# ---- block 1 ----
==> block_1/final_clocks.png <==
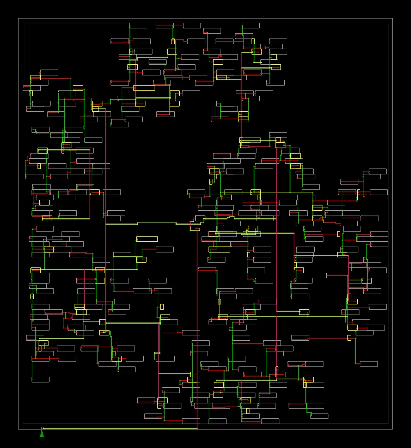

===== src/rtl/gift_inv_sbox_masked_serial.sv =====
// Three-share masked inverse GIFT S-box layer, one nibble per cycle through a two-stage (G then F) quadratic core.
// Latency NIBBLES+2 edges from accept to out_valid; in_ready only in IDLE, result held in DONE until out_ready.
module gift_inv_sbox_masked_serial #(
    parameter int NIBBLES = 16
) (
    input  logic                 clk,
    input  logic                 rst_n,
    input  logic                 in_valid,
    output logic                 in_ready,
    input  logic [4*NIBBLES-1:0] in_s1,
    input  logic [4*NIBBLES-1:0] in_s2,
    input  logic [4*NIBBLES-1:0] in_s3,
    output logic                 out_valid,
    input  logic                 out_ready,
    output logic [4*NIBBLES-1:0] out_s1,
    output logic [4*NIBBLES-1:0] out_s2,
    output logic [4*NIBBLES-1:0] out_s3,
    output logic                 busy
);

    localparam int W  = 4 * NIBBLES;
    localparam int IW = $clog2(NIBBLES);
    localparam int FW = $clog2(NIBBLES + 1);

    typedef enum logic [1:0] {
        IDLE = 2'd0,
        RUN  = 2'd1,
        DONE = 2'd2
    } state_t;

    state_t               state_q, state_d;
    logic [W-1:0]         s1_q, s1_d;
    logic [W-1:0]         s2_q, s2_d;
    logic [W-1:0]         s3_q, s3_d;
    logic [FW-1:0]        f_q, f_d;
    logic [IW-1:0]        w_q, w_d;
    logic [1:0]           v_q, v_d;
    logic [2:0][2:0][4:0] gc_q, gc_d;
    logic [2:0][2:0][3:0] fc_q, fc_d;

    logic [IW-1:0]        rd_idx;
    logic [2:0][3:0]      x_sh;
    logic [2:0][4:0]      g_sh;
    logic [2:0][3:0]      r_sh;
    logic                 feed;

    // G lifts the nibble to 5 bits {x0&x1, x3..x0}; the only cubic terms of InvS
    // (x0x1x3, x0x1x2) then become quadratic in F. Component (i,j) sees shares i and j only.
    function automatic logic [4:0] g_comp(input logic [3:0] xi, input logic [3:0] xj,
                                          input logic diag);
        g_comp = {xi[0] & xj[1], (diag ? xi : 4'h0)};
    endfunction

    function automatic logic [3:0] f_comp(input logic [4:0] gi, input logic [4:0] gj,
                                          input logic diag, input logic cnst);
        logic [3:0] q;
        logic [3:0] l;
        q[0] = (gi[0] & gj[2]) ^ (gi[1] & gj[2]) ^ (gi[4] & gj[3]);
        q[1] = (gi[0] & gj[2]) ^ (gi[1] & gj[2]) ^ (gi[4] & gj[2])
             ^ (gi[1] & gj[3]) ^ (gi[2] & gj[3]);
        q[2] = gi[0] & gj[3];
        q[3] = gi[1] & gj[3];
        l[0] = gi[0] ^ gi[1] ^ gi[2] ^ gi[3] ^ gi[4];
        l[1] = gi[2] ^ gi[3] ^ gi[4];
        l[2] = gi[0] ^ gi[1] ^ gi[2];
        l[3] = gi[0] ^ gi[2];
        f_comp = q ^ (diag ? l : 4'h0) ^ (cnst ? 4'hd : 4'h0);
    endfunction

    always_comb begin
        feed   = (state_q == RUN) && (f_q < FW'(NIBBLES));
        rd_idx = feed ? f_q[IW-1:0] : '0;
        x_sh[0] = s1_q[{rd_idx, 2'b00} +: 4];
        x_sh[1] = s2_q[{rd_idx, 2'b00} +: 4];
        x_sh[2] = s3_q[{rd_idx, 2'b00} +: 4];
    end

    // Compression directly after each register bank is the only place share terms meet.
    always_comb begin
        gc_d = '0;
        fc_d = '0;
        g_sh = '0;
        r_sh = '0;
        for (int i = 0; i < 3; i++) begin
            for (int j = 0; j < 3; j++) begin
                gc_d[i][j] = g_comp(x_sh[i], x_sh[j], (i == j));
            end
            g_sh[i] = gc_q[i][0] ^ gc_q[i][1] ^ gc_q[i][2];
        end
        for (int i = 0; i < 3; i++) begin
            for (int j = 0; j < 3; j++) begin
                fc_d[i][j] = f_comp(g_sh[i], g_sh[j], (i == j), (i == 0) && (j == 0));
            end
            r_sh[i] = fc_q[i][0] ^ fc_q[i][1] ^ fc_q[i][2];
        end
    end

    always_comb begin
        state_d = state_q;
        s1_d    = s1_q;
        s2_d    = s2_q;
        s3_d    = s3_q;
        f_d     = f_q;
        w_d     = w_q;
        v_d     = v_q;
        case (state_q)
            IDLE: begin
                if (in_valid) begin
                    s1_d    = in_s1;
                    s2_d    = in_s2;
                    s3_d    = in_s3;
                    f_d     = '0;
                    w_d     = '0;
                    v_d     = '0;
                    state_d = RUN;
                end
            end
            RUN: begin
                if (feed) begin
                    f_d = f_q + FW'(1);
                end
                v_d = {v_q[0], feed};
                // Write-back trails the read pointer by two nibbles, so it never aliases it.
                if (v_q[1]) begin
                    s1_d[{w_q, 2'b00} +: 4] = r_sh[0];
                    s2_d[{w_q, 2'b00} +: 4] = r_sh[1];
                    s3_d[{w_q, 2'b00} +: 4] = r_sh[2];
                    w_d = w_q + IW'(1);
                    if (w_q == IW'(NIBBLES - 1)) begin
                        state_d = DONE;
                    end
                end
            end
            DONE: begin
                if (out_ready) begin
                    state_d = IDLE;
                end
            end
            default: state_d = IDLE;
        endcase
    end

    always_ff @(posedge clk or negedge rst_n) begin
        if (!rst_n) begin
            state_q <= IDLE;
            s1_q    <= '0;
            s2_q    <= '0;
            s3_q    <= '0;
            f_q     <= '0;
            w_q     <= '0;
            v_q     <= '0;
            gc_q    <= '0;
            fc_q    <= '0;
        end else begin
            state_q <= state_d;
            s1_q    <= s1_d;
            s2_q    <= s2_d;
            s3_q    <= s3_d;
            f_q     <= f_d;
            w_q     <= w_d;
            v_q     <= v_d;
            gc_q    <= gc_d;
            fc_q    <= fc_d;
        end
    end

    assign in_ready  = (state_q == IDLE);
    assign out_valid = (state_q == DONE);
    assign busy      = (state_q == RUN);
    assign out_s1    = s1_q;
    assign out_s2    = s2_q;
    assign out_s3    = s3_q;

endmodule


===== config.mk =====
export PLATFORM = sky130hd
export DESIGN_NAME = gift_inv_sbox_masked_serial
export DESIGN_NICKNAME = d
export VERILOG_FILES = /design/src/rtl/gift_inv_sbox_masked_serial.sv
export SDC_FILE = /design/constraint.sdc
export NUM_CORES = 1
export LEC_CHECK = 0
export CORE_ASPECT_RATIO = 1.1
export CORE_MARGIN = 2
export CORE_UTILIZATION = 35
export CTS_BUF_LIST = sky130_fd_sc_hd__clkbuf_8
export DETAILED_ROUTE_END_ITERATION = 7
export DONT_BUFFER_PORTS = 1
export SKIP_CTS_REPAIR_TIMING = 1
export SYNTH_ARGS = -nofsm -noshare
export SYNTH_HDL_FRONTEND = slang
export SYNTH_SLANG_ARGS = --single-unit

===== constraint.sdc =====
create_clock -name clk -period 2.75 [get_ports clk]
set_clock_uncertainty 0.15 [all_clocks]
set_input_delay 0.275 -clock clk [delete_from_list [all_inputs] [get_ports clk]]
set_output_delay 0.275 -clock clk [all_outputs]
set_load 0.01 [all_outputs]

# ---- block 2 ----
## src/rtl/resposta_alarme_pkg.sv

```systemverilog
// Shared definitions for the alarm response controller: state encoding,
// debug/counter widths and a timer-width helper.
package resposta_alarme_pkg;

    typedef enum logic [1:0] {
        REPOUSO  = 2'd0,
        ATRASO   = 2'd1,
        DISPARO  = 2'd2,
        SILENCIO = 2'd3
    } estado_t;

    localparam int LARG_ESTADO   = 2;
    localparam int LARG_DISPAROS = 8;
    localparam logic [LARG_DISPAROS-1:0] DISPAROS_MAX = 8'd255;

    // Bits needed to hold a down-count starting at valor-1.
    function automatic int largura(input int valor);
        return (valor < 2) ? 1 : $clog2(valor);
    endfunction

endpackage

```

## src/rtl/temporizador_descendente.sv

```systemverilog
// Loadable down-counter that holds at zero and flags it; load wins over decrement.
module temporizador_descendente #(
    parameter int LARGURA = 8
) (
    input  logic               i_clk,
    input  logic               i_reset_n,
    input  logic               i_carregar,
    input  logic [LARGURA-1:0] i_valor,
    input  logic               i_decrementar,
    output logic               o_zero
);

    logic [LARGURA-1:0] r_contagem;

    always_ff @(posedge i_clk) begin
        if (!i_reset_n) begin
            r_contagem <= '0;
        end else if (i_carregar) begin
            r_contagem <= i_valor;
        end else if (i_decrementar && (r_contagem != '0)) begin
            r_contagem <= r_contagem - 1'b1;
        end
    end

    assign o_zero = (r_contagem == '0);

endmodule

```

## src/rtl/resposta_alarme.sv

```systemverilog
// Alarm response controller: entry delay, timed pulsed siren, alert lamp, keypad lockout.
// Optional activation counter enabled by defining RESPOSTA_CONTADOR_DISPAROS_EN.
module resposta_alarme
    import resposta_alarme_pkg::*;
#(
    parameter int ATRASO_ENTRADA = 16,
    parameter int TEMPO_SIRENE   = 256,
    parameter int MEIO_TOM       = 4,
    parameter int MAX_ERROS      = 3,
    parameter int TEMPO_BLOQUEIO = 64
) (
    input  logic                     gerador_frequencia,
    input  logic                     reset_n,
    input  logic                     alarme,
    input  logic                     senha_ok,
    input  logic                     senha_erro,
    output logic                     sirene,
    output logic                     luz_alerta,
    output logic                     bloqueado,
    output logic [LARG_ESTADO-1:0]   estado,
    output logic [LARG_DISPAROS-1:0] disparos
);

    localparam int LARG_T   = largura((ATRASO_ENTRADA > TEMPO_SIRENE) ? ATRASO_ENTRADA : TEMPO_SIRENE);
    localparam int LARG_TOM = largura(MEIO_TOM);
    localparam int LARG_BLQ = largura(TEMPO_BLOQUEIO);

    localparam logic [LARG_T-1:0]   CARGA_ATRASO  = LARG_T'(ATRASO_ENTRADA - 1);
    localparam logic [LARG_T-1:0]   CARGA_SIRENE  = LARG_T'(TEMPO_SIRENE - 1);
    localparam logic [LARG_TOM-1:0] CARGA_TOM     = LARG_TOM'(MEIO_TOM - 1);
    localparam logic [LARG_BLQ-1:0] CARGA_BLQ     = LARG_BLQ'(TEMPO_BLOQUEIO - 1);
    localparam logic [3:0]          ERROS_LIMITE  = 4'(MAX_ERROS - 1);

    estado_t    r_estado;
    logic       r_alarme_d;
    logic       r_sirene;
    logic       r_luz;
    logic       r_bloqueado;
    logic [3:0] r_erros;

    estado_t     w_prox;
    logic        w_trigger, w_ok_ef, w_erro_ef, w_bloq_inicio;
    logic        w_entra_atraso, w_entra_disparo;
    logic        w_t_zero, w_tom_zero, w_blq_zero;
    logic        w_t_carregar, w_t_dec, w_tom_carregar, w_tom_dec;
    logic [LARG_T-1:0] w_t_valor;

    // Strobes are dead during lockout; a simultaneous ok+erro counts as erro only.
    assign w_trigger     = alarme & ~r_alarme_d;
    assign w_erro_ef     = senha_erro & ~r_bloqueado;
    assign w_ok_ef       = senha_ok & ~senha_erro & ~r_bloqueado;
    assign w_bloq_inicio = w_erro_ef & (r_erros == ERROS_LIMITE);

    always_comb begin
        w_prox          = r_estado;
        w_entra_atraso  = 1'b0;
        w_entra_disparo = 1'b0;
        if (w_ok_ef) begin
            w_prox = REPOUSO;
        end else begin
            case (r_estado)
                REPOUSO: if (w_trigger) begin
                    w_prox         = ATRASO;
                    w_entra_atraso = 1'b1;
                end
                ATRASO: if (w_bloq_inicio || w_t_zero) begin
                    w_prox          = DISPARO;
                    w_entra_disparo = 1'b1;
                end
                DISPARO: if (w_t_zero) w_prox = SILENCIO;
                SILENCIO: if (w_trigger) begin
                    w_prox          = DISPARO;
                    w_entra_disparo = 1'b1;
                end
                default: w_prox = REPOUSO;
            endcase
        end
    end

    assign w_t_carregar   = w_entra_atraso | w_entra_disparo;
    assign w_t_valor      = w_entra_disparo ? CARGA_SIRENE : CARGA_ATRASO;
    assign w_t_dec        = (r_estado == ATRASO) || (r_estado == DISPARO);
    assign w_tom_carregar = w_entra_disparo | ((r_estado == DISPARO) & w_tom_zero);
    assign w_tom_dec      = (r_estado == DISPARO);

    temporizador_descendente #(.LARGURA(LARG_T)) u_tempo_estado (
        .i_clk        (gerador_frequencia),
        .i_reset_n    (reset_n),
        .i_carregar   (w_t_carregar),
        .i_valor      (w_t_valor),
        .i_decrementar(w_t_dec),
        .o_zero       (w_t_zero)
    );

    temporizador_descendente #(.LARGURA(LARG_BLQ)) u_tempo_bloqueio (
        .i_clk        (gerador_frequencia),
        .i_reset_n    (reset_n),
        .i_carregar   (w_bloq_inicio),
        .i_valor      (CARGA_BLQ),
        .i_decrementar(r_bloqueado),
        .o_zero       (w_blq_zero)
    );

    temporizador_descendente #(.LARGURA(LARG_TOM)) u_fase_tom (
        .i_clk        (gerador_frequencia),
        .i_reset_n    (reset_n),
        .i_carregar   (w_tom_carregar),
        .i_valor      (CARGA_TOM),
        .i_decrementar(w_tom_dec),
        .o_zero       (w_tom_zero)
    );

    always_ff @(posedge gerador_frequencia) begin
        if (!reset_n) begin
            r_estado    <= REPOUSO;
            r_alarme_d  <= 1'b0;
            r_sirene    <= 1'b0;
            r_luz       <= 1'b0;
            r_bloqueado <= 1'b0;
            r_erros     <= '0;
        end else begin
            r_estado   <= w_prox;
            r_alarme_d <= alarme;
            r_luz      <= (w_prox == DISPARO) || (w_prox == SILENCIO);

            if (w_entra_disparo)        r_sirene <= 1'b1;
            else if (w_prox != DISPARO) r_sirene <= 1'b0;
            else if (w_tom_zero)        r_sirene <= ~r_sirene;

            if (w_bloq_inicio)                  r_bloqueado <= 1'b1;
            else if (r_bloqueado && w_blq_zero) r_bloqueado <= 1'b0;

            if (w_ok_ef || w_bloq_inicio) r_erros <= '0;
            else if (w_erro_ef)           r_erros <= r_erros + 1'b1;
        end
    end

    assign estado     = r_estado;
    assign sirene     = r_sirene;
    assign luz_alerta = r_luz;
    assign bloqueado  = r_bloqueado;

`ifdef RESPOSTA_CONTADOR_DISPAROS_EN
    logic [LARG_DISPAROS-1:0] r_disparos;

    always_ff @(posedge gerador_frequencia) begin
        if (!reset_n) begin
            r_disparos <= '0;
        end else if (w_entra_disparo && (r_disparos != DISPAROS_MAX)) begin
            r_disparos <= r_disparos + 1'b1;
        end
    end

    assign disparos = r_disparos;
`else
    assign disparos = '0;
`endif

endmodule

```

## config.mk

```make
export PLATFORM = sky130hd
export DESIGN_NAME = resposta_alarme
export DESIGN_NICKNAME = d
export VERILOG_FILES = /design/src/rtl/resposta_alarme_pkg.sv /design/src/rtl/temporizador_descendente.sv /design/src/rtl/resposta_alarme.sv
export SDC_FILE = /design/constraint.sdc
export NUM_CORES = 1
export LEC_CHECK = 0
export ABC_AREA = 1
export CORE_UTILIZATION = 55
export CTS_CLUSTER_DIAMETER = 80
export DETAILED_ROUTE_END_ITERATION = 6
export PLACE_DENSITY = 0.87
export SLEW_MARGIN = 25
export SYNTH_ARGS = -nofsm -noshare
export SYNTH_HDL_FRONTEND = slang
export SYNTH_SLANG_ARGS = --single-unit
```

## constraint.sdc

```tcl
create_clock -name gerador_frequencia -period 5.06 [get_ports gerador_frequencia]
set_clock_uncertainty 0.2 [all_clocks]
set_input_delay 0.759 -clock gerador_frequencia [delete_from_list [all_inputs] [get_ports gerador_frequencia]]
set_output_delay 0.759 -clock gerador_frequencia [all_outputs]
set_load 0.005 [all_outputs]
```

# ---- block 3 ----
[config.mk]
export PLATFORM = sky130hd
export DESIGN_NAME = sap1_prog_loader
export DESIGN_NICKNAME = d
export VERILOG_FILES = /design/src/rtl/sap1_prog_loader.sv
export SDC_FILE = /design/constraint.sdc
export NUM_CORES = 1
export LEC_CHECK = 0
export CAP_MARGIN = 15
export CELL_PAD_IN_SITES_DETAIL_PLACEMENT = 0
export CELL_PAD_IN_SITES_GLOBAL_PLACEMENT = 1
export CORE_UTILIZATION = 30
export DETAILED_ROUTE_END_ITERATION = 12
export PLACE_DENSITY = 0.82
export SLEW_MARGIN = 0
export SYNTH_ARGS = -nofsm -noshare
export SYNTH_HDL_FRONTEND = slang
export SYNTH_SLANG_ARGS = --single-unit
export TNS_END_PERCENT = 1
[constraint.sdc]
create_clock -name clk -period 2.15 [get_ports clk]
set_clock_uncertainty 0.05 [all_clocks]
set_input_delay 0.5375 -clock clk [delete_from_list [all_inputs] [get_ports clk]]
set_output_delay 0.5375 -clock clk [all_outputs]
set_load 0.005 [all_outputs]
[src/rtl/sap1_prog_loader.sv]
// ---------------------------------------------------------------------------
// sap1_prog_loader
//
// Front-panel replacement for the SAP-1 CPU. The loader keeps the CPU stopped
// while it accepts program bytes from a host over a valid/ready stream and
// writes them into the program memory. Once loading is complete (all DEPTH
// bytes, or an early run request), it issues a single-cycle CPU clear and
// then lets the CPU run.
//
// Parameters
//   ADDR_W  memory address width
//   DATA_W  memory word / bus width
//   DEPTH   number of locations loaded; must equal 2**ADDR_W
//
// Ports
//   clk         system clock, rising edge
//   clr         synchronous active-high reset
//   load_req    start a load (acted on in IDLE and RUN)
//   run_req     start the CPU without loading (IDLE) / end a load early (LOAD)
//   in_data     program byte from the host
//   in_valid    in_data is valid
//   in_ready    loader takes in_data this cycle (decoded from registers only)
//   ram_addr    memory write address (registered)
//   ram_wdata   memory write data (registered)
//   ram_we      memory write strobe, one cycle per byte (registered)
//   cpu_hold    1 = CPU clock gated off
//   cpu_clr     one-cycle CPU clear pulse
//   busy        1 while loading or releasing
//   done        1 while the CPU runs
//   byte_count  bytes accepted in the current/last load, 0..DEPTH
// ---------------------------------------------------------------------------
module sap1_prog_loader #(
  parameter int ADDR_W = 4,
  parameter int DATA_W = 8,
  parameter int DEPTH  = 16
) (
  input  logic              clk,
  input  logic              clr,
  input  logic              load_req,
  input  logic              run_req,
  input  logic [DATA_W-1:0] in_data,
  input  logic              in_valid,
  output logic              in_ready,
  output logic [ADDR_W-1:0] ram_addr,
  output logic [DATA_W-1:0] ram_wdata,
  output logic              ram_we,
  output logic              cpu_hold,
  output logic              cpu_clr,
  output logic              busy,
  output logic              done,
  output logic [ADDR_W:0]   byte_count
);

  // byte_count is one bit wider than the address so it can hold DEPTH itself.
  localparam logic [ADDR_W:0] DEPTH_C = (ADDR_W+1)'(DEPTH);
  localparam logic [ADDR_W:0] LAST_C  = (ADDR_W+1)'(DEPTH - 1);
  localparam logic [ADDR_W:0] ONE_C   = (ADDR_W+1)'(1);
  localparam logic [ADDR_W:0] ZERO_C  = (ADDR_W+1)'(0);

  typedef enum logic [1:0] {
    ST_IDLE    = 2'd0,
    ST_LOAD    = 2'd1,
    ST_RELEASE = 2'd2,
    ST_RUN     = 2'd3
  } state_t;

  state_t              state_r;
  state_t              state_nxt_s;
  logic [ADDR_W:0]     count_r;
  logic [ADDR_W:0]     count_nxt_s;
  logic [ADDR_W-1:0]   addr_r;
  logic [DATA_W-1:0]   wdata_r;
  logic                we_r;
  logic                in_ready_s;
  logic                xfer_s;

  // Handshake qualifiers: in_ready depends only on registered state so the
  // host never sees a combinational path from its own inputs.
  always_comb begin
    in_ready_s = (state_r == ST_LOAD) && (count_r < DEPTH_C);
    xfer_s     = in_ready_s && in_valid;
  end

  // Next-state and byte-count logic.
  always_comb begin
    state_nxt_s = state_r;
    count_nxt_s = count_r;
    case (state_r)
      ST_IDLE: begin
        // load_req has priority when both requests arrive together.
        if (load_req) begin
          state_nxt_s = ST_LOAD;
          count_nxt_s = ZERO_C;
        end else if (run_req) begin
          state_nxt_s = ST_RELEASE;
        end else begin
          state_nxt_s = ST_IDLE;
        end
      end
      ST_LOAD: begin
        if (xfer_s) begin
          count_nxt_s = count_r + ONE_C;
          // The final byte or a concurrent run_req ends the load; the byte
          // accepted this cycle is still written.
          if ((count_r == LAST_C) || run_req) begin
            state_nxt_s = ST_RELEASE;
          end else begin
            state_nxt_s = ST_LOAD;
          end
        end else if (run_req) begin
          state_nxt_s = ST_RELEASE;
        end else begin
          state_nxt_s = ST_LOAD;
        end
      end
      ST_RELEASE: begin
        state_nxt_s = ST_RUN;
      end
      ST_RUN: begin
        // A reload halts the CPU at once and restarts from address 0.
        if (load_req) begin
          state_nxt_s = ST_LOAD;
          count_nxt_s = ZERO_C;
        end else begin
          state_nxt_s = ST_RUN;
        end
      end
      default: begin
        state_nxt_s = ST_IDLE;
        count_nxt_s = ZERO_C;
      end
    endcase
  end

  // Control state and byte counter registers.
  always_ff @(posedge clk) begin
    if (clr) begin
      state_r <= ST_IDLE;
      count_r <= ZERO_C;
    end else begin
      state_r <= state_nxt_s;
      count_r <= count_nxt_s;
    end
  end

  // Memory write port: each accepted byte becomes a one-cycle strobe on the
  // following cycle; address/data hold their last value between writes.
  always_ff @(posedge clk) begin
    if (clr) begin
      we_r    <= 1'b0;
      addr_r  <= {ADDR_W{1'b0}};
      wdata_r <= {DATA_W{1'b0}};
    end else if (xfer_s) begin
      we_r    <= 1'b1;
      addr_r  <= count_r[ADDR_W-1:0];
      wdata_r <= in_data;
    end else begin
      we_r    <= 1'b0;
      addr_r  <= addr_r;
      wdata_r <= wdata_r;
    end
  end

  // Output decode from the state register.
  always_comb begin
    in_ready   = in_ready_s;
    cpu_hold   = (state_r != ST_RUN);
    cpu_clr    = (state_r == ST_RELEASE);
    busy       = (state_r == ST_LOAD) || (state_r == ST_RELEASE);
    done       = (state_r == ST_RUN);
    ram_we     = we_r;
    ram_addr   = addr_r;
    ram_wdata  = wdata_r;
    byte_count = count_r;
  end

endmodule

# ---- block 4 ----
--- src/rtl/fir_out_stage.sv ---
// rtl/fir_out_stage.sv - FIR output stage: valid alignment, round/saturate, FWFT FIFO, sticky flags
module fir_out_stage #(
    parameter int IN_WIDTH   = 36,
    parameter int OUT_WIDTH  = 18,
    parameter int SHIFT      = 16,
    parameter int LATENCY    = 2,
    parameter int FIFO_DEPTH = 4
) (
    input  logic                          clk,
    input  logic                          reset,
    input  logic                          in_data_vld,
    input  logic [IN_WIDTH-1:0]           y_in,
    input  logic                          clr_flags,
    output logic [OUT_WIDTH-1:0]          out_data,
    output logic                          out_valid,
    input  logic                          out_ready,
    output logic                          sat_flag,
    output logic                          ovf_flag,
    output logic [15:0]                   sample_count,
    output logic [$clog2(FIFO_DEPTH):0]   level
);

    localparam int PW = $clog2(FIFO_DEPTH);
    localparam int LW = PW + 1;
    localparam int RW = IN_WIDTH + 1 - SHIFT;
    localparam logic [IN_WIDTH:0] RND = (IN_WIDTH + 1)'(1) << (SHIFT - 1);

    logic [LATENCY-1:0]   vld_q, vld_d;
    logic                 cap_en;

    logic [IN_WIDTH:0]    rnd_sum;
    logic [RW-1:0]        rnd_shr;
    logic                 over;
    logic [OUT_WIDTH-1:0] result;

    logic [OUT_WIDTH-1:0] s_data_q, s_data_d;
    logic                 s_vld_q, s_vld_d;

    logic [OUT_WIDTH-1:0] mem_q [FIFO_DEPTH];
    logic [PW-1:0]        wr_ptr_q, wr_ptr_d;
    logic [PW-1:0]        rd_ptr_q, rd_ptr_d;
    logic [LW-1:0]        level_q, level_d;
    logic                 sat_q, sat_d;
    logic                 ovf_q, ovf_d;
    logic [15:0]          cnt_q, cnt_d;

    logic                 push, pop, full, wr_en, drop;

    generate
        if (LATENCY == 1) begin : g_lat1
            assign vld_d = in_data_vld;
        end else begin : g_latn
            assign vld_d = {vld_q[LATENCY-2:0], in_data_vld};
        end
    endgenerate

    assign cap_en = vld_q[LATENCY-1];

    // One extra bit on the sum keeps the rounding carry of an all-ones input.
    assign rnd_sum = {1'b0, y_in} + RND;
    assign rnd_shr = rnd_sum[IN_WIDTH:SHIFT];

    generate
        if (RW > OUT_WIDTH) begin : g_sat
            assign over   = |rnd_shr[RW-1:OUT_WIDTH];
            assign result = over ? '1 : rnd_shr[OUT_WIDTH-1:0];
        end else begin : g_nosat
            assign over   = 1'b0;
            assign result = OUT_WIDTH'(rnd_shr);
        end
    endgenerate

    assign out_valid = (level_q != '0);
    assign full      = (level_q == LW'(FIFO_DEPTH));
    assign pop       = out_valid & out_ready;
    assign push      = s_vld_q;
    // A full FIFO still accepts a write when the head leaves on the same edge.
    assign wr_en     = push & (~full | pop);
    assign drop      = push & full & ~pop;

    always_comb begin
        s_vld_d  = cap_en;
        s_data_d = cap_en ? result : s_data_q;
        wr_ptr_d = wr_en ? wr_ptr_q + PW'(1) : wr_ptr_q;
        rd_ptr_d = pop   ? rd_ptr_q + PW'(1) : rd_ptr_q;
        level_d  = level_q;
        if (wr_en && !pop) begin
            level_d = level_q + LW'(1);
        end else if (!wr_en && pop) begin
            level_d = level_q - LW'(1);
        end
        cnt_d = pop ? cnt_q + 16'd1 : cnt_q;
        sat_d = (sat_q & ~clr_flags) | (cap_en & over);
        ovf_d = (ovf_q & ~clr_flags) | drop;
    end

    always_ff @(posedge clk or negedge reset) begin
        if (!reset) begin
            vld_q    <= '0;
            s_data_q <= '0;
            s_vld_q  <= 1'b0;
            wr_ptr_q <= '0;
            rd_ptr_q <= '0;
            level_q  <= '0;
            cnt_q    <= '0;
            sat_q    <= 1'b0;
            ovf_q    <= 1'b0;
            for (int i = 0; i < FIFO_DEPTH; i++) begin
                mem_q[i] <= '0;
            end
        end else begin
            vld_q    <= vld_d;
            s_data_q <= s_data_d;
            s_vld_q  <= s_vld_d;
            wr_ptr_q <= wr_ptr_d;
            rd_ptr_q <= rd_ptr_d;
            level_q  <= level_d;
            cnt_q    <= cnt_d;
            sat_q    <= sat_d;
            ovf_q    <= ovf_d;
            if (wr_en) begin
                mem_q[wr_ptr_q] <= s_data_q;
            end
        end
    end

    assign out_data     = mem_q[rd_ptr_q];
    assign level        = level_q;
    assign sample_count = cnt_q;
    assign sat_flag     = sat_q;
    assign ovf_flag     = ovf_q;

endmodule
--- config.mk ---
export PLATFORM = sky130hd
export DESIGN_NAME = fir_out_stage
export DESIGN_NICKNAME = d
export VERILOG_FILES = /design/src/rtl/fir_out_stage.sv
export SDC_FILE = /design/constraint.sdc
export NUM_CORES = 1
export LEC_CHECK = 0
export CAP_MARGIN = 10
export CORE_ASPECT_RATIO = 2
export CORE_MARGIN = 2
export CORE_UTILIZATION = 55
export DETAILED_ROUTE_END_ITERATION = 7
export PLACE_DENSITY = 0.81
export SYNTH_ARGS = -nofsm -noshare
export SYNTH_HDL_FRONTEND = slang
export SYNTH_SLANG_ARGS = --single-unit
--- constraint.sdc ---
create_clock -name clk -period 6.2 [get_ports clk]
set_input_delay 1.55 -clock clk [delete_from_list [all_inputs] [get_ports clk]]
set_output_delay 1.55 -clock clk [all_outputs]
set_load 0.01 [all_outputs]
==> block_2/metal_stack.png <==
(4 px per um)
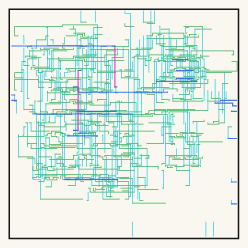
| colour | layer | wire length |
|---|---|---|
| magenta | met4 | 25.2 um |
| green | met1 | 1390 um |
| blue | met3 | 149 um |
| cyan | met2 | 1390 um |

==> impl_summary.log, block 2 <==
[flow] summary of implementation run
[metrics] outcome: finished, violations left
[metrics] violated checks: DRC
[metrics] grt peak-use layer: met2
[metrics] critical-path cell list: clkdlybuf4s50_1
[metrics] Clock-cell share: 0.0204
[metrics] standard cell area after detailed placement: roughly 0.0017 mm2
[metrics] number of remaining DRC errors: 2
[metrics] core outline area: ~0.0028 mm2
[metrics] topmost layer with routed signal wires: met4
[metrics] multi-input gate share of the layout cell area: 0.542
[metrics] Largest regs: u_tempo_estado.r_contagem x8, u_tempo_bloqueio.r_contagem x6, r_erros x4
[metrics] post-cts sizing count: 0
[metrics] max-cap violations: 0
[metrics] hold path endpoint: u_tempo_bloqueio.r_contagem[4]
[metrics] clock buffer count from CTS: 3
[metrics] ANT nets after route: 0
[metrics] total instance count after detailed placement: ~260
[metrics] Cell Type Count: 32
[metrics] source-to-sink clock delay at the later pin of the worst-skew pair: approximately 0.32 ns
[metrics] area leader, netlist: dfxtp_1
[metrics] commonest cells after routing, fill and taps aside: nand2_1 (35), inv_1 (32), nor2_1 (31)
[metrics] total wire length: around 3 mm
[metrics] number of hold buffers added after CTS: 0
[metrics] capturing element type of the critical path: output pin
[metrics] maximum number of pins on one net before global-route repair: 15
[metrics] Setup Total Neg Slack: 0 ns
[metrics] post-synthesis area per instance: ~7.3 um2
[metrics] number of flip-flops in the largest register: 8
[metrics] overall die height: approximately 57 um
[metrics] mux frac, synth: 0
[metrics] clock network power consumption: 0.104 mW
==> block_4/density.png <==
(3 px per um) The die is cut into 7 by 14 equal tiles; black is low, pale yellow is high, 0 to 100% covered.
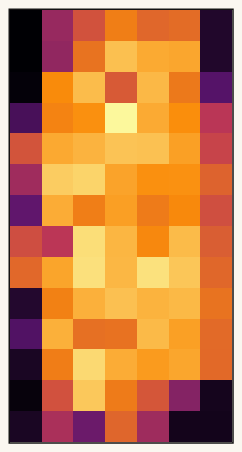
nearly empty tiles: 4.1%
fullest tile: 99%
tiles over 75% full: 42%
mean over tiles: 62%

==> block_4/metal_stack.png <==
(2 px per um)
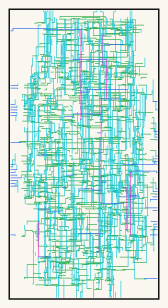
| colour | layer | wire length |
|---|---|---|
| magenta | met4 | 220 um |
| cyan | met2 | 6130 um |
| green | met1 | 4210 um |
| blue | met3 | 339 um |

==> impl_summary.log, block 4 <==
[flow] summary of implementation run
[metrics] overall die height: ~140 um
[metrics] area of all sequential standard cells: 0.00295 mm2
[metrics] ANT nets after route: 0
[metrics] post-synthesis register bit count: roughly 120
[metrics] cell at the root of the clock tree: clkbuf_16
[metrics] detailed router's first-iteration violation count: ~230
[metrics] antenna cells: 0
[metrics] final max-slew violation count: 0
[metrics] TritonCTS Sinks: ~120
[metrics] first-pass GRT wire length: between 15 and 20 mm
[metrics] clock network power consumption: 1.03 mW
[metrics] number of ports placed on the die boundary: between 80 and 90
[metrics] setup repair after global routing missed its margin: false
[metrics] number of hold buffers added after CTS: 0
[metrics] total number of tap cells: about 130
[metrics] multi-input combinational gate total: between 200 and 250
[metrics] number of cells traversed by the worst register-to-register path: 8
[metrics] routed length per instance: 18.0 um
[metrics] WP depth: 2
[metrics] setup violators final: 0
[metrics] Syn Inst Count: between 300 and 400
[metrics] net switching power of the design: 0.918 mW
[metrics] Log Warnings: 44
[metrics] largest fanout of any net on the critical path: 19
[metrics] beginning of the worst hold path: vld_q[0]
[metrics] bufs w/o clock: around 68
[metrics] grt met2 use: 0.400
[metrics] number of warnings reported in the yosys synthesis log: 0
[metrics] worst-case hold slack: between 0.3 and 0.4 ns
[metrics] reg-to-reg slack, setup: 3.80 ns
[metrics] outcome: complete, no violations
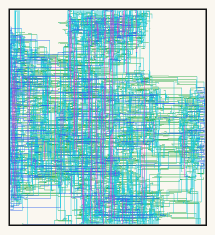
(block_1/metal_stack.png)
(1 px per um)
| colour | layer | wire length |
|---|---|---|
| cyan | met2 | 30.3 mm |
| magenta | met4 | 3780 um |
| green | met1 | 25.0 mm |
| blue | met3 | 6400 um |

==> block_1/cell_classes.png <==
(1 px per um)
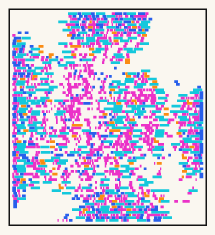
| colour | class | cells | share of their area |
|---|---|---|---|
| orange | clock drivers and dummy loads | 91 | 6.0% |
| magenta | all other logic | 1145 | 41% |
| blue | other buffers and delay cells | 290 | 16% |
| cyan | flip-flops | 262 | 38% |

About block_1/final_clocks.png:
clock buffer count from CTS: 49
source-to-sink clock delay at the later pin of the worst-skew pair: 0.64 ns
TritonCTS Sinks: 262

==> impl_summary.log, block 1 <==
[flow] summary of implementation run
[metrics] outcome: finished, violations left
[metrics] highest clock frequency the design can meet: 0.350 GHz
[metrics] number of remaining DRC errors: 0
[metrics] final max-slew violation count: 8
[metrics] type of the worst min-delay path: input pin to asynchronous set/reset pin
[metrics] slowest stage cell, crit path: nor2_1
[metrics] cell at the root of the clock tree: clkbuf_8
[metrics] number of H-tree levels: 2
[metrics] kind of critical path: register to register
[metrics] standard cell area after detailed placement: 0.0150 mm2
[metrics] count of flip-flops and latches: around 260
[metrics] number of I/O port buffers: 0
[metrics] Die Outline Area: between 0.04 and 0.05 mm2
[metrics] final-report hold violation count: 262
[metrics] XOR/XNOR Fraction of Synth Area: 0.0502
[metrics] antenna cells: 1
[metrics] violated checks: hold timing, capacitance limit, slew limit, setup timing
[metrics] worst setup path end: out_s3[35]
[metrics] global routing usage on met1: 0.369
[metrics] max-cap violations: 1
[metrics] critical-path cell list: buf_4 -> nand2b_4 -> nor2_1 -> a21oi_1 -> a21oi_1
[metrics] Non-Filler Instances: 2302
[metrics] setup repair after global routing missed its margin: true
[metrics] topmost layer with routed signal wires: met4
[metrics] commonest cells in the synthesized netlist: dfrtp_1 (262), a21oi_1 (209), nor2_1 (190), nand2_1 (148), o21ai_0 (96)
[metrics] capturing element type of the critical path: register
[metrics] global-route usage over all layers: 0.298
[metrics] setup violators final: 4
[metrics] worst-case hold slack: -0.801 ns
[metrics] number of ports placed on the die boundary: slightly below 400
[metrics] fraction of layout cells with a size suffix above 1: 0.136
[metrics] Log Warnings: 34
[metrics] number of search-and-repair iterations in the first detailed-routing pass: 5
[metrics] multi-input gate share of the layout cell area: 0.385
[metrics] Adder-Cell Fraction of Synth Area: 0.00976
[metrics] count of vias placed by the detailed router: approximately 14000
[metrics] detailed router's first-iteration violation count: 1120
[metrics] detailed placer's ending HPWL: 48.5 mm
[metrics] worst setup slack after layout: -0.103 ns
[metrics] area overhead of the layout relative to synthesis: 28.2%
[metrics] total number of tap cells: between 500 and 600
[metrics] ratio of final minimum period to clock period: 1.04
[metrics] Final min period: ~2.9 ns
[metrics] launching element type of the critical path: register
==> block_3/final_clocks.png <==
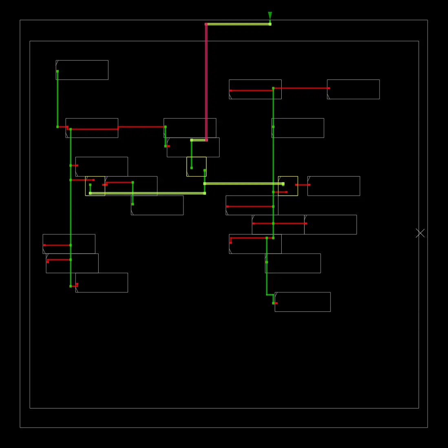
source-to-sink clock delay at the later pin of the worst-skew pair: 0.29 ns
clock buffer count from CTS: 3
TritonCTS Sinks: 20
total of clock buffers placed in the layout: 3

==> block_3/cell_classes.png <==
(4 px per um)
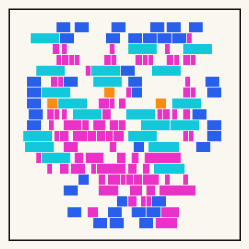
| colour | class | cells | share of their area |
|---|---|---|---|
| cyan | flip-flops | 20 | 30% |
| blue | other buffers and delay cells | 39 | 28% |
| orange | cells driving clock nets | 3 | 1.7% |
| magenta | all other logic | 84 | 40% |

==> impl_summary.log, block 3 <==
[flow] summary of implementation run
[metrics] worst-case hold slack: slightly above 0.4 ns
[metrics] number of remaining DRC errors: 1
[metrics] detailed router's first-iteration violation count: 20
[metrics] global routing usage on met1: 0.183
[metrics] Cell Type Count: 27
[metrics] topmost layer with routed signal wires: met4
[metrics] max-cap violations: 0
[metrics] Simple-Gate Area Share: 0.269
[metrics] total instance count after detailed placement: between 150 and 200
[metrics] Post-Synth AOI/OAI Area: 0.146
[metrics] predominant post-synthesis flop cell: dfxtp_1
[metrics] count of buffering cells on the critical path with inverters included: 2
[metrics] routed vias/inst: approximately 4.8
[metrics] Power Internal: just over 0.7 mW
[metrics] Post-Route M1 WL: roughly 1000 um
[metrics] outcome: finished, violations left
[metrics] violated checks: DRC
[metrics] fraction of power spent switching nets: 0.314
[metrics] number of hold buffers added after CTS: 0
[metrics] beginning of the worst hold path: ram_wdata[0]
[metrics] Die Outline Area: roughly 0.0033 mm2
[metrics] post-synthesis area per instance: about 8.5 um2

# ---- block 5 ----
<file path="config.mk">
export PLATFORM = sky130hd
export DESIGN_NAME = fetch_unit
export DESIGN_NICKNAME = d
export VERILOG_FILES = /design/src/rtl/fetch_unit.sv
export SDC_FILE = /design/constraint.sdc
export NUM_CORES = 1
export LEC_CHECK = 0
export CORE_ASPECT_RATIO = 0.9
export CORE_MARGIN = 8
export CORE_UTILIZATION = 45
export DETAILED_ROUTE_END_ITERATION = 8
export MAX_ROUTING_LAYER = met4
export PLACE_DENSITY = 0.79
export RECOVER_POWER = 100
export SKIP_LAST_GASP = 1
export SYNTH_ARGS = -nofsm -noshare
export SYNTH_HDL_FRONTEND = slang
export SYNTH_SLANG_ARGS = --single-unit
export TNS_END_PERCENT = 50
</file>
<file path="constraint.sdc">
create_clock -name clk -period 2.54 [get_ports clk]
set_clock_uncertainty 0.15 [all_clocks]
set_input_delay 0.381 -clock clk [delete_from_list [all_inputs] [get_ports clk]]
set_output_delay 0.381 -clock clk [all_outputs]
set_load 0.05 [all_outputs]
</file>
<file path="src/rtl/fetch_unit.sv">
// rtl/fetch_unit.sv - instruction-fetch stage with IF/ID register, stall, redirect and halt (optional FETCH_PERF_EN)
module fetch_unit #(
    parameter logic [15:0] RESET_PC = 16'd1,
    parameter logic [4:0]  HALT_OP  = 5'b11010,
    parameter logic [15:0] PC_STEP  = 16'd1
) (
    input  logic        clk,
    input  logic        reset,
    input  logic        stall,
    input  logic        redirect_valid,
    input  logic [15:0] redirect_pc,
    output logic [15:0] pc,
    input  logic [8:0]  rom_inst,
    output logic [15:0] if_pc,
    output logic [8:0]  if_inst,
    output logic        if_valid,
    output logic        halted
`ifdef FETCH_PERF_EN
    ,
    output logic [31:0] fetch_count
`endif
);

    typedef enum logic {RUN, HALTED} state_t;

    state_t      state, state_n;
    logic [15:0] pc_n;
    logic [15:0] if_pc_n;
    logic [8:0]  if_inst_n;
    logic        if_valid_n;
    logic        halted_n;
    logic        load_valid;

    // Register stage: PC, IF/ID contents and fetch state.
    always_ff @(posedge clk or posedge reset) begin
        if (reset) begin
            state    <= RUN;
            pc       <= RESET_PC;
            if_pc    <= 16'd0;
            if_inst  <= 9'd0;
            if_valid <= 1'b0;
            halted   <= 1'b0;
        end else begin
            state    <= state_n;
            pc       <= pc_n;
            if_pc    <= if_pc_n;
            if_inst  <= if_inst_n;
            if_valid <= if_valid_n;
            halted   <= halted_n;
        end
    end

    // Next-state logic: redirect beats stall, stall beats halt detection.
    always_comb begin
        state_n    = state;
        pc_n       = pc;
        if_pc_n    = if_pc;
        if_inst_n  = if_inst;
        if_valid_n = if_valid;
        halted_n   = halted;
        load_valid = 1'b0;
        if (redirect_valid) begin
            // Squashes anything fetched speculatively, including a halt.
            pc_n       = redirect_pc;
            if_pc_n    = 16'd0;
            if_inst_n  = 9'd0;
            if_valid_n = 1'b0;
            state_n    = RUN;
            halted_n   = 1'b0;
        end else if (!stall) begin
            case (state)
                RUN: begin
                    if_pc_n    = pc;
                    if_inst_n  = rom_inst;
                    if_valid_n = 1'b1;
                    load_valid = 1'b1;
                    if (rom_inst[8:4] == HALT_OP) begin
                        state_n  = HALTED;
                        halted_n = 1'b1;
                    end else begin
                        pc_n = pc + PC_STEP;
                    end
                end
                HALTED: begin
                    if_inst_n  = 9'd0;
                    if_valid_n = 1'b0;
                    halted_n   = 1'b1;
                end
                default: begin
                    state_n = RUN;
                end
            endcase
        end
    end

`ifdef FETCH_PERF_EN
    // Saturating count of instructions delivered into IF/ID.
    always_ff @(posedge clk or posedge reset) begin
        if (reset) begin
            fetch_count <= 32'd0;
        end else if (load_valid && (fetch_count != 32'hFFFF_FFFF)) begin
            fetch_count <= fetch_count + 32'd1;
        end
    end
`endif

endmodule

</file>
# ---- block 6 ----
==> config.mk <==
export PLATFORM = sky130hd
export DESIGN_NAME = output_port_arbiter
export DESIGN_NICKNAME = d
export VERILOG_FILES = /design/src/rtl/output_port_arbiter.sv
export SDC_FILE = /design/constraint.sdc
export NUM_CORES = 1
export LEC_CHECK = 0
export CORE_AREA = 2 2 156 158
export CTS_BUF_LIST = sky130_fd_sc_hd__clkbuf_8 sky130_fd_sc_hd__clkbuf_16
export DETAILED_ROUTE_END_ITERATION = 8
export DIE_AREA = 0 0 158 160
export SYNTH_ARGS = -nofsm -noshare
export SYNTH_HDL_FRONTEND = slang
export SYNTH_SLANG_ARGS = --single-unit
==> constraint.sdc <==
create_clock -name clk -period 5.1 [get_ports clk]
set_input_delay 0.51 -clock clk [delete_from_list [all_inputs] [get_ports clk]]
set_output_delay 0.51 -clock clk [all_outputs]
set_load 0.005 [all_outputs]
==> src/rtl/output_port_arbiter.sv <==
// Round-robin arbiter with a single-entry output register for one router output port.
// Optional per-input 16-bit grant counters are built when ARB_GRANT_CNT_EN is defined.
module output_port_arbiter #(
    parameter int DATA_WIDTH = 64,
    parameter int NUM_IN     = 5,
    parameter int PTR_RESET  = 0
) (
    input  logic                         clk,
    input  logic                         reset,
    input  logic [NUM_IN-1:0]            req,
    input  logic [NUM_IN*DATA_WIDTH-1:0] data_in,
    output logic [NUM_IN-1:0]            grant,
    output logic                         out_valid,
    output logic [DATA_WIDTH-1:0]        out_data,
    input  logic                         out_ready
`ifdef ARB_GRANT_CNT_EN
    ,
    output logic [NUM_IN*16-1:0]         grant_cnt
`endif
);

    localparam int PTR_W = (NUM_IN > 1) ? $clog2(NUM_IN) : 1;

    typedef enum logic {EMPTY, FULL} state_t;

    state_t                  state_reg, state_next;
    logic [PTR_W-1:0]        ptr_reg;
    logic [NUM_IN-1:0]       grant_reg;
    logic [DATA_WIDTH-1:0]   data_reg;
    logic [NUM_IN-1:0]       eligible;
    logic [NUM_IN-1:0]       win_onehot;
    logic [PTR_W-1:0]        winner;
    logic [PTR_W-1:0]        ptr_next;
    logic                    found;
    logic                    load;
    logic [DATA_WIDTH-1:0]   in_flit [NUM_IN];

    genvar gi;
    generate
        for (gi = 0; gi < NUM_IN; gi++) begin : g_in
            assign in_flit[gi]    = data_in[gi*DATA_WIDTH +: DATA_WIDTH];
            assign win_onehot[gi] = (winner == PTR_W'(gi));
        end
    endgenerate

    // A requester whose grant is visible this cycle is still holding req; mask it.
    assign eligible = req & ~grant_reg;

    // Scan from the highest offset down so the lowest offset from ptr wins last.
    always_comb begin
        logic [PTR_W:0] sum;
        found  = 1'b0;
        winner = ptr_reg;
        sum    = '0;
        for (int k = NUM_IN - 1; k >= 0; k--) begin
            sum = {1'b0, ptr_reg} + (PTR_W+1)'(k);
            if (sum >= (PTR_W+1)'(NUM_IN))
                sum = sum - (PTR_W+1)'(NUM_IN);
            if (eligible[sum[PTR_W-1:0]]) begin
                found  = 1'b1;
                winner = sum[PTR_W-1:0];
            end
        end
    end

    assign ptr_next = (winner == PTR_W'(NUM_IN - 1)) ? '0 : winner + 1'b1;

    // Slot is free when empty or when the held flit retires on this edge.
    always_comb begin
        state_next = state_reg;
        load       = 1'b0;
        case (state_reg)
            EMPTY: begin
                if (found) begin
                    state_next = FULL;
                    load       = 1'b1;
                end
            end
            FULL: begin
                if (out_ready) begin
                    if (found) begin
                        state_next = FULL;
                        load       = 1'b1;
                    end else begin
                        state_next = EMPTY;
                    end
                end
            end
            default: state_next = EMPTY;
        endcase
    end

    always_ff @(posedge clk) begin
        if (reset) begin
            state_reg <= EMPTY;
            grant_reg <= '0;
            data_reg  <= '0;
            ptr_reg   <= PTR_W'(PTR_RESET);
        end else begin
            state_reg <= state_next;
            grant_reg <= load ? win_onehot : '0;
            if (load) begin
                data_reg <= in_flit[winner];
                ptr_reg  <= ptr_next;
            end
        end
    end

    assign grant     = grant_reg;
    assign out_valid = (state_reg == FULL);
    assign out_data  = data_reg;

`ifdef ARB_GRANT_CNT_EN
    logic [15:0] cnt_reg [NUM_IN];

    generate
        for (gi = 0; gi < NUM_IN; gi++) begin : g_cnt
            always_ff @(posedge clk) begin
                if (reset)
                    cnt_reg[gi] <= '0;
                else if (load && win_onehot[gi])
                    cnt_reg[gi] <= cnt_reg[gi] + 16'd1;
            end
            assign grant_cnt[gi*16 +: 16] = cnt_reg[gi];
        end
    endgenerate
`endif

endmodule

# ---- block 7 ----
<file path="config.mk">
export PLATFORM = sky130hd
export DESIGN_NAME = coherence_bus_ctrl
export DESIGN_NICKNAME = d
export VERILOG_FILES = /design/src/rtl/cache_pkg.sv /design/src/rtl/cpu_types_pkg.sv /design/src/rtl/bus_arbiter.sv /design/src/rtl/coherence_bus_ctrl.sv
export SDC_FILE = /design/constraint.sdc
export NUM_CORES = 1
export LEC_CHECK = 0
export ABC_CLOCK_PERIOD_IN_PS = 1800
export CORE_AREA = 2 2 196 198
export DETAILED_ROUTE_END_ITERATION = 10
export DIE_AREA = 0 0 198 200
export PLACE_DENSITY = 0.46
export SLEW_MARGIN = 20
export SYNTH_ARGS = -nofsm -noshare
export SYNTH_HDL_FRONTEND = slang
export SYNTH_SLANG_ARGS = --single-unit
</file>
<file path="constraint.sdc">
create_clock -name CLK -period 1.8 [get_ports CLK]
set_input_delay 0.36 -clock CLK [delete_from_list [all_inputs] [get_ports CLK]]
set_output_delay 0.36 -clock CLK [all_outputs]
set_load 0.1 [all_outputs]
</file>
<file path="src/rtl/cache_pkg.sv">
// Cache/bus shared definitions.
//   BLK_WORDS   : words per dcache block (two-beat block transfers).
//   bus_state_t : coherence bus controller FSM states.
package cache_pkg;
    localparam int BLK_WORDS = 2;

    // Beat index within a dcache block.
    typedef logic [$clog2(BLK_WORDS)-1:0] beat_t;

    typedef enum logic [3:0] {
        IDLE   = 4'd0,
        IFETCH = 4'd1,
        WB1    = 4'd2,
        WB2    = 4'd3,
        SNOOP  = 4'd4,
        XFER1  = 4'd5,
        XFER2  = 4'd6,
        FILL1  = 4'd7,
        FILL2  = 4'd8
    } bus_state_t;
endpackage

</file>
<file path="src/rtl/cpu_types_pkg.sv">
// Shared CPU-side types.
//   word_t     : 32-bit memory word.
//   ramstate_t : handshake status reported by the single-ported RAM.
package cpu_types_pkg;
    typedef logic [31:0] word_t;

    typedef enum logic [1:0] {
        FREE   = 2'd0,
        BUSY   = 2'd1,
        ACCESS = 2'd2,
        ERROR  = 2'd3
    } ramstate_t;
endpackage

</file>
<file path="src/rtl/bus_arbiter.sv">
// Two-core request arbiter for the coherence bus.
// Config macro: BUS_RR_EN -- when defined, round-robin with a pointer
// register; otherwise fixed priority (core 0 wins ties, no state).
// Ports:
//   req    : per-core request vector for the class being arbitrated.
//   gnt    : one-hot grant (all zero when nothing is requested).
//   CLK    : clock (round-robin build only).
//   nRST   : asynchronous active-low reset (round-robin build only).
//   upd    : a transaction has just completed (round-robin build only).
//   served : index of the core that transaction served (round-robin build only).
module bus_arbiter #(
    parameter int CPUS = 2
) (
    input  logic [CPUS-1:0] req,
    output logic [CPUS-1:0] gnt
`ifdef BUS_RR_EN
    ,
    input  logic            CLK,
    input  logic            nRST,
    input  logic            upd,
    input  logic            served
`endif
);

`ifdef BUS_RR_EN
    // ptr names the core that wins a tie.
    logic ptr;

    always_ff @(posedge CLK or negedge nRST) begin
        if (!nRST) begin
            ptr <= 1'b0;
        end else if (upd) begin
            ptr <= ~served;
        end
    end

    always_comb begin
        gnt = '0;
        if (req[ptr]) begin
            gnt[ptr] = 1'b1;
        end else if (req[~ptr]) begin
            gnt[~ptr] = 1'b1;
        end
    end
`else
    always_comb begin
        gnt = '0;
        if (req[0]) begin
            gnt[0] = 1'b1;
        end else if (req[1]) begin
            gnt[1] = 1'b1;
        end
    end
`endif

endmodule

</file>
<file path="src/rtl/coherence_bus_ctrl.sv">
// Coherence bus controller: arbitrates icache/dcache requests of two cores
// onto one single-ported RAM and sequences two-word dcache block fills,
// writebacks and snoop-driven cache-to-cache transfers.
// Config macro: BUS_RR_EN (round-robin arbitration; fixed priority otherwise).
// Ports:
//   CLK, nRST          : clock, asynchronous active-low reset.
//   iREN/iaddr         : icache read request + word address per core.
//   iwait/iload        : icache stall + read data per core.
//   dREN/dWEN/daddr    : dcache fill / writeback request + word address.
//   dstore             : writeback or snoop-supply data per core.
//   dwait/dload        : dcache stall + fill data per core.
//   ccwrite/cctrans    : requester-wants-exclusive / snooped-holds-Modified.
//   ccwait/ccinv       : snoop in progress / invalidate snooped block.
//   ccsnoopaddr        : address being snooped, per core.
//   ramREN/ramWEN      : RAM read / write strobes.
//   ramaddr/ramstore   : RAM address / write data.
//   ramload/ramstate   : RAM read data / RAM handshake status.
module coherence_bus_ctrl
    import cpu_types_pkg::*;
    import cache_pkg::*;
#(
    parameter int CPUS = 2
) (
    input  logic            CLK,
    input  logic            nRST,
    input  logic [CPUS-1:0] iREN,
    input  word_t           iaddr       [CPUS],
    output logic [CPUS-1:0] iwait,
    output word_t           iload       [CPUS],
    input  logic [CPUS-1:0] dREN,
    input  logic [CPUS-1:0] dWEN,
    input  word_t           daddr       [CPUS],
    input  word_t           dstore      [CPUS],
    output logic [CPUS-1:0] dwait,
    output word_t           dload       [CPUS],
    input  logic [CPUS-1:0] ccwrite,
    input  logic [CPUS-1:0] cctrans,
    output logic [CPUS-1:0] ccwait,
    output logic [CPUS-1:0] ccinv,
    output word_t           ccsnoopaddr [CPUS],
    output logic            ramREN,
    output logic            ramWEN,
    output word_t           ramaddr,
    output word_t           ramstore,
    input  word_t           ramload,
    input  ramstate_t       ramstate
);

    bus_state_t      state, state_nx;
    logic            gnt;      // latched granted core
    logic            oth;      // the other (snooped) core
    logic            gnt_idx;
    logic            acc;
    logic [CPUS-1:0] arb_req, arb_gnt;

    assign acc = (ramstate == ACCESS);
    assign oth = ~gnt;

    // Only the highest-priority non-empty class is offered to the arbiter.
    assign arb_req = (|dWEN) ? dWEN : (|dREN) ? dREN : iREN;

    always_comb begin
        gnt_idx = 1'b0;
        for (int i = 0; i < CPUS; i++) begin
            if (arb_gnt[i]) gnt_idx = 1'(i);
        end
    end

`ifdef BUS_RR_EN
    logic done;
    assign done = acc && (state == IFETCH || state == WB2 ||
                          state == XFER2  || state == FILL2);

    bus_arbiter #(.CPUS(CPUS)) u_arb (
        .req    (arb_req),
        .gnt    (arb_gnt),
        .CLK    (CLK),
        .nRST   (nRST),
        .upd    (done),
        .served (gnt)
    );
`else
    bus_arbiter #(.CPUS(CPUS)) u_arb (
        .req (arb_req),
        .gnt (arb_gnt)
    );
`endif

    // State register; grant is captured only when leaving IDLE.
    always_ff @(posedge CLK or negedge nRST) begin
        if (!nRST) begin
            state <= IDLE;
            gnt   <= 1'b0;
        end else begin
            state <= state_nx;
            if (state == IDLE && state_nx != IDLE) gnt <= gnt_idx;
        end
    end

    // Next state: any ramstate other than ACCESS (including ERROR) holds.
    always_comb begin
        state_nx = state;
        case (state)
            IDLE: begin
                if (|dWEN)      state_nx = WB1;
                else if (|dREN) state_nx = SNOOP;
                else if (|iREN) state_nx = IFETCH;
            end
            IFETCH:  if (acc) state_nx = IDLE;
            WB1:     if (acc) state_nx = WB2;
            WB2:     if (acc) state_nx = IDLE;
            SNOOP:   state_nx = cctrans[oth] ? XFER1 : FILL1;
            XFER1:   if (acc) state_nx = XFER2;
            XFER2:   if (acc) state_nx = IDLE;
            FILL1:   if (acc) state_nx = FILL2;
            FILL2:   if (acc) state_nx = IDLE;
            default: state_nx = IDLE;
        endcase
    end

    // Outputs: Moore on state/gnt, except load data and the ACCESS wait release.
    always_comb begin
        iwait    = '1;
        dwait    = '1;
        ccwait   = '0;
        ccinv    = '0;
        ramREN   = 1'b0;
        ramWEN   = 1'b0;
        ramaddr  = '0;
        ramstore = '0;
        for (int i = 0; i < CPUS; i++) begin
            iload[i]       = '0;
            dload[i]       = '0;
            ccsnoopaddr[i] = '0;
        end
        case (state)
            IFETCH: begin
                ramREN     = 1'b1;
                ramaddr    = iaddr[gnt];
                iload[gnt] = ramload;
                if (acc) iwait[gnt] = 1'b0;
            end
            WB1, WB2: begin
                ramWEN   = 1'b1;
                ramaddr  = daddr[gnt];
                ramstore = dstore[gnt];
                if (acc) dwait[gnt] = 1'b0;
            end
            SNOOP: begin
                ccwait[oth]      = 1'b1;
                ccsnoopaddr[oth] = daddr[gnt];
                ccinv[oth]       = ccwrite[gnt];
            end
            // The Modified owner supplies the requester and memory at once.
            XFER1, XFER2: begin
                ccwait[oth]      = 1'b1;
                ccsnoopaddr[oth] = daddr[gnt];
                dload[gnt]       = dstore[oth];
                ramWEN           = 1'b1;
                ramaddr          = daddr[oth];
                ramstore         = dstore[oth];
                if (acc) dwait[gnt] = 1'b0;
            end
            FILL1, FILL2: begin
                ramREN     = 1'b1;
                ramaddr    = daddr[gnt];
                dload[gnt] = ramload;
                if (acc) dwait[gnt] = 1'b0;
            end
            default: ;
        endcase
    end

endmodule

</file>
==> block_6/metal_stack.png <==
(1.5 px per um)
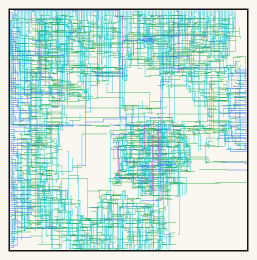
| colour | layer | wire length |
|---|---|---|
| cyan | met2 | 14100 um |
| magenta | met4 | 743 um |
| green | met1 | 11600 um |
| blue | met3 | 2030 um |

==> block_6/pins.png <==
(2 px per um) Pins as bars across the die edge, other pins in grey.
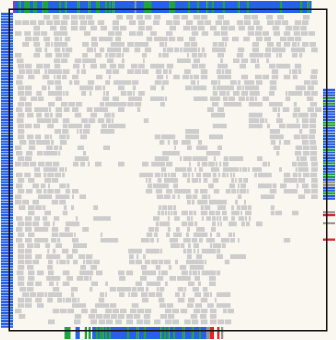
| colour | port | pins | direction | edge |
|---|---|---|---|---|
| blue | data_in | 320 | input | 125 top, 116 left, 49 bottom, 30 right |
| green | out_data | 64 | output | 35 top, 20 bottom, 9 right |
| purple | clk | 1 | input | top |
| red | req | 5 | input | 3 bottom, 2 right |

==> impl_summary.log, block 6 <==
[flow] summary of implementation run
[metrics] number of warnings reported in the yosys synthesis log: 0
[metrics] number of cells traversed by the worst register-to-register path: 12
[metrics] Clk pin slew, worst setup/hold paths: 0.06 ns
[metrics] worst setup slack after layout: roughly 0.87 ns
[metrics] outcome: complete, no violations
[metrics] CTS tree: done
[metrics] area of all sequential standard cells: 0.00146 mm2
[metrics] maximum number of pins on one net before global-route repair: ~73
[metrics] number of remaining DRC errors: 0
[metrics] arrival time reported for the critical path endpoint: approximately 4.5 ns
[metrics] Routed met3 length: around 2.0 mm
[metrics] critical-path cell list: inv_1 -> ha_1 -> a21oi_2 -> mux2_4 -> a211o_1 -> o21ai_2 -> mux2i_1 -> a211oi_2 -> nor4_4 -> nand2_2 -> buf_12 -> o221ai_1
[metrics] Cell Type Count: 69
[metrics] predominant post-synthesis flop cell: dfxtp_1
[metrics] post-cts sizing count: 0
[metrics] post-synthesis cell type with the largest instance count: mux2i_1
[metrics] clock buffer count from CTS: 9
[metrics] total wire length: around 29 mm
[metrics] largest fanout of any net on the critical path: 29
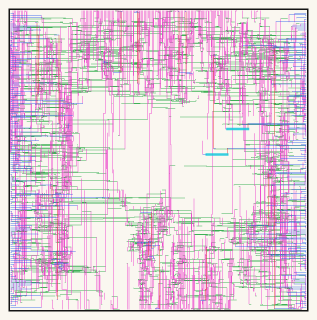
(block_7/metal_stack.png)
(1.5 px per um)
| colour | layer | wire length |
|---|---|---|
| cyan | met5 | 27.6 um |
| green | met1 | 14500 um |
| blue | met3 | 3050 um |
| magenta | met2 | 21.9 mm |
| red | met4 | 794 um |

==> impl_summary.log, block 7 <==
[flow] summary of implementation run
[metrics] setup violators final: around 270
[metrics] multi-input combinational gate total: around 480
[metrics] total number of tap cells: around 510
[metrics] TritonCTS Sinks: 5
[metrics] cell class contributing the biggest share of worst-path delay: simple AND/OR/NAND/NOR gates
[metrics] Syn Inst Count: roughly 570
[metrics] post-synthesis register bit count: 5
[metrics] mux frac, synth: 0.0792
[metrics] outcome: finished, violations left
[metrics] nets: about 1500
[metrics] detailed placer's ending HPWL: about 31 mm
[metrics] count of library flops with an enable pin: 0
[metrics] violated checks: setup timing
[metrics] number of setup buffers added after CTS: 8
[metrics] launching element type of the critical path: register
[metrics] main kind of combinational logic by area: AND-OR/OR-AND gates
[metrics] count of buffering cells on the critical path with inverters included: 4
[metrics] worst setup slack after layout: -0.788 ns
[metrics] yosys cell count: roughly 570
[metrics] measured slew at the worst slew-check pin: 0.446 ns
[metrics] Post-Syn Area: 0.00430 mm2
[metrics] multi-input gate share of the layout cell area: 0.355
[metrics] number of cells traversed by the worst register-to-register path: 7
==> block_5/pins.png <==
(4 px per um) Pins as bars across the die edge, other pins in grey.
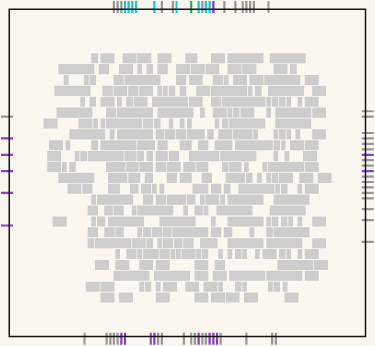
| colour | port | pins | direction | edge |
|---|---|---|---|---|
| purple | redirect_pc | 16 | input | 8 bottom, 5 left, 2 right, 1 top |
| green | stall | 1 | input | top |
| cyan | rom_inst | 9 | input | top |
all pins by edge: 24 bottom, 24 top, 18 right, 6 left

==> impl_summary.log, block 5 <==
[flow] summary of implementation run
[metrics] register fraction of the total cell area: 0.367
[metrics] destination of the worst register-to-register timing path: pc[10]
[metrics] number of nets at floorplan: roughly 260
[metrics] XOR/XNOR Fraction of Synth Area: 0.0205
[metrics] detailed placer's ending HPWL: 4.35 mm
[metrics] total number of tap cells: 62
[metrics] ANT nets after route: 0
[metrics] setup violators final: 0
[metrics] clock tree buffer depth: 2
[metrics] nets: around 330
[metrics] worst setup path end: pc[7]
[metrics] startpoint of the lowest-slack register-to-register path: pc[0]
[metrics] sequential-to-total area share from yosys stat: 0.515
[metrics] main kind of combinational logic by area: simple AND/OR/NAND/NOR gates
[metrics] number of ports placed on the die boundary: a little over 70
[metrics] Largest regs: if_pc x16, pc x16, if_inst x9
[metrics] Final min period: ~2.3 ns
[metrics] commonest cells after routing, fill and taps aside: dlygate4sd3_1 (46), dfrtp_1 (43), nand2_1 (42)
[metrics] final-report hold violation count: 0
[metrics] arrival time reported for the critical path endpoint: between 1.5 and 2 ns
[metrics] antenna violations before repair: 0
[metrics] capturing element type of the critical path: output pin
[metrics] outcome: complete, no violations
[metrics] grt met2 use: 0.275
[metrics] total wire length: between 5 and 6 mm
[metrics] grt peak-use layer: met2
[metrics] standard cell area after detailed placement: slightly below 0.003 mm2
[metrics] CP Launch Point: pc[7]

==> gallery <==
Cells coloured by class.
(a)
(3 px per um)
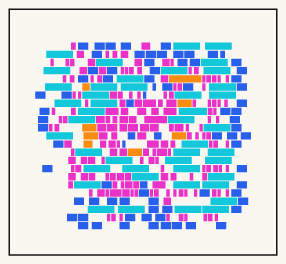
(b)
(1.5 px per um)
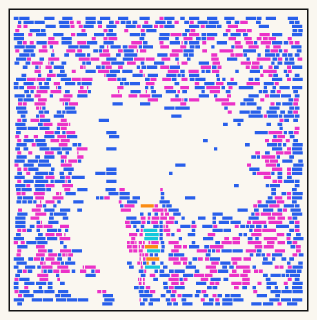
(c)
(1.5 px per um)
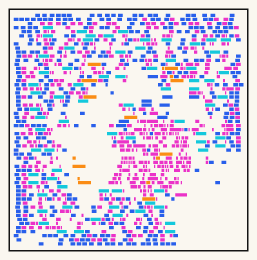
block 7 -> (b)
block 6 -> (c)
block 5 -> (a)

Key to (b):
| colour | class | cells | share of their area |
|---|---|---|---|
| orange | clock drivers and dummy loads | 4 | 0.48% |
| blue | other buffers and delay cells | 726 | 62% |
| cyan | flip-flops | 5 | 0.81% |
| magenta | all other logic | 484 | 37% |


# ---- block 8 ----
==> block_8/metal_stack.png <==
(2 px per um)
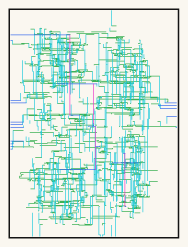

## config.mk

```make
export PLATFORM = sky130hd
export DESIGN_NAME = edge_pulse_gen_mc
export DESIGN_NICKNAME = d
export VERILOG_FILES = /design/src/rtl/edge_pulse_gen_mc.sv
export SDC_FILE = /design/constraint.sdc
export NUM_CORES = 1
export LEC_CHECK = 0
export ABC_AREA = 1
export CAP_MARGIN = 40
export CORE_ASPECT_RATIO = 1.4
export CORE_MARGIN = 5
export CORE_UTILIZATION = 35
export CTS_CLUSTER_DIAMETER = 30
export DETAILED_ROUTE_END_ITERATION = 10
export MAX_ROUTING_LAYER = met4
export PLACE_DENSITY = 0.49
export SYNTH_ARGS = -nofsm -noshare
export SYNTH_HDL_FRONTEND = slang
export SYNTH_SLANG_ARGS = --single-unit
```

## constraint.sdc

```tcl
create_clock -name clk -period 1.5 [get_ports clk]
set_clock_uncertainty 0.05 [all_clocks]
set_input_delay 0.15 -clock clk [delete_from_list [all_inputs] [get_ports clk]]
set_output_delay 0.15 -clock clk [all_outputs]
set_load 0.02 [all_outputs]
```

## src/rtl/edge_pulse_gen_mc.sv

```systemverilog
// Multi-channel edge pulse generator.
// Each channel synchronises an async level, detects rise/fall/both edges
// (selected at run time) and emits a registered pulse stretched to PULSE_W cycles.
// Detection is masked for SYNC_STAGES+1 cycles after reset release so that a
// level already high during reset does not produce a spurious pulse.
// Optional build macro EDGE_CNT_EN adds per-channel 8-bit saturating event
// counters (evt_cnt) with a synchronous clear (evt_clr).
module edge_pulse_gen_mc #(
   parameter int unsigned CH          = 4,
   parameter int unsigned SYNC_STAGES = 2,
   parameter int unsigned PULSE_W     = 1
) (
   input  logic              clk,
   input  logic              rst_n,
   input  logic [CH-1:0]     d,
   input  logic [2*CH-1:0]   edge_mode,
`ifdef EDGE_CNT_EN
   input  logic              evt_clr,
   output logic [8*CH-1:0]   evt_cnt,
`endif
   output logic [CH-1:0]     pulse,
   output logic [CH-1:0]     busy,
   output logic              edge_any
);

   localparam int unsigned  ArmW    = $clog2(SYNC_STAGES + 2);
   localparam logic [ArmW-1:0] ArmDone = ArmW'(SYNC_STAGES + 1);
   localparam logic [7:0]   Reload  = 8'(PULSE_W - 1);

   logic [CH-1:0]   sync_q [SYNC_STAGES];
   logic [CH-1:0]   hist_q;
   logic [CH-1:0]   sv;
   logic [CH-1:0]   rise;
   logic [CH-1:0]   fall;
   logic [CH-1:0]   det_raw;
   logic [CH-1:0]   det;
   logic [ArmW-1:0] arm_q;
   logic            armed;
   logic [7:0]      cnt_q [CH];
   logic [CH-1:0]   pulse_q;
   logic            edge_any_q;

   assign sv    = sync_q[SYNC_STAGES-1];
   assign armed = (arm_q == ArmDone);

   // Synchroniser chain plus one history flop per channel.
   always_ff @(posedge clk or negedge rst_n) begin
      if (!rst_n) begin
         for (int k = 0; k < SYNC_STAGES; k++) begin
            sync_q[k] <= '0;
         end
         hist_q <= '0;
      end else begin
         sync_q[0] <= d;
         for (int k = 1; k < SYNC_STAGES; k++) begin
            sync_q[k] <= sync_q[k-1];
         end
         hist_q <= sv;
      end
   end

   // Arm counter: counts up after reset release and holds once armed.
   always_ff @(posedge clk or negedge rst_n) begin
      if (!rst_n) begin
         arm_q <= '0;
      end else if (!armed) begin
         arm_q <= arm_q + 1'b1;
      end
   end

   // Per-channel edge detect, gated by the run-time mode and the arm mask.
   always_comb begin
      rise    = sv & ~hist_q;
      fall    = ~sv & hist_q;
      det_raw = '0;
      for (int i = 0; i < CH; i++) begin
         det_raw[i] = (edge_mode[2*i] & rise[i]) | (edge_mode[2*i+1] & fall[i]);
      end
      det = armed ? det_raw : '0;
   end

   // Stretch counters: a detect (re)loads PULSE_W-1, otherwise count down.
   always_ff @(posedge clk or negedge rst_n) begin
      if (!rst_n) begin
         for (int i = 0; i < CH; i++) begin
            cnt_q[i] <= '0;
         end
         pulse_q    <= '0;
         edge_any_q <= 1'b0;
      end else begin
         for (int i = 0; i < CH; i++) begin
            if (det[i]) begin
               cnt_q[i]   <= Reload;
               pulse_q[i] <= 1'b1;
            end else if (cnt_q[i] != 8'd0) begin
               cnt_q[i]   <= cnt_q[i] - 8'd1;
               pulse_q[i] <= 1'b1;
            end else begin
               pulse_q[i] <= 1'b0;
            end
         end
         edge_any_q <= |det;
      end
   end

   // Busy flags follow the stretch counters directly.
   always_comb begin
      busy = '0;
      for (int i = 0; i < CH; i++) begin
         busy[i] = (cnt_q[i] != 8'd0);
      end
   end

   assign pulse    = pulse_q;
   assign edge_any = edge_any_q;

`ifdef EDGE_CNT_EN
   logic [7:0] evt_q [CH];

   // Saturating event counters; clear takes priority over a same-cycle detect.
   always_ff @(posedge clk or negedge rst_n) begin
      if (!rst_n) begin
         for (int i = 0; i < CH; i++) begin
            evt_q[i] <= '0;
         end
      end else begin
         for (int i = 0; i < CH; i++) begin
            if (evt_clr) begin
               evt_q[i] <= '0;
            end else if (det[i] && (evt_q[i] != 8'hff)) begin
               evt_q[i] <= evt_q[i] + 8'd1;
            end
         end
      end
   end

   // Flatten counters onto the output bus, channel i at bits [8i+7:8i].
   always_comb begin
      evt_cnt = '0;
      for (int i = 0; i < CH; i++) begin
         evt_cnt[8*i +: 8] = evt_q[i];
      end
   end
`endif

endmodule

```

# ---- block 9 ----
--- src/rtl/booth_radix4_seq_mult.sv ---
// booth_radix4_seq_mult
//   Iterative radix-4 Booth multiplier. One recoded multiplier digit is
//   retired per clock. The operands are signed or unsigned, selected per
//   operation. Operands and the product each move over a valid/ready
//   handshake.
//
//   Optional feature: define BOOTH_EARLY_TERM_EN to finish as soon as all
//   remaining multiplier digits are zero. Latency is then 1..ITER.
//   Without it, latency is fixed at ITER.
//
// Ports
//   clk, rst_n           clock, asynchronous active-low reset
//   in_valid, in_ready   operand handshake (a, b, signed_mode)
//   a, b                 multiplicand, multiplier (b is Booth-recoded)
//   signed_mode          1 = two's complement operands, 0 = unsigned
//   out_valid, out_ready product handshake
//   p                    2*WIDTH-bit product, held after the handshake
//   busy                 high whenever not IDLE
module booth_radix4_seq_mult #(
  parameter int WIDTH = 32
) (
  input  logic               clk,
  input  logic               rst_n,
  input  logic               in_valid,
  output logic               in_ready,
  input  logic [WIDTH-1:0]   a,
  input  logic [WIDTH-1:0]   b,
  input  logic               signed_mode,
  output logic               out_valid,
  input  logic               out_ready,
  output logic [2*WIDTH-1:0] p,
  output logic               busy
);

  localparam int ITER = WIDTH / 2 + 1;
  localparam int ACCW = 2 * WIDTH + 4;
  // Multiplier shift register: WIDTH+2 extended bits plus the implicit b[-1].
  localparam int BW   = WIDTH + 3;
  localparam int CW   = $clog2(ITER);
  localparam logic [CW-1:0]   LAST = CW'(ITER - 1);
  localparam logic [ACCW-1:0] ONE  = ACCW'(1);

  typedef enum logic [1:0] {IDLE, RUN, DONE} state_t;

  state_t              state_q;
  logic [ACCW-1:0]     acc_q, acc_d;
  logic [ACCW-1:0]     mcand_q;
  logic [ACCW-1:0]     pp_d;
  logic [BW-1:0]       mplr_q, mplr_d;
  logic [CW-1:0]       cnt_q;
  logic [2*WIDTH-1:0]  p_q;
  logic                in_ready_q, out_valid_q, busy_q;
  logic                last_d;
  logic                a_ext, b_ext;

  assign a_ext = signed_mode & a[WIDTH-1];
  assign b_ext = signed_mode & b[WIDTH-1];

  // The multiplicand is kept pre-shifted by 4^i. The multiplier is shifted
  // right arithmetically, so the current triplet is always mplr_q[2:0].
  always_comb begin
    pp_d = '0;
    unique case (mplr_q[2:0])
      3'b001, 3'b010: pp_d = mcand_q;
      3'b011:         pp_d = mcand_q << 1;
      3'b100:         pp_d = ~(mcand_q << 1) + ONE;
      3'b101, 3'b110: pp_d = ~mcand_q + ONE;
      default:        pp_d = '0;
    endcase
    acc_d  = acc_q + pp_d;
    mplr_d = {{2{mplr_q[BW-1]}}, mplr_q[BW-1:2]};
    last_d = (cnt_q == LAST);
`ifdef BOOTH_EARLY_TERM_EN
    // After the shift, bit 0 is b[2i+1]. Every bit above it is an unprocessed
    // multiplier bit or a copy of the sign. All equal means all remaining
    // digits recode to 0.
    if ((&mplr_d) || ~(|mplr_d)) last_d = 1'b1;
`endif
  end

  always_ff @(posedge clk or negedge rst_n) begin
    if (!rst_n) begin
      state_q     <= IDLE;
      acc_q       <= '0;
      mcand_q     <= '0;
      mplr_q      <= '0;
      cnt_q       <= '0;
      p_q         <= '0;
      in_ready_q  <= 1'b1;
      out_valid_q <= 1'b0;
      busy_q      <= 1'b0;
    end else begin
      unique case (state_q)
        IDLE: begin
          if (in_valid) begin
            acc_q      <= '0;
            mcand_q    <= {{(ACCW-WIDTH){a_ext}}, a};
            mplr_q     <= {{2{b_ext}}, b, 1'b0};
            cnt_q      <= '0;
            state_q    <= RUN;
            in_ready_q <= 1'b0;
            busy_q     <= 1'b1;
          end
        end
        RUN: begin
          acc_q   <= acc_d;
          mcand_q <= mcand_q << 2;
          mplr_q  <= mplr_d;
          cnt_q   <= cnt_q + CW'(1);
          if (last_d) begin
            state_q     <= DONE;
            out_valid_q <= 1'b1;
            p_q         <= acc_d[2*WIDTH-1:0];
          end
        end
        DONE: begin
          if (out_ready) begin
            state_q     <= IDLE;
            out_valid_q <= 1'b0;
            in_ready_q  <= 1'b1;
            busy_q      <= 1'b0;
          end
        end
        default: begin
          state_q     <= IDLE;
          out_valid_q <= 1'b0;
          in_ready_q  <= 1'b1;
          busy_q      <= 1'b0;
        end
      endcase
    end
  end

  assign in_ready  = in_ready_q;
  assign out_valid = out_valid_q;
  assign busy      = busy_q;
  assign p         = p_q;

endmodule
--- config.mk ---
export PLATFORM = sky130hd
export DESIGN_NAME = booth_radix4_seq_mult
export DESIGN_NICKNAME = d
export VERILOG_FILES = /design/src/rtl/booth_radix4_seq_mult.sv
export SDC_FILE = /design/constraint.sdc
export NUM_CORES = 1
export LEC_CHECK = 0
export ABC_AREA = 1
export ABC_CLOCK_PERIOD_IN_PS = 4100
export CAP_MARGIN = 10
export CORE_MARGIN = 2
export CORE_UTILIZATION = 55
export DETAILED_ROUTE_END_ITERATION = 8
export PLACE_DENSITY = 0.88
export SETUP_SLACK_MARGIN = 0.2
export SLEW_MARGIN = 10
export SYNTH_ARGS = -nofsm -noshare
export SYNTH_HDL_FRONTEND = slang
export SYNTH_SLANG_ARGS = --single-unit
--- constraint.sdc ---
create_clock -name clk -period 4.1 [get_ports clk]
set_input_delay 0.615 -clock clk [delete_from_list [all_inputs] [get_ports clk]]
set_output_delay 0.615 -clock clk [all_outputs]
set_load 0.02 [all_outputs]
# ---- block 10 ----
==> src/rtl/dds_ctrl_pkg.sv <==
// Shared definitions for the DDS parameter controller.
// Holds the FSM state encoding, waveform and edit-field codes, field widths,
// and small helpers that map states to display fields and edit order.
package dds_ctrl_pkg;

  localparam int unsigned WAVE_W  = 2;
  localparam int unsigned AMP_W   = 4;
  localparam int unsigned FIELD_W = 2;
  localparam int unsigned STATE_W = 3;

  localparam logic [AMP_W-1:0] AMP_MAX   = AMP_W'(15);
  localparam logic [AMP_W-1:0] AMP_MIN   = AMP_W'(0);
  localparam logic [AMP_W-1:0] AMP_RESET = AMP_W'(15);

  typedef enum logic [STATE_W-1:0] {
    ST_IDLE      = 3'd0,
    ST_EDIT_WAVE = 3'd1,
    ST_EDIT_FREQ = 3'd2,
    ST_EDIT_AMP  = 3'd3,
    ST_COMMIT    = 3'd4
  } state_e;

  typedef enum logic [WAVE_W-1:0] {
    WAVE_SINE   = 2'd0,
    WAVE_SQUARE = 2'd1,
    WAVE_TRI    = 2'd2,
    WAVE_SAW    = 2'd3
  } wave_e;

  typedef enum logic [FIELD_W-1:0] {
    FIELD_NONE = 2'd0,
    FIELD_WAVE = 2'd1,
    FIELD_FREQ = 2'd2,
    FIELD_AMP  = 2'd3
  } field_e;

  // Display field shown for a given controller state.
  function automatic field_e field_of(state_e s);
    case (s)
      ST_EDIT_WAVE: field_of = FIELD_WAVE;
      ST_EDIT_FREQ: field_of = FIELD_FREQ;
      ST_EDIT_AMP:  field_of = FIELD_AMP;
      default:      field_of = FIELD_NONE;
    endcase
  endfunction

  // Edit field order wave -> freq -> amp -> wave.
  function automatic state_e next_edit(state_e s);
    case (s)
      ST_EDIT_WAVE: next_edit = ST_EDIT_FREQ;
      ST_EDIT_FREQ: next_edit = ST_EDIT_AMP;
      default:      next_edit = ST_EDIT_WAVE;
    endcase
  endfunction

endpackage

==> src/rtl/dds_param_ctrl_if.sv <==
// Button / configuration bus of the DDS parameter controller.
// Inputs:  iBtnMode, iBtnUp, iBtnDown, iBtnSel (one-cycle pulses), iCfgReady.
// Outputs: oTuneWord, oWaveSel, oAmp (committed config), oCfgValid, oEditField.
// slave = controller side, master = buttons/DDS core side.
interface dds_param_ctrl_if
  import dds_ctrl_pkg::*;
#(
  parameter int unsigned TW_W = 32
);
  logic               iBtnMode;
  logic               iBtnUp;
  logic               iBtnDown;
  logic               iBtnSel;
  logic               iCfgReady;
  logic [TW_W-1:0]    oTuneWord;
  logic [WAVE_W-1:0]  oWaveSel;
  logic [AMP_W-1:0]   oAmp;
  logic               oCfgValid;
  logic [FIELD_W-1:0] oEditField;

  modport slave (
    input  iBtnMode, iBtnUp, iBtnDown, iBtnSel, iCfgReady,
    output oTuneWord, oWaveSel, oAmp, oCfgValid, oEditField
  );

  modport master (
    output iBtnMode, iBtnUp, iBtnDown, iBtnSel, iCfgReady,
    input  oTuneWord, oWaveSel, oAmp, oCfgValid, oEditField
  );
endinterface

==> src/rtl/dds_param_ctrl_idle_timer.sv <==
// Inactivity timer: counts enabled cycles, restarts on clear, and flags
// expiry on the cycle the count reaches COUNT_CYC-1 (then restarts).
// Ports: clk, rst (async active-high), clear_i, enable_i, expire_c.
module idle_timer #(
  parameter int unsigned COUNT_CYC = 24_000_000
) (
  input  logic clk,
  input  logic rst,
  input  logic clear_i,
  input  logic enable_i,
  output logic expire_c
);
  localparam int unsigned CNT_W = (COUNT_CYC > 1) ? $clog2(COUNT_CYC) : 1;
  localparam logic [CNT_W-1:0] LAST = CNT_W'(COUNT_CYC - 1);

  logic [CNT_W-1:0] count_q, count_d;

  // Clear dominates; expiry only on an uninterrupted enabled cycle.
  always_comb begin
    expire_c = 1'b0;
    count_d  = count_q;
    if (clear_i) begin
      count_d = '0;
    end else if (enable_i) begin
      if (count_q == LAST) begin
        expire_c = 1'b1;
        count_d  = '0;
      end else begin
        count_d = count_q + CNT_W'(1);
      end
    end
  end

  always_ff @(posedge clk or posedge rst) begin
    if (rst) count_q <= '0;
    else     count_q <= count_d;
  end
endmodule

==> src/rtl/dds_param_ctrl.sv <==
// DDS parameter controller: button-driven editing of waveform, tuning word and
// amplitude in shadow registers, committed on Sel and offered to the DDS core
// with a valid/ready handshake. Edits are abandoned after an inactivity timeout.
// Ports: CLK, RESET (async active-high), bus (dds_param_ctrl_if.slave).
module dds_param_ctrl
  import dds_ctrl_pkg::*;
#(
  parameter int unsigned      TW_W        = 32,
  parameter logic [TW_W-1:0]  TW_RESET    = TW_W'(1_789_570),
  parameter logic [TW_W-1:0]  TW_STEP     = TW_W'(17_896),
  parameter logic [TW_W-1:0]  TW_MIN      = TW_W'(17_896),
  parameter logic [TW_W-1:0]  TW_MAX      = TW_W'(1_073_741_824),
  parameter int unsigned      TIMEOUT_CYC = 24_000_000
) (
  input  logic             CLK,
  input  logic             RESET,
  dds_param_ctrl_if.slave  bus
);
  localparam int unsigned TWX_W = TW_W + 1;
  localparam logic [TWX_W-1:0] STEP_X = TWX_W'(TW_STEP);
  localparam logic [TWX_W-1:0] MIN_X  = TWX_W'(TW_MIN);
  localparam logic [TWX_W-1:0] MAX_X  = TWX_W'(TW_MAX);

  state_e             state_q, state_d;
  logic [TW_W-1:0]    tw_q, tw_d, sh_tw_q, sh_tw_d;
  logic [WAVE_W-1:0]  wave_q, wave_d, sh_wave_q, sh_wave_d;
  logic [AMP_W-1:0]   amp_q, amp_d, sh_amp_q, sh_amp_d;
  logic               valid_q, valid_d;
  logic [FIELD_W-1:0] field_q, field_d;

  logic            in_edit, any_btn, step_up, step_dn, expire;
  logic [TWX_W-1:0] tw_up_x;
  logic [TW_W-1:0]  tw_up, tw_dn;

  assign in_edit = (state_q == ST_EDIT_WAVE) || (state_q == ST_EDIT_FREQ) ||
                   (state_q == ST_EDIT_AMP);
  assign any_btn = bus.iBtnMode | bus.iBtnUp | bus.iBtnDown | bus.iBtnSel;
  // Up and Down together cancel out.
  assign step_up = bus.iBtnUp & ~bus.iBtnDown;
  assign step_dn = bus.iBtnDown & ~bus.iBtnUp;

  // Saturating tuning-word step, one extra bit so the sum cannot wrap.
  assign tw_up_x = {1'b0, sh_tw_q} + STEP_X;
  assign tw_up   = (tw_up_x > MAX_X) ? TW_MAX : tw_up_x[TW_W-1:0];
  assign tw_dn   = ({1'b0, sh_tw_q} < (MIN_X + STEP_X)) ? TW_MIN : (sh_tw_q - TW_STEP);

  idle_timer #(
    .COUNT_CYC (TIMEOUT_CYC)
  ) u_idle_timer (
    .clk      (CLK),
    .rst      (RESET),
    .clear_i  (~in_edit | any_btn),
    .enable_i (in_edit),
    .expire_c (expire)
  );

  // Next state, shadow edits and commit; priority Sel > Mode > Up/Down > timeout.
  always_comb begin
    state_d   = state_q;
    tw_d      = tw_q;
    wave_d    = wave_q;
    amp_d     = amp_q;
    sh_tw_d   = sh_tw_q;
    sh_wave_d = sh_wave_q;
    sh_amp_d  = sh_amp_q;

    case (state_q)
      ST_COMMIT: begin
        if (valid_q && bus.iCfgReady) state_d = ST_IDLE;
      end
      ST_IDLE: begin
        if (bus.iBtnMode) begin
          sh_tw_d   = tw_q;
          sh_wave_d = wave_q;
          sh_amp_d  = amp_q;
          state_d   = ST_EDIT_WAVE;
        end
      end
      ST_EDIT_WAVE, ST_EDIT_FREQ, ST_EDIT_AMP: begin
        if (bus.iBtnSel) begin
          tw_d    = sh_tw_q;
          wave_d  = sh_wave_q;
          amp_d   = sh_amp_q;
          state_d = ST_COMMIT;
        end else if (bus.iBtnMode) begin
          state_d = next_edit(state_q);
        end else if (step_up || step_dn) begin
          case (state_q)
            ST_EDIT_WAVE: sh_wave_d = step_up ? (sh_wave_q + WAVE_W'(1)) : (sh_wave_q - WAVE_W'(1));
            ST_EDIT_FREQ: sh_tw_d   = step_up ? tw_up : tw_dn;
            ST_EDIT_AMP: begin
              if (step_up) sh_amp_d = (sh_amp_q == AMP_MAX) ? AMP_MAX : (sh_amp_q + AMP_W'(1));
              else         sh_amp_d = (sh_amp_q == AMP_MIN) ? AMP_MIN : (sh_amp_q - AMP_W'(1));
            end
            default: ;
          endcase
        end else if (expire) begin
          state_d = ST_IDLE;
        end
      end
      default: state_d = ST_COMMIT;
    endcase

    valid_d = (state_d == ST_COMMIT);
    field_d = field_of(state_d);
  end

  always_ff @(posedge CLK or posedge RESET) begin
    if (RESET) begin
      state_q   <= ST_COMMIT;
      tw_q      <= TW_RESET;
      wave_q    <= WAVE_SINE;
      amp_q     <= AMP_RESET;
      sh_tw_q   <= TW_RESET;
      sh_wave_q <= WAVE_SINE;
      sh_amp_q  <= AMP_RESET;
      valid_q   <= 1'b1;
      field_q   <= FIELD_NONE;
    end else begin
      state_q   <= state_d;
      tw_q      <= tw_d;
      wave_q    <= wave_d;
      amp_q     <= amp_d;
      sh_tw_q   <= sh_tw_d;
      sh_wave_q <= sh_wave_d;
      sh_amp_q  <= sh_amp_d;
      valid_q   <= valid_d;
      field_q   <= field_d;
    end
  end

  assign bus.oTuneWord  = tw_q;
  assign bus.oWaveSel   = wave_q;
  assign bus.oAmp       = amp_q;
  assign bus.oCfgValid  = valid_q;
  assign bus.oEditField = field_q;
endmodule

==> src/flat_wrapper.sv <==
// flat-port wrapper written by rule: the top's interface ports become plain ports
module dds_param_ctrl_flat import dds_ctrl_pkg::*;
#(
  parameter int unsigned      TW_W        = 32,
  parameter logic [TW_W-1:0]  TW_RESET    = TW_W'(1_789_570),
  parameter logic [TW_W-1:0]  TW_STEP     = TW_W'(17_896),
  parameter logic [TW_W-1:0]  TW_MIN      = TW_W'(17_896),
  parameter logic [TW_W-1:0]  TW_MAX      = TW_W'(1_073_741_824),
  parameter int unsigned      TIMEOUT_CYC = 24_000_000
)
  (CLK, RESET, bus_iBtnMode, bus_iBtnUp, bus_iBtnDown, bus_iBtnSel, bus_iCfgReady, bus_oTuneWord, bus_oWaveSel, bus_oAmp, bus_oCfgValid, bus_oEditField);
  dds_param_ctrl_if #(.TW_W(TW_W)) bus_i ();
  input  logic CLK;
  input  logic RESET;
  input wire logic [$bits(bus_i.iBtnMode)-1:0] bus_iBtnMode;
  input wire logic [$bits(bus_i.iBtnUp)-1:0] bus_iBtnUp;
  input wire logic [$bits(bus_i.iBtnDown)-1:0] bus_iBtnDown;
  input wire logic [$bits(bus_i.iBtnSel)-1:0] bus_iBtnSel;
  input wire logic [$bits(bus_i.iCfgReady)-1:0] bus_iCfgReady;
  output wire logic [$bits(bus_i.oTuneWord)-1:0] bus_oTuneWord;
  output wire logic [$bits(bus_i.oWaveSel)-1:0] bus_oWaveSel;
  output wire logic [$bits(bus_i.oAmp)-1:0] bus_oAmp;
  output wire logic [$bits(bus_i.oCfgValid)-1:0] bus_oCfgValid;
  output wire logic [$bits(bus_i.oEditField)-1:0] bus_oEditField;
  assign bus_i.iBtnMode = bus_iBtnMode;
  assign bus_i.iBtnUp = bus_iBtnUp;
  assign bus_i.iBtnDown = bus_iBtnDown;
  assign bus_i.iBtnSel = bus_iBtnSel;
  assign bus_i.iCfgReady = bus_iCfgReady;
  assign bus_oTuneWord = bus_i.oTuneWord;
  assign bus_oWaveSel = bus_i.oWaveSel;
  assign bus_oAmp = bus_i.oAmp;
  assign bus_oCfgValid = bus_i.oCfgValid;
  assign bus_oEditField = bus_i.oEditField;
  dds_param_ctrl #(.TW_W(TW_W), .TW_RESET(TW_RESET), .TW_STEP(TW_STEP), .TW_MIN(TW_MIN), .TW_MAX(TW_MAX), .TIMEOUT_CYC(TIMEOUT_CYC)) u_core (.CLK(CLK), .RESET(RESET), .bus(bus_i));
endmodule
==> config.mk <==
export PLATFORM = sky130hd
export DESIGN_NAME = dds_param_ctrl_flat
export DESIGN_NICKNAME = d
export VERILOG_FILES = /design/src/rtl/dds_ctrl_pkg.sv /design/src/rtl/dds_param_ctrl_if.sv /design/src/rtl/dds_param_ctrl_idle_timer.sv /design/src/rtl/dds_param_ctrl.sv /design/src/flat_wrapper.sv
export SDC_FILE = /design/constraint.sdc
export NUM_CORES = 1
export LEC_CHECK = 0
export CAP_MARGIN = 5
export CORE_AREA = 2 2 109 111
export CTS_BUF_LIST = sky130_fd_sc_hd__clkbuf_4
export CTS_CLUSTER_DIAMETER = 100
export DETAILED_ROUTE_END_ITERATION = 10
export DIE_AREA = 0 0 111 113
export PLACE_DENSITY_LB_ADDON = 0.2
export SLEW_MARGIN = 25
export SYNTH_ARGS = -nofsm -noshare
export SYNTH_HDL_FRONTEND = slang
export SYNTH_SLANG_ARGS = --single-unit
export TNS_END_PERCENT = 20
==> constraint.sdc <==
create_clock -name CLK -period 4.6 [get_ports CLK]
set_clock_uncertainty 0.05 [all_clocks]
set_input_delay 0.69 -clock CLK [delete_from_list [all_inputs] [get_ports CLK]]
set_output_delay 0.69 -clock CLK [all_outputs]
set_load 0.005 [all_outputs]
# ---- block 11 ----
==> config.mk <==
export PLATFORM = sky130hd
export DESIGN_NAME = pipe_hazard_response_flat
export DESIGN_NICKNAME = d
export VERILOG_FILES = /design/src/rtl/pipe_hazard_response_if.sv /design/src/rtl/pipe_hazard_response.sv /design/src/flat_wrapper.sv
export SDC_FILE = /design/constraint.sdc
export NUM_CORES = 1
export LEC_CHECK = 0
export CAP_MARGIN = 20
export CORE_MARGIN = 8
export CORE_UTILIZATION = 41
export DETAILED_ROUTE_END_ITERATION = 16
export PLACE_DENSITY = 0.8
export SLEW_MARGIN = 20
export SYNTH_ARGS = -nofsm -noshare
export SYNTH_HDL_FRONTEND = slang
export SYNTH_SLANG_ARGS = --single-unit
==> constraint.sdc <==
create_clock -name CLK -period 2.11 [get_ports CLK]
set_clock_uncertainty 0.1 [all_clocks]
set_input_delay 0.422 -clock CLK [delete_from_list [all_inputs] [get_ports CLK]]
set_output_delay 0.422 -clock CLK [all_outputs]
set_load 0.01 [all_outputs]
==> src/rtl/pipe_hazard_response_if.sv <==
// Bundle of hazard-control inputs and pipeline-register outputs shared by the
// hazard response block and whoever drives it.
interface pipe_hazard_response_if #(
    parameter int CTRL_W = 16,
    parameter int CNT_W  = 16
);
    logic              PCWrite;
    logic              IFIDWrite;
    logic              IF_Flush;
    logic              Hazard_Ctrl;
    logic [31:0]       Next_PC;
    logic [31:0]       IF_Instr;
    logic [31:0]       IF_PC_4;
    logic [CTRL_W-1:0] ID_Ctrl;
    logic [31:0]       PC;
    logic [31:0]       ID_Instr;
    logic [31:0]       ID_PC_4;
    logic [CTRL_W-1:0] EX_Ctrl;
    logic [3:0]        Stall_Run;
    logic [CNT_W-1:0]  Bubble_CNT;
    logic [CNT_W-1:0]  Flush_CNT;
    logic              Stall_Err;
    logic              Ctrl_Err;
    logic [1:0]        State;

    modport slave (
        input  PCWrite, IFIDWrite, IF_Flush, Hazard_Ctrl,
               Next_PC, IF_Instr, IF_PC_4, ID_Ctrl,
        output PC, ID_Instr, ID_PC_4, EX_Ctrl, Stall_Run,
               Bubble_CNT, Flush_CNT, Stall_Err, Ctrl_Err, State
    );

    modport master (
        output PCWrite, IFIDWrite, IF_Flush, Hazard_Ctrl,
               Next_PC, IF_Instr, IF_PC_4, ID_Ctrl,
        input  PC, ID_Instr, ID_PC_4, EX_Ctrl, Stall_Run,
               Bubble_CNT, Flush_CNT, Stall_Err, Ctrl_Err, State
    );
endinterface

==> src/rtl/pipe_hazard_response.sv <==
// Applies hazard-unit stall/flush controls to the PC, IF/ID and ID/EX control
// registers, and keeps debug statistics on bubbles, flushes and stall runs.
module pipe_hazard_response #(
    parameter logic [31:0] PC_RESET    = 32'h0000_0000,
    parameter logic [31:0] NOP_INSTR   = 32'h0000_0000,
    parameter int          CTRL_W      = 16,
    parameter int          STALL_LIMIT = 3,
    parameter int          CNT_W       = 16
) (
    input logic                    CLK,
    input logic                    RESET,
    pipe_hazard_response_if.slave  bus
);

    typedef enum logic [1:0] {
        ST_RUN   = 2'b00,
        ST_STALL = 2'b01,
        ST_ERR   = 2'b10
    } state_t;

    localparam logic [3:0] LIMIT = 4'(STALL_LIMIT);

    logic [31:0]       r_pc;
    logic [31:0]       r_id_instr_p1;
    logic [31:0]       r_id_pc4_p1;
    logic [CTRL_W-1:0] r_ex_ctrl_p2;
    logic [3:0]        r_stall_run;
    logic [CNT_W-1:0]  r_bubble_cnt;
    logic [CNT_W-1:0]  r_flush_cnt;
    logic              r_stall_err;
    logic              r_ctrl_err;
    state_t            r_state;
    logic              w_ctrl_bad;

    function automatic logic [CNT_W-1:0] sat_inc_cnt(input logic [CNT_W-1:0] v);
        return (&v) ? v : v + CNT_W'(1);
    endfunction

    function automatic logic [3:0] sat_inc_run(input logic [3:0] v);
        return (&v) ? v : v + 4'd1;
    endfunction

    // PC and IF/ID only move together legally; a bubble must coincide with a frozen front end.
    assign w_ctrl_bad = (bus.PCWrite != bus.IFIDWrite) || (bus.Hazard_Ctrl == bus.PCWrite);

    // PC register: load the selected next PC unless the front end is frozen.
    always_ff @(posedge CLK) begin
        if (RESET)
            r_pc <= PC_RESET;
        else if (bus.PCWrite)
            r_pc <= bus.Next_PC;
    end

    // IF/ID register: a stall holds and masks any flush; a flush injects a NOP.
    always_ff @(posedge CLK) begin
        if (RESET) begin
            r_id_instr_p1 <= NOP_INSTR;
            r_id_pc4_p1   <= '0;
            r_flush_cnt   <= '0;
        end else if (bus.IFIDWrite) begin
            if (bus.IF_Flush) begin
                r_id_instr_p1 <= NOP_INSTR;
                r_id_pc4_p1   <= '0;
                r_flush_cnt   <= sat_inc_cnt(r_flush_cnt);
            end else begin
                r_id_instr_p1 <= bus.IF_Instr;
                r_id_pc4_p1   <= bus.IF_PC_4;
            end
        end
    end

    // ID/EX control: zero the bundle to create a bubble and count it.
    always_ff @(posedge CLK) begin
        if (RESET) begin
            r_ex_ctrl_p2 <= '0;
            r_bubble_cnt <= '0;
        end else if (bus.Hazard_Ctrl) begin
            r_ex_ctrl_p2 <= '0;
            r_bubble_cnt <= sat_inc_cnt(r_bubble_cnt);
        end else begin
            r_ex_ctrl_p2 <= bus.ID_Ctrl;
        end
    end

    // Stall tracking FSM with run length, runaway detection and control sanity flag.
    always_ff @(posedge CLK) begin
        if (RESET) begin
            r_state     <= ST_RUN;
            r_stall_run <= '0;
            r_stall_err <= 1'b0;
            r_ctrl_err  <= 1'b0;
        end else begin
            r_stall_run <= bus.Hazard_Ctrl ? sat_inc_run(r_stall_run) : 4'd0;
            if (w_ctrl_bad)
                r_ctrl_err <= 1'b1;
            case (r_state)
                ST_RUN: begin
                    if (bus.Hazard_Ctrl)
                        r_state <= ST_STALL;
                end
                ST_STALL: begin
                    if (!bus.Hazard_Ctrl) begin
                        r_state <= ST_RUN;
                    end else if (r_stall_run == LIMIT) begin
                        r_state     <= ST_ERR;
                        r_stall_err <= 1'b1;
                    end
                end
                ST_ERR:  r_state <= ST_ERR;
                default: r_state <= ST_RUN;
            endcase
        end
    end

    assign bus.PC         = r_pc;
    assign bus.ID_Instr   = r_id_instr_p1;
    assign bus.ID_PC_4    = r_id_pc4_p1;
    assign bus.EX_Ctrl    = r_ex_ctrl_p2;
    assign bus.Stall_Run  = r_stall_run;
    assign bus.Bubble_CNT = r_bubble_cnt;
    assign bus.Flush_CNT  = r_flush_cnt;
    assign bus.Stall_Err  = r_stall_err;
    assign bus.Ctrl_Err   = r_ctrl_err;
    assign bus.State      = r_state;

endmodule

==> src/flat_wrapper.sv <==
// flat-port wrapper written by rule: the top's interface ports become plain ports
module pipe_hazard_response_flat 
#(
    parameter logic [31:0] PC_RESET    = 32'h0000_0000,
    parameter logic [31:0] NOP_INSTR   = 32'h0000_0000,
    parameter int          CTRL_W      = 16,
    parameter int          STALL_LIMIT = 3,
    parameter int          CNT_W       = 16
)
  (CLK, RESET, bus_PCWrite, bus_IFIDWrite, bus_IF_Flush, bus_Hazard_Ctrl, bus_Next_PC, bus_IF_Instr, bus_IF_PC_4, bus_ID_Ctrl, bus_PC, bus_ID_Instr, bus_ID_PC_4, bus_EX_Ctrl, bus_Stall_Run, bus_Bubble_CNT, bus_Flush_CNT, bus_Stall_Err, bus_Ctrl_Err, bus_State);
  pipe_hazard_response_if #(.CTRL_W(CTRL_W), .CNT_W(CNT_W)) bus_i ();
  input logic CLK;
  input logic RESET;
  input wire logic [$bits(bus_i.PCWrite)-1:0] bus_PCWrite;
  input wire logic [$bits(bus_i.IFIDWrite)-1:0] bus_IFIDWrite;
  input wire logic [$bits(bus_i.IF_Flush)-1:0] bus_IF_Flush;
  input wire logic [$bits(bus_i.Hazard_Ctrl)-1:0] bus_Hazard_Ctrl;
  input wire logic [$bits(bus_i.Next_PC)-1:0] bus_Next_PC;
  input wire logic [$bits(bus_i.IF_Instr)-1:0] bus_IF_Instr;
  input wire logic [$bits(bus_i.IF_PC_4)-1:0] bus_IF_PC_4;
  input wire logic [$bits(bus_i.ID_Ctrl)-1:0] bus_ID_Ctrl;
  output wire logic [$bits(bus_i.PC)-1:0] bus_PC;
  output wire logic [$bits(bus_i.ID_Instr)-1:0] bus_ID_Instr;
  output wire logic [$bits(bus_i.ID_PC_4)-1:0] bus_ID_PC_4;
  output wire logic [$bits(bus_i.EX_Ctrl)-1:0] bus_EX_Ctrl;
  output wire logic [$bits(bus_i.Stall_Run)-1:0] bus_Stall_Run;
  output wire logic [$bits(bus_i.Bubble_CNT)-1:0] bus_Bubble_CNT;
  output wire logic [$bits(bus_i.Flush_CNT)-1:0] bus_Flush_CNT;
  output wire logic [$bits(bus_i.Stall_Err)-1:0] bus_Stall_Err;
  output wire logic [$bits(bus_i.Ctrl_Err)-1:0] bus_Ctrl_Err;
  output wire logic [$bits(bus_i.State)-1:0] bus_State;
  assign bus_i.PCWrite = bus_PCWrite;
  assign bus_i.IFIDWrite = bus_IFIDWrite;
  assign bus_i.IF_Flush = bus_IF_Flush;
  assign bus_i.Hazard_Ctrl = bus_Hazard_Ctrl;
  assign bus_i.Next_PC = bus_Next_PC;
  assign bus_i.IF_Instr = bus_IF_Instr;
  assign bus_i.IF_PC_4 = bus_IF_PC_4;
  assign bus_i.ID_Ctrl = bus_ID_Ctrl;
  assign bus_PC = bus_i.PC;
  assign bus_ID_Instr = bus_i.ID_Instr;
  assign bus_ID_PC_4 = bus_i.ID_PC_4;
  assign bus_EX_Ctrl = bus_i.EX_Ctrl;
  assign bus_Stall_Run = bus_i.Stall_Run;
  assign bus_Bubble_CNT = bus_i.Bubble_CNT;
  assign bus_Flush_CNT = bus_i.Flush_CNT;
  assign bus_Stall_Err = bus_i.Stall_Err;
  assign bus_Ctrl_Err = bus_i.Ctrl_Err;
  assign bus_State = bus_i.State;
  pipe_hazard_response #(.PC_RESET(PC_RESET), .NOP_INSTR(NOP_INSTR), .CTRL_W(CTRL_W), .STALL_LIMIT(STALL_LIMIT), .CNT_W(CNT_W)) u_core (.CLK(CLK), .RESET(RESET), .bus(bus_i));
endmodule
==> block_9/density.png <==
(2 px per um) The die is cut into 18 by 18 equal tiles; black is low, pale yellow is high, 0 to 100% covered.
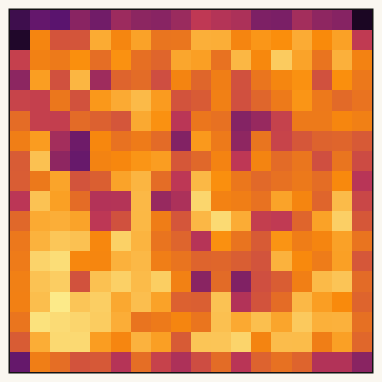
tiles over 75% full: 33%
emptiest ninth of the die: top left
mean over tiles: 67%
fullest tile: 96%

==> impl_summary.log, block 9 <==
[flow] summary of implementation run
[metrics] met2 wire length: ~28 mm
[metrics] routed length per instance: roughly 20 um
[metrics] core outline area: around 0.03 mm2
[metrics] worst-case hold slack: 0.0950 ns
[metrics] WP depth: 25
[metrics] number of ports placed on the die boundary: approximately 140
[metrics] total of clock buffers placed in the layout: 37
[metrics] area overhead of the layout relative to synthesis: 30.8%
[metrics] overall die height: around 180 um
[metrics] biggest cell category by area in the final layout: multi-input combinational cells
[metrics] Clk pin slew, worst setup/hold paths: 0.06 ns
[metrics] outcome: complete, no violations
[metrics] slowest stage cell, crit path: dfrtp_1
[metrics] antenna violations before repair: 0
[metrics] detailed placer's ending HPWL: 46.9 mm
[metrics] register fraction of the total cell area: 0.264
[metrics] Post-Route M1 WL: 26.6 mm
[metrics] grt met2 use: 0.593
[metrics] Routed met3 length: between 6 and 7 mm
[metrics] CP Launch Point: mcand_q[1]
[metrics] count of library flops with an enable pin: 0
[metrics] kind of critical path: register to register
[metrics] mux frac, synth: 0.00116
==> block_10/metal_stack.png <==
(2 px per um)
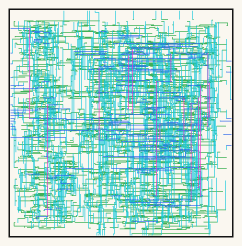
| colour | layer | wire length |
|---|---|---|
| magenta | met4 | 497 um |
| cyan | met2 | 9130 um |
| blue | met3 | 1530 um |
| green | met1 | 8090 um |

==> block_10/final_clocks.png <==
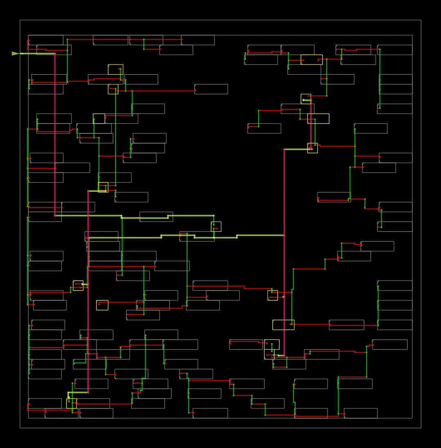
count of flip-flops and latches: 107
source-to-sink clock delay at the later pin of the worst-skew pair: 0.53 ns
clock buffer count from CTS: 9
TritonCTS Sinks: 107

==> impl_summary.log, block 10 <==
[flow] summary of implementation run
[metrics] Layout Cell Area excl Fill: 0.00758 mm2
[metrics] outcome: complete, no violations
[metrics] maximum number of pins on one net before global-route repair: ~50
[metrics] count of vias placed by the detailed router: approximately 6400
[metrics] Non-clock buffering overhead: 0.0799
[metrics] number of fill cells: between 900 and 1000
[metrics] grt peak-use layer: met2
[metrics] routed length per instance: approximately 20 um
[metrics] Die Outline Area: roughly 0.013 mm2
[metrics] CP Launch Point: u_core.sh_tw_q[23]
[metrics] commonest cells in the synthesized netlist: nor2_1 (83), dfrtp_1 (77), nand2_1 (74), o21ai_0 (66), clkbuf_1 (53)
[metrics] antenna violations before repair: 0
[metrics] slowest stage cell, crit path: or4_4
[metrics] area overhead of the layout relative to synthesis: 9.90%
[metrics] XOR/XNOR Fraction of Synth Area: 0.0584
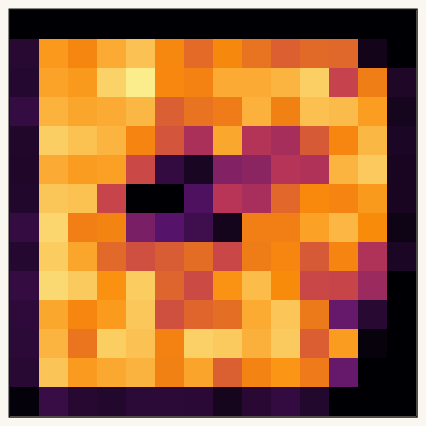
(block_11/density.png)
(3 px per um) The die is cut into 14 by 14 equal tiles; black is low, pale yellow is high, 0 to 100% covered.
mean over tiles: 51%
emptiest ninth of the die: bottom right
fullest tile: 96%
tiles over 75% full: 32%
nearly empty tiles: 13%

==> block_11/final_clocks.png <==
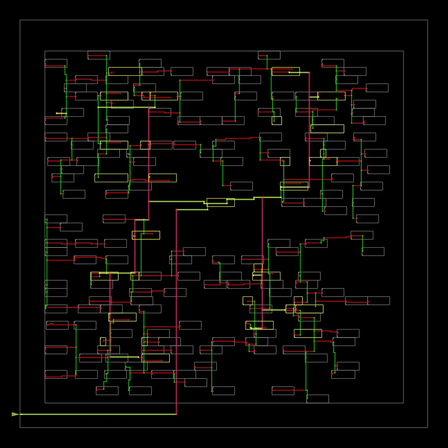
total of clock buffers placed in the layout: 17
count of flip-flops and latches: 152

==> impl_summary.log, block 11 <==
[flow] summary of implementation run
[metrics] mux frac, synth: 0.0715
[metrics] nets: 1047
[metrics] ANT nets after route: 0
[metrics] Layout Utilization: 0.681
[metrics] Routed met3 length: roughly 2 mm
[metrics] Syn Inst Count: between 600 and 700
[metrics] total wire length: around 19 mm
[metrics] tightest slew margin relative to the limit: 0.479
[metrics] largest fanout of any net on the critical path: 9
[metrics] number of placement rows: 43
[metrics] TritonCTS Sinks: 152
[metrics] Adder-Cell Fraction of Synth Area: 0.00642
[metrics] Die Outline Area: approximately 0.018 mm2
[metrics] top area cells in the synthesized netlist: dfxtp_1 (52%), nor2_1 (7.7%), nor2b_1 (7.5%)
[metrics] worst setup path end: u_core.bus.Bubble_CNT[13]
[metrics] outcome: complete, no violations
[metrics] top logic cell by instance count in the layout: clkdlybuf4s50_1
[metrics] count of vias placed by the detailed router: 5584
[metrics] Non-Filler Instances: 1120
[metrics] number of I/O port buffers: ~270
[metrics] Setup Total Neg Slack: 0 ns
[metrics] antenna cells: 1
==> block_8/density.png <==
(3 px per um) The die is cut into 8 by 11 equal tiles; black is low, pale yellow is high, 0 to 100% covered.
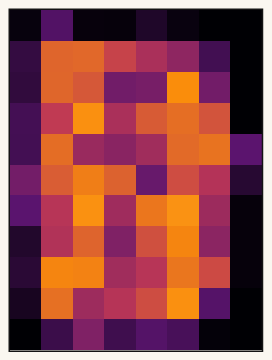
nearly empty tiles: 16%
densest ninth of the die: middle
mean over tiles: 37%
emptiest ninth of the die: top right
tiles over 75% full: 5.7%

==> block_8/final_clocks.png <==
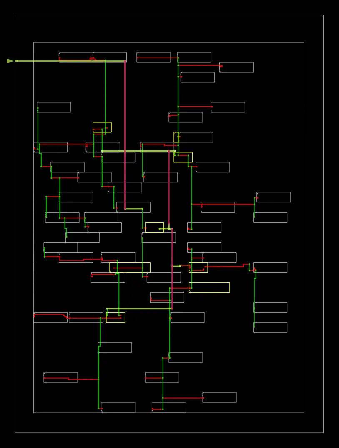
source-to-sink clock delay at the later pin of the worst-skew pair: 0.31 ns
count of flip-flops and latches: 51
clock buffer count from CTS: 5
total of clock buffers placed in the layout: 6

## Picture notes: block_8/metal_stack.png
| colour | layer | wire length |
|---|---|---|
| blue | met3 | 161 um |
| cyan | met2 | 2890 um |
| magenta | met4 | 108 um |
| green | met1 | 2520 um |

==> impl_summary.log, block 8 <==
[flow] summary of implementation run
[metrics] met2 wire length: between 2 and 3 mm
[metrics] number of ports placed on the die boundary: 23
[metrics] type of the worst min-delay path: input pin to register
[metrics] Post-Syn Area: about 0.0027 mm2
[metrics] slowest stage cell, crit path: dfrtp_1
[metrics] total number of tap cells: about 97
[metrics] non-clock inverter count in the final layout: between 40 and 50
[metrics] horizontal die dimension: 83.9 um
[metrics] post-synthesis area per instance: 8.11 um2
[metrics] max-cap violations: 0
[metrics] ratio of final minimum period to clock period: 0.980
[metrics] number of hold buffers added after CTS: 1
[metrics] Setup Total Neg Slack: 0 ns
[metrics] detailed router's first-iteration violation count: ~64
[metrics] Init Core Util: 0.361
[metrics] detailed placer's ending HPWL: roughly 4.1 mm
[metrics] top logic cell by instance count in the layout: nand2_1
[metrics] top area cells in the synthesized netlist: dfrtp_1 (48%), nand2_1 (12%), nand3_1 (8.0%)
[metrics] cell at the root of the clock tree: clkbuf_8
[metrics] tightest slew margin relative to the limit: 0.756
[metrics] beginning of the worst hold path: d[0]
[metrics] post-synthesis register bit count: roughly 50
[metrics] outcome: complete, no violations
[metrics] measured slew at the worst slew-check pin: 0.366 ns
[metrics] Die Outline Area: ~0.0095 mm2
[metrics] hold path endpoint: sync_q[4]
[metrics] first-pass GRT wire length: between 9 and 10 mm
[metrics] via count of the first global-routing pass: around 2300
[metrics] worst setup slack after layout: about 0.030 ns
[metrics] count of vias placed by the detailed router: 2254
[metrics] number of placement rows: 37
[metrics] Layout Cell Area excl Fill: around 0.0036 mm2
[metrics] highest clock frequency the design can meet: a little under 0.7 GHz
[metrics] predominant post-synthesis flop cell: dfrtp_1
[metrics] Simple-Gate Area Share: 0.373
[metrics] worst-case hold slack: between 0.2 and 0.25 ns

# ---- block 12 ----
==> block_12/pins.png <==
(4 px per um) Pins as bars across the die edge, other pins in grey.
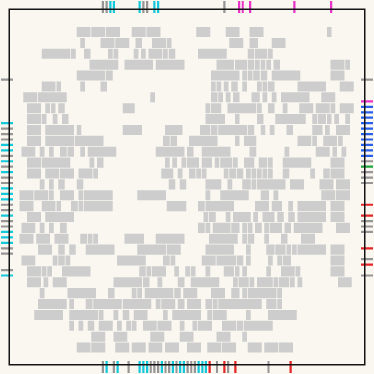

[src/rtl/scroll_controller.sv]
// Side-scrolling controller: loads the first visible level columns after reset,
// then fine-scrolls on frame ticks and streams a new ROM column each 40-pixel wrap.
module scroll_controller #(
    parameter logic [9:0] SCROLL_THRESHOLD = 10'd320,
    parameter logic [5:0] SCROLL_STEP      = 6'd2,
    parameter logic [7:0] LEVEL_COLS       = 8'd200,
    parameter logic [3:0] VISIBLE_COLS     = 4'd10
) (
    input  logic        Clk,
    input  logic        Reset_n,
    input  logic        frame_tick,
    input  logic [9:0]  Mario_X_Pos,
    input  logic        Mario_moving_right,
    output logic [7:0]  rom_addr,
    input  logic [29:0] rom_data,
    output logic [29:0] new_block_id,
    output logic        Shift,
    output logic [5:0]  scroll_offset,
    output logic        hold_mario,
    output logic        busy,
    output logic        level_end,
    output logic [7:0]  col_index
);

    typedef enum logic [2:0] {
        INIT_FETCH, INIT_WAIT, INIT_SHIFT, IDLE, FETCH, WAIT, SHIFT
    } state_t;

    state_t      state_q;
    logic [7:0]  colIndex_q;
    logic [3:0]  initCount_q;
    logic [5:0]  scrollOffset_q;
    logic [29:0] blockId_q;
    logic        shift_q;
    logic        hold_q;
    logic        levelEnd_q;

    logic        scrollReq_d;
    logic [6:0]  offsetSum_d;
    logic        offsetWrap_d;
    logic        lastCol_d;
    logic [4:0]  initNext_d;

    always_comb begin
        scrollReq_d  = frame_tick && (Mario_X_Pos > SCROLL_THRESHOLD)
                       && Mario_moving_right && !levelEnd_q;
        offsetSum_d  = {1'b0, scrollOffset_q} + {1'b0, SCROLL_STEP};
        offsetWrap_d = (offsetSum_d >= 7'd40);
        lastCol_d    = ((colIndex_q + 8'd1) == LEVEL_COLS);
        initNext_d   = {1'b0, initCount_q} + 5'd1;
    end

    // Ticks are only sampled in IDLE, so a tick during a column fetch is dropped.
    always_ff @(posedge Clk) begin
        if (!Reset_n) begin
            state_q        <= INIT_FETCH;
            colIndex_q     <= 8'd0;
            initCount_q    <= 4'd0;
            scrollOffset_q <= 6'd0;
            blockId_q      <= 30'd0;
            shift_q        <= 1'b0;
            hold_q         <= 1'b0;
            levelEnd_q     <= 1'b0;
        end else begin
            shift_q <= 1'b0;
            hold_q  <= 1'b0;
            case (state_q)
                INIT_FETCH: state_q <= INIT_WAIT;
                INIT_WAIT: begin
                    blockId_q <= rom_data;
                    shift_q   <= 1'b1;
                    state_q   <= INIT_SHIFT;
                end
                INIT_SHIFT: begin
                    colIndex_q  <= colIndex_q + 8'd1;
                    initCount_q <= initCount_q + 4'd1;
                    if (lastCol_d) begin
                        levelEnd_q <= 1'b1;
                        state_q    <= IDLE;
                    end else if (initNext_d < {1'b0, VISIBLE_COLS}) begin
                        state_q <= INIT_FETCH;
                    end else begin
                        state_q <= IDLE;
                    end
                end
                IDLE: begin
                    if (scrollReq_d) begin
                        hold_q <= 1'b1;
                        if (offsetWrap_d) begin
                            scrollOffset_q <= 6'd0;
                            state_q        <= FETCH;
                        end else begin
                            scrollOffset_q <= offsetSum_d[5:0];
                        end
                    end
                end
                FETCH: state_q <= WAIT;
                WAIT: begin
                    blockId_q <= rom_data;
                    shift_q   <= 1'b1;
                    state_q   <= SHIFT;
                end
                SHIFT: begin
                    colIndex_q <= colIndex_q + 8'd1;
                    if (lastCol_d) begin
                        levelEnd_q <= 1'b1;
                    end
                    state_q <= IDLE;
                end
                default: state_q <= INIT_FETCH;
            endcase
        end
    end

    assign rom_addr      = colIndex_q;
    assign col_index     = colIndex_q;
    assign new_block_id  = blockId_q;
    assign Shift         = shift_q;
    assign scroll_offset = scrollOffset_q;
    assign hold_mario    = hold_q;
    assign level_end     = levelEnd_q;
    assign busy          = (state_q != IDLE);

endmodule

[config.mk]
export PLATFORM = sky130hd
export DESIGN_NAME = scroll_controller
export DESIGN_NICKNAME = d
export VERILOG_FILES = /design/src/rtl/scroll_controller.sv
export SDC_FILE = /design/constraint.sdc
export NUM_CORES = 1
export LEC_CHECK = 0
export ABC_AREA = 1
export CAP_MARGIN = 25
export CORE_MARGIN = 2
export CORE_UTILIZATION = 33
export CTS_CLUSTER_DIAMETER = 100
export DETAILED_ROUTE_END_ITERATION = 10
export HOLD_SLACK_MARGIN = 0.12
export PLACE_DENSITY = 0.71
export RECOVER_POWER = 25
export SLEW_MARGIN = 0
export SYNTH_ARGS = -nofsm -noshare
export SYNTH_HDL_FRONTEND = slang
export SYNTH_SLANG_ARGS = --single-unit
[constraint.sdc]
create_clock -name Clk -period 3.35 [get_ports Clk]
set_input_delay 0.335 -clock Clk [delete_from_list [all_inputs] [get_ports Clk]]
set_output_delay 0.335 -clock Clk [all_outputs]
set_load 0.05 [all_outputs]
# ---- block 13 ----
==> src/rtl/bht_setassoc.sv <==
// Set-associative branch target buffer with saturating direction counters,
// per-set round-robin replacement, EXE-time resolve/allocate, bulk clear and
// a saturating mispredict counter.
module bht_setassoc #(
  parameter int unsigned PC_W     = 12,
  parameter int unsigned SET_BITS = 4,
  parameter int unsigned WAYS     = 4,
  parameter int unsigned CNT_W    = 2,
  parameter int unsigned PERF_W   = 16
) (
  input  logic              CLK,
  input  logic              nrst,
  input  logic [PC_W-1:0]   if_PC,
  output logic              if_prediction,
  output logic [PC_W-1:0]   if_PBT,
  input  logic              exe_valid,
  input  logic [PC_W-1:0]   exe_PC,
  input  logic              exe_is_jump,
  input  logic              exe_is_compressed,
  input  logic              exe_taken,
  input  logic [PC_W-1:0]   exe_target,
  input  logic              exe_pred_taken,
  input  logic [PC_W-1:0]   exe_PBT,
  output logic              exe_mispredict,
  output logic [PC_W-1:0]   exe_CNI,
  input  logic              bht_clear,
  output logic [PERF_W-1:0] perf_mispredicts
);

  localparam int unsigned SETS  = 1 << SET_BITS;
  localparam int unsigned TAG_W = PC_W - SET_BITS - 1;
  localparam int unsigned RR_W  = $clog2(WAYS);

  logic              valid_q [SETS][WAYS];
  logic              valid_d [SETS][WAYS];
  logic [TAG_W-1:0]  tag_q   [SETS][WAYS];
  logic [TAG_W-1:0]  tag_d   [SETS][WAYS];
  logic [PC_W-1:0]   tgt_q   [SETS][WAYS];
  logic [PC_W-1:0]   tgt_d   [SETS][WAYS];
  logic [CNT_W-1:0]  cnt_q   [SETS][WAYS];
  logic [CNT_W-1:0]  cnt_d   [SETS][WAYS];
  logic [RR_W-1:0]   rr_q    [SETS];
  logic [RR_W-1:0]   rr_d    [SETS];
  logic [PERF_W-1:0] perf_q, perf_d;

  logic [SET_BITS-1:0] if_set, exe_set;
  logic [TAG_W-1:0]    if_tag, exe_tag;
  logic                if_hit;
  logic                exe_hit, inv_found, taken_eff;
  logic [RR_W-1:0]     exe_way, inv_way, victim;
  logic [PC_W-1:0]     fall;
  logic                unused_pc_bit;

  assign if_set  = if_PC[SET_BITS:1];
  assign if_tag  = if_PC[PC_W-1:SET_BITS+1];
  assign exe_set = exe_PC[SET_BITS:1];
  assign exe_tag = exe_PC[PC_W-1:SET_BITS+1];
  assign unused_pc_bit = if_PC[0];
  assign perf_mispredicts = perf_q;

  // Fetch lookup from registered state; lowest matching way wins.
  always_comb begin
    if_hit        = 1'b0;
    if_prediction = 1'b0;
    if_PBT        = '0;
    for (int unsigned w = 0; w < WAYS; w++) begin
      if (!if_hit && valid_q[if_set][w] && (tag_q[if_set][w] == if_tag)) begin
        if_hit        = 1'b1;
        if_prediction = cnt_q[if_set][w][CNT_W-1];
        if_PBT        = tgt_q[if_set][w];
      end
    end
  end

  // EXE resolve: correct next address and mispredict detection.
  always_comb begin
    taken_eff      = exe_taken | exe_is_jump;
    fall           = exe_PC + (exe_is_compressed ? PC_W'(2) : PC_W'(4));
    exe_CNI        = '0;
    exe_mispredict = 1'b0;
    if (exe_valid) begin
      exe_CNI        = taken_eff ? exe_target : fall;
      exe_mispredict = (taken_eff != exe_pred_taken) ||
                       (taken_eff && (exe_target != exe_PBT));
    end
  end

  // EXE-side way search: hit way and lowest invalid way of the resolved set.
  always_comb begin
    exe_hit   = 1'b0;
    exe_way   = '0;
    inv_found = 1'b0;
    inv_way   = '0;
    for (int unsigned w = 0; w < WAYS; w++) begin
      if (!exe_hit && valid_q[exe_set][w] && (tag_q[exe_set][w] == exe_tag)) begin
        exe_hit = 1'b1;
        exe_way = RR_W'(w);
      end
      if (!inv_found && !valid_q[exe_set][w]) begin
        inv_found = 1'b1;
        inv_way   = RR_W'(w);
      end
    end
    victim = inv_found ? inv_way : rr_q[exe_set];
  end

  // Next-state for table, replacement pointers and mispredict counter.
  always_comb begin
    valid_d = valid_q;
    tag_d   = tag_q;
    tgt_d   = tgt_q;
    cnt_d   = cnt_q;
    rr_d    = rr_q;
    perf_d  = perf_q;
    if (exe_mispredict && (perf_q != '1)) begin
      perf_d = perf_q + PERF_W'(1);
    end
    if (bht_clear) begin
      for (int unsigned s = 0; s < SETS; s++) begin
        rr_d[s] = '0;
        for (int unsigned w = 0; w < WAYS; w++) begin
          valid_d[s][w] = 1'b0;
        end
      end
    end else if (exe_valid) begin
      if (exe_hit) begin
        if (taken_eff) begin
          tgt_d[exe_set][exe_way] = exe_target;
          if (cnt_q[exe_set][exe_way] != '1) begin
            cnt_d[exe_set][exe_way] = cnt_q[exe_set][exe_way] + CNT_W'(1);
          end
        end else if (cnt_q[exe_set][exe_way] != '0) begin
          cnt_d[exe_set][exe_way] = cnt_q[exe_set][exe_way] - CNT_W'(1);
        end
      end else if (taken_eff) begin
        valid_d[exe_set][victim] = 1'b1;
        tag_d[exe_set][victim]   = exe_tag;
        tgt_d[exe_set][victim]   = exe_target;
        cnt_d[exe_set][victim]   = exe_is_jump ? '1 : CNT_W'(1 << (CNT_W - 1));
        if (!inv_found) begin
          rr_d[exe_set] = rr_q[exe_set] + RR_W'(1);
        end
      end
    end
  end

  // State registers with synchronous active-low reset.
  always_ff @(posedge CLK) begin
    if (!nrst) begin
      perf_q <= '0;
      for (int unsigned s = 0; s < SETS; s++) begin
        rr_q[s] <= '0;
        for (int unsigned w = 0; w < WAYS; w++) begin
          valid_q[s][w] <= 1'b0;
          tag_q[s][w]   <= '0;
          tgt_q[s][w]   <= '0;
          cnt_q[s][w]   <= '0;
        end
      end
    end else begin
      valid_q <= valid_d;
      tag_q   <= tag_d;
      tgt_q   <= tgt_d;
      cnt_q   <= cnt_d;
      rr_q    <= rr_d;
      perf_q  <= perf_d;
    end
  end

endmodule
==> config.mk <==
export PLATFORM = sky130hd
export DESIGN_NAME = bht_setassoc
export DESIGN_NICKNAME = d
export VERILOG_FILES = /design/src/rtl/bht_setassoc.sv
export SDC_FILE = /design/constraint.sdc
export NUM_CORES = 2
export LEC_CHECK = 0
export CAP_MARGIN = 25
export CORE_ASPECT_RATIO = 0.9
export CORE_MARGIN = 1
export CORE_UTILIZATION = 45
export CTS_BUF_LIST = sky130_fd_sc_hd__clkbuf_8 sky130_fd_sc_hd__clkbuf_16
export DETAILED_ROUTE_END_ITERATION = 12
export HOLD_SLACK_MARGIN = 0.02
export MAX_ROUTING_LAYER = met4
export PLACE_DENSITY_LB_ADDON = 0.3
export SYNTH_ARGS = -nofsm -noshare
export SYNTH_HDL_FRONTEND = slang
export SYNTH_SLANG_ARGS = --single-unit
export TNS_END_PERCENT = 100
==> constraint.sdc <==
create_clock -name CLK -period 8.5 [get_ports CLK]
set_input_delay 0.85 -clock CLK [delete_from_list [all_inputs] [get_ports CLK]]
set_output_delay 0.85 -clock CLK [all_outputs]
set_load 0.01 [all_outputs]
# ---- block 14 ----
`src/rtl/axis_uart_rx.sv`:
```
// axis_uart_rx: UART receiver presenting bytes on an AXI-Stream master with parity/framing checks.
// Define UART_RX_MAJORITY_VOTE_EN for 2-of-3 sampling of every bit.
module axis_uart_rx #(
  parameter int AXI_DATA_WIDTH = 8,
  parameter int CLOCK = 100_000_000,
  parameter int BAUD_RATE = 115_200,
  parameter int DATA_BITS = 8,
  parameter int STOP_BITS = 1,
  parameter int PARITY_BITS = 0
) (
  input  logic                      aclk,
  input  logic                      areset,
  input  logic                      uart_rx,
  output logic                      rx_done,
  output logic [1:0]                rx_error,
  output logic [AXI_DATA_WIDTH-1:0] m_axis_tdata,
  output logic                      m_axis_tvalid,
  input  logic                      m_axis_tready
);
  localparam int CPB = CLOCK / BAUD_RATE;
  localparam int HALF = CPB / 2;
  localparam int CW = $clog2(CPB);
  localparam logic [CW-1:0] HALF_END = CW'(HALF - 1);
  localparam logic [CW-1:0] BIT_END = CW'(CPB - 1);
  typedef enum logic [2:0] {IDLE, START, DATA, PARITY, STOP} state_t;
  state_t state;
  logic [1:0] sync_ff;
  logic sync_d;
  logic [CW-1:0] cnt;
  logic [2:0] idx;
  logic stop_idx;
  logic [DATA_BITS-1:0] shreg;
  logic par_err, frm_err;
  logic bit_val, frm_now, good;
`ifdef UART_RX_MAJORITY_VOTE_EN
  logic sync_dd;
  assign bit_val = (sync_ff[1] & sync_d) | (sync_ff[1] & sync_dd) | (sync_d & sync_dd);
`else
  assign bit_val = sync_ff[1];
`endif
  assign frm_now = frm_err | ~bit_val;
  assign good = ~frm_now & ~par_err;
  always_ff @(posedge aclk) begin
    if (areset) begin
      state <= IDLE;
      sync_ff <= 2'b11;
      sync_d <= 1'b1;
`ifdef UART_RX_MAJORITY_VOTE_EN
      sync_dd <= 1'b1;
`endif
      cnt <= '0;
      idx <= '0;
      stop_idx <= 1'b0;
      shreg <= '0;
      par_err <= 1'b0;
      frm_err <= 1'b0;
      rx_done <= 1'b0;
      rx_error <= 2'b00;
      m_axis_tdata <= '0;
      m_axis_tvalid <= 1'b0;
    end else begin
      sync_ff <= {sync_ff[0], uart_rx};
      sync_d <= sync_ff[1];
`ifdef UART_RX_MAJORITY_VOTE_EN
      sync_dd <= sync_d;
`endif
      rx_done <= 1'b0;
      if (m_axis_tready) m_axis_tvalid <= 1'b0;
      cnt <= cnt + 1'b1;
      case (state)
        IDLE: begin
          cnt <= '0;
          if (sync_d & ~sync_ff[1]) state <= START;
        end
        START: if (cnt == HALF_END) begin
          cnt <= '0;
          idx <= '0;
          stop_idx <= 1'b0;
          par_err <= 1'b0;
          frm_err <= 1'b0;
          state <= bit_val ? IDLE : DATA;
        end
        DATA: if (cnt == BIT_END) begin
          cnt <= '0;
          shreg <= {bit_val, shreg[DATA_BITS-1:1]};
          idx <= idx + 1'b1;
          if (idx == 3'(DATA_BITS - 1)) state <= (PARITY_BITS != 0) ? PARITY : STOP;
        end
        PARITY: if (cnt == BIT_END) begin
          cnt <= '0;
          par_err <= ((^shreg) ^ bit_val) != (PARITY_BITS == 1);
          state <= STOP;
        end
        STOP: if (cnt == BIT_END) begin
          cnt <= '0;
          frm_err <= frm_now;
          stop_idx <= 1'b1;
          if (stop_idx == 1'(STOP_BITS - 1)) begin
            state <= IDLE;
            rx_done <= 1'b1;
            rx_error <= {frm_now, par_err};
            // a full, stalled holding register keeps its byte; the new one is lost
            if (good && (!m_axis_tvalid || m_axis_tready)) begin
              m_axis_tdata <= AXI_DATA_WIDTH'(shreg);
              m_axis_tvalid <= 1'b1;
            end
          end
        end
        default: state <= IDLE;
      endcase
    end
  end
endmodule

```
`config.mk`:
```
export PLATFORM = sky130hd
export DESIGN_NAME = axis_uart_rx
export DESIGN_NICKNAME = d
export VERILOG_FILES = /design/src/rtl/axis_uart_rx.sv
export SDC_FILE = /design/constraint.sdc
export NUM_CORES = 1
export LEC_CHECK = 0
export CAP_MARGIN = 20
export CORE_MARGIN = 8
export CORE_UTILIZATION = 40
export CTS_CLUSTER_SIZE = 14
export DETAILED_ROUTE_END_ITERATION = 7
export PLACE_DENSITY = 0.62
export SYNTH_ARGS = -nofsm -noshare
export SYNTH_HDL_FRONTEND = slang
export SYNTH_SLANG_ARGS = --single-unit
```
`constraint.sdc`:
```
create_clock -name aclk -period 2.6 [get_ports aclk]
set_input_delay 0.52 -clock aclk [delete_from_list [all_inputs] [get_ports aclk]]
set_output_delay 0.52 -clock aclk [all_outputs]
set_load 0.02 [all_outputs]
```
# ---- block 15 ----
`config.mk`:
```
export PLATFORM = sky130hd
export DESIGN_NAME = alu_op_driver_flat
export DESIGN_NICKNAME = d
export VERILOG_FILES = /design/src/rtl/alu_op_driver_if.sv /design/src/rtl/alu_op_driver.sv /design/src/flat_wrapper.sv
export SDC_FILE = /design/constraint.sdc
export NUM_CORES = 1
export LEC_CHECK = 0
export ABC_CLOCK_PERIOD_IN_PS = 1900
export CORE_UTILIZATION = 32
export DETAILED_ROUTE_END_ITERATION = 10
export GPL_ROUTABILITY_DRIVEN = 0
export HOLD_SLACK_MARGIN = 0.05
export PLACE_DENSITY = 0.62
export RECOVER_POWER = 25
export SLEW_MARGIN = 15
export SYNTH_ARGS = -nofsm -noshare
export SYNTH_HDL_FRONTEND = slang
export SYNTH_SLANG_ARGS = --single-unit
```
`constraint.sdc`:
```
create_clock -name clk -period 1.9 [get_ports clk]
set_input_delay 0.57 -clock clk [delete_from_list [all_inputs] [get_ports clk]]
set_output_delay 0.57 -clock clk [all_outputs]
set_load 0.02 [all_outputs]
```
`src/rtl/alu_op_driver_if.sv`:
```
// alu_op_driver_if: command, ALU and response signals of the ALU command issuer.
// The slave modport is the issuer itself. The master modport is its environment:
// the command source, the attached combinational ALU and the response sink.
interface alu_op_driver_if;
  logic       cmd_valid;
  logic       cmd_ready;
  logic [2:0] cmd_op;
  logic [3:0] cmd_a;
  logic [3:0] cmd_b;
  logic       cmd_acc;

  logic [3:0] alu_a;
  logic [3:0] alu_b;
  logic [2:0] alu_sel;
  logic [3:0] alu_result;
  logic       alu_carry;

  logic       rsp_valid;
  logic       rsp_ready;
  logic [3:0] rsp_result;
  logic       rsp_carry;
  logic       rsp_zero;

  logic [3:0] acc;
  logic       busy;
  logic       chk_err;

  modport master (
    output cmd_valid, cmd_op, cmd_a, cmd_b, cmd_acc,
    output alu_result, alu_carry,
    output rsp_ready,
    input  cmd_ready, alu_a, alu_b, alu_sel,
    input  rsp_valid, rsp_result, rsp_carry, rsp_zero,
    input  acc, busy, chk_err
  );

  modport slave (
    input  cmd_valid, cmd_op, cmd_a, cmd_b, cmd_acc,
    input  alu_result, alu_carry,
    input  rsp_ready,
    output cmd_ready, alu_a, alu_b, alu_sel,
    output rsp_valid, rsp_result, rsp_carry, rsp_zero,
    output acc, busy, chk_err
  );
endinterface

```
`src/rtl/alu_op_driver.sv`:
```
// alu_op_driver: issues commands to a 4-bit combinational ALU, holds its inputs
// for SETTLE_CYCLES clocks, samples Result/CarryOut and returns them on a
// valid/ready response channel. A 4-bit accumulator keeps the last result.
// Optional macro ALU_DRV_CHECK_EN adds a golden model that sets the sticky
// chk_err flag when the ALU disagrees with it; without it chk_err is tied low.
module alu_op_driver #(
  parameter int SETTLE_CYCLES = 1
) (
  input  logic           clk,
  input  logic           rst_n,
  alu_op_driver_if.slave bus
);

  typedef enum logic [1:0] {
    IDLE   = 2'd0,
    SETTLE = 2'd1,
    RESP   = 2'd2
  } state_t;

  localparam logic [3:0] SETTLE_LOAD = 4'(SETTLE_CYCLES);

  // Settle times outside 1..15 cannot be represented by the 4-bit counter.
  if (SETTLE_CYCLES < 1 || SETTLE_CYCLES > 15) begin : g_bad_settle
    $error("alu_op_driver: SETTLE_CYCLES=%0d outside legal range 1..15", SETTLE_CYCLES);
  end

  state_t     state;
  logic [3:0] settle_cnt;
  logic       cmd_ready_q;
  logic       rsp_valid_q;
  logic       busy_q;
  logic [3:0] alu_a_q;
  logic [3:0] alu_b_q;
  logic [2:0] alu_sel_q;
  logic [3:0] rsp_result_q;
  logic       rsp_carry_q;
  logic       rsp_zero_q;
  logic [3:0] acc_q;
  logic       sample_now;

  // The ALU outputs are captured on the last settle cycle.
  assign sample_now = (state == SETTLE) && (settle_cnt == 4'd1);

  // Command/settle/response sequencer with registered handshake and status flags.
  always_ff @(posedge clk or negedge rst_n) begin
    if (!rst_n) begin
      state        <= IDLE;
      settle_cnt   <= 4'd0;
      cmd_ready_q  <= 1'b1;
      rsp_valid_q  <= 1'b0;
      busy_q       <= 1'b0;
      alu_a_q      <= 4'd0;
      alu_b_q      <= 4'd0;
      alu_sel_q    <= 3'd0;
      rsp_result_q <= 4'd0;
      rsp_carry_q  <= 1'b0;
      rsp_zero_q   <= 1'b0;
      acc_q        <= 4'd0;
    end else begin
      case (state)
        IDLE: begin
          if (bus.cmd_valid) begin
            alu_a_q     <= bus.cmd_acc ? acc_q : bus.cmd_a;
            alu_b_q     <= bus.cmd_b;
            alu_sel_q   <= bus.cmd_op;
            settle_cnt  <= SETTLE_LOAD;
            state       <= SETTLE;
            cmd_ready_q <= 1'b0;
            busy_q      <= 1'b1;
          end
        end
        SETTLE: begin
          if (settle_cnt == 4'd1) begin
            rsp_result_q <= bus.alu_result;
            rsp_carry_q  <= bus.alu_carry;
            rsp_zero_q   <= (bus.alu_result == 4'd0);
            acc_q        <= bus.alu_result;
            settle_cnt   <= 4'd0;
            state        <= RESP;
            rsp_valid_q  <= 1'b1;
          end else begin
            settle_cnt <= settle_cnt - 4'd1;
          end
        end
        RESP: begin
          if (bus.rsp_ready) begin
            state       <= IDLE;
            rsp_valid_q <= 1'b0;
            cmd_ready_q <= 1'b1;
            busy_q      <= 1'b0;
          end
        end
        default: begin
          state       <= IDLE;
          settle_cnt  <= 4'd0;
          rsp_valid_q <= 1'b0;
          cmd_ready_q <= 1'b1;
          busy_q      <= 1'b0;
        end
      endcase
    end
  end

  assign bus.cmd_ready  = cmd_ready_q;
  assign bus.rsp_valid  = rsp_valid_q;
  assign bus.busy       = busy_q;
  assign bus.alu_a      = alu_a_q;
  assign bus.alu_b      = alu_b_q;
  assign bus.alu_sel    = alu_sel_q;
  assign bus.rsp_result = rsp_result_q;
  assign bus.rsp_carry  = rsp_carry_q;
  assign bus.rsp_zero   = rsp_zero_q;
  assign bus.acc        = acc_q;

`ifdef ALU_DRV_CHECK_EN
  logic [4:0] model_out;
  logic       chk_err_q;

  // Golden {carry, result} for the operation currently presented to the ALU.
  always_comb begin
    model_out = 5'd0;
    case (alu_sel_q)
      3'b000:  model_out = {1'b0, alu_a_q} + {1'b0, alu_b_q};
      3'b001:  model_out = {1'b0, alu_a_q} - {1'b0, alu_b_q};
      3'b010:  model_out = {1'b0, alu_a_q & alu_b_q};
      3'b011:  model_out = {1'b0, alu_a_q | alu_b_q};
      3'b100:  model_out = {1'b0, alu_a_q ^ alu_b_q};
      3'b101:  model_out = {1'b0, alu_a_q[2:0], 1'b0};
      3'b110:  model_out = {2'b00, alu_a_q[3:1]};
      default: model_out = {1'b0, ~alu_a_q};
    endcase
  end

  // Sticky mismatch flag, only cleared by reset.
  always_ff @(posedge clk or negedge rst_n) begin
    if (!rst_n) begin
      chk_err_q <= 1'b0;
    end else if (sample_now && ({bus.alu_carry, bus.alu_result} != model_out)) begin
      chk_err_q <= 1'b1;
    end
  end

  assign bus.chk_err = chk_err_q;
`else
  assign bus.chk_err = 1'b0;
`endif

endmodule
```
`src/flat_wrapper.sv`:
```
// flat-port wrapper written by rule: the top's interface ports become plain ports
module alu_op_driver_flat 
#(
  parameter int SETTLE_CYCLES = 1
)
  (clk, rst_n, bus_cmd_valid, bus_cmd_op, bus_cmd_a, bus_cmd_b, bus_cmd_acc, bus_alu_result, bus_alu_carry, bus_rsp_ready, bus_cmd_ready, bus_alu_a, bus_alu_b, bus_alu_sel, bus_rsp_valid, bus_rsp_result, bus_rsp_carry, bus_rsp_zero, bus_acc, bus_busy, bus_chk_err);
  alu_op_driver_if bus_i ();
  input  logic clk;
  input  logic rst_n;
  input wire logic [$bits(bus_i.cmd_valid)-1:0] bus_cmd_valid;
  input wire logic [$bits(bus_i.cmd_op)-1:0] bus_cmd_op;
  input wire logic [$bits(bus_i.cmd_a)-1:0] bus_cmd_a;
  input wire logic [$bits(bus_i.cmd_b)-1:0] bus_cmd_b;
  input wire logic [$bits(bus_i.cmd_acc)-1:0] bus_cmd_acc;
  input wire logic [$bits(bus_i.alu_result)-1:0] bus_alu_result;
  input wire logic [$bits(bus_i.alu_carry)-1:0] bus_alu_carry;
  input wire logic [$bits(bus_i.rsp_ready)-1:0] bus_rsp_ready;
  output wire logic [$bits(bus_i.cmd_ready)-1:0] bus_cmd_ready;
  output wire logic [$bits(bus_i.alu_a)-1:0] bus_alu_a;
  output wire logic [$bits(bus_i.alu_b)-1:0] bus_alu_b;
  output wire logic [$bits(bus_i.alu_sel)-1:0] bus_alu_sel;
  output wire logic [$bits(bus_i.rsp_valid)-1:0] bus_rsp_valid;
  output wire logic [$bits(bus_i.rsp_result)-1:0] bus_rsp_result;
  output wire logic [$bits(bus_i.rsp_carry)-1:0] bus_rsp_carry;
  output wire logic [$bits(bus_i.rsp_zero)-1:0] bus_rsp_zero;
  output wire logic [$bits(bus_i.acc)-1:0] bus_acc;
  output wire logic [$bits(bus_i.busy)-1:0] bus_busy;
  output wire logic [$bits(bus_i.chk_err)-1:0] bus_chk_err;
  assign bus_i.cmd_valid = bus_cmd_valid;
  assign bus_i.cmd_op = bus_cmd_op;
  assign bus_i.cmd_a = bus_cmd_a;
  assign bus_i.cmd_b = bus_cmd_b;
  assign bus_i.cmd_acc = bus_cmd_acc;
  assign bus_i.alu_result = bus_alu_result;
  assign bus_i.alu_carry = bus_alu_carry;
  assign bus_i.rsp_ready = bus_rsp_ready;
  assign bus_cmd_ready = bus_i.cmd_ready;
  assign bus_alu_a = bus_i.alu_a;
  assign bus_alu_b = bus_i.alu_b;
  assign bus_alu_sel = bus_i.alu_sel;
  assign bus_rsp_valid = bus_i.rsp_valid;
  assign bus_rsp_result = bus_i.rsp_result;
  assign bus_rsp_carry = bus_i.rsp_carry;
  assign bus_rsp_zero = bus_i.rsp_zero;
  assign bus_acc = bus_i.acc;
  assign bus_busy = bus_i.busy;
  assign bus_chk_err = bus_i.chk_err;
  alu_op_driver #(.SETTLE_CYCLES(SETTLE_CYCLES)) u_core (.clk(clk), .rst_n(rst_n), .bus(bus_i));
endmodule
```
==> block_13/metal_stack.png <==
(1 px per um)
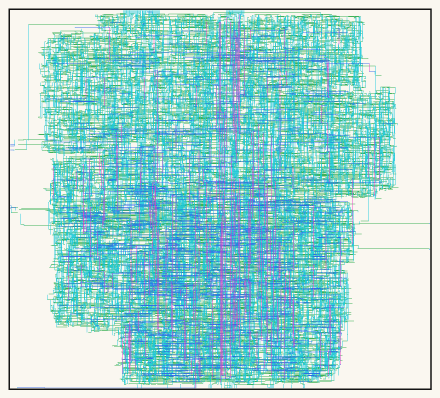
| colour | layer | wire length |
|---|---|---|
| magenta | met4 | 9540 um |
| cyan | met2 | 100 mm |
| blue | met3 | 20.2 mm |
| green | met1 | 91.9 mm |

==> impl_summary.log, block 13 <==
[flow] summary of implementation run
[metrics] reg-to-reg slack, setup: 3.03 ns
[metrics] Clock-cell share: 0.0693
[metrics] met2 wire length: roughly 100 mm
[metrics] commonest cells after routing, fill and taps aside: dfxtp_1 (1456), mux2i_1 (942), nand2_1 (888)
[metrics] source-to-sink clock delay at the later pin of the worst-skew pair: between 0.8 and 0.9 ns
[metrics] post-cts sizing count: 0
[metrics] worst setup path end: if_PBT[11]
[metrics] number of flip-flops in the largest register: approximately 770
[metrics] Log Warnings: 50
[metrics] total number of tap cells: around 2100
[metrics] total instance count after detailed placement: ~8500
[metrics] area of all sequential standard cells: just under 0.03 mm2
[metrics] maximum number of pins on one net before global-route repair: 244
[metrics] top area cells in the synthesized netlist: dfxtp_1 (41%), mux4_2 (18%), mux2i_1 (13%)
[metrics] worst setup slack after layout: around 1.7 ns
[metrics] outcome: complete, no violations
[metrics] Clock Power Share: 0.480
[metrics] routed length per instance: around 25 um
[metrics] capturing element type of the critical path: output pin
[metrics] detailed placer's ending HPWL: 138 mm
[metrics] Clk pin slew, worst setup/hold paths: around 0.060 ns
[metrics] cell at the root of the clock tree: clkbuf_16
[metrics] post-synthesis area per instance: between 10 and 15 um2
[metrics] grt met2 use: 0.418
[metrics] count of library flops with an enable pin: 0
[metrics] CTS tree: done
[metrics] clock tree buffer depth: 3
[metrics] number of cells traversed by the worst register-to-register path: 17
[metrics] Post-Syn Area: 0.0709 mm2
[metrics] ratio of final minimum period to clock period: 0.799
[metrics] routed vias/inst: slightly above 6
[metrics] chip area estimate from yosys synthesis: 0.0709 mm2
[metrics] topmost layer with routed signal wires: met4
[metrics] Max stage delay on crit path: around 0.73 ns
[metrics] post-synthesis register bit count: approximately 1500
[metrics] CP Launch Point: if_PC[1]
[metrics] ANT nets after route: 0
[metrics] weighted congestion at the end of routability-driven global placement: ~0.96
[metrics] total overflow reported by the global router: 0
[metrics] Setup Total Neg Slack: 0 ns
[metrics] net switching power of the design: approximately 3.6 mW
[metrics] Power Internal: around 11 mW
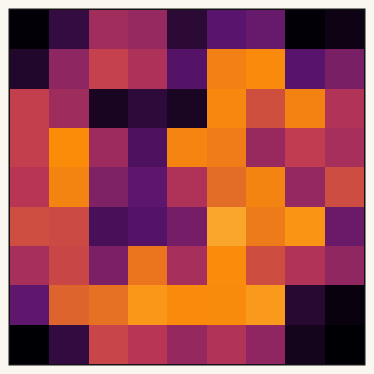
(block_12/density.png)
(4 px per um) The die is cut into 9 by 9 equal tiles; black is low, pale yellow is high, 0 to 100% covered.
tiles over 75% full: 6.2%
nearly empty tiles: 4.9%
mean over tiles: 43%
fullest tile: 81%
densest ninth of the die: bottom middle

==> block_12/final_clocks.png <==
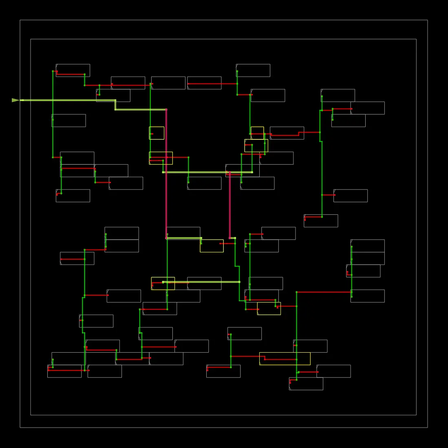
TritonCTS Sinks: 53
clock network power consumption: 0.436 mW
clock skew: 0.00725 ns

Notes on block_12/pins.png above:
| colour | port | pins | direction | edge |
|---|---|---|---|---|
| cyan | new_block_id | 30 | output | 13 left, 12 bottom, 5 top |
| blue | Mario_X_Pos | 10 | input | right |
| green | frame_tick | 1 | input | right |
| magenta | scroll_offset | 6 | output | 5 top, 1 right |
| red | rom_addr | 8 | output | 4 right, 4 bottom |
all pins by edge: 31 bottom, 28 left, 26 right, 15 top

==> impl_summary.log, block 12 <==
[flow] summary of implementation run
[metrics] fraction of power spent switching nets: 0.417
[metrics] Power Internal: 1.27 mW
[metrics] Post-Synth AOI/OAI Area: 0.142
[metrics] area overhead of the layout relative to synthesis: 47.4%
[metrics] chip area estimate from yosys synthesis: about 0.0024 mm2
[metrics] launching element type of the critical path: input pin
[metrics] Max stage delay on crit path: ~0.9 ns
[metrics] count of vias placed by the detailed router: ~2300
[metrics] cell at the root of the clock tree: clkbuf_8
[metrics] biggest cell category by area in the final layout: multi-input combinational cells
[metrics] top logic cell by instance count in the layout: clkdlybuf4s50_1
[metrics] final max-slew violation count: 0
[metrics] post-synthesis register bit count: about 53
[metrics] core outline area: 0.00683 mm2
[metrics] Clock Power Share: 0.201
[metrics] number of cells traversed by the worst register-to-register path: 7
[metrics] detailed placer's ending HPWL: approximately 4 mm
[metrics] clock tree buffer depth: 2
[metrics] total overflow reported by the global router: 0
[metrics] async set or reset register ratio after synthesis: 0
[metrics] area occupied by multi-input gates: about 0.0011 mm2
[metrics] number of search-and-repair iterations in the first detailed-routing pass: 4
[metrics] overall power: 2.17 mW
[metrics] number of setup buffers added after CTS: 0
[metrics] outcome: complete, no violations
[metrics] hold path endpoint: level_end
[metrics] setup violators final: 0
[metrics] Sequential Power: ~0.82 mW
[metrics] standard cell area after detailed placement: about 0.0034 mm2
[metrics] number of warnings reported in the yosys synthesis log: 0
[metrics] post-synthesis cell type with the largest instance count: nor2_1
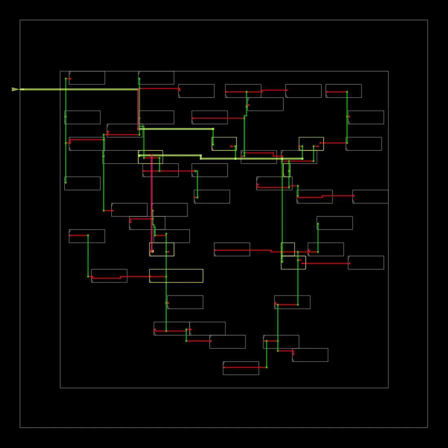
(block_14/final_clocks.png)
clock network power consumption: 0.507 mW
clock buffer count from CTS: 5

==> block_14/metal_stack.png <==
(3 px per um)
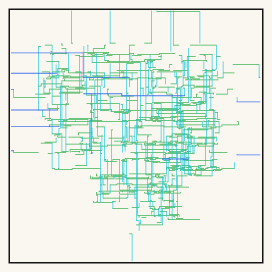
| colour | layer | wire length |
|---|---|---|
| magenta | met4 | 27.9 um |
| cyan | met2 | 1460 um |
| blue | met3 | 146 um |
| green | met1 | 1740 um |

==> impl_summary.log, block 14 <==
[flow] summary of implementation run
[metrics] outcome: complete, no violations
[metrics] cell at the root of the clock tree: clkbuf_8
[metrics] multi-input gate share of the layout cell area: 0.437
[metrics] power attributed to combinational cells: 0.0437 mW
[metrics] overall die height: 84.0 um
[metrics] capturing element type of the critical path: register
[metrics] commonest cells after routing, fill and taps aside: dfxtp_1 (42), nor2_1 (40), mux2i_1 (18)
[metrics] Largest regs: cnt x10, m_axis_tdata x8, shreg x8
[metrics] area occupied by multi-input gates: 937 um2
[metrics] global routing usage on met1: 0.133
[metrics] worst-case hold slack: roughly 0.42 ns
[metrics] number of nets at floorplan: 205
[metrics] grt met2 use: 0.149
[metrics] pre-CTS worst setup slack: between 0.5 and 0.6 ns
[metrics] yosys cell count: approximately 200
[metrics] Post-Syn Area: 0.00185 mm2
[metrics] horizontal die dimension: around 84 um
[metrics] worst setup path end: m_axis_tdata[3]
[metrics] WP depth: 6
[metrics] maximum number of pins on one net before global-route repair: 19
[metrics] tightest slew margin relative to the limit: 0.618
[metrics] number of hold buffers added after CTS: 0
[metrics] number of fill cells: about 400
[metrics] nets: between 200 and 250
[metrics] multi-input combinational gate total: approximately 140
[metrics] routed vias/inst: about 5
[metrics] Routed met3 length: 145 um
==> block_15/pins.png <==
(6 px per um) Pins as bars across the die edge, other pins in grey.
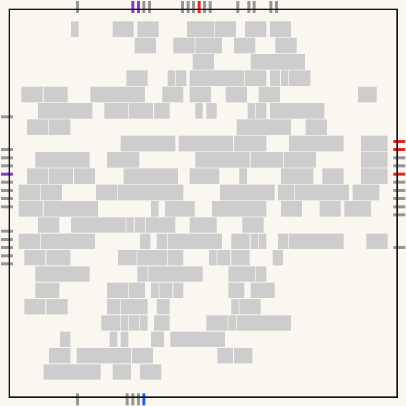
| colour | port | pins | direction | edge |
|---|---|---|---|---|
| purple | bus_cmd_op | 3 | input | 2 top, 1 left |
| red | bus_acc | 4 | output | 3 right, 1 top |
| blue | bus_rsp_ready | 1 | input | bottom |
all pins by edge: 16 top, 14 left, 11 right, 5 bottom

==> impl_summary.log, block 15 <==
[flow] summary of implementation run
[metrics] outcome: complete, no violations
[metrics] top area cells in the synthesized netlist: dfrtp_1 (50%), mux2_2 (6.3%), mux2_4 (6.0%)
[metrics] destination of the worst register-to-register timing path: u_core.settle_cnt[2]
[metrics] WP depth: 1
[metrics] biggest cell category by area in the final layout: sequential cells
[metrics] detailed placer's ending HPWL: approximately 1.9 mm
[metrics] number of nets at floorplan: 128
[metrics] global routing usage on met1: 0.172
[metrics] setup violators final: 0
[metrics] main kind of combinational logic by area: multiplexers
[metrics] number of warnings reported in the yosys synthesis log: 0
[metrics] standard cell area after detailed placement: 0.00170 mm2
[metrics] Clk pin slew, worst setup/hold paths: 0.09 ns
[metrics] startpoint of the lowest-slack register-to-register path: u_core.settle_cnt[1]
[metrics] count of buffering cells on the critical path with inverters included: 1
[metrics] Setup Total Neg Slack: 0 ns
[metrics] multi-input gate share of the layout cell area: 0.276
[metrics] maximum number of pins on one net before global-route repair: 27
[metrics] via count of the first global-routing pass: roughly 950
[metrics] Syn Inst Count: 105
[metrics] power group with the largest share: combinational cells
[metrics] slowest stage cell, crit path: clkdlybuf4s50_1
[metrics] clock skew: roughly 0.0017 ns
[metrics] area occupied by multi-input gates: about 500 um2
[metrics] Log Warnings: 27
[metrics] Sequential Power: 1.07 mW
[metrics] cell at the root of the clock tree: clkbuf_8
[metrics] Routed met3 length: approximately 150 um
[metrics] source-to-sink clock delay at the later pin of the worst-skew pair: 0.27 ns
[metrics] commonest cells after routing, fill and taps aside: clkdlybuf4s50_1 (34), dfrtp_1 (25), nor2_1 (9)
[metrics] Final min period: approximately 1.8 ns

# ---- block 16 ----
==> block_16/pins.png <==
(3 px per um) Pins as bars across the die edge, other pins in grey.
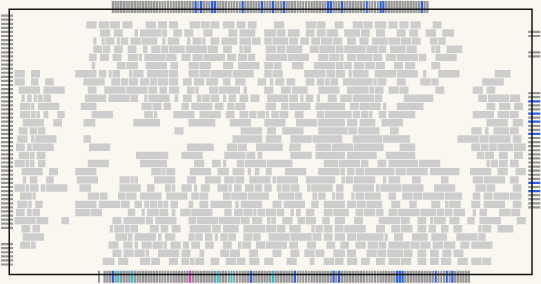

## src/rtl/riscv_pkg.sv

```systemverilog
// riscv_pkg: shared memory-stage types and constants.
package riscv_pkg;
  localparam int XLEN = 32;
  localparam int REGADDR_W = 5;
  localparam logic [3:0] MEM_TIMEOUT = 4'd15;
  typedef enum logic {IDLE, WAIT} memstate_t;
  typedef struct packed {
    logic                 regwrt;
    logic                 resultctrl;
    logic [REGADDR_W-1:0] rd;
    logic [XLEN-1:0]      pc;
    logic [XLEN-1:0]      alu;
    logic [XLEN-1:0]      rdata;
  } mw_t;
endpackage

```

## src/rtl/memory_cycle_if.sv

```systemverilog
// memory_cycle_if: data-memory request/ready handshake bus.
interface memory_cycle_if
  import riscv_pkg::*;
();
  logic            dmem_req;
  logic            dmem_we;
  logic [XLEN-1:0] dmem_addr;
  logic [XLEN-1:0] dmem_wdata;
  logic            dmem_ready;
  logic [XLEN-1:0] dmem_rdata;
  modport master (output dmem_req, dmem_we, dmem_addr, dmem_wdata, input dmem_ready, dmem_rdata);
  modport slave  (input dmem_req, dmem_we, dmem_addr, dmem_wdata, output dmem_ready, dmem_rdata);
endinterface

```

## src/rtl/memory_cycle_mw_reg.sv

```systemverilog
// mw_reg: M/W pipeline register; bubble clears the write-enables and holds the data fields.
module mw_reg
  import riscv_pkg::*;
(
  input  logic clk,
  input  logic rst,
  input  logic bubble,
  input  mw_t  d,
  output mw_t  q
);
  always_ff @(posedge clk)
    if (!rst) q <= '0;
    else if (bubble) begin
      q.regwrt     <= 1'b0;
      q.resultctrl <= 1'b0;
    end
    else q <= d;
endmodule

```

## src/rtl/memory_cycle.sv

```systemverilog
// memory_cycle: memory stage with data-memory handshake FSM, M/W register and result mux.
// Defining MEM_TIMEOUT_EN adds a WAIT-cycle timeout and the sticky merr_M output.
module memory_cycle
  import riscv_pkg::*;
(
  input  logic                 clk,
  input  logic                 rst,
  input  logic                 regwrt_M,
  input  logic                 memwrite_M,
  input  logic                 resultctrl_M,
  input  logic [REGADDR_W-1:0] RD_M,
  input  logic [XLEN-1:0]      PC_1DEM,
  input  logic [XLEN-1:0]      ALUresult_M,
  input  logic [XLEN-1:0]      writedata_M,
  memory_cycle_if.master       dmem,
  output logic                 regwrt_W,
  output logic                 resultctrl_W,
  output logic [REGADDR_W-1:0] RD_W,
  output logic [XLEN-1:0]      PC_1W,
  output logic [XLEN-1:0]      ALUresult_W,
  output logic [XLEN-1:0]      readdata_W,
  output logic [XLEN-1:0]      ResultW,
  output logic                 stall_M
`ifdef MEM_TIMEOUT_EN
  , output logic               merr_M
`endif
);
  memstate_t r_state, w_next;
  logic w_acc, w_busy, w_tmo;
  mw_t  w_d, w_q;
  assign w_acc = memwrite_M | resultctrl_M;
  assign w_busy = r_state == WAIT || w_acc;
  assign dmem.dmem_req = rst && w_busy;
  assign dmem.dmem_we = dmem.dmem_req && memwrite_M;
  assign dmem.dmem_addr = ALUresult_M;
  assign dmem.dmem_wdata = writedata_M;
  assign stall_M = dmem.dmem_req && !dmem.dmem_ready && !w_tmo;
  always_ff @(posedge clk)
    r_state <= !rst ? IDLE : w_next;
  always_comb
    w_next = stall_M ? WAIT : IDLE;
`ifdef MEM_TIMEOUT_EN
  logic [3:0] r_cnt;
  logic       r_merr;
  assign w_tmo = r_state == WAIT && !dmem.dmem_ready && r_cnt == MEM_TIMEOUT;
  always_ff @(posedge clk)
    if (!rst) begin
      r_cnt  <= 4'd0;
      r_merr <= 1'b0;
    end
    else begin
      r_cnt  <= (r_state == WAIT && w_next == WAIT) ? r_cnt + 4'd1 : 4'd0;
      r_merr <= r_merr | w_tmo;
    end
  assign merr_M = r_merr;
`else
  assign w_tmo = 1'b0;
`endif
  // stores never write the register file; non-loads capture zero read data
  assign w_d = '{regwrt: regwrt_M & ~memwrite_M, resultctrl: resultctrl_M, rd: RD_M,
                 pc: PC_1DEM, alu: ALUresult_M,
                 rdata: resultctrl_M ? dmem.dmem_rdata : '0};
  mw_reg u_mw_reg (
    .clk    (clk),
    .rst    (rst),
    .bubble (stall_M | w_tmo),
    .d      (w_d),
    .q      (w_q)
  );
  assign regwrt_W = w_q.regwrt;
  assign resultctrl_W = w_q.resultctrl;
  assign RD_W = w_q.rd;
  assign PC_1W = w_q.pc;
  assign ALUresult_W = w_q.alu;
  assign readdata_W = w_q.rdata;
  assign ResultW = w_q.resultctrl ? w_q.rdata : w_q.alu;
endmodule

```

## src/flat_wrapper.sv

```systemverilog
// flat-port wrapper written by rule: the top's interface ports become plain ports
module memory_cycle_flat import riscv_pkg::*;
  (clk, rst, regwrt_M, memwrite_M, resultctrl_M, RD_M, PC_1DEM, ALUresult_M, writedata_M, regwrt_W, resultctrl_W, RD_W, PC_1W, ALUresult_W, readdata_W, ResultW, stall_M, dmem_dmem_req, dmem_dmem_we, dmem_dmem_addr, dmem_dmem_wdata, dmem_dmem_ready, dmem_dmem_rdata);
  memory_cycle_if dmem_i ();
  input  logic clk;
  input  logic rst;
  input  logic regwrt_M;
  input  logic memwrite_M;
  input  logic resultctrl_M;
  input  logic [REGADDR_W-1:0] RD_M;
  input  logic [XLEN-1:0] PC_1DEM;
  input  logic [XLEN-1:0] ALUresult_M;
  input  logic [XLEN-1:0] writedata_M;
  output logic regwrt_W;
  output logic resultctrl_W;
  output logic [REGADDR_W-1:0] RD_W;
  output logic [XLEN-1:0] PC_1W;
  output logic [XLEN-1:0] ALUresult_W;
  output logic [XLEN-1:0] readdata_W;
  output logic [XLEN-1:0] ResultW;
  output logic stall_M;
  output wire logic [$bits(dmem_i.dmem_req)-1:0] dmem_dmem_req;
  output wire logic [$bits(dmem_i.dmem_we)-1:0] dmem_dmem_we;
  output wire logic [$bits(dmem_i.dmem_addr)-1:0] dmem_dmem_addr;
  output wire logic [$bits(dmem_i.dmem_wdata)-1:0] dmem_dmem_wdata;
  input wire logic [$bits(dmem_i.dmem_ready)-1:0] dmem_dmem_ready;
  input wire logic [$bits(dmem_i.dmem_rdata)-1:0] dmem_dmem_rdata;
  assign dmem_dmem_req = dmem_i.dmem_req;
  assign dmem_dmem_we = dmem_i.dmem_we;
  assign dmem_dmem_addr = dmem_i.dmem_addr;
  assign dmem_dmem_wdata = dmem_i.dmem_wdata;
  assign dmem_i.dmem_ready = dmem_dmem_ready;
  assign dmem_i.dmem_rdata = dmem_dmem_rdata;
  memory_cycle u_core (.clk(clk), .rst(rst), .regwrt_M(regwrt_M), .memwrite_M(memwrite_M), .resultctrl_M(resultctrl_M), .RD_M(RD_M), .PC_1DEM(PC_1DEM), .ALUresult_M(ALUresult_M), .writedata_M(writedata_M), .dmem(dmem_i), .regwrt_W(regwrt_W), .resultctrl_W(resultctrl_W), .RD_W(RD_W), .PC_1W(PC_1W), .ALUresult_W(ALUresult_W), .readdata_W(readdata_W), .ResultW(ResultW), .stall_M(stall_M));
endmodule
```

## config.mk

```make
export PLATFORM = sky130hd
export DESIGN_NAME = memory_cycle_flat
export DESIGN_NICKNAME = d
export VERILOG_FILES = /design/src/rtl/riscv_pkg.sv /design/src/rtl/memory_cycle_if.sv /design/src/rtl/memory_cycle_mw_reg.sv /design/src/rtl/memory_cycle.sv /design/src/flat_wrapper.sv
export SDC_FILE = /design/constraint.sdc
export NUM_CORES = 1
export LEC_CHECK = 0
export ABC_AREA = 0
export CORE_ASPECT_RATIO = 0.5
export CORE_MARGIN = 1
export CORE_UTILIZATION = 31
export DETAILED_ROUTE_END_ITERATION = 10
export HOLD_SLACK_MARGIN = 0.12
export PLACE_DENSITY = 0.83
export SLEW_MARGIN = 30
export SYNTH_ARGS = -nofsm -noshare
export SYNTH_HDL_FRONTEND = slang
export SYNTH_SLANG_ARGS = --single-unit
```

## constraint.sdc

```tcl
create_clock -name clk -period 1.41 [get_ports clk]
set_input_delay 0.2115 -clock clk [delete_from_list [all_inputs] [get_ports clk]]
set_output_delay 0.2115 -clock clk [all_outputs]
set_load 0.01 [all_outputs]
```

# ---- block 17 ----
<file path="src/rtl/alu_seq.sv">
// alu_seq: handshaked execute-stage ALU with iterative RV32M multiply/divide.
// Single-cycle ops land in DONE after one edge; MUL/DIV ops take XLEN+1 edges.
// Optional macro ALU_SEQ_DIV_EN: when defined, the restoring divider and DIV
// state exist; when undefined, divide/remainder ops return all ones in one cycle.
module alu_seq #(
  parameter int XLEN = 32,
  parameter int SHW  = $clog2(XLEN)
) (
  input  logic            clk_i,
  input  logic            rst_i,
  input  logic            valid_i,
  output logic            ready_o,
  input  logic [XLEN-1:0] data1_i,
  input  logic [XLEN-1:0] data2_i,
  input  logic [4:0]      ALUCtrl_i,
  input  logic            flush_i,
  output logic            valid_o,
  input  logic            ready_i,
  output logic [XLEN-1:0] data_o,
  output logic            Zero_o,
  output logic            branch_flag_o,
  output logic            busy_o
);

  localparam logic [4:0] OP_ADD  = 5'b00000, OP_SUB  = 5'b00001, OP_SLL  = 5'b00010;
  localparam logic [4:0] OP_XOR  = 5'b00011, OP_SRL  = 5'b00100, OP_SRA  = 5'b00101;
  localparam logic [4:0] OP_OR   = 5'b00110, OP_AND  = 5'b00111, OP_SLT  = 5'b01000;
  localparam logic [4:0] OP_SLTU = 5'b01001, OP_BEQ  = 5'b01010, OP_BNE  = 5'b01011;
  localparam logic [4:0] OP_BLT  = 5'b01100, OP_BGE  = 5'b01101, OP_BLTU = 5'b01110;
  localparam logic [4:0] OP_BGEU = 5'b01111, OP_MUL  = 5'b10000, OP_MULH = 5'b10001;
  localparam logic [4:0] OP_MULHSU = 5'b10010;
`ifndef ALU_SEQ_DIV_EN
  localparam logic [4:0] OP_DIV  = 5'b10100, OP_DIVU = 5'b10101, OP_REM  = 5'b10110;
  localparam logic [4:0] OP_REMU = 5'b10111;
`endif

`ifdef ALU_SEQ_DIV_EN
  typedef enum logic [1:0] {S_IDLE = 2'd0, S_MUL = 2'd1, S_DIV = 2'd2, S_DONE = 2'd3} state_t;
`else
  typedef enum logic [1:0] {S_IDLE = 2'd0, S_MUL = 2'd1, S_DONE = 2'd3} state_t;
`endif

  state_t                state_q, state_d;
  logic [SHW-1:0]        cnt_q, cnt_d;
  logic [XLEN-1:0]       data_q, data_d;
  logic                  zero_q, zero_d, br_q, br_d, valid_q, valid_d, busy_q, busy_d;
  logic [2*XLEN-1:0]     acc_q, acc_d, mcand_q, mcand_d;
  logic [XLEN-1:0]       mplier_q, mplier_d;
  logic                  bsgn_q, bsgn_d, hi_q, hi_d;

  logic                  ready_s, accept_s, last_s, alu_br_s, is_mul_s, asgn_s;
  logic [XLEN-1:0]       alu_res_s;
  logic [SHW-1:0]        shamt_s;
  logic [2*XLEN-1:0]     acc_nx_s;

`ifdef ALU_SEQ_DIV_EN
  logic [XLEN-1:0]       quo_q, quo_d, rem_q, rem_d, dsr_q, dsr_d;
  logic                  qneg_q, qneg_d, rneg_q, rneg_d, wrem_q, wrem_d;
  logic                  is_div_s, dsgn_s, aneg_s, bneg_s;
  logic [XLEN:0]         part_s, diff_s;
  logic [XLEN-1:0]       quo_nx_s, rem_nx_s, div_res_s;
`endif

  assign ready_s       = (state_q == S_IDLE) || ((state_q == S_DONE) && ready_i);
  assign accept_s      = valid_i && ready_s && !flush_i;
  assign last_s        = (cnt_q == SHW'(XLEN - 1));
  assign shamt_s       = data2_i[SHW-1:0];
  assign is_mul_s      = (ALUCtrl_i[4:2] == 3'b100);
  assign asgn_s        = (ALUCtrl_i == OP_MULH) || (ALUCtrl_i == OP_MULHSU);
  assign ready_o       = ready_s;
  assign valid_o       = valid_q;
  assign data_o        = data_q;
  assign Zero_o        = zero_q;
  assign branch_flag_o = br_q;
  assign busy_o        = busy_q;

  // Single-cycle result and branch compare from the live operands.
  always_comb begin
    alu_res_s = data1_i;
    alu_br_s  = 1'b0;
    case (ALUCtrl_i)
      OP_ADD:  alu_res_s = data1_i + data2_i;
      OP_SUB:  alu_res_s = data1_i - data2_i;
      OP_SLL:  alu_res_s = data1_i << shamt_s;
      OP_XOR:  alu_res_s = data1_i ^ data2_i;
      OP_SRL:  alu_res_s = data1_i >> shamt_s;
      OP_SRA:  alu_res_s = $unsigned($signed(data1_i) >>> shamt_s);
      OP_OR:   alu_res_s = data1_i | data2_i;
      OP_AND:  alu_res_s = data1_i & data2_i;
      OP_SLT:  alu_res_s = {{(XLEN-1){1'b0}}, ($signed(data1_i) < $signed(data2_i))};
      OP_SLTU: alu_res_s = {{(XLEN-1){1'b0}}, (data1_i < data2_i)};
      OP_BEQ:  begin alu_res_s = data1_i - data2_i; alu_br_s = (data1_i == data2_i); end
      OP_BNE:  begin alu_res_s = data1_i - data2_i; alu_br_s = (data1_i != data2_i); end
      OP_BLT:  begin alu_res_s = data1_i - data2_i; alu_br_s = ($signed(data1_i) < $signed(data2_i)); end
      OP_BGE:  begin alu_res_s = data1_i - data2_i; alu_br_s = ($signed(data1_i) >= $signed(data2_i)); end
      OP_BLTU: begin alu_res_s = data1_i - data2_i; alu_br_s = (data1_i < data2_i); end
      OP_BGEU: begin alu_res_s = data1_i - data2_i; alu_br_s = (data1_i >= data2_i); end
`ifndef ALU_SEQ_DIV_EN
      OP_DIV, OP_DIVU, OP_REM, OP_REMU: alu_res_s = {XLEN{1'b1}};
`endif
      default: alu_res_s = data1_i;
    endcase
  end

  // One shift-add step; the top multiplier bit carries negative weight for MULH.
  always_comb begin
    acc_nx_s = acc_q;
    if (mplier_q[0]) begin
      if (bsgn_q && last_s) begin
        acc_nx_s = acc_q - mcand_q;
      end else begin
        acc_nx_s = acc_q + mcand_q;
      end
    end else begin
      acc_nx_s = acc_q;
    end
  end

`ifdef ALU_SEQ_DIV_EN
  assign is_div_s = (ALUCtrl_i[4:2] == 3'b101);
  assign dsgn_s   = !ALUCtrl_i[0];
  assign aneg_s   = dsgn_s && data1_i[XLEN-1];
  assign bneg_s   = dsgn_s && data2_i[XLEN-1];

  // One restoring-divide step on magnitudes plus the final sign fix-up.
  always_comb begin
    part_s = {rem_q, quo_q[XLEN-1]};
    diff_s = part_s - {1'b0, dsr_q};
    if (!diff_s[XLEN]) begin
      rem_nx_s = diff_s[XLEN-1:0];
      quo_nx_s = {quo_q[XLEN-2:0], 1'b1};
    end else begin
      rem_nx_s = part_s[XLEN-1:0];
      quo_nx_s = {quo_q[XLEN-2:0], 1'b0};
    end
    if (wrem_q) begin
      div_res_s = rneg_q ? (-rem_nx_s) : rem_nx_s;
    end else begin
      div_res_s = qneg_q ? (-quo_nx_s) : quo_nx_s;
    end
  end
`endif

  // Next-state, datapath and output-register logic; flush beats accept.
  always_comb begin
    state_d  = state_q;
    cnt_d    = cnt_q;
    data_d   = data_q;
    br_d     = br_q;
    acc_d    = acc_q;
    mcand_d  = mcand_q;
    mplier_d = mplier_q;
    bsgn_d   = bsgn_q;
    hi_d     = hi_q;
`ifdef ALU_SEQ_DIV_EN
    quo_d    = quo_q;
    rem_d    = rem_q;
    dsr_d    = dsr_q;
    qneg_d   = qneg_q;
    rneg_d   = rneg_q;
    wrem_d   = wrem_q;
`endif
    if (flush_i) begin
      state_d = S_IDLE;
      cnt_d   = {SHW{1'b0}};
    end else if (accept_s) begin
      cnt_d = {SHW{1'b0}};
      if (is_mul_s) begin
        state_d  = S_MUL;
        acc_d    = {(2*XLEN){1'b0}};
        mcand_d  = asgn_s ? {{XLEN{data1_i[XLEN-1]}}, data1_i} : {{XLEN{1'b0}}, data1_i};
        mplier_d = data2_i;
        bsgn_d   = (ALUCtrl_i == OP_MULH);
        hi_d     = (ALUCtrl_i != OP_MUL);
`ifdef ALU_SEQ_DIV_EN
      end else if (is_div_s) begin
        state_d = S_DIV;
        quo_d   = aneg_s ? (-data1_i) : data1_i;
        dsr_d   = bneg_s ? (-data2_i) : data2_i;
        rem_d   = {XLEN{1'b0}};
        qneg_d  = (aneg_s ^ bneg_s) && (data2_i != {XLEN{1'b0}});
        rneg_d  = aneg_s;
        wrem_d  = ALUCtrl_i[1];
`endif
      end else begin
        state_d = S_DONE;
        data_d  = alu_res_s;
        br_d    = alu_br_s;
      end
    end else begin
      case (state_q)
        S_MUL: begin
          acc_d    = acc_nx_s;
          mcand_d  = mcand_q << 1;
          mplier_d = mplier_q >> 1;
          cnt_d    = cnt_q + SHW'(1);
          if (last_s) begin
            state_d = S_DONE;
            data_d  = hi_q ? acc_nx_s[2*XLEN-1:XLEN] : acc_nx_s[XLEN-1:0];
            br_d    = 1'b0;
          end else begin
            state_d = S_MUL;
          end
        end
`ifdef ALU_SEQ_DIV_EN
        S_DIV: begin
          quo_d = quo_nx_s;
          rem_d = rem_nx_s;
          cnt_d = cnt_q + SHW'(1);
          if (last_s) begin
            state_d = S_DONE;
            data_d  = div_res_s;
            br_d    = 1'b0;
          end else begin
            state_d = S_DIV;
          end
        end
`endif
        S_DONE: begin
          if (ready_i) begin
            state_d = S_IDLE;
          end else begin
            state_d = S_DONE;
          end
        end
        S_IDLE:  state_d = S_IDLE;
        default: state_d = S_IDLE;
      endcase
    end
    zero_d  = (data_d == {XLEN{1'b0}});
    valid_d = (state_d == S_DONE);
`ifdef ALU_SEQ_DIV_EN
    busy_d  = (state_d == S_MUL) || (state_d == S_DIV);
`else
    busy_d  = (state_d == S_MUL);
`endif
  end

  // State and datapath registers with synchronous active-low reset.
  always_ff @(posedge clk_i) begin
    if (!rst_i) begin
      state_q  <= S_IDLE;
      cnt_q    <= {SHW{1'b0}};
      data_q   <= {XLEN{1'b0}};
      zero_q   <= 1'b1;
      br_q     <= 1'b0;
      valid_q  <= 1'b0;
      busy_q   <= 1'b0;
      acc_q    <= {(2*XLEN){1'b0}};
      mcand_q  <= {(2*XLEN){1'b0}};
      mplier_q <= {XLEN{1'b0}};
      bsgn_q   <= 1'b0;
      hi_q     <= 1'b0;
`ifdef ALU_SEQ_DIV_EN
      quo_q    <= {XLEN{1'b0}};
      rem_q    <= {XLEN{1'b0}};
      dsr_q    <= {XLEN{1'b0}};
      qneg_q   <= 1'b0;
      rneg_q   <= 1'b0;
      wrem_q   <= 1'b0;
`endif
    end else begin
      state_q  <= state_d;
      cnt_q    <= cnt_d;
      data_q   <= data_d;
      zero_q   <= zero_d;
      br_q     <= br_d;
      valid_q  <= valid_d;
      busy_q   <= busy_d;
      acc_q    <= acc_d;
      mcand_q  <= mcand_d;
      mplier_q <= mplier_d;
      bsgn_q   <= bsgn_d;
      hi_q     <= hi_d;
`ifdef ALU_SEQ_DIV_EN
      quo_q    <= quo_d;
      rem_q    <= rem_d;
      dsr_q    <= dsr_d;
      qneg_q   <= qneg_d;
      rneg_q   <= rneg_d;
      wrem_q   <= wrem_d;
`endif
    end
  end

endmodule
</file>
<file path="config.mk">
export PLATFORM = sky130hd
export DESIGN_NAME = alu_seq
export DESIGN_NICKNAME = d
export VERILOG_FILES = /design/src/rtl/alu_seq.sv
export SDC_FILE = /design/constraint.sdc
export NUM_CORES = 1
export LEC_CHECK = 0
export CAP_MARGIN = 20
export CORE_AREA = 2 2 286 359
export DETAILED_ROUTE_END_ITERATION = 6
export DIE_AREA = 0 0 288 361
export HOLD_SLACK_MARGIN = 0.08
export SLEW_MARGIN = 30
export SYNTH_ARGS = -nofsm -noshare
export SYNTH_HDL_FRONTEND = slang
export SYNTH_SLANG_ARGS = --single-unit
export TNS_END_PERCENT = 30
</file>
<file path="constraint.sdc">
create_clock -name clk_i -period 18.55 [get_ports clk_i]
set_input_delay 5.565 -clock clk_i [delete_from_list [all_inputs] [get_ports clk_i]]
set_output_delay 5.565 -clock clk_i [all_outputs]
set_load 0.01 [all_outputs]
</file>
# ---- block 18 ----
==> config.mk <==
export PLATFORM = sky130hd
export DESIGN_NAME = neuron_mac
export DESIGN_NICKNAME = d
export VERILOG_FILES = /design/src/rtl/neuron_mac.sv
export SDC_FILE = /design/constraint.sdc
export NUM_CORES = 2
export LEC_CHECK = 0
export CAP_MARGIN = 10
export CORE_ASPECT_RATIO = 0.75
export CORE_MARGIN = 4
export CORE_UTILIZATION = 37
export DETAILED_ROUTE_END_ITERATION = 16
export GPL_TIMING_DRIVEN = 0
export HOLD_SLACK_MARGIN = 0.15
export SYNTH_ARGS = -nofsm -noshare
export SYNTH_HDL_FRONTEND = slang
export SYNTH_SLANG_ARGS = --single-unit
==> constraint.sdc <==
create_clock -name clock -period 15.3 [get_ports clock]
set_input_delay 3.06 -clock clock [delete_from_list [all_inputs] [get_ports clock]]
set_output_delay 3.06 -clock clock [all_outputs]
set_load 0.1 [all_outputs]
==> src/rtl/neuron_mac.sv <==
// neuron_mac: fixed-point MAC neuron with runtime-writable weights/bias, round-half-up, saturation and activation.
// Define NEURON_SIGMOID_EN to compile in the 256-entry sigmoid ROM that makes ACTIVATION = 2 legal.

module neuron_mac #(
    parameter int INTG_WIDTH = 8,
    parameter int FRAC_WIDTH = 8,
    parameter int NUM_INPUTS = 16,
    parameter int LANES      = 4,
    parameter int ACTIVATION = 1,
    localparam int DATA_WIDTH = INTG_WIDTH + FRAC_WIDTH,
    localparam int ADDR_WIDTH = $clog2(NUM_INPUTS + 1)
) (
    input  logic                         clock,
    input  logic                         reset_n,
    input  logic                         in_valid,
    output logic                         in_ready,
    input  logic signed [DATA_WIDTH-1:0] inputs [NUM_INPUTS],
    input  logic                         wr_en,
    input  logic [ADDR_WIDTH-1:0]        wr_addr,
    input  logic signed [DATA_WIDTH-1:0] wr_data,
    output logic signed [DATA_WIDTH-1:0] out,
    output logic                         out_valid,
    input  logic                         out_ready
);

    localparam int NUM_BEATS = NUM_INPUTS / LANES;
    localparam int BEAT_W    = (NUM_BEATS > 1) ? $clog2(NUM_BEATS) : 1;
    localparam int IDX_W     = (NUM_INPUTS > 1) ? $clog2(NUM_INPUTS) : 1;
    localparam int PROD_W    = 2 * DATA_WIDTH;
    localparam int ACC_W     = 2 * DATA_WIDTH + $clog2(NUM_INPUTS + 1) + 1;

    localparam logic [BEAT_W-1:0]            LAST_BEAT = BEAT_W'(NUM_BEATS - 1);
    localparam logic signed [DATA_WIDTH-1:0] W_ONE     = DATA_WIDTH'(1 << FRAC_WIDTH);
    localparam logic signed [ACC_W-1:0]      RND_HALF  = ACC_W'(1) << (FRAC_WIDTH - 1);
    localparam logic signed [ACC_W-1:0]      SAT_MAX   = {{(ACC_W-DATA_WIDTH+1){1'b0}}, {(DATA_WIDTH-1){1'b1}}};
    localparam logic signed [ACC_W-1:0]      SAT_MIN   = {{(ACC_W-DATA_WIDTH+1){1'b1}}, {(DATA_WIDTH-1){1'b0}}};

    if (NUM_INPUTS % LANES != 0) begin : g_chk_lanes
        $fatal(1, "neuron_mac: LANES must divide NUM_INPUTS");
    end
`ifdef NEURON_SIGMOID_EN
    if (ACTIVATION < 0 || ACTIVATION > 2) begin : g_chk_act
        $fatal(1, "neuron_mac: ACTIVATION must be 0, 1 or 2");
    end
    // ROM index takes bits FRAC_WIDTH+3..FRAC_WIDTH-4 of the offset value.
    if (INTG_WIDTH < 5 || FRAC_WIDTH < 4) begin : g_chk_sig_fmt
        $fatal(1, "neuron_mac: sigmoid needs INTG_WIDTH >= 5 and FRAC_WIDTH >= 4");
    end
`else
    if (ACTIVATION < 0 || ACTIVATION > 1) begin : g_chk_act
        $fatal(1, "neuron_mac: ACTIVATION must be 0 or 1 without NEURON_SIGMOID_EN");
    end
`endif

    typedef enum logic [1:0] {S_IDLE, S_ACCUM, S_ACTIVATE, S_HOLD} state_t;

    state_t                        state_q, state_d;
    logic signed [DATA_WIDTH-1:0]  in_q [NUM_INPUTS];
    logic signed [DATA_WIDTH-1:0]  in_d [NUM_INPUTS];
    logic signed [DATA_WIDTH-1:0]  w_q  [NUM_INPUTS];
    logic signed [DATA_WIDTH-1:0]  w_d  [NUM_INPUTS];
    logic signed [DATA_WIDTH-1:0]  bias_q, bias_d;
    logic signed [ACC_W-1:0]       sum_q, sum_d;
    logic [BEAT_W-1:0]             beat_q, beat_d;
    logic signed [DATA_WIDTH-1:0]  out_q, out_d;

    logic                          accept;
    logic [IDX_W-1:0]              lane_idx;
    logic signed [PROD_W-1:0]      lane_prod;
    logic signed [ACC_W-1:0]       beat_sum;
    logic signed [ACC_W-1:0]       rnd_sum;
    logic signed [ACC_W-1:0]       rnd_val;
    logic signed [DATA_WIDTH-1:0]  sat_val;
    logic signed [DATA_WIDTH-1:0]  act_val;

    always_ff @(posedge clock or negedge reset_n) begin
        if (!reset_n) begin
            state_q <= S_IDLE;
        end else begin
            state_q <= state_d;
        end
    end

    always_comb begin
        state_d = state_q;
        case (state_q)
            S_IDLE:     if (accept) state_d = S_ACCUM;
            S_ACCUM:    if (beat_q == LAST_BEAT) state_d = S_ACTIVATE;
            S_ACTIVATE: state_d = S_HOLD;
            S_HOLD:     if (out_ready) state_d = S_IDLE;
            default:    state_d = S_IDLE;
        endcase
    end

    always_comb begin
        in_ready  = (state_q == S_IDLE);
        out_valid = (state_q == S_HOLD);
    end

    assign accept = in_valid & in_ready;

    always_comb begin
        beat_sum  = '0;
        lane_idx  = '0;
        lane_prod = '0;
        for (int k = 0; k < LANES; k++) begin
            lane_idx  = IDX_W'(int'(beat_q) * LANES + k);
            lane_prod = in_q[lane_idx] * w_q[lane_idx];
            beat_sum  = beat_sum + ACC_W'(lane_prod);
        end
    end

    always_comb begin
        rnd_sum = sum_q + RND_HALF;
        rnd_val = rnd_sum >>> FRAC_WIDTH;
        if (rnd_val > SAT_MAX) begin
            sat_val = {1'b0, {(DATA_WIDTH-1){1'b1}}};
        end else if (rnd_val < SAT_MIN) begin
            sat_val = {1'b1, {(DATA_WIDTH-1){1'b0}}};
        end else begin
            sat_val = rnd_val[DATA_WIDTH-1:0];
        end
    end

`ifdef NEURON_SIGMOID_EN
    localparam logic signed [DATA_WIDTH-1:0] SIG_HI  = DATA_WIDTH'((8 << FRAC_WIDTH) - 1);
    localparam logic signed [DATA_WIDTH-1:0] SIG_LO  = DATA_WIDTH'(-(8 << FRAC_WIDTH));
    localparam logic [DATA_WIDTH-1:0]        SIG_OFS = DATA_WIDTH'(8 << FRAC_WIDTH);

    // Entry i holds sigmoid sampled at the centre of its 1/16-wide bin over [-8, 8).
    function automatic logic [DATA_WIDTH-1:0] sig_entry(input int i);
        real x;
        real s;
        x = -8.0 + (real'(i) + 0.5) / 16.0;
        s = 1.0 / (1.0 + $exp(-x));
        return DATA_WIDTH'($rtoi(s * (2.0 ** FRAC_WIDTH) + 0.5));
    endfunction

    logic [DATA_WIDTH-1:0]        sig_rom [256];
    logic signed [DATA_WIDTH-1:0] sig_clamp;
    logic [DATA_WIDTH-1:0]        sig_off;
    logic [7:0]                   sig_idx;

    for (genvar g = 0; g < 256; g++) begin : g_sig_rom
        localparam logic [DATA_WIDTH-1:0] ENTRY = sig_entry(g);
        assign sig_rom[g] = ENTRY;
    end

    always_comb begin
        if (sat_val > SIG_HI) begin
            sig_clamp = SIG_HI;
        end else if (sat_val < SIG_LO) begin
            sig_clamp = SIG_LO;
        end else begin
            sig_clamp = sat_val;
        end
        sig_off = sig_clamp + SIG_OFS;
        sig_idx = sig_off[FRAC_WIDTH+3 -: 8];
    end
`endif

    always_comb begin
        act_val = sat_val;
        if (ACTIVATION == 1 && sat_val[DATA_WIDTH-1]) begin
            act_val = '0;
        end
`ifdef NEURON_SIGMOID_EN
        if (ACTIVATION == 2) begin
            act_val = sig_rom[sig_idx];
        end
`endif
    end

    // Weight/bias writes only land in IDLE when no vector is being taken.
    always_comb begin
        in_d   = in_q;
        w_d    = w_q;
        bias_d = bias_q;
        sum_d  = sum_q;
        beat_d = beat_q;
        out_d  = out_q;
        case (state_q)
            S_IDLE: begin
                if (accept) begin
                    in_d   = inputs;
                    sum_d  = ACC_W'(bias_q) <<< FRAC_WIDTH;
                    beat_d = '0;
                end else if (wr_en) begin
                    if (wr_addr < ADDR_WIDTH'(NUM_INPUTS)) begin
                        w_d[wr_addr[IDX_W-1:0]] = wr_data;
                    end else if (wr_addr == ADDR_WIDTH'(NUM_INPUTS)) begin
                        bias_d = wr_data;
                    end
                end
            end
            S_ACCUM: begin
                sum_d  = sum_q + beat_sum;
                beat_d = beat_q + 1'b1;
            end
            S_ACTIVATE: out_d = act_val;
            default: ;
        endcase
    end

    always_ff @(posedge clock or negedge reset_n) begin
        if (!reset_n) begin
            for (int i = 0; i < NUM_INPUTS; i++) begin
                in_q[i] <= '0;
                w_q[i]  <= W_ONE;
            end
            bias_q <= '0;
            sum_q  <= '0;
            beat_q <= '0;
            out_q  <= '0;
        end else begin
            in_q   <= in_d;
            w_q    <= w_d;
            bias_q <= bias_d;
            sum_q  <= sum_d;
            beat_q <= beat_d;
            out_q  <= out_d;
        end
    end

    assign out = out_q;

endmodule

==> block_18/cell_classes.png <==
(1 px per um)
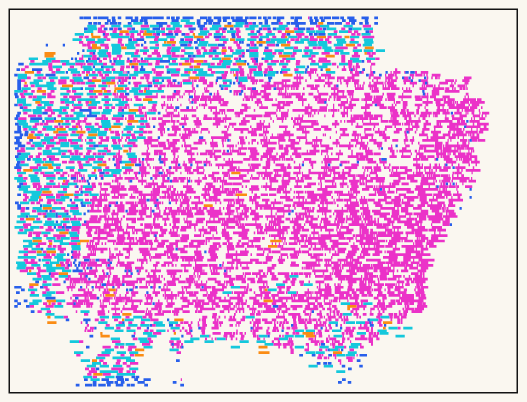
| colour | class | cells | share of their area |
|---|---|---|---|
| orange | clock drivers and dummy loads | 126 | 3.1% |
| magenta | all other logic | 5561 | 71% |
| blue | other buffers and delay cells | 598 | 6.1% |
| cyan | flip-flops | 585 | 20% |

==> impl_summary.log, block 18 <==
[flow] summary of implementation run
[metrics] final max-slew violation count: 0
[metrics] pre-CTS worst setup slack: between 1.5 and 2 ns
[metrics] destination of the worst register-to-register timing path: sum_q[37]
[metrics] number of warnings reported in the yosys synthesis log: 0
[metrics] met3 global-route usage: 0.0968
[metrics] type of the worst min-delay path: register to register
[metrics] post-synthesis area per instance: approximately 11 um2
[metrics] Setup Total Neg Slack: 0 ns
[metrics] bufs w/o clock: 598
[metrics] detailed router's first-iteration violation count: 4740
[metrics] clock skew: just over 0.04 ns
[metrics] count of buffering cells on the critical path with inverters included: 10
[metrics] post-cts sizing count: 0
[metrics] total overflow reported by the global router: 0
[metrics] chip area estimate from yosys synthesis: roughly 0.07 mm2
[metrics] Post-Synth AOI/OAI Area: 0.0304
[metrics] nets: 8761
[metrics] slowest stage cell, crit path: clkbuf_1
[metrics] cell at the root of the clock tree: clkbuf_16
[metrics] Clk pin slew, worst setup/hold paths: around 0.06 ns
[metrics] number of nets at floorplan: 8349
[metrics] total number of tap cells: 2484
[metrics] number of hold buffers added after CTS: 0
[metrics] overall die height: approximately 380 um
[metrics] Post-Route M1 WL: around 110 mm
[metrics] total wire length: approximately 260 mm
[metrics] Simple-Gate Area Share: 0.0817
[metrics] Adder-Cell Fraction of Synth Area: 0.448
[metrics] outcome: complete, no violations
[metrics] worst setup slack after layout: around 1.4 ns
[metrics] ANT nets after route: 0
[metrics] routed vias/inst: about 5.2
[metrics] clock buffer count from CTS: between 60 and 70
[metrics] number of H-tree levels: 3
[metrics] biggest cell category by area in the final layout: multi-input combinational cells
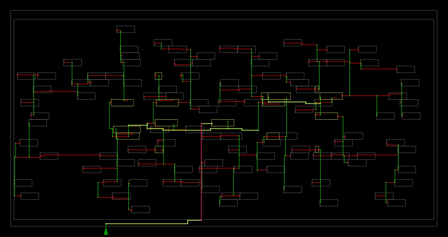
(block_16/final_clocks.png)
clock buffer count from CTS: 9
total of clock buffers placed in the layout: 12
clock skew: 0.00948 ns

Notes on block_16/pins.png above:
| colour | port | pins | direction | edge |
|---|---|---|---|---|
| magenta | dmem_dmem_ready | 1 | input | bottom |
| blue | dmem_dmem_rdata | 32 | input | 15 top, 11 bottom, 6 right |
| cyan | RD_M | 5 | input | bottom |
all pins by edge: 134 bottom, 115 top, 59 left, 33 right

==> impl_summary.log, block 16 <==
[flow] summary of implementation run
[metrics] ratio of final minimum period to clock period: 1.18
[metrics] outcome: finished, violations left
[metrics] cell at the root of the clock tree: clkbuf_16
[metrics] horizontal die dimension: approximately 170 um
[metrics] worst setup slack after layout: -0.259 ns
[metrics] setup violators final: between 80 and 90
[metrics] async set or reset register ratio after synthesis: 0
[metrics] register fraction of the total cell area: 0.242
[metrics] post-synthesis register bit count: ~100
[metrics] count of buffering cells on the critical path with inverters included: 3
[metrics] biggest cell category by area in the final layout: buffers
[metrics] violated checks: setup timing
[metrics] Clock-cell share: 0.0348
[metrics] number of I/O port buffers: approximately 280
[metrics] fraction of synthesized cell area taken by the top area cell type: 0.455
[metrics] Log Warnings: 28
[metrics] count of flip-flops and latches: approximately 100
[metrics] hold path endpoint: u_core.u_mw_reg.q[102]
[metrics] number of flip-flops in the largest register: a little over 100
[metrics] grt met2 use: 0.412
[metrics] Layout Utilization: 0.618
[metrics] routed vias/inst: around 4.8
[metrics] number of search-and-repair iterations in the first detailed-routing pass: 4
[metrics] Clk pin slew, worst setup/hold paths: 0.07 ns
[metrics] highest clock frequency the design can meet: 0.599 GHz
[metrics] area of all sequential standard cells: approximately 0.0021 mm2
[metrics] multi-input combinational gate total: 278
[metrics] Cell Type Count: 19
[metrics] cell class contributing the biggest share of worst-path delay: buffers and inverters
[metrics] slowest stage cell, crit path: dfxtp_4
[metrics] area leader, netlist: dfxtp_1
[metrics] via count of the first global-routing pass: roughly 4600
[metrics] fraction of layout cells with a size suffix above 1: 0.286
==> block_17/pins.png <==
(1 px per um) Pins as bars across the die edge, other pins in grey.
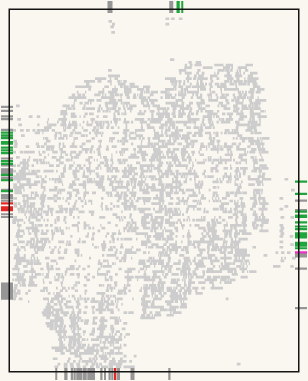
| colour | port | pins | direction | edge |
|---|---|---|---|---|
| magenta | flush_i | 1 | input | right |
| green | data_o | 32 | output | 16 right, 13 left, 3 top |
| red | ALUCtrl_i | 5 | input | 4 left, 1 bottom |
all pins by edge: 50 left, 28 bottom, 24 right, 9 top

==> impl_summary.log, block 17 <==
[flow] summary of implementation run
[metrics] outcome: complete, no violations
[metrics] Clock-cell share: 0.0337
[metrics] multi-input gate share of the layout cell area: 0.685
[metrics] max-cap violations: 0
[metrics] pre-CTS worst setup slack: a little over 6 ns
[metrics] TritonCTS Sinks: a little over 200
[metrics] beginning of the worst hold path: cnt_q[4]
[metrics] commonest cells after routing, fill and taps aside: nand2_1 (344), a21oi_1 (275), nor2_1 (261)
[metrics] ANT nets after route: 0
[metrics] measured slew at the worst slew-check pin: 1.08 ns
[metrics] global routing usage on met1: 0.314
[metrics] Largest regs: acc_q x64, mcand_q x64
[metrics] mux frac, synth: 0.0849
[metrics] number of placement rows: 130
[metrics] source-to-sink clock delay at the later pin of the worst-skew pair: 0.63 ns
[metrics] number of H-tree levels: 1
[metrics] detailed placer's ending HPWL: between 100 and 150 mm
[metrics] XOR/XNOR Fraction of Synth Area: 0.0478
[metrics] reg-to-reg slack, setup: around 10 ns
[metrics] number of I/O port buffers: roughly 110
[metrics] horizontal die dimension: 288 um
[metrics] cell class contributing the biggest share of worst-path delay: buffers and inverters
[metrics] count of library flops with an enable pin: 0
[metrics] Simple-Gate Area Share: 0.223
[metrics] worst hold path depth: 2
[metrics] number of cells traversed by the worst register-to-register path: 22
[metrics] total wire length: 134 mm
[metrics] post-synthesis register bit count: ~200
[metrics] post-cts sizing count: 0
[metrics] ratio of final minimum period to clock period: 0.670
[metrics] worst-case hold slack: between 0.4 and 0.5 ns
[metrics] core outline area: approximately 0.10 mm2
[metrics] setup repair after global routing missed its margin: false

# ---- block 19 ----
### src/rtl/line_in_sampler.sv
`timescale 1ns/1ps
// Codec line-in capture: mixes the L/R words to mono, rounds 24-bit to 16-bit,
// queues the samples in a small FIFO behind valid/ready and drives a peak meter.
module line_in_sampler #(
    parameter int FIFO_AW     = 3,
    parameter int PEAK_WINDOW = 4800
) (
    input  logic               clk,
    input  logic               reset,
    input  logic               new_frame,
    input  logic [23:0]        line_in_l,
    input  logic [23:0]        line_in_r,
    input  logic [1:0]         mono_sel,
    output logic [15:0]        sample_out,
    output logic               sample_valid,
    input  logic               sample_ready,
    output logic [FIFO_AW:0]   fifo_count,
    output logic               overflow,
    output logic [3:0]         peak_level
);
    localparam int DEPTH = 1 << FIFO_AW;
    localparam int WCW   = $clog2(PEAK_WINDOW + 1);
    localparam logic [FIFO_AW-1:0] PTR_ONE  = (FIFO_AW)'(1);
    localparam logic [FIFO_AW:0]   CNT_ONE  = (FIFO_AW+1)'(1);
    localparam logic [FIFO_AW:0]   CNT_FULL = (FIFO_AW+1)'(DEPTH);
    localparam logic [WCW-1:0]     WC_ONE   = (WCW)'(1);
    localparam logic [WCW-1:0]     WC_LAST  = (WCW)'(PEAK_WINDOW - 1);

    typedef enum logic [1:0] {IDLE, CAPTURE, CONVERT, PUSH} state_t;

    state_t              r_state;
    logic                r_nf_q;
    logic signed [23:0]  r_l;
    logic signed [23:0]  r_r;
    logic [1:0]          r_sel;
    logic signed [24:0]  r_mix;
    logic [15:0]         r_conv;
    logic [15:0]         r_mem [DEPTH];
    logic [FIFO_AW-1:0]  r_wr_ptr;
    logic [FIFO_AW-1:0]  r_rd_ptr;
    logic [FIFO_AW:0]    r_count;
    logic [15:0]         r_head;
    logic                r_overflow;
    logic [14:0]         r_pk;
    logic [WCW-1:0]      r_wcnt;
    logic [3:0]          r_peak;

    logic                w_rise;
    logic                w_full;
    logic                w_empty;
    logic                w_pop;
    logic                w_push_req;
    logic                w_push;
    logic [FIFO_AW-1:0]  w_rd_next;
    logic signed [24:0]  w_sum;
    logic signed [24:0]  w_mix;
    logic signed [24:0]  w_rnd;
    logic [15:0]         w_conv;
    logic [14:0]         w_neg;
    logic [14:0]         w_abs;
    logic [14:0]         w_pk_next;
    logic [3:0]          w_therm;

    assign w_rise     = new_frame && !r_nf_q;
    assign w_full     = (r_count == CNT_FULL);
    assign w_empty    = (r_count == '0);
    assign w_pop      = !w_empty && sample_ready;
    assign w_push_req = (r_state == PUSH);
    // A full FIFO still takes the new word when the head leaves in the same cycle.
    assign w_push     = w_push_req && (!w_full || w_pop);
    assign w_rd_next  = r_rd_ptr + PTR_ONE;

    always_comb begin
        w_sum = {r_l[23], r_l} + {r_r[23], r_r};
        case (r_sel)
            2'b00:   w_mix = {r_l[23], r_l};
            2'b01:   w_mix = {r_r[23], r_r};
            default: w_mix = w_sum >>> 1;
        endcase
    end

    // Round half-up into the kept 16 bits; only the positive side can overflow.
    assign w_rnd  = r_mix + 25'sd128;
    assign w_conv = (w_rnd > 25'sh7FFFFF) ? 16'h7FFF : w_rnd[23:8];

    assign w_neg     = ~r_conv[14:0] + 15'd1;
    assign w_abs     = r_conv[15] ? ((r_conv == 16'h8000) ? 15'h7FFF : w_neg) : r_conv[14:0];
    assign w_pk_next = (w_abs > r_pk) ? w_abs : r_pk;
    assign w_therm   = {w_pk_next >= 15'd16384, w_pk_next >= 15'd8192,
                        w_pk_next >= 15'd4096,  w_pk_next >= 15'd2048};

    always_ff @(posedge clk or posedge reset) begin
        if (reset) begin
            r_state <= IDLE;
            r_nf_q  <= 1'b0;
            r_l     <= '0;
            r_r     <= '0;
            r_sel   <= '0;
            r_mix   <= '0;
            r_conv  <= '0;
        end else begin
            r_nf_q <= new_frame;
            case (r_state)
                IDLE: begin
                    if (w_rise) begin
                        r_l     <= line_in_l;
                        r_r     <= line_in_r;
                        r_sel   <= mono_sel;
                        r_state <= CAPTURE;
                    end
                end
                CAPTURE: begin
                    r_mix   <= w_mix;
                    r_state <= CONVERT;
                end
                CONVERT: begin
                    r_conv  <= w_conv;
                    r_state <= PUSH;
                end
                PUSH:    r_state <= IDLE;
                default: r_state <= IDLE;
            endcase
        end
    end

    // NOTE: the storage array has no reset; pointers and count define what is valid.
    always_ff @(posedge clk) begin
        if (w_push) begin
            r_mem[r_wr_ptr] <= r_conv;
        end
    end

    always_ff @(posedge clk or posedge reset) begin
        if (reset) begin
            r_wr_ptr   <= '0;
            r_rd_ptr   <= '0;
            r_count    <= '0;
            r_head     <= '0;
            r_overflow <= 1'b0;
        end else begin
            if (w_push) r_wr_ptr <= r_wr_ptr + PTR_ONE;
            if (w_pop)  r_rd_ptr <= w_rd_next;
            case ({w_push, w_pop})
                2'b10:   r_count <= r_count + CNT_ONE;
                2'b01:   r_count <= r_count - CNT_ONE;
                default: r_count <= r_count;
            endcase
            if (w_push_req && !w_push) r_overflow <= 1'b1;
            // Head register tracks the next entry, or the incoming word when it becomes head.
            if (w_pop && (r_count > CNT_ONE)) begin
                r_head <= r_mem[w_rd_next];
            end else if (w_push && (w_empty || ((r_count == CNT_ONE) && w_pop))) begin
                r_head <= r_conv;
            end
        end
    end

    always_ff @(posedge clk or posedge reset) begin
        if (reset) begin
            r_pk   <= '0;
            r_wcnt <= '0;
            r_peak <= '0;
        end else if (w_push) begin
            if (r_wcnt == WC_LAST) begin
                r_peak <= w_therm;
                r_pk   <= '0;
                r_wcnt <= '0;
            end else begin
                r_pk   <= w_pk_next;
                r_wcnt <= r_wcnt + WC_ONE;
            end
        end
    end

    assign sample_out   = r_head;
    assign sample_valid = !w_empty;
    assign fifo_count   = r_count;
    assign overflow     = r_overflow;
    assign peak_level   = r_peak;

endmodule

### config.mk
export PLATFORM = sky130hd
export DESIGN_NAME = line_in_sampler
export DESIGN_NICKNAME = d
export VERILOG_FILES = /design/src/rtl/line_in_sampler.sv
export SDC_FILE = /design/constraint.sdc
export NUM_CORES = 1
export LEC_CHECK = 0
export ABC_AREA = 1
export CORE_ASPECT_RATIO = 1.2
export CORE_MARGIN = 2
export CORE_UTILIZATION = 40
export DETAILED_ROUTE_END_ITERATION = 8
export PLACE_DENSITY_LB_ADDON = 0.1
export RECOVER_POWER = 50
export SLEW_MARGIN = 25
export SYNTH_ARGS = -nofsm -noshare
export SYNTH_HDL_FRONTEND = slang
export SYNTH_SLANG_ARGS = --single-unit
export TNS_END_PERCENT = 30
### constraint.sdc
create_clock -name clk -period 11.92 [get_ports clk]
set_input_delay 2.384 -clock clk [delete_from_list [all_inputs] [get_ports clk]]
set_output_delay 2.384 -clock clk [all_outputs]
set_load 0.005 [all_outputs]
# ---- block 20 ----
### src/rtl/system_types_pkg.sv
// Shared L1/L2 block geometry and the icache miss-queue entry type.
package system_types_pkg;

    localparam int L1_BLOCK_ADDR_WIDTH = 29;
    localparam int L1_BLOCK_SIZE_BITS  = 256;

    typedef logic [L1_BLOCK_ADDR_WIDTH-1:0] pa29_t;
    typedef logic [L1_BLOCK_SIZE_BITS-1:0]  blk256_t;

    typedef struct packed {
        logic  valid;
        logic  issued;
        logic  stale;
        pa29_t PA29;
    } icache_l2_port_entry_t;

endpackage

### src/rtl/icache_l2_port_if.sv
// icache <-> L2 miss, fill, snoop and L2-pipeline signal bundle.
interface icache_l2_port_if;
    import system_types_pkg::*;

    logic    l2_req_valid;
    pa29_t   l2_req_PA29;
    logic    l2_req_ready;
    logic    l2_resp_valid;
    pa29_t   l2_resp_PA29;
    blk256_t l2_resp_data256;
    logic    l2_snoop_inv_valid;
    pa29_t   l2_snoop_inv_PA29;
    logic    mem_req_valid;
    pa29_t   mem_req_PA29;
    logic    mem_req_ready;
    logic    mem_resp_valid;
    pa29_t   mem_resp_PA29;
    blk256_t mem_resp_data256;
    logic    coh_inv_valid;
    pa29_t   coh_inv_PA29;

    modport slave (
        input  l2_req_valid, l2_req_PA29,
        output l2_req_ready,
        output l2_resp_valid, l2_resp_PA29, l2_resp_data256,
        output l2_snoop_inv_valid, l2_snoop_inv_PA29,
        output mem_req_valid, mem_req_PA29,
        input  mem_req_ready,
        input  mem_resp_valid, mem_resp_PA29, mem_resp_data256,
        input  coh_inv_valid, coh_inv_PA29
    );

    modport master (
        output l2_req_valid, l2_req_PA29,
        input  l2_req_ready,
        input  l2_resp_valid, l2_resp_PA29, l2_resp_data256,
        input  l2_snoop_inv_valid, l2_snoop_inv_PA29,
        input  mem_req_valid, mem_req_PA29,
        output mem_req_ready,
        output mem_resp_valid, mem_resp_PA29, mem_resp_data256,
        output coh_inv_valid, coh_inv_PA29
    );

endinterface

### src/rtl/icache_l2_port_cam.sv
// Parallel block-address compare across all valid queue entries.
module icache_l2_port_cam
    import system_types_pkg::*;
#(
    parameter int DEPTH = 4
) (
    input  icache_l2_port_entry_t ents [DEPTH],
    input  pa29_t                 pa,
    output logic [DEPTH-1:0]      match
);

    always_comb begin
        match = '0;
        for (int i = 0; i < DEPTH; i++) begin
            match[i] = ents[i].valid && (ents[i].PA29 == pa);
        end
    end

endmodule

### src/rtl/icache_l2_port.sv
// L2-side icache miss responder: in-order queue, refetch on invalidate.
// ICACHE_L2_PORT_COALESCE_EN: drop requests matching a pending entry.
module icache_l2_port
    import system_types_pkg::*;
#(
    parameter int REQ_QUEUE_DEPTH       = 4,
    parameter int REQ_QUEUE_INDEX_WIDTH = $clog2(REQ_QUEUE_DEPTH)
) (
    input  logic             CLK,
    input  logic             nRST,
    icache_l2_port_if.slave  bus
);

    localparam int IW = REQ_QUEUE_INDEX_WIDTH;
    typedef logic [IW-1:0] idx_t;
    typedef logic [IW:0]   cnt_t;

    icache_l2_port_entry_t ent_q [REQ_QUEUE_DEPTH];
    icache_l2_port_entry_t ent_d [REQ_QUEUE_DEPTH];
    icache_l2_port_entry_t head_ent;
    icache_l2_port_entry_t issue_ent;

    idx_t    head_q, head_d, issue_q, issue_d;
    idx_t    tail_q, tail_d;
    cnt_t    count_q, count_d;
    logic    resp_valid_q, resp_valid_d;
    pa29_t   resp_pa_q, resp_pa_d;
    blk256_t resp_data_q, resp_data_d;
    logic    snp_valid_q, snp_valid_d;
    pa29_t   snp_pa_q, snp_pa_d;

    logic    full, deq, refetch, acc;
    logic    enq, wr, fire, coal_hit;
    pa29_t   wr_pa;
    logic [REQ_QUEUE_DEPTH-1:0] inv_match;

    icache_l2_port_cam #(.DEPTH(REQ_QUEUE_DEPTH)) u_inv_cam (
        .ents  (ent_q),
        .pa    (bus.coh_inv_PA29),
        .match (inv_match)
    );

`ifdef ICACHE_L2_PORT_COALESCE_EN
    logic [REQ_QUEUE_DEPTH-1:0] req_match;

    icache_l2_port_cam #(.DEPTH(REQ_QUEUE_DEPTH)) u_req_cam (
        .ents  (ent_q),
        .pa    (bus.l2_req_PA29),
        .match (req_match)
    );

    // Refetch blocks acceptance, so only live entries can coalesce.
    assign coal_hit = |req_match;
`else
    assign coal_hit = 1'b0;
`endif

    assign head_ent  = ent_q[head_q];
    assign issue_ent = ent_q[issue_q];

    assign full    = (count_q == cnt_t'(REQ_QUEUE_DEPTH));
    assign deq     = bus.mem_resp_valid && (count_q != '0);
    // A same-cycle invalidate of the head counts as stale.
    assign refetch = deq && (head_ent.stale ||
                     (bus.coh_inv_valid &&
                      bus.coh_inv_PA29 == head_ent.PA29));

    assign bus.l2_req_ready  = !full && !refetch;
    assign acc   = bus.l2_req_valid && bus.l2_req_ready;
    assign enq   = acc && !coal_hit;
    assign wr    = enq || refetch;
    assign wr_pa = refetch ? head_ent.PA29 : bus.l2_req_PA29;

    assign bus.mem_req_valid = issue_ent.valid && !issue_ent.issued;
    assign bus.mem_req_PA29  = issue_ent.PA29;
    assign fire = bus.mem_req_valid && bus.mem_req_ready;

    assign bus.l2_resp_valid      = resp_valid_q;
    assign bus.l2_resp_PA29       = resp_pa_q;
    assign bus.l2_resp_data256    = resp_data_q;
    assign bus.l2_snoop_inv_valid = snp_valid_q;
    assign bus.l2_snoop_inv_PA29  = snp_pa_q;

    always_comb begin
        ent_d = ent_q;
        if (fire) begin
            ent_d[issue_q].issued = 1'b1;
        end
        // An entry issuing this cycle is conservatively marked too.
        for (int i = 0; i < REQ_QUEUE_DEPTH; i++) begin
            if (bus.coh_inv_valid && inv_match[i] && ent_d[i].issued) begin
                ent_d[i].stale = 1'b1;
            end
        end
        if (deq) begin
            ent_d[head_q].valid = 1'b0;
        end
        if (wr) begin
            ent_d[tail_q].valid  = 1'b1;
            ent_d[tail_q].issued = 1'b0;
            ent_d[tail_q].stale  = 1'b0;
            ent_d[tail_q].PA29   = wr_pa;
        end
    end

    always_comb begin
        head_d  = head_q + idx_t'(deq);
        tail_d  = tail_q + idx_t'(wr);
        issue_d = issue_q + idx_t'(fire);
        count_d = count_q + cnt_t'(wr) - cnt_t'(deq);
    end

    always_comb begin
        resp_valid_d = deq && !refetch;
        resp_pa_d    = resp_pa_q;
        resp_data_d  = resp_data_q;
        if (resp_valid_d) begin
            resp_pa_d   = head_ent.PA29;
            resp_data_d = bus.mem_resp_data256;
        end
        snp_valid_d = bus.coh_inv_valid;
        snp_pa_d    = bus.coh_inv_valid ? bus.coh_inv_PA29 : snp_pa_q;
    end

    always_ff @(posedge CLK or negedge nRST) begin
        if (!nRST) begin
            for (int i = 0; i < REQ_QUEUE_DEPTH; i++) begin
                ent_q[i] <= '0;
            end
            head_q       <= '0;
            issue_q      <= '0;
            tail_q       <= '0;
            count_q      <= '0;
            resp_valid_q <= 1'b0;
            resp_pa_q    <= '0;
            resp_data_q  <= '0;
            snp_valid_q  <= 1'b0;
            snp_pa_q     <= '0;
        end else begin
            ent_q        <= ent_d;
            head_q       <= head_d;
            issue_q      <= issue_d;
            tail_q       <= tail_d;
            count_q      <= count_d;
            resp_valid_q <= resp_valid_d;
            resp_pa_q    <= resp_pa_d;
            resp_data_q  <= resp_data_d;
            snp_valid_q  <= snp_valid_d;
            snp_pa_q     <= snp_pa_d;
        end
    end

    resp_order_a: assert property (
        @(posedge CLK) disable iff (!nRST)
        bus.mem_resp_valid |->
            (count_q != '0 && bus.mem_resp_PA29 == head_ent.PA29)
    );

endmodule
### src/flat_wrapper.sv
// flat-port wrapper written by rule: the top's interface ports become plain ports
module icache_l2_port_flat import system_types_pkg::*;
#(
    parameter int REQ_QUEUE_DEPTH       = 4,
    parameter int REQ_QUEUE_INDEX_WIDTH = $clog2(REQ_QUEUE_DEPTH)
)
  (CLK, nRST, bus_l2_req_valid, bus_l2_req_PA29, bus_l2_req_ready, bus_l2_resp_valid, bus_l2_resp_PA29, bus_l2_resp_data256, bus_l2_snoop_inv_valid, bus_l2_snoop_inv_PA29, bus_mem_req_valid, bus_mem_req_PA29, bus_mem_req_ready, bus_mem_resp_valid, bus_mem_resp_PA29, bus_mem_resp_data256, bus_coh_inv_valid, bus_coh_inv_PA29);
  icache_l2_port_if bus_i ();
  input  logic CLK;
  input  logic nRST;
  input wire logic [$bits(bus_i.l2_req_valid)-1:0] bus_l2_req_valid;
  input wire logic [$bits(bus_i.l2_req_PA29)-1:0] bus_l2_req_PA29;
  output wire logic [$bits(bus_i.l2_req_ready)-1:0] bus_l2_req_ready;
  output wire logic [$bits(bus_i.l2_resp_valid)-1:0] bus_l2_resp_valid;
  output wire logic [$bits(bus_i.l2_resp_PA29)-1:0] bus_l2_resp_PA29;
  output wire logic [$bits(bus_i.l2_resp_data256)-1:0] bus_l2_resp_data256;
  output wire logic [$bits(bus_i.l2_snoop_inv_valid)-1:0] bus_l2_snoop_inv_valid;
  output wire logic [$bits(bus_i.l2_snoop_inv_PA29)-1:0] bus_l2_snoop_inv_PA29;
  output wire logic [$bits(bus_i.mem_req_valid)-1:0] bus_mem_req_valid;
  output wire logic [$bits(bus_i.mem_req_PA29)-1:0] bus_mem_req_PA29;
  input wire logic [$bits(bus_i.mem_req_ready)-1:0] bus_mem_req_ready;
  input wire logic [$bits(bus_i.mem_resp_valid)-1:0] bus_mem_resp_valid;
  input wire logic [$bits(bus_i.mem_resp_PA29)-1:0] bus_mem_resp_PA29;
  input wire logic [$bits(bus_i.mem_resp_data256)-1:0] bus_mem_resp_data256;
  input wire logic [$bits(bus_i.coh_inv_valid)-1:0] bus_coh_inv_valid;
  input wire logic [$bits(bus_i.coh_inv_PA29)-1:0] bus_coh_inv_PA29;
  assign bus_i.l2_req_valid = bus_l2_req_valid;
  assign bus_i.l2_req_PA29 = bus_l2_req_PA29;
  assign bus_l2_req_ready = bus_i.l2_req_ready;
  assign bus_l2_resp_valid = bus_i.l2_resp_valid;
  assign bus_l2_resp_PA29 = bus_i.l2_resp_PA29;
  assign bus_l2_resp_data256 = bus_i.l2_resp_data256;
  assign bus_l2_snoop_inv_valid = bus_i.l2_snoop_inv_valid;
  assign bus_l2_snoop_inv_PA29 = bus_i.l2_snoop_inv_PA29;
  assign bus_mem_req_valid = bus_i.mem_req_valid;
  assign bus_mem_req_PA29 = bus_i.mem_req_PA29;
  assign bus_i.mem_req_ready = bus_mem_req_ready;
  assign bus_i.mem_resp_valid = bus_mem_resp_valid;
  assign bus_i.mem_resp_PA29 = bus_mem_resp_PA29;
  assign bus_i.mem_resp_data256 = bus_mem_resp_data256;
  assign bus_i.coh_inv_valid = bus_coh_inv_valid;
  assign bus_i.coh_inv_PA29 = bus_coh_inv_PA29;
  icache_l2_port #(.REQ_QUEUE_DEPTH(REQ_QUEUE_DEPTH), .REQ_QUEUE_INDEX_WIDTH(REQ_QUEUE_INDEX_WIDTH)) u_core (.CLK(CLK), .nRST(nRST), .bus(bus_i));
endmodule
### config.mk
export PLATFORM = sky130hd
export DESIGN_NAME = icache_l2_port_flat
export DESIGN_NICKNAME = d
export VERILOG_FILES = /design/src/rtl/system_types_pkg.sv /design/src/rtl/icache_l2_port_if.sv /design/src/rtl/icache_l2_port_cam.sv /design/src/rtl/icache_l2_port.sv /design/src/flat_wrapper.sv
export SDC_FILE = /design/constraint.sdc
export NUM_CORES = 1
export LEC_CHECK = 0
export ABC_AREA = 1
export ABC_CLOCK_PERIOD_IN_PS = 4150
export CORE_AREA = 2 2 268 270
export DETAILED_ROUTE_END_ITERATION = 6
export DIE_AREA = 0 0 270 272
export HOLD_SLACK_MARGIN = 0.08
export PLACE_DENSITY_LB_ADDON = 0.12
export SLEW_MARGIN = 0
export SYNTH_ARGS = -nofsm -noshare
export SYNTH_HDL_FRONTEND = slang
export SYNTH_HIERARCHICAL = 1
export SYNTH_SLANG_ARGS = --single-unit
### constraint.sdc
create_clock -name CLK -period 4.15 [get_ports CLK]
set_input_delay 1.0375 -clock CLK [delete_from_list [all_inputs] [get_ports CLK]]
set_output_delay 1.0375 -clock CLK [all_outputs]
set_load 0.05 [all_outputs]
# ---- block 21 ----
**src/rtl/basys3_user_input.sv**
```systemverilog
// Input conditioning for the Basys3 push buttons and slide switches.
// Each channel is synchronized into clk_ext, debounced, and given registered change pulses.

module basys3_user_input #(
   parameter int unsigned NUM_BTN         = 5,
   parameter int unsigned NUM_SW          = 16,
   parameter int unsigned DEBOUNCE_CYCLES = 1000000,
   parameter int unsigned CNT_WIDTH       = $clog2(DEBOUNCE_CYCLES)
) (
   input  logic               clk_ext,
   input  logic               rst,
   input  logic [NUM_BTN-1:0] btn_async,
   input  logic [NUM_SW-1:0]  sw_async,
   output logic [NUM_BTN-1:0] btn_level,
   output logic [NUM_BTN-1:0] btn_press,
   output logic [NUM_BTN-1:0] btn_release,
   output logic [NUM_SW-1:0]  sw_level,
   output logic [NUM_SW-1:0]  sw_change
);

   localparam int unsigned NUM_CH = NUM_BTN + NUM_SW;
   localparam logic [CNT_WIDTH-1:0] CNT_MAX = CNT_WIDTH'(DEBOUNCE_CYCLES - 1);

   // Buttons occupy the low channel indices, switches the high ones.
   logic [NUM_CH-1:0] raw;
   (* ASYNC_REG = "TRUE" *) logic [NUM_CH-1:0] meta;
   logic [NUM_CH-1:0] sync;
   logic [NUM_CH-1:0] level;

   assign raw = {sw_async, btn_async};

   always_ff @(posedge clk_ext) begin
      if (rst) begin
         meta <= '0;
         sync <= '0;
      end else begin
         meta <= raw;
         sync <= meta;
      end
   end

   for (genvar ch = 0; ch < NUM_CH; ch++) begin : gen_ch
      logic [CNT_WIDTH-1:0] cnt_q;
      logic [CNT_WIDTH-1:0] cnt_d;
      logic                 level_q;
      logic                 accept;

      // Any return to the accepted level drops the count, so bounces restart the window.
      always_comb begin
         accept = 1'b0;
         cnt_d  = '0;
         if (sync[ch] != level_q) begin
            if (cnt_q == CNT_MAX) begin
               accept = 1'b1;
            end else begin
               cnt_d = cnt_q + 1'b1;
            end
         end
      end

      always_ff @(posedge clk_ext) begin
         if (rst) begin
            cnt_q   <= '0;
            level_q <= 1'b0;
         end else begin
            cnt_q <= cnt_d;
            if (accept) begin
               level_q <= sync[ch];
            end
         end
      end

      assign level[ch] = level_q;

      if (ch < NUM_BTN) begin : gen_btn_pulse
         logic press_q;
         logic release_q;

         always_ff @(posedge clk_ext) begin
            if (rst) begin
               press_q   <= 1'b0;
               release_q <= 1'b0;
            end else begin
               press_q   <= accept & sync[ch];
               release_q <= accept & ~sync[ch];
            end
         end

         assign btn_press[ch]   = press_q;
         assign btn_release[ch] = release_q;
      end else begin : gen_sw_pulse
         logic change_q;

         always_ff @(posedge clk_ext) begin
            if (rst) begin
               change_q <= 1'b0;
            end else begin
               change_q <= accept;
            end
         end

         assign sw_change[ch-NUM_BTN] = change_q;
      end
   end

   assign btn_level = level[NUM_BTN-1:0];
   assign sw_level  = level[NUM_CH-1:NUM_BTN];

endmodule

```
**config.mk**
```make
export PLATFORM = sky130hd
export DESIGN_NAME = basys3_user_input
export DESIGN_NICKNAME = d
export VERILOG_FILES = /design/src/rtl/basys3_user_input.sv
export SDC_FILE = /design/constraint.sdc
export NUM_CORES = 1
export LEC_CHECK = 0
export ABC_AREA = 1
export ABC_CLOCK_PERIOD_IN_PS = 2000
export CAP_MARGIN = 5
export CORE_UTILIZATION = 38
export CTS_BUF_LIST = sky130_fd_sc_hd__clkbuf_2 sky130_fd_sc_hd__clkbuf_4 sky130_fd_sc_hd__clkbuf_8
export DETAILED_ROUTE_END_ITERATION = 12
export PLACE_DENSITY = 0.51
export SLEW_MARGIN = 20
export SYNTH_ARGS = -nofsm -noshare
export SYNTH_HDL_FRONTEND = slang
export SYNTH_SLANG_ARGS = --single-unit
```
**constraint.sdc**
```tcl
create_clock -name clk_ext -period 2 [get_ports clk_ext]
set_clock_uncertainty 0.15 [all_clocks]
set_input_delay 0.4 -clock clk_ext [delete_from_list [all_inputs] [get_ports clk_ext]]
set_output_delay 0.4 -clock clk_ext [all_outputs]
set_load 0.05 [all_outputs]
```
# ---- block 22 ----
$ cat src/rtl/sht21_iic_responder.sv
// SHT21-style IIC responder: acknowledges the measurement master's address and
// command, then serves a latched 16-bit word followed by its CRC-8.
module sht21_iic_responder #(
    parameter logic [6:0]  DEV_ADDR = 7'h40,
    parameter logic [7:0]  CMD_TEM  = 8'hE3,
    parameter logic [7:0]  CMD_HUM  = 8'hE5,
    parameter int unsigned FILT_LEN = 4,
    parameter int unsigned HOLD_CYC = 8
) (
    input  logic        i_clk,
    input  logic        i_rst,
    input  logic        i_scl_in,
    input  logic        i_sda_in,
    output logic        o_sda_oe,
    input  logic [15:0] i_tem_data,
    input  logic [15:0] i_hum_data,
    output logic        o_cmd_valid,
    output logic [7:0]  o_cmd_code,
    output logic        o_busy
);

    localparam int unsigned FCW = $clog2(FILT_LEN + 1);
    localparam int unsigned HCW = $clog2(HOLD_CYC + 1);

    typedef enum logic [3:0] {
        StIdle, StAddr, StWAck, StCmd, StCAck, StWaitRs, StRAck, StTx, StMAck, StIgnore
    } state_e;

    // Bit 1 carries SCL, bit 0 carries SDA.
    logic [1:0]     r_meta, r_sync, r_filt, r_filt_q;
    logic [FCW-1:0] r_fcnt [2];

    state_e         r_state, w_state_d;
    logic [2:0]     r_bit_cnt, w_bit_cnt_d;
    logic [7:0]     r_shift, w_shift_d, w_shift_in;
    logic [1:0]     r_idx, w_idx_d;
    logic           r_busy, w_busy_d;
    logic [7:0]     r_cmd_code, w_cmd_code_d;
    logic           r_cmd_valid, w_cmd_valid_d;
    logic [15:0]    r_snapshot, w_snapshot_d;
    logic           r_snap_valid, w_snap_valid_d;
    logic [HCW-1:0] r_hold_cnt;
    logic           r_sda_oe;

    logic       w_sda, w_scl_rise, w_scl_fall, w_start, w_stop;
    logic [7:0] w_crc, w_tx_byte;
    logic       w_oe_target;

    function automatic logic [7:0] crc8(input logic [15:0] data);
        logic [7:0] crc;
        crc = 8'h00;
        for (int i = 15; i >= 0; i--) begin
            if (crc[7] ^ data[i]) crc = {crc[6:0], 1'b0} ^ 8'h31;
            else                  crc = {crc[6:0], 1'b0};
        end
        return crc;
    endfunction

    // A new level is accepted only after FILT_LEN consecutive differing samples.
    always_ff @(posedge i_clk or posedge i_rst) begin
        if (i_rst) begin
            r_meta   <= 2'b11;
            r_sync   <= 2'b11;
            r_filt   <= 2'b11;
            r_filt_q <= 2'b11;
            for (int i = 0; i < 2; i++) r_fcnt[i] <= '0;
        end else begin
            r_meta   <= {i_scl_in, i_sda_in};
            r_sync   <= r_meta;
            r_filt_q <= r_filt;
            for (int i = 0; i < 2; i++) begin
                if (r_sync[i] == r_filt[i]) begin
                    r_fcnt[i] <= '0;
                end else if (r_fcnt[i] == FCW'(FILT_LEN - 1)) begin
                    r_filt[i] <= r_sync[i];
                    r_fcnt[i] <= '0;
                end else begin
                    r_fcnt[i] <= r_fcnt[i] + FCW'(1);
                end
            end
        end
    end

    assign w_sda      = r_filt[0];
    assign w_scl_rise = r_filt[1] & ~r_filt_q[1];
    assign w_scl_fall = ~r_filt[1] & r_filt_q[1];
    assign w_start    = r_filt[1] & r_filt_q[1] & r_filt_q[0] & ~r_filt[0];
    assign w_stop     = r_filt[1] & r_filt_q[1] & ~r_filt_q[0] & r_filt[0];
    assign w_shift_in = {r_shift[6:0], w_sda};

    assign w_crc     = crc8(r_snapshot);
    assign w_tx_byte = (r_idx == 2'd0) ? r_snapshot[15:8] :
                       (r_idx == 2'd1) ? r_snapshot[7:0]  : w_crc;

    always_comb begin
        w_state_d      = r_state;
        w_bit_cnt_d    = r_bit_cnt;
        w_shift_d      = r_shift;
        w_idx_d        = r_idx;
        w_busy_d       = r_busy;
        w_cmd_code_d   = r_cmd_code;
        w_cmd_valid_d  = 1'b0;
        w_snapshot_d   = r_snapshot;
        w_snap_valid_d = r_snap_valid;
        if (w_stop) begin
            w_state_d   = StIdle;
            w_busy_d    = 1'b0;
            w_bit_cnt_d = 3'd0;
        end else if (w_start) begin
            w_state_d   = StAddr;
            w_bit_cnt_d = 3'd0;
        end else if (w_scl_rise) begin
            case (r_state)
                StAddr: begin
                    w_shift_d   = w_shift_in;
                    w_bit_cnt_d = r_bit_cnt + 3'd1;
                    if (r_bit_cnt == 3'd7) begin
                        if (w_shift_in == {DEV_ADDR, 1'b0}) begin
                            w_state_d = StWAck;
                            w_busy_d  = 1'b1;
                        end else if (w_shift_in == {DEV_ADDR, 1'b1} && r_snap_valid) begin
                            w_state_d = StRAck;
                            w_busy_d  = 1'b1;
                            w_idx_d   = 2'd0;
                        end else begin
                            w_state_d = StIgnore;
                        end
                    end
                end
                StWAck: begin
                    w_state_d   = StCmd;
                    w_bit_cnt_d = 3'd0;
                end
                StCmd: begin
                    w_shift_d   = w_shift_in;
                    w_bit_cnt_d = r_bit_cnt + 3'd1;
                    if (r_bit_cnt == 3'd7) begin
                        if (w_shift_in == CMD_TEM || w_shift_in == CMD_HUM) begin
                            w_state_d      = StCAck;
                            w_cmd_code_d   = w_shift_in;
                            w_cmd_valid_d  = 1'b1;
                            w_snap_valid_d = 1'b1;
                            w_snapshot_d   = (w_shift_in == CMD_TEM) ? i_tem_data : i_hum_data;
                        end else begin
                            w_state_d = StIgnore;
                        end
                    end
                end
                StCAck: w_state_d = StWaitRs;
                StRAck: begin
                    w_state_d   = StTx;
                    w_bit_cnt_d = 3'd0;
                end
                StTx: begin
                    w_bit_cnt_d = r_bit_cnt + 3'd1;
                    if (r_bit_cnt == 3'd7) w_state_d = StMAck;
                end
                StMAck: begin
                    if (!w_sda && r_idx != 2'd2) begin
                        w_idx_d     = r_idx + 2'd1;
                        w_state_d   = StTx;
                        w_bit_cnt_d = 3'd0;
                    end else begin
                        w_state_d = StIgnore;
                    end
                end
                default: ;
            endcase
        end
    end

    always_ff @(posedge i_clk or posedge i_rst) begin
        if (i_rst) begin
            r_state      <= StIdle;
            r_bit_cnt    <= 3'd0;
            r_shift      <= 8'h00;
            r_idx        <= 2'd0;
            r_busy       <= 1'b0;
            r_cmd_code   <= 8'h00;
            r_cmd_valid  <= 1'b0;
            r_snapshot   <= 16'h0000;
            r_snap_valid <= 1'b0;
        end else begin
            r_state      <= w_state_d;
            r_bit_cnt    <= w_bit_cnt_d;
            r_shift      <= w_shift_d;
            r_idx        <= w_idx_d;
            r_busy       <= w_busy_d;
            r_cmd_code   <= w_cmd_code_d;
            r_cmd_valid  <= w_cmd_valid_d;
            r_snapshot   <= w_snapshot_d;
            r_snap_valid <= w_snap_valid_d;
        end
    end

    // The state settles at an SCL rise; the matching SDA level is applied only
    // HOLD_CYC cycles into the following low phase.
    assign w_oe_target = (r_state == StWAck) || (r_state == StCAck) || (r_state == StRAck) ||
                         ((r_state == StTx) && !w_tx_byte[3'd7 - r_bit_cnt]);

    always_ff @(posedge i_clk or posedge i_rst) begin
        if (i_rst) begin
            r_hold_cnt <= '0;
            r_sda_oe   <= 1'b0;
        end else if (w_start || w_stop) begin
            r_hold_cnt <= '0;
            r_sda_oe   <= 1'b0;
        end else if (w_scl_fall) begin
            r_hold_cnt <= HCW'(HOLD_CYC);
        end else if (w_scl_rise) begin
            r_hold_cnt <= '0;
        end else if (r_hold_cnt != '0) begin
            r_hold_cnt <= r_hold_cnt - HCW'(1);
            if (r_hold_cnt == HCW'(1)) r_sda_oe <= w_oe_target;
        end
    end

    assign o_sda_oe    = r_sda_oe;
    assign o_cmd_valid = r_cmd_valid;
    assign o_cmd_code  = r_cmd_code;
    assign o_busy      = r_busy;

endmodule

$ cat config.mk
export PLATFORM = sky130hd
export DESIGN_NAME = sht21_iic_responder
export DESIGN_NICKNAME = d
export VERILOG_FILES = /design/src/rtl/sht21_iic_responder.sv
export SDC_FILE = /design/constraint.sdc
export NUM_CORES = 1
export LEC_CHECK = 0
export CORE_ASPECT_RATIO = 0.9
export CORE_MARGIN = 1.5
export CORE_UTILIZATION = 40
export DETAILED_ROUTE_END_ITERATION = 16
export PLACE_DENSITY = 0.7
export SLEW_MARGIN = 20
export SYNTH_ARGS = -nofsm -noshare
export SYNTH_HDL_FRONTEND = slang
export SYNTH_SLANG_ARGS = --single-unit
$ cat constraint.sdc
create_clock -name i_clk -period 3.14 [get_ports i_clk]
set_input_delay 0.471 -clock i_clk [delete_from_list [all_inputs] [get_ports i_clk]]
set_output_delay 0.471 -clock i_clk [all_outputs]
set_load 0.1 [all_outputs]
==> block_21/final_clocks.png <==
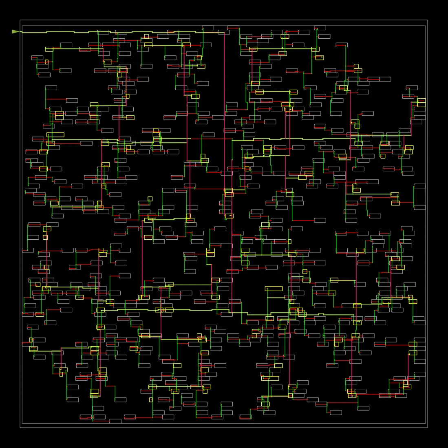
source-to-sink clock delay at the later pin of the worst-skew pair: 0.67 ns
clock network power consumption: 10.6 mW
count of flip-flops and latches: 509
clock buffer count from CTS: 93
total of clock buffers placed in the layout: 149

==> impl_summary.log, block 21 <==
[flow] summary of implementation run
[metrics] topmost layer with routed signal wires: met4
[metrics] pre-CTS worst setup slack: 0.157 ns
[metrics] multi-input combinational gate total: ~2800
[metrics] highest clock frequency the design can meet: between 0.5 and 0.6 GHz
[metrics] detailed placer's ending HPWL: around 39 mm
[metrics] Simple-Gate Area Share: 0.389
[metrics] number of hold buffers added after CTS: 1
[metrics] area occupied by multi-input gates: approximately 0.013 mm2
[metrics] area of all sequential standard cells: 0.0102 mm2
[metrics] post-synthesis area per instance: about 6.7 um2
[metrics] Max stage delay on crit path: between 0.3 and 0.4 ns
[metrics] antenna violations before repair: 1
[metrics] register fraction of the total cell area: 0.356
[metrics] overall die height: ~260 um
[metrics] outcome: complete, no violations
[metrics] count of buffering cells on the critical path with inverters included: 1
[metrics] worst setup path end: btn_press[0]
[metrics] standby leakage power: slightly above 9 nW
[metrics] predominant post-synthesis flop cell: dfxtp_1
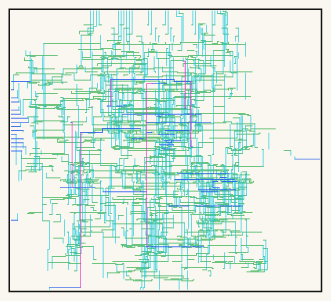
(block_22/metal_stack.png)
(3 px per um)
| colour | layer | wire length |
|---|---|---|
| green | met1 | 3540 um |
| magenta | met4 | 176 um |
| cyan | met2 | 3590 um |
| blue | met3 | 350 um |

==> impl_summary.log, block 22 <==
[flow] summary of implementation run
[metrics] weighted congestion at the end of routability-driven global placement: 0.863
[metrics] clock tree buffer depth: 2
[metrics] Worst IR Drop VDD: between 0.0003 and 0.0004 V
[metrics] multi-input gate share of the layout cell area: 0.445
[metrics] number of hold buffers added after CTS: 0
[metrics] chip area estimate from yosys synthesis: 0.00364 mm2
[metrics] WP depth: 7
[metrics] reg-to-reg slack, setup: 0.40 ns
[metrics] capturing element type of the critical path: register
[metrics] number of remaining DRC errors: 0
[metrics] sequential-to-total area share from yosys stat: 0.428
[metrics] source-to-sink clock delay at the later pin of the worst-skew pair: approximately 0.35 ns
[metrics] count of vias placed by the detailed router: between 2000 and 3000
[metrics] beginning of the worst hold path: r_meta[1]
[metrics] biggest cell category by area in the final layout: multi-input combinational cells
[metrics] number of I/O port buffers: 46
[metrics] overall die height: about 94 um
[metrics] setup violators final: 0
[metrics] outcome: complete, no violations
[metrics] launching element type of the critical path: register
[metrics] Die Outline Area: a little under 0.01 mm2
[metrics] total wire length: roughly 7.7 mm
[metrics] commonest cells in the synthesized netlist: dfrtp_1 (54), nor2_1 (40), a21oi_1 (32), mux2i_1 (20), nand2_1 (19)
[metrics] Final min period: roughly 2.7 ns
[metrics] total of clock buffers placed in the layout: 10
[metrics] area occupied by multi-input gates: 0.00196 mm2
[metrics] number of fill cells: between 800 and 900
[metrics] TritonCTS Sinks: around 62
[metrics] Sequential Power: 1.11 mW
[metrics] standard cell area after detailed placement: 0.00421 mm2
[metrics] worst setup slack after layout: between 0.4 and 0.5 ns
[metrics] nets: roughly 450
[metrics] Layout Utilization: 0.505
[metrics] global routing usage on met1: 0.232
[metrics] CP Launch Point: r_snapshot[9]
[metrics] hold path endpoint: r_sync[1]
[metrics] number of flip-flops in the largest register: 16
[metrics] Logic pwr share: 0.261
[metrics] Log Warnings: 32
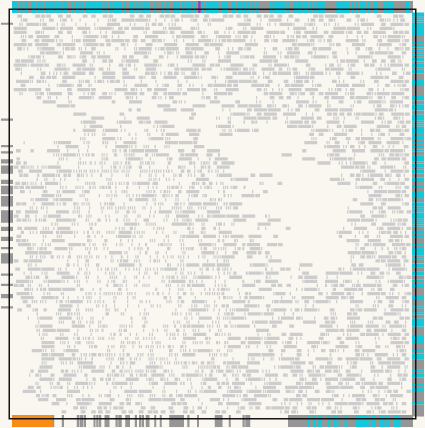
(block_20/pins.png)
(1.5 px per um) Pins as bars across the die edge, other pins in grey.
| colour | port | pins | direction | edge |
|---|---|---|---|---|
| cyan | bus_l2_resp_data256 | 256 | output | 131 top, 98 right, 27 bottom |
| purple | bus_mem_req_valid | 1 | output | top |
| orange | bus_mem_resp_PA29 | 29 | input | bottom |
all pins by edge: 290 top, 198 right, 166 bottom, 42 left

==> impl_summary.log, block 20 <==
[flow] summary of implementation run
[metrics] outcome: complete, no violations
[metrics] Post-Route M1 WL: roughly 44 mm
[metrics] critical-path cell list: clkdlybuf4s50_1 -> inv_1 -> nand2_1 -> nand2_1 -> nor2_1 -> nand2_1 -> inv_1 -> nand2_1 -> nor2_2 -> nand2_1 -> nand2_2 -> buf_4 -> a21boi_1 -> buf_4
[metrics] final max-slew violation count: 0
[metrics] non-clock inverter count in the final layout: between 150 and 200
[metrics] worst setup path end: bus_l2_req_ready
[metrics] Post-Syn Area: around 0.022 mm2
[metrics] number of ports placed on the die boundary: roughly 700
[metrics] top logic cell by instance count in the layout: nand2_1
[metrics] number of remaining DRC errors: 0
[metrics] Log Warnings: roughly 67
[metrics] total of clock buffers placed in the layout: around 75
[metrics] count of flip-flops and latches: ~450
[metrics] XOR/XNOR Fraction of Synth Area: 0.00278
[metrics] clock tree buffer depth: 3
[metrics] Worst IR Drop VDD: a little over 0.0006 V
[metrics] launching element type of the critical path: input pin
[metrics] topmost layer with routed signal wires: met5
[metrics] number of search-and-repair iterations in the first detailed-routing pass: 5
[metrics] routed vias/inst: roughly 4.7
[metrics] highest clock frequency the design can meet: about 0.25 GHz
[metrics] nets: around 4200
[metrics] ANT nets after route: 0
[metrics] predominant post-synthesis flop cell: dfrtp_1
[metrics] number of hold buffers added after CTS: 0
[metrics] number of fill cells: a little over 7000
[metrics] largest fanout of any net on the critical path: 3
[metrics] number of setup buffers added after CTS: 0
==> block_19/cell_classes.png <==
(1 px per um)
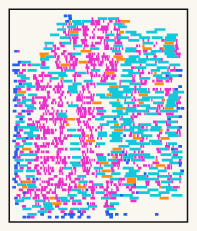
| colour | class | cells | share of their area |
|---|---|---|---|
| blue | other buffers and delay cells | 95 | 5.6% |
| orange | clock drivers and dummy loads | 57 | 6.7% |
| cyan | flip-flops | 280 | 48% |
| magenta | all other logic | 1191 | 40% |

==> block_19/final_clocks.png <==
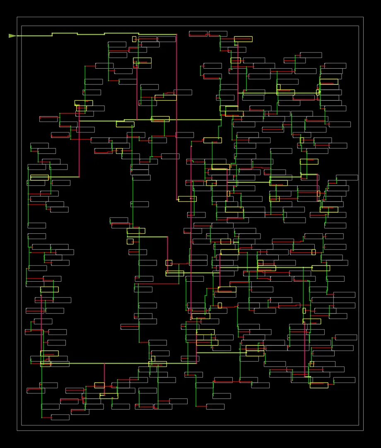
clock network power consumption: 0.971 mW
clock skew: 0.0114 ns
source-to-sink clock delay at the later pin of the worst-skew pair: 0.56 ns
total of clock buffers placed in the layout: 45

==> impl_summary.log, block 19 <==
[flow] summary of implementation run
[metrics] chip area estimate from yosys synthesis: ~0.014 mm2
[metrics] setup repair after global routing missed its margin: false
[metrics] multi-input gate share of the layout cell area: 0.354
[metrics] violated checks: capacitance limit, slew limit
[metrics] outcome: finished, violations left
[metrics] met2 wire length: about 18 mm
[metrics] antenna cells: 0
[metrics] final max-slew violation count: approximately 160
[metrics] core outline area: around 0.035 mm2
[metrics] ratio of total power to cell area: about 300 mW/mm2
[metrics] number of flip-flops in the largest register: roughly 130
[metrics] number of nets at floorplan: roughly 1600
[metrics] ANT nets after route: 0
[metrics] number of cells traversed by the worst register-to-register path: 20
[metrics] routed length per instance: 16.7 um
[metrics] max-cap violations: 2
[metrics] standard cell area after detailed placement: approximately 0.016 mm2


==> layout pictures side by side <==
The clock network.
picture 1
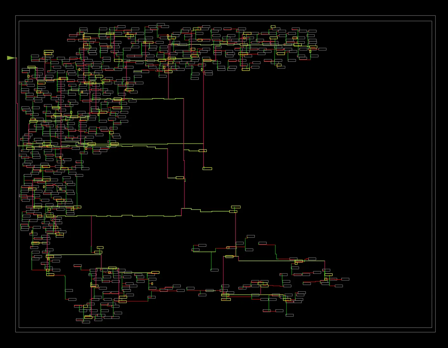
picture 2
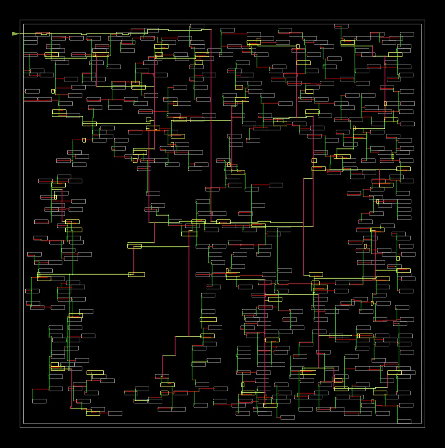
picture 3
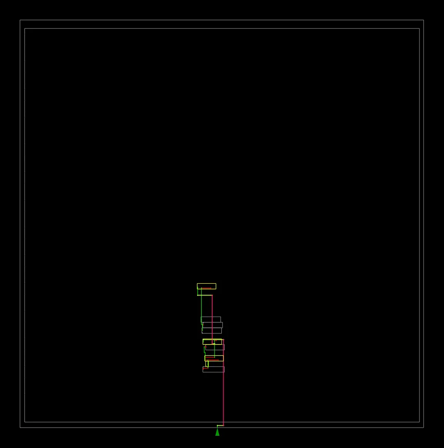
picture 4
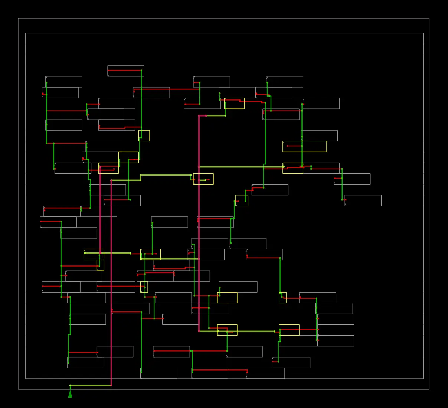
picture 5
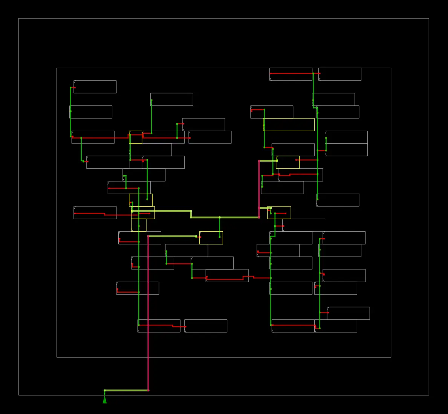
picture 6
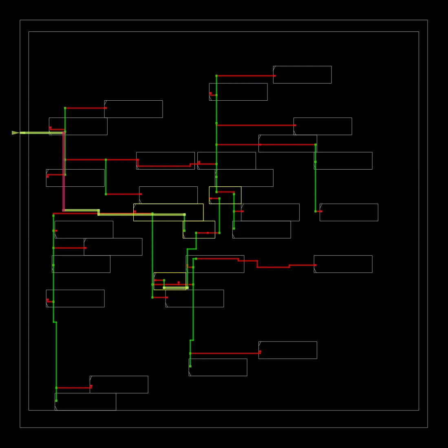
Of these, most sequential cells: picture 1
Picture 5 comes from block 5.
Picture 1 comes from block 18.
Picture 2 comes from block 20.
Picture 4 comes from block 22.
Picture 3 comes from block 7.
Picture 6 comes from block 15.


==> notes/layouts.md <==
Pictures saved along the way, in no particular order.

Signal wires by layer.
shot_01.png
(3 px per um)
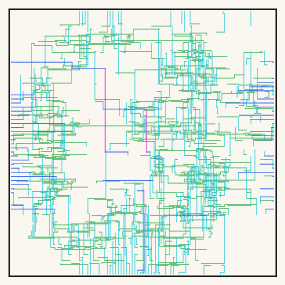
shot_02.png
(1 px per um)
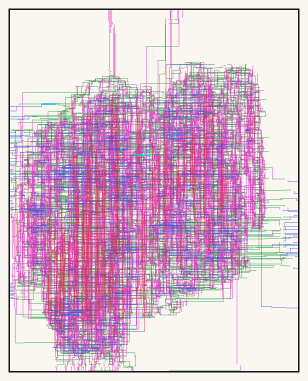
shot_03.png
(1 px per um)
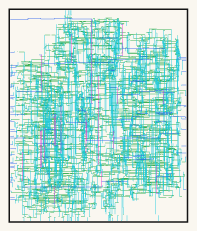
shot_04.png
(4 px per um)
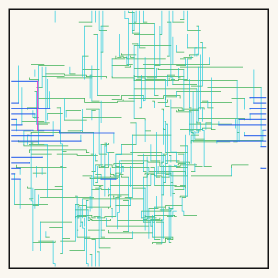
shot_05.png
(1 px per um)
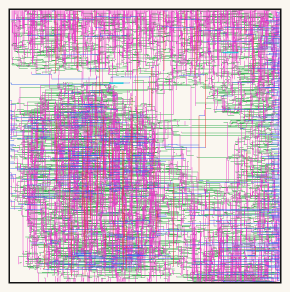
shot_06.png
(1 px per um)
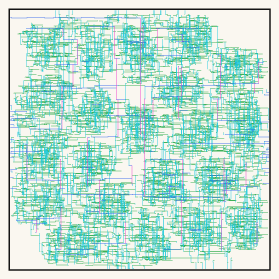
shot_04.png -> block 15
shot_01.png -> block 12
shot_06.png -> block 21
shot_03.png -> block 19
shot_05.png -> block 20
shot_02.png -> block 17
The one with the largest die is shot_02.png.

Power and IR drop assume default switching activity.
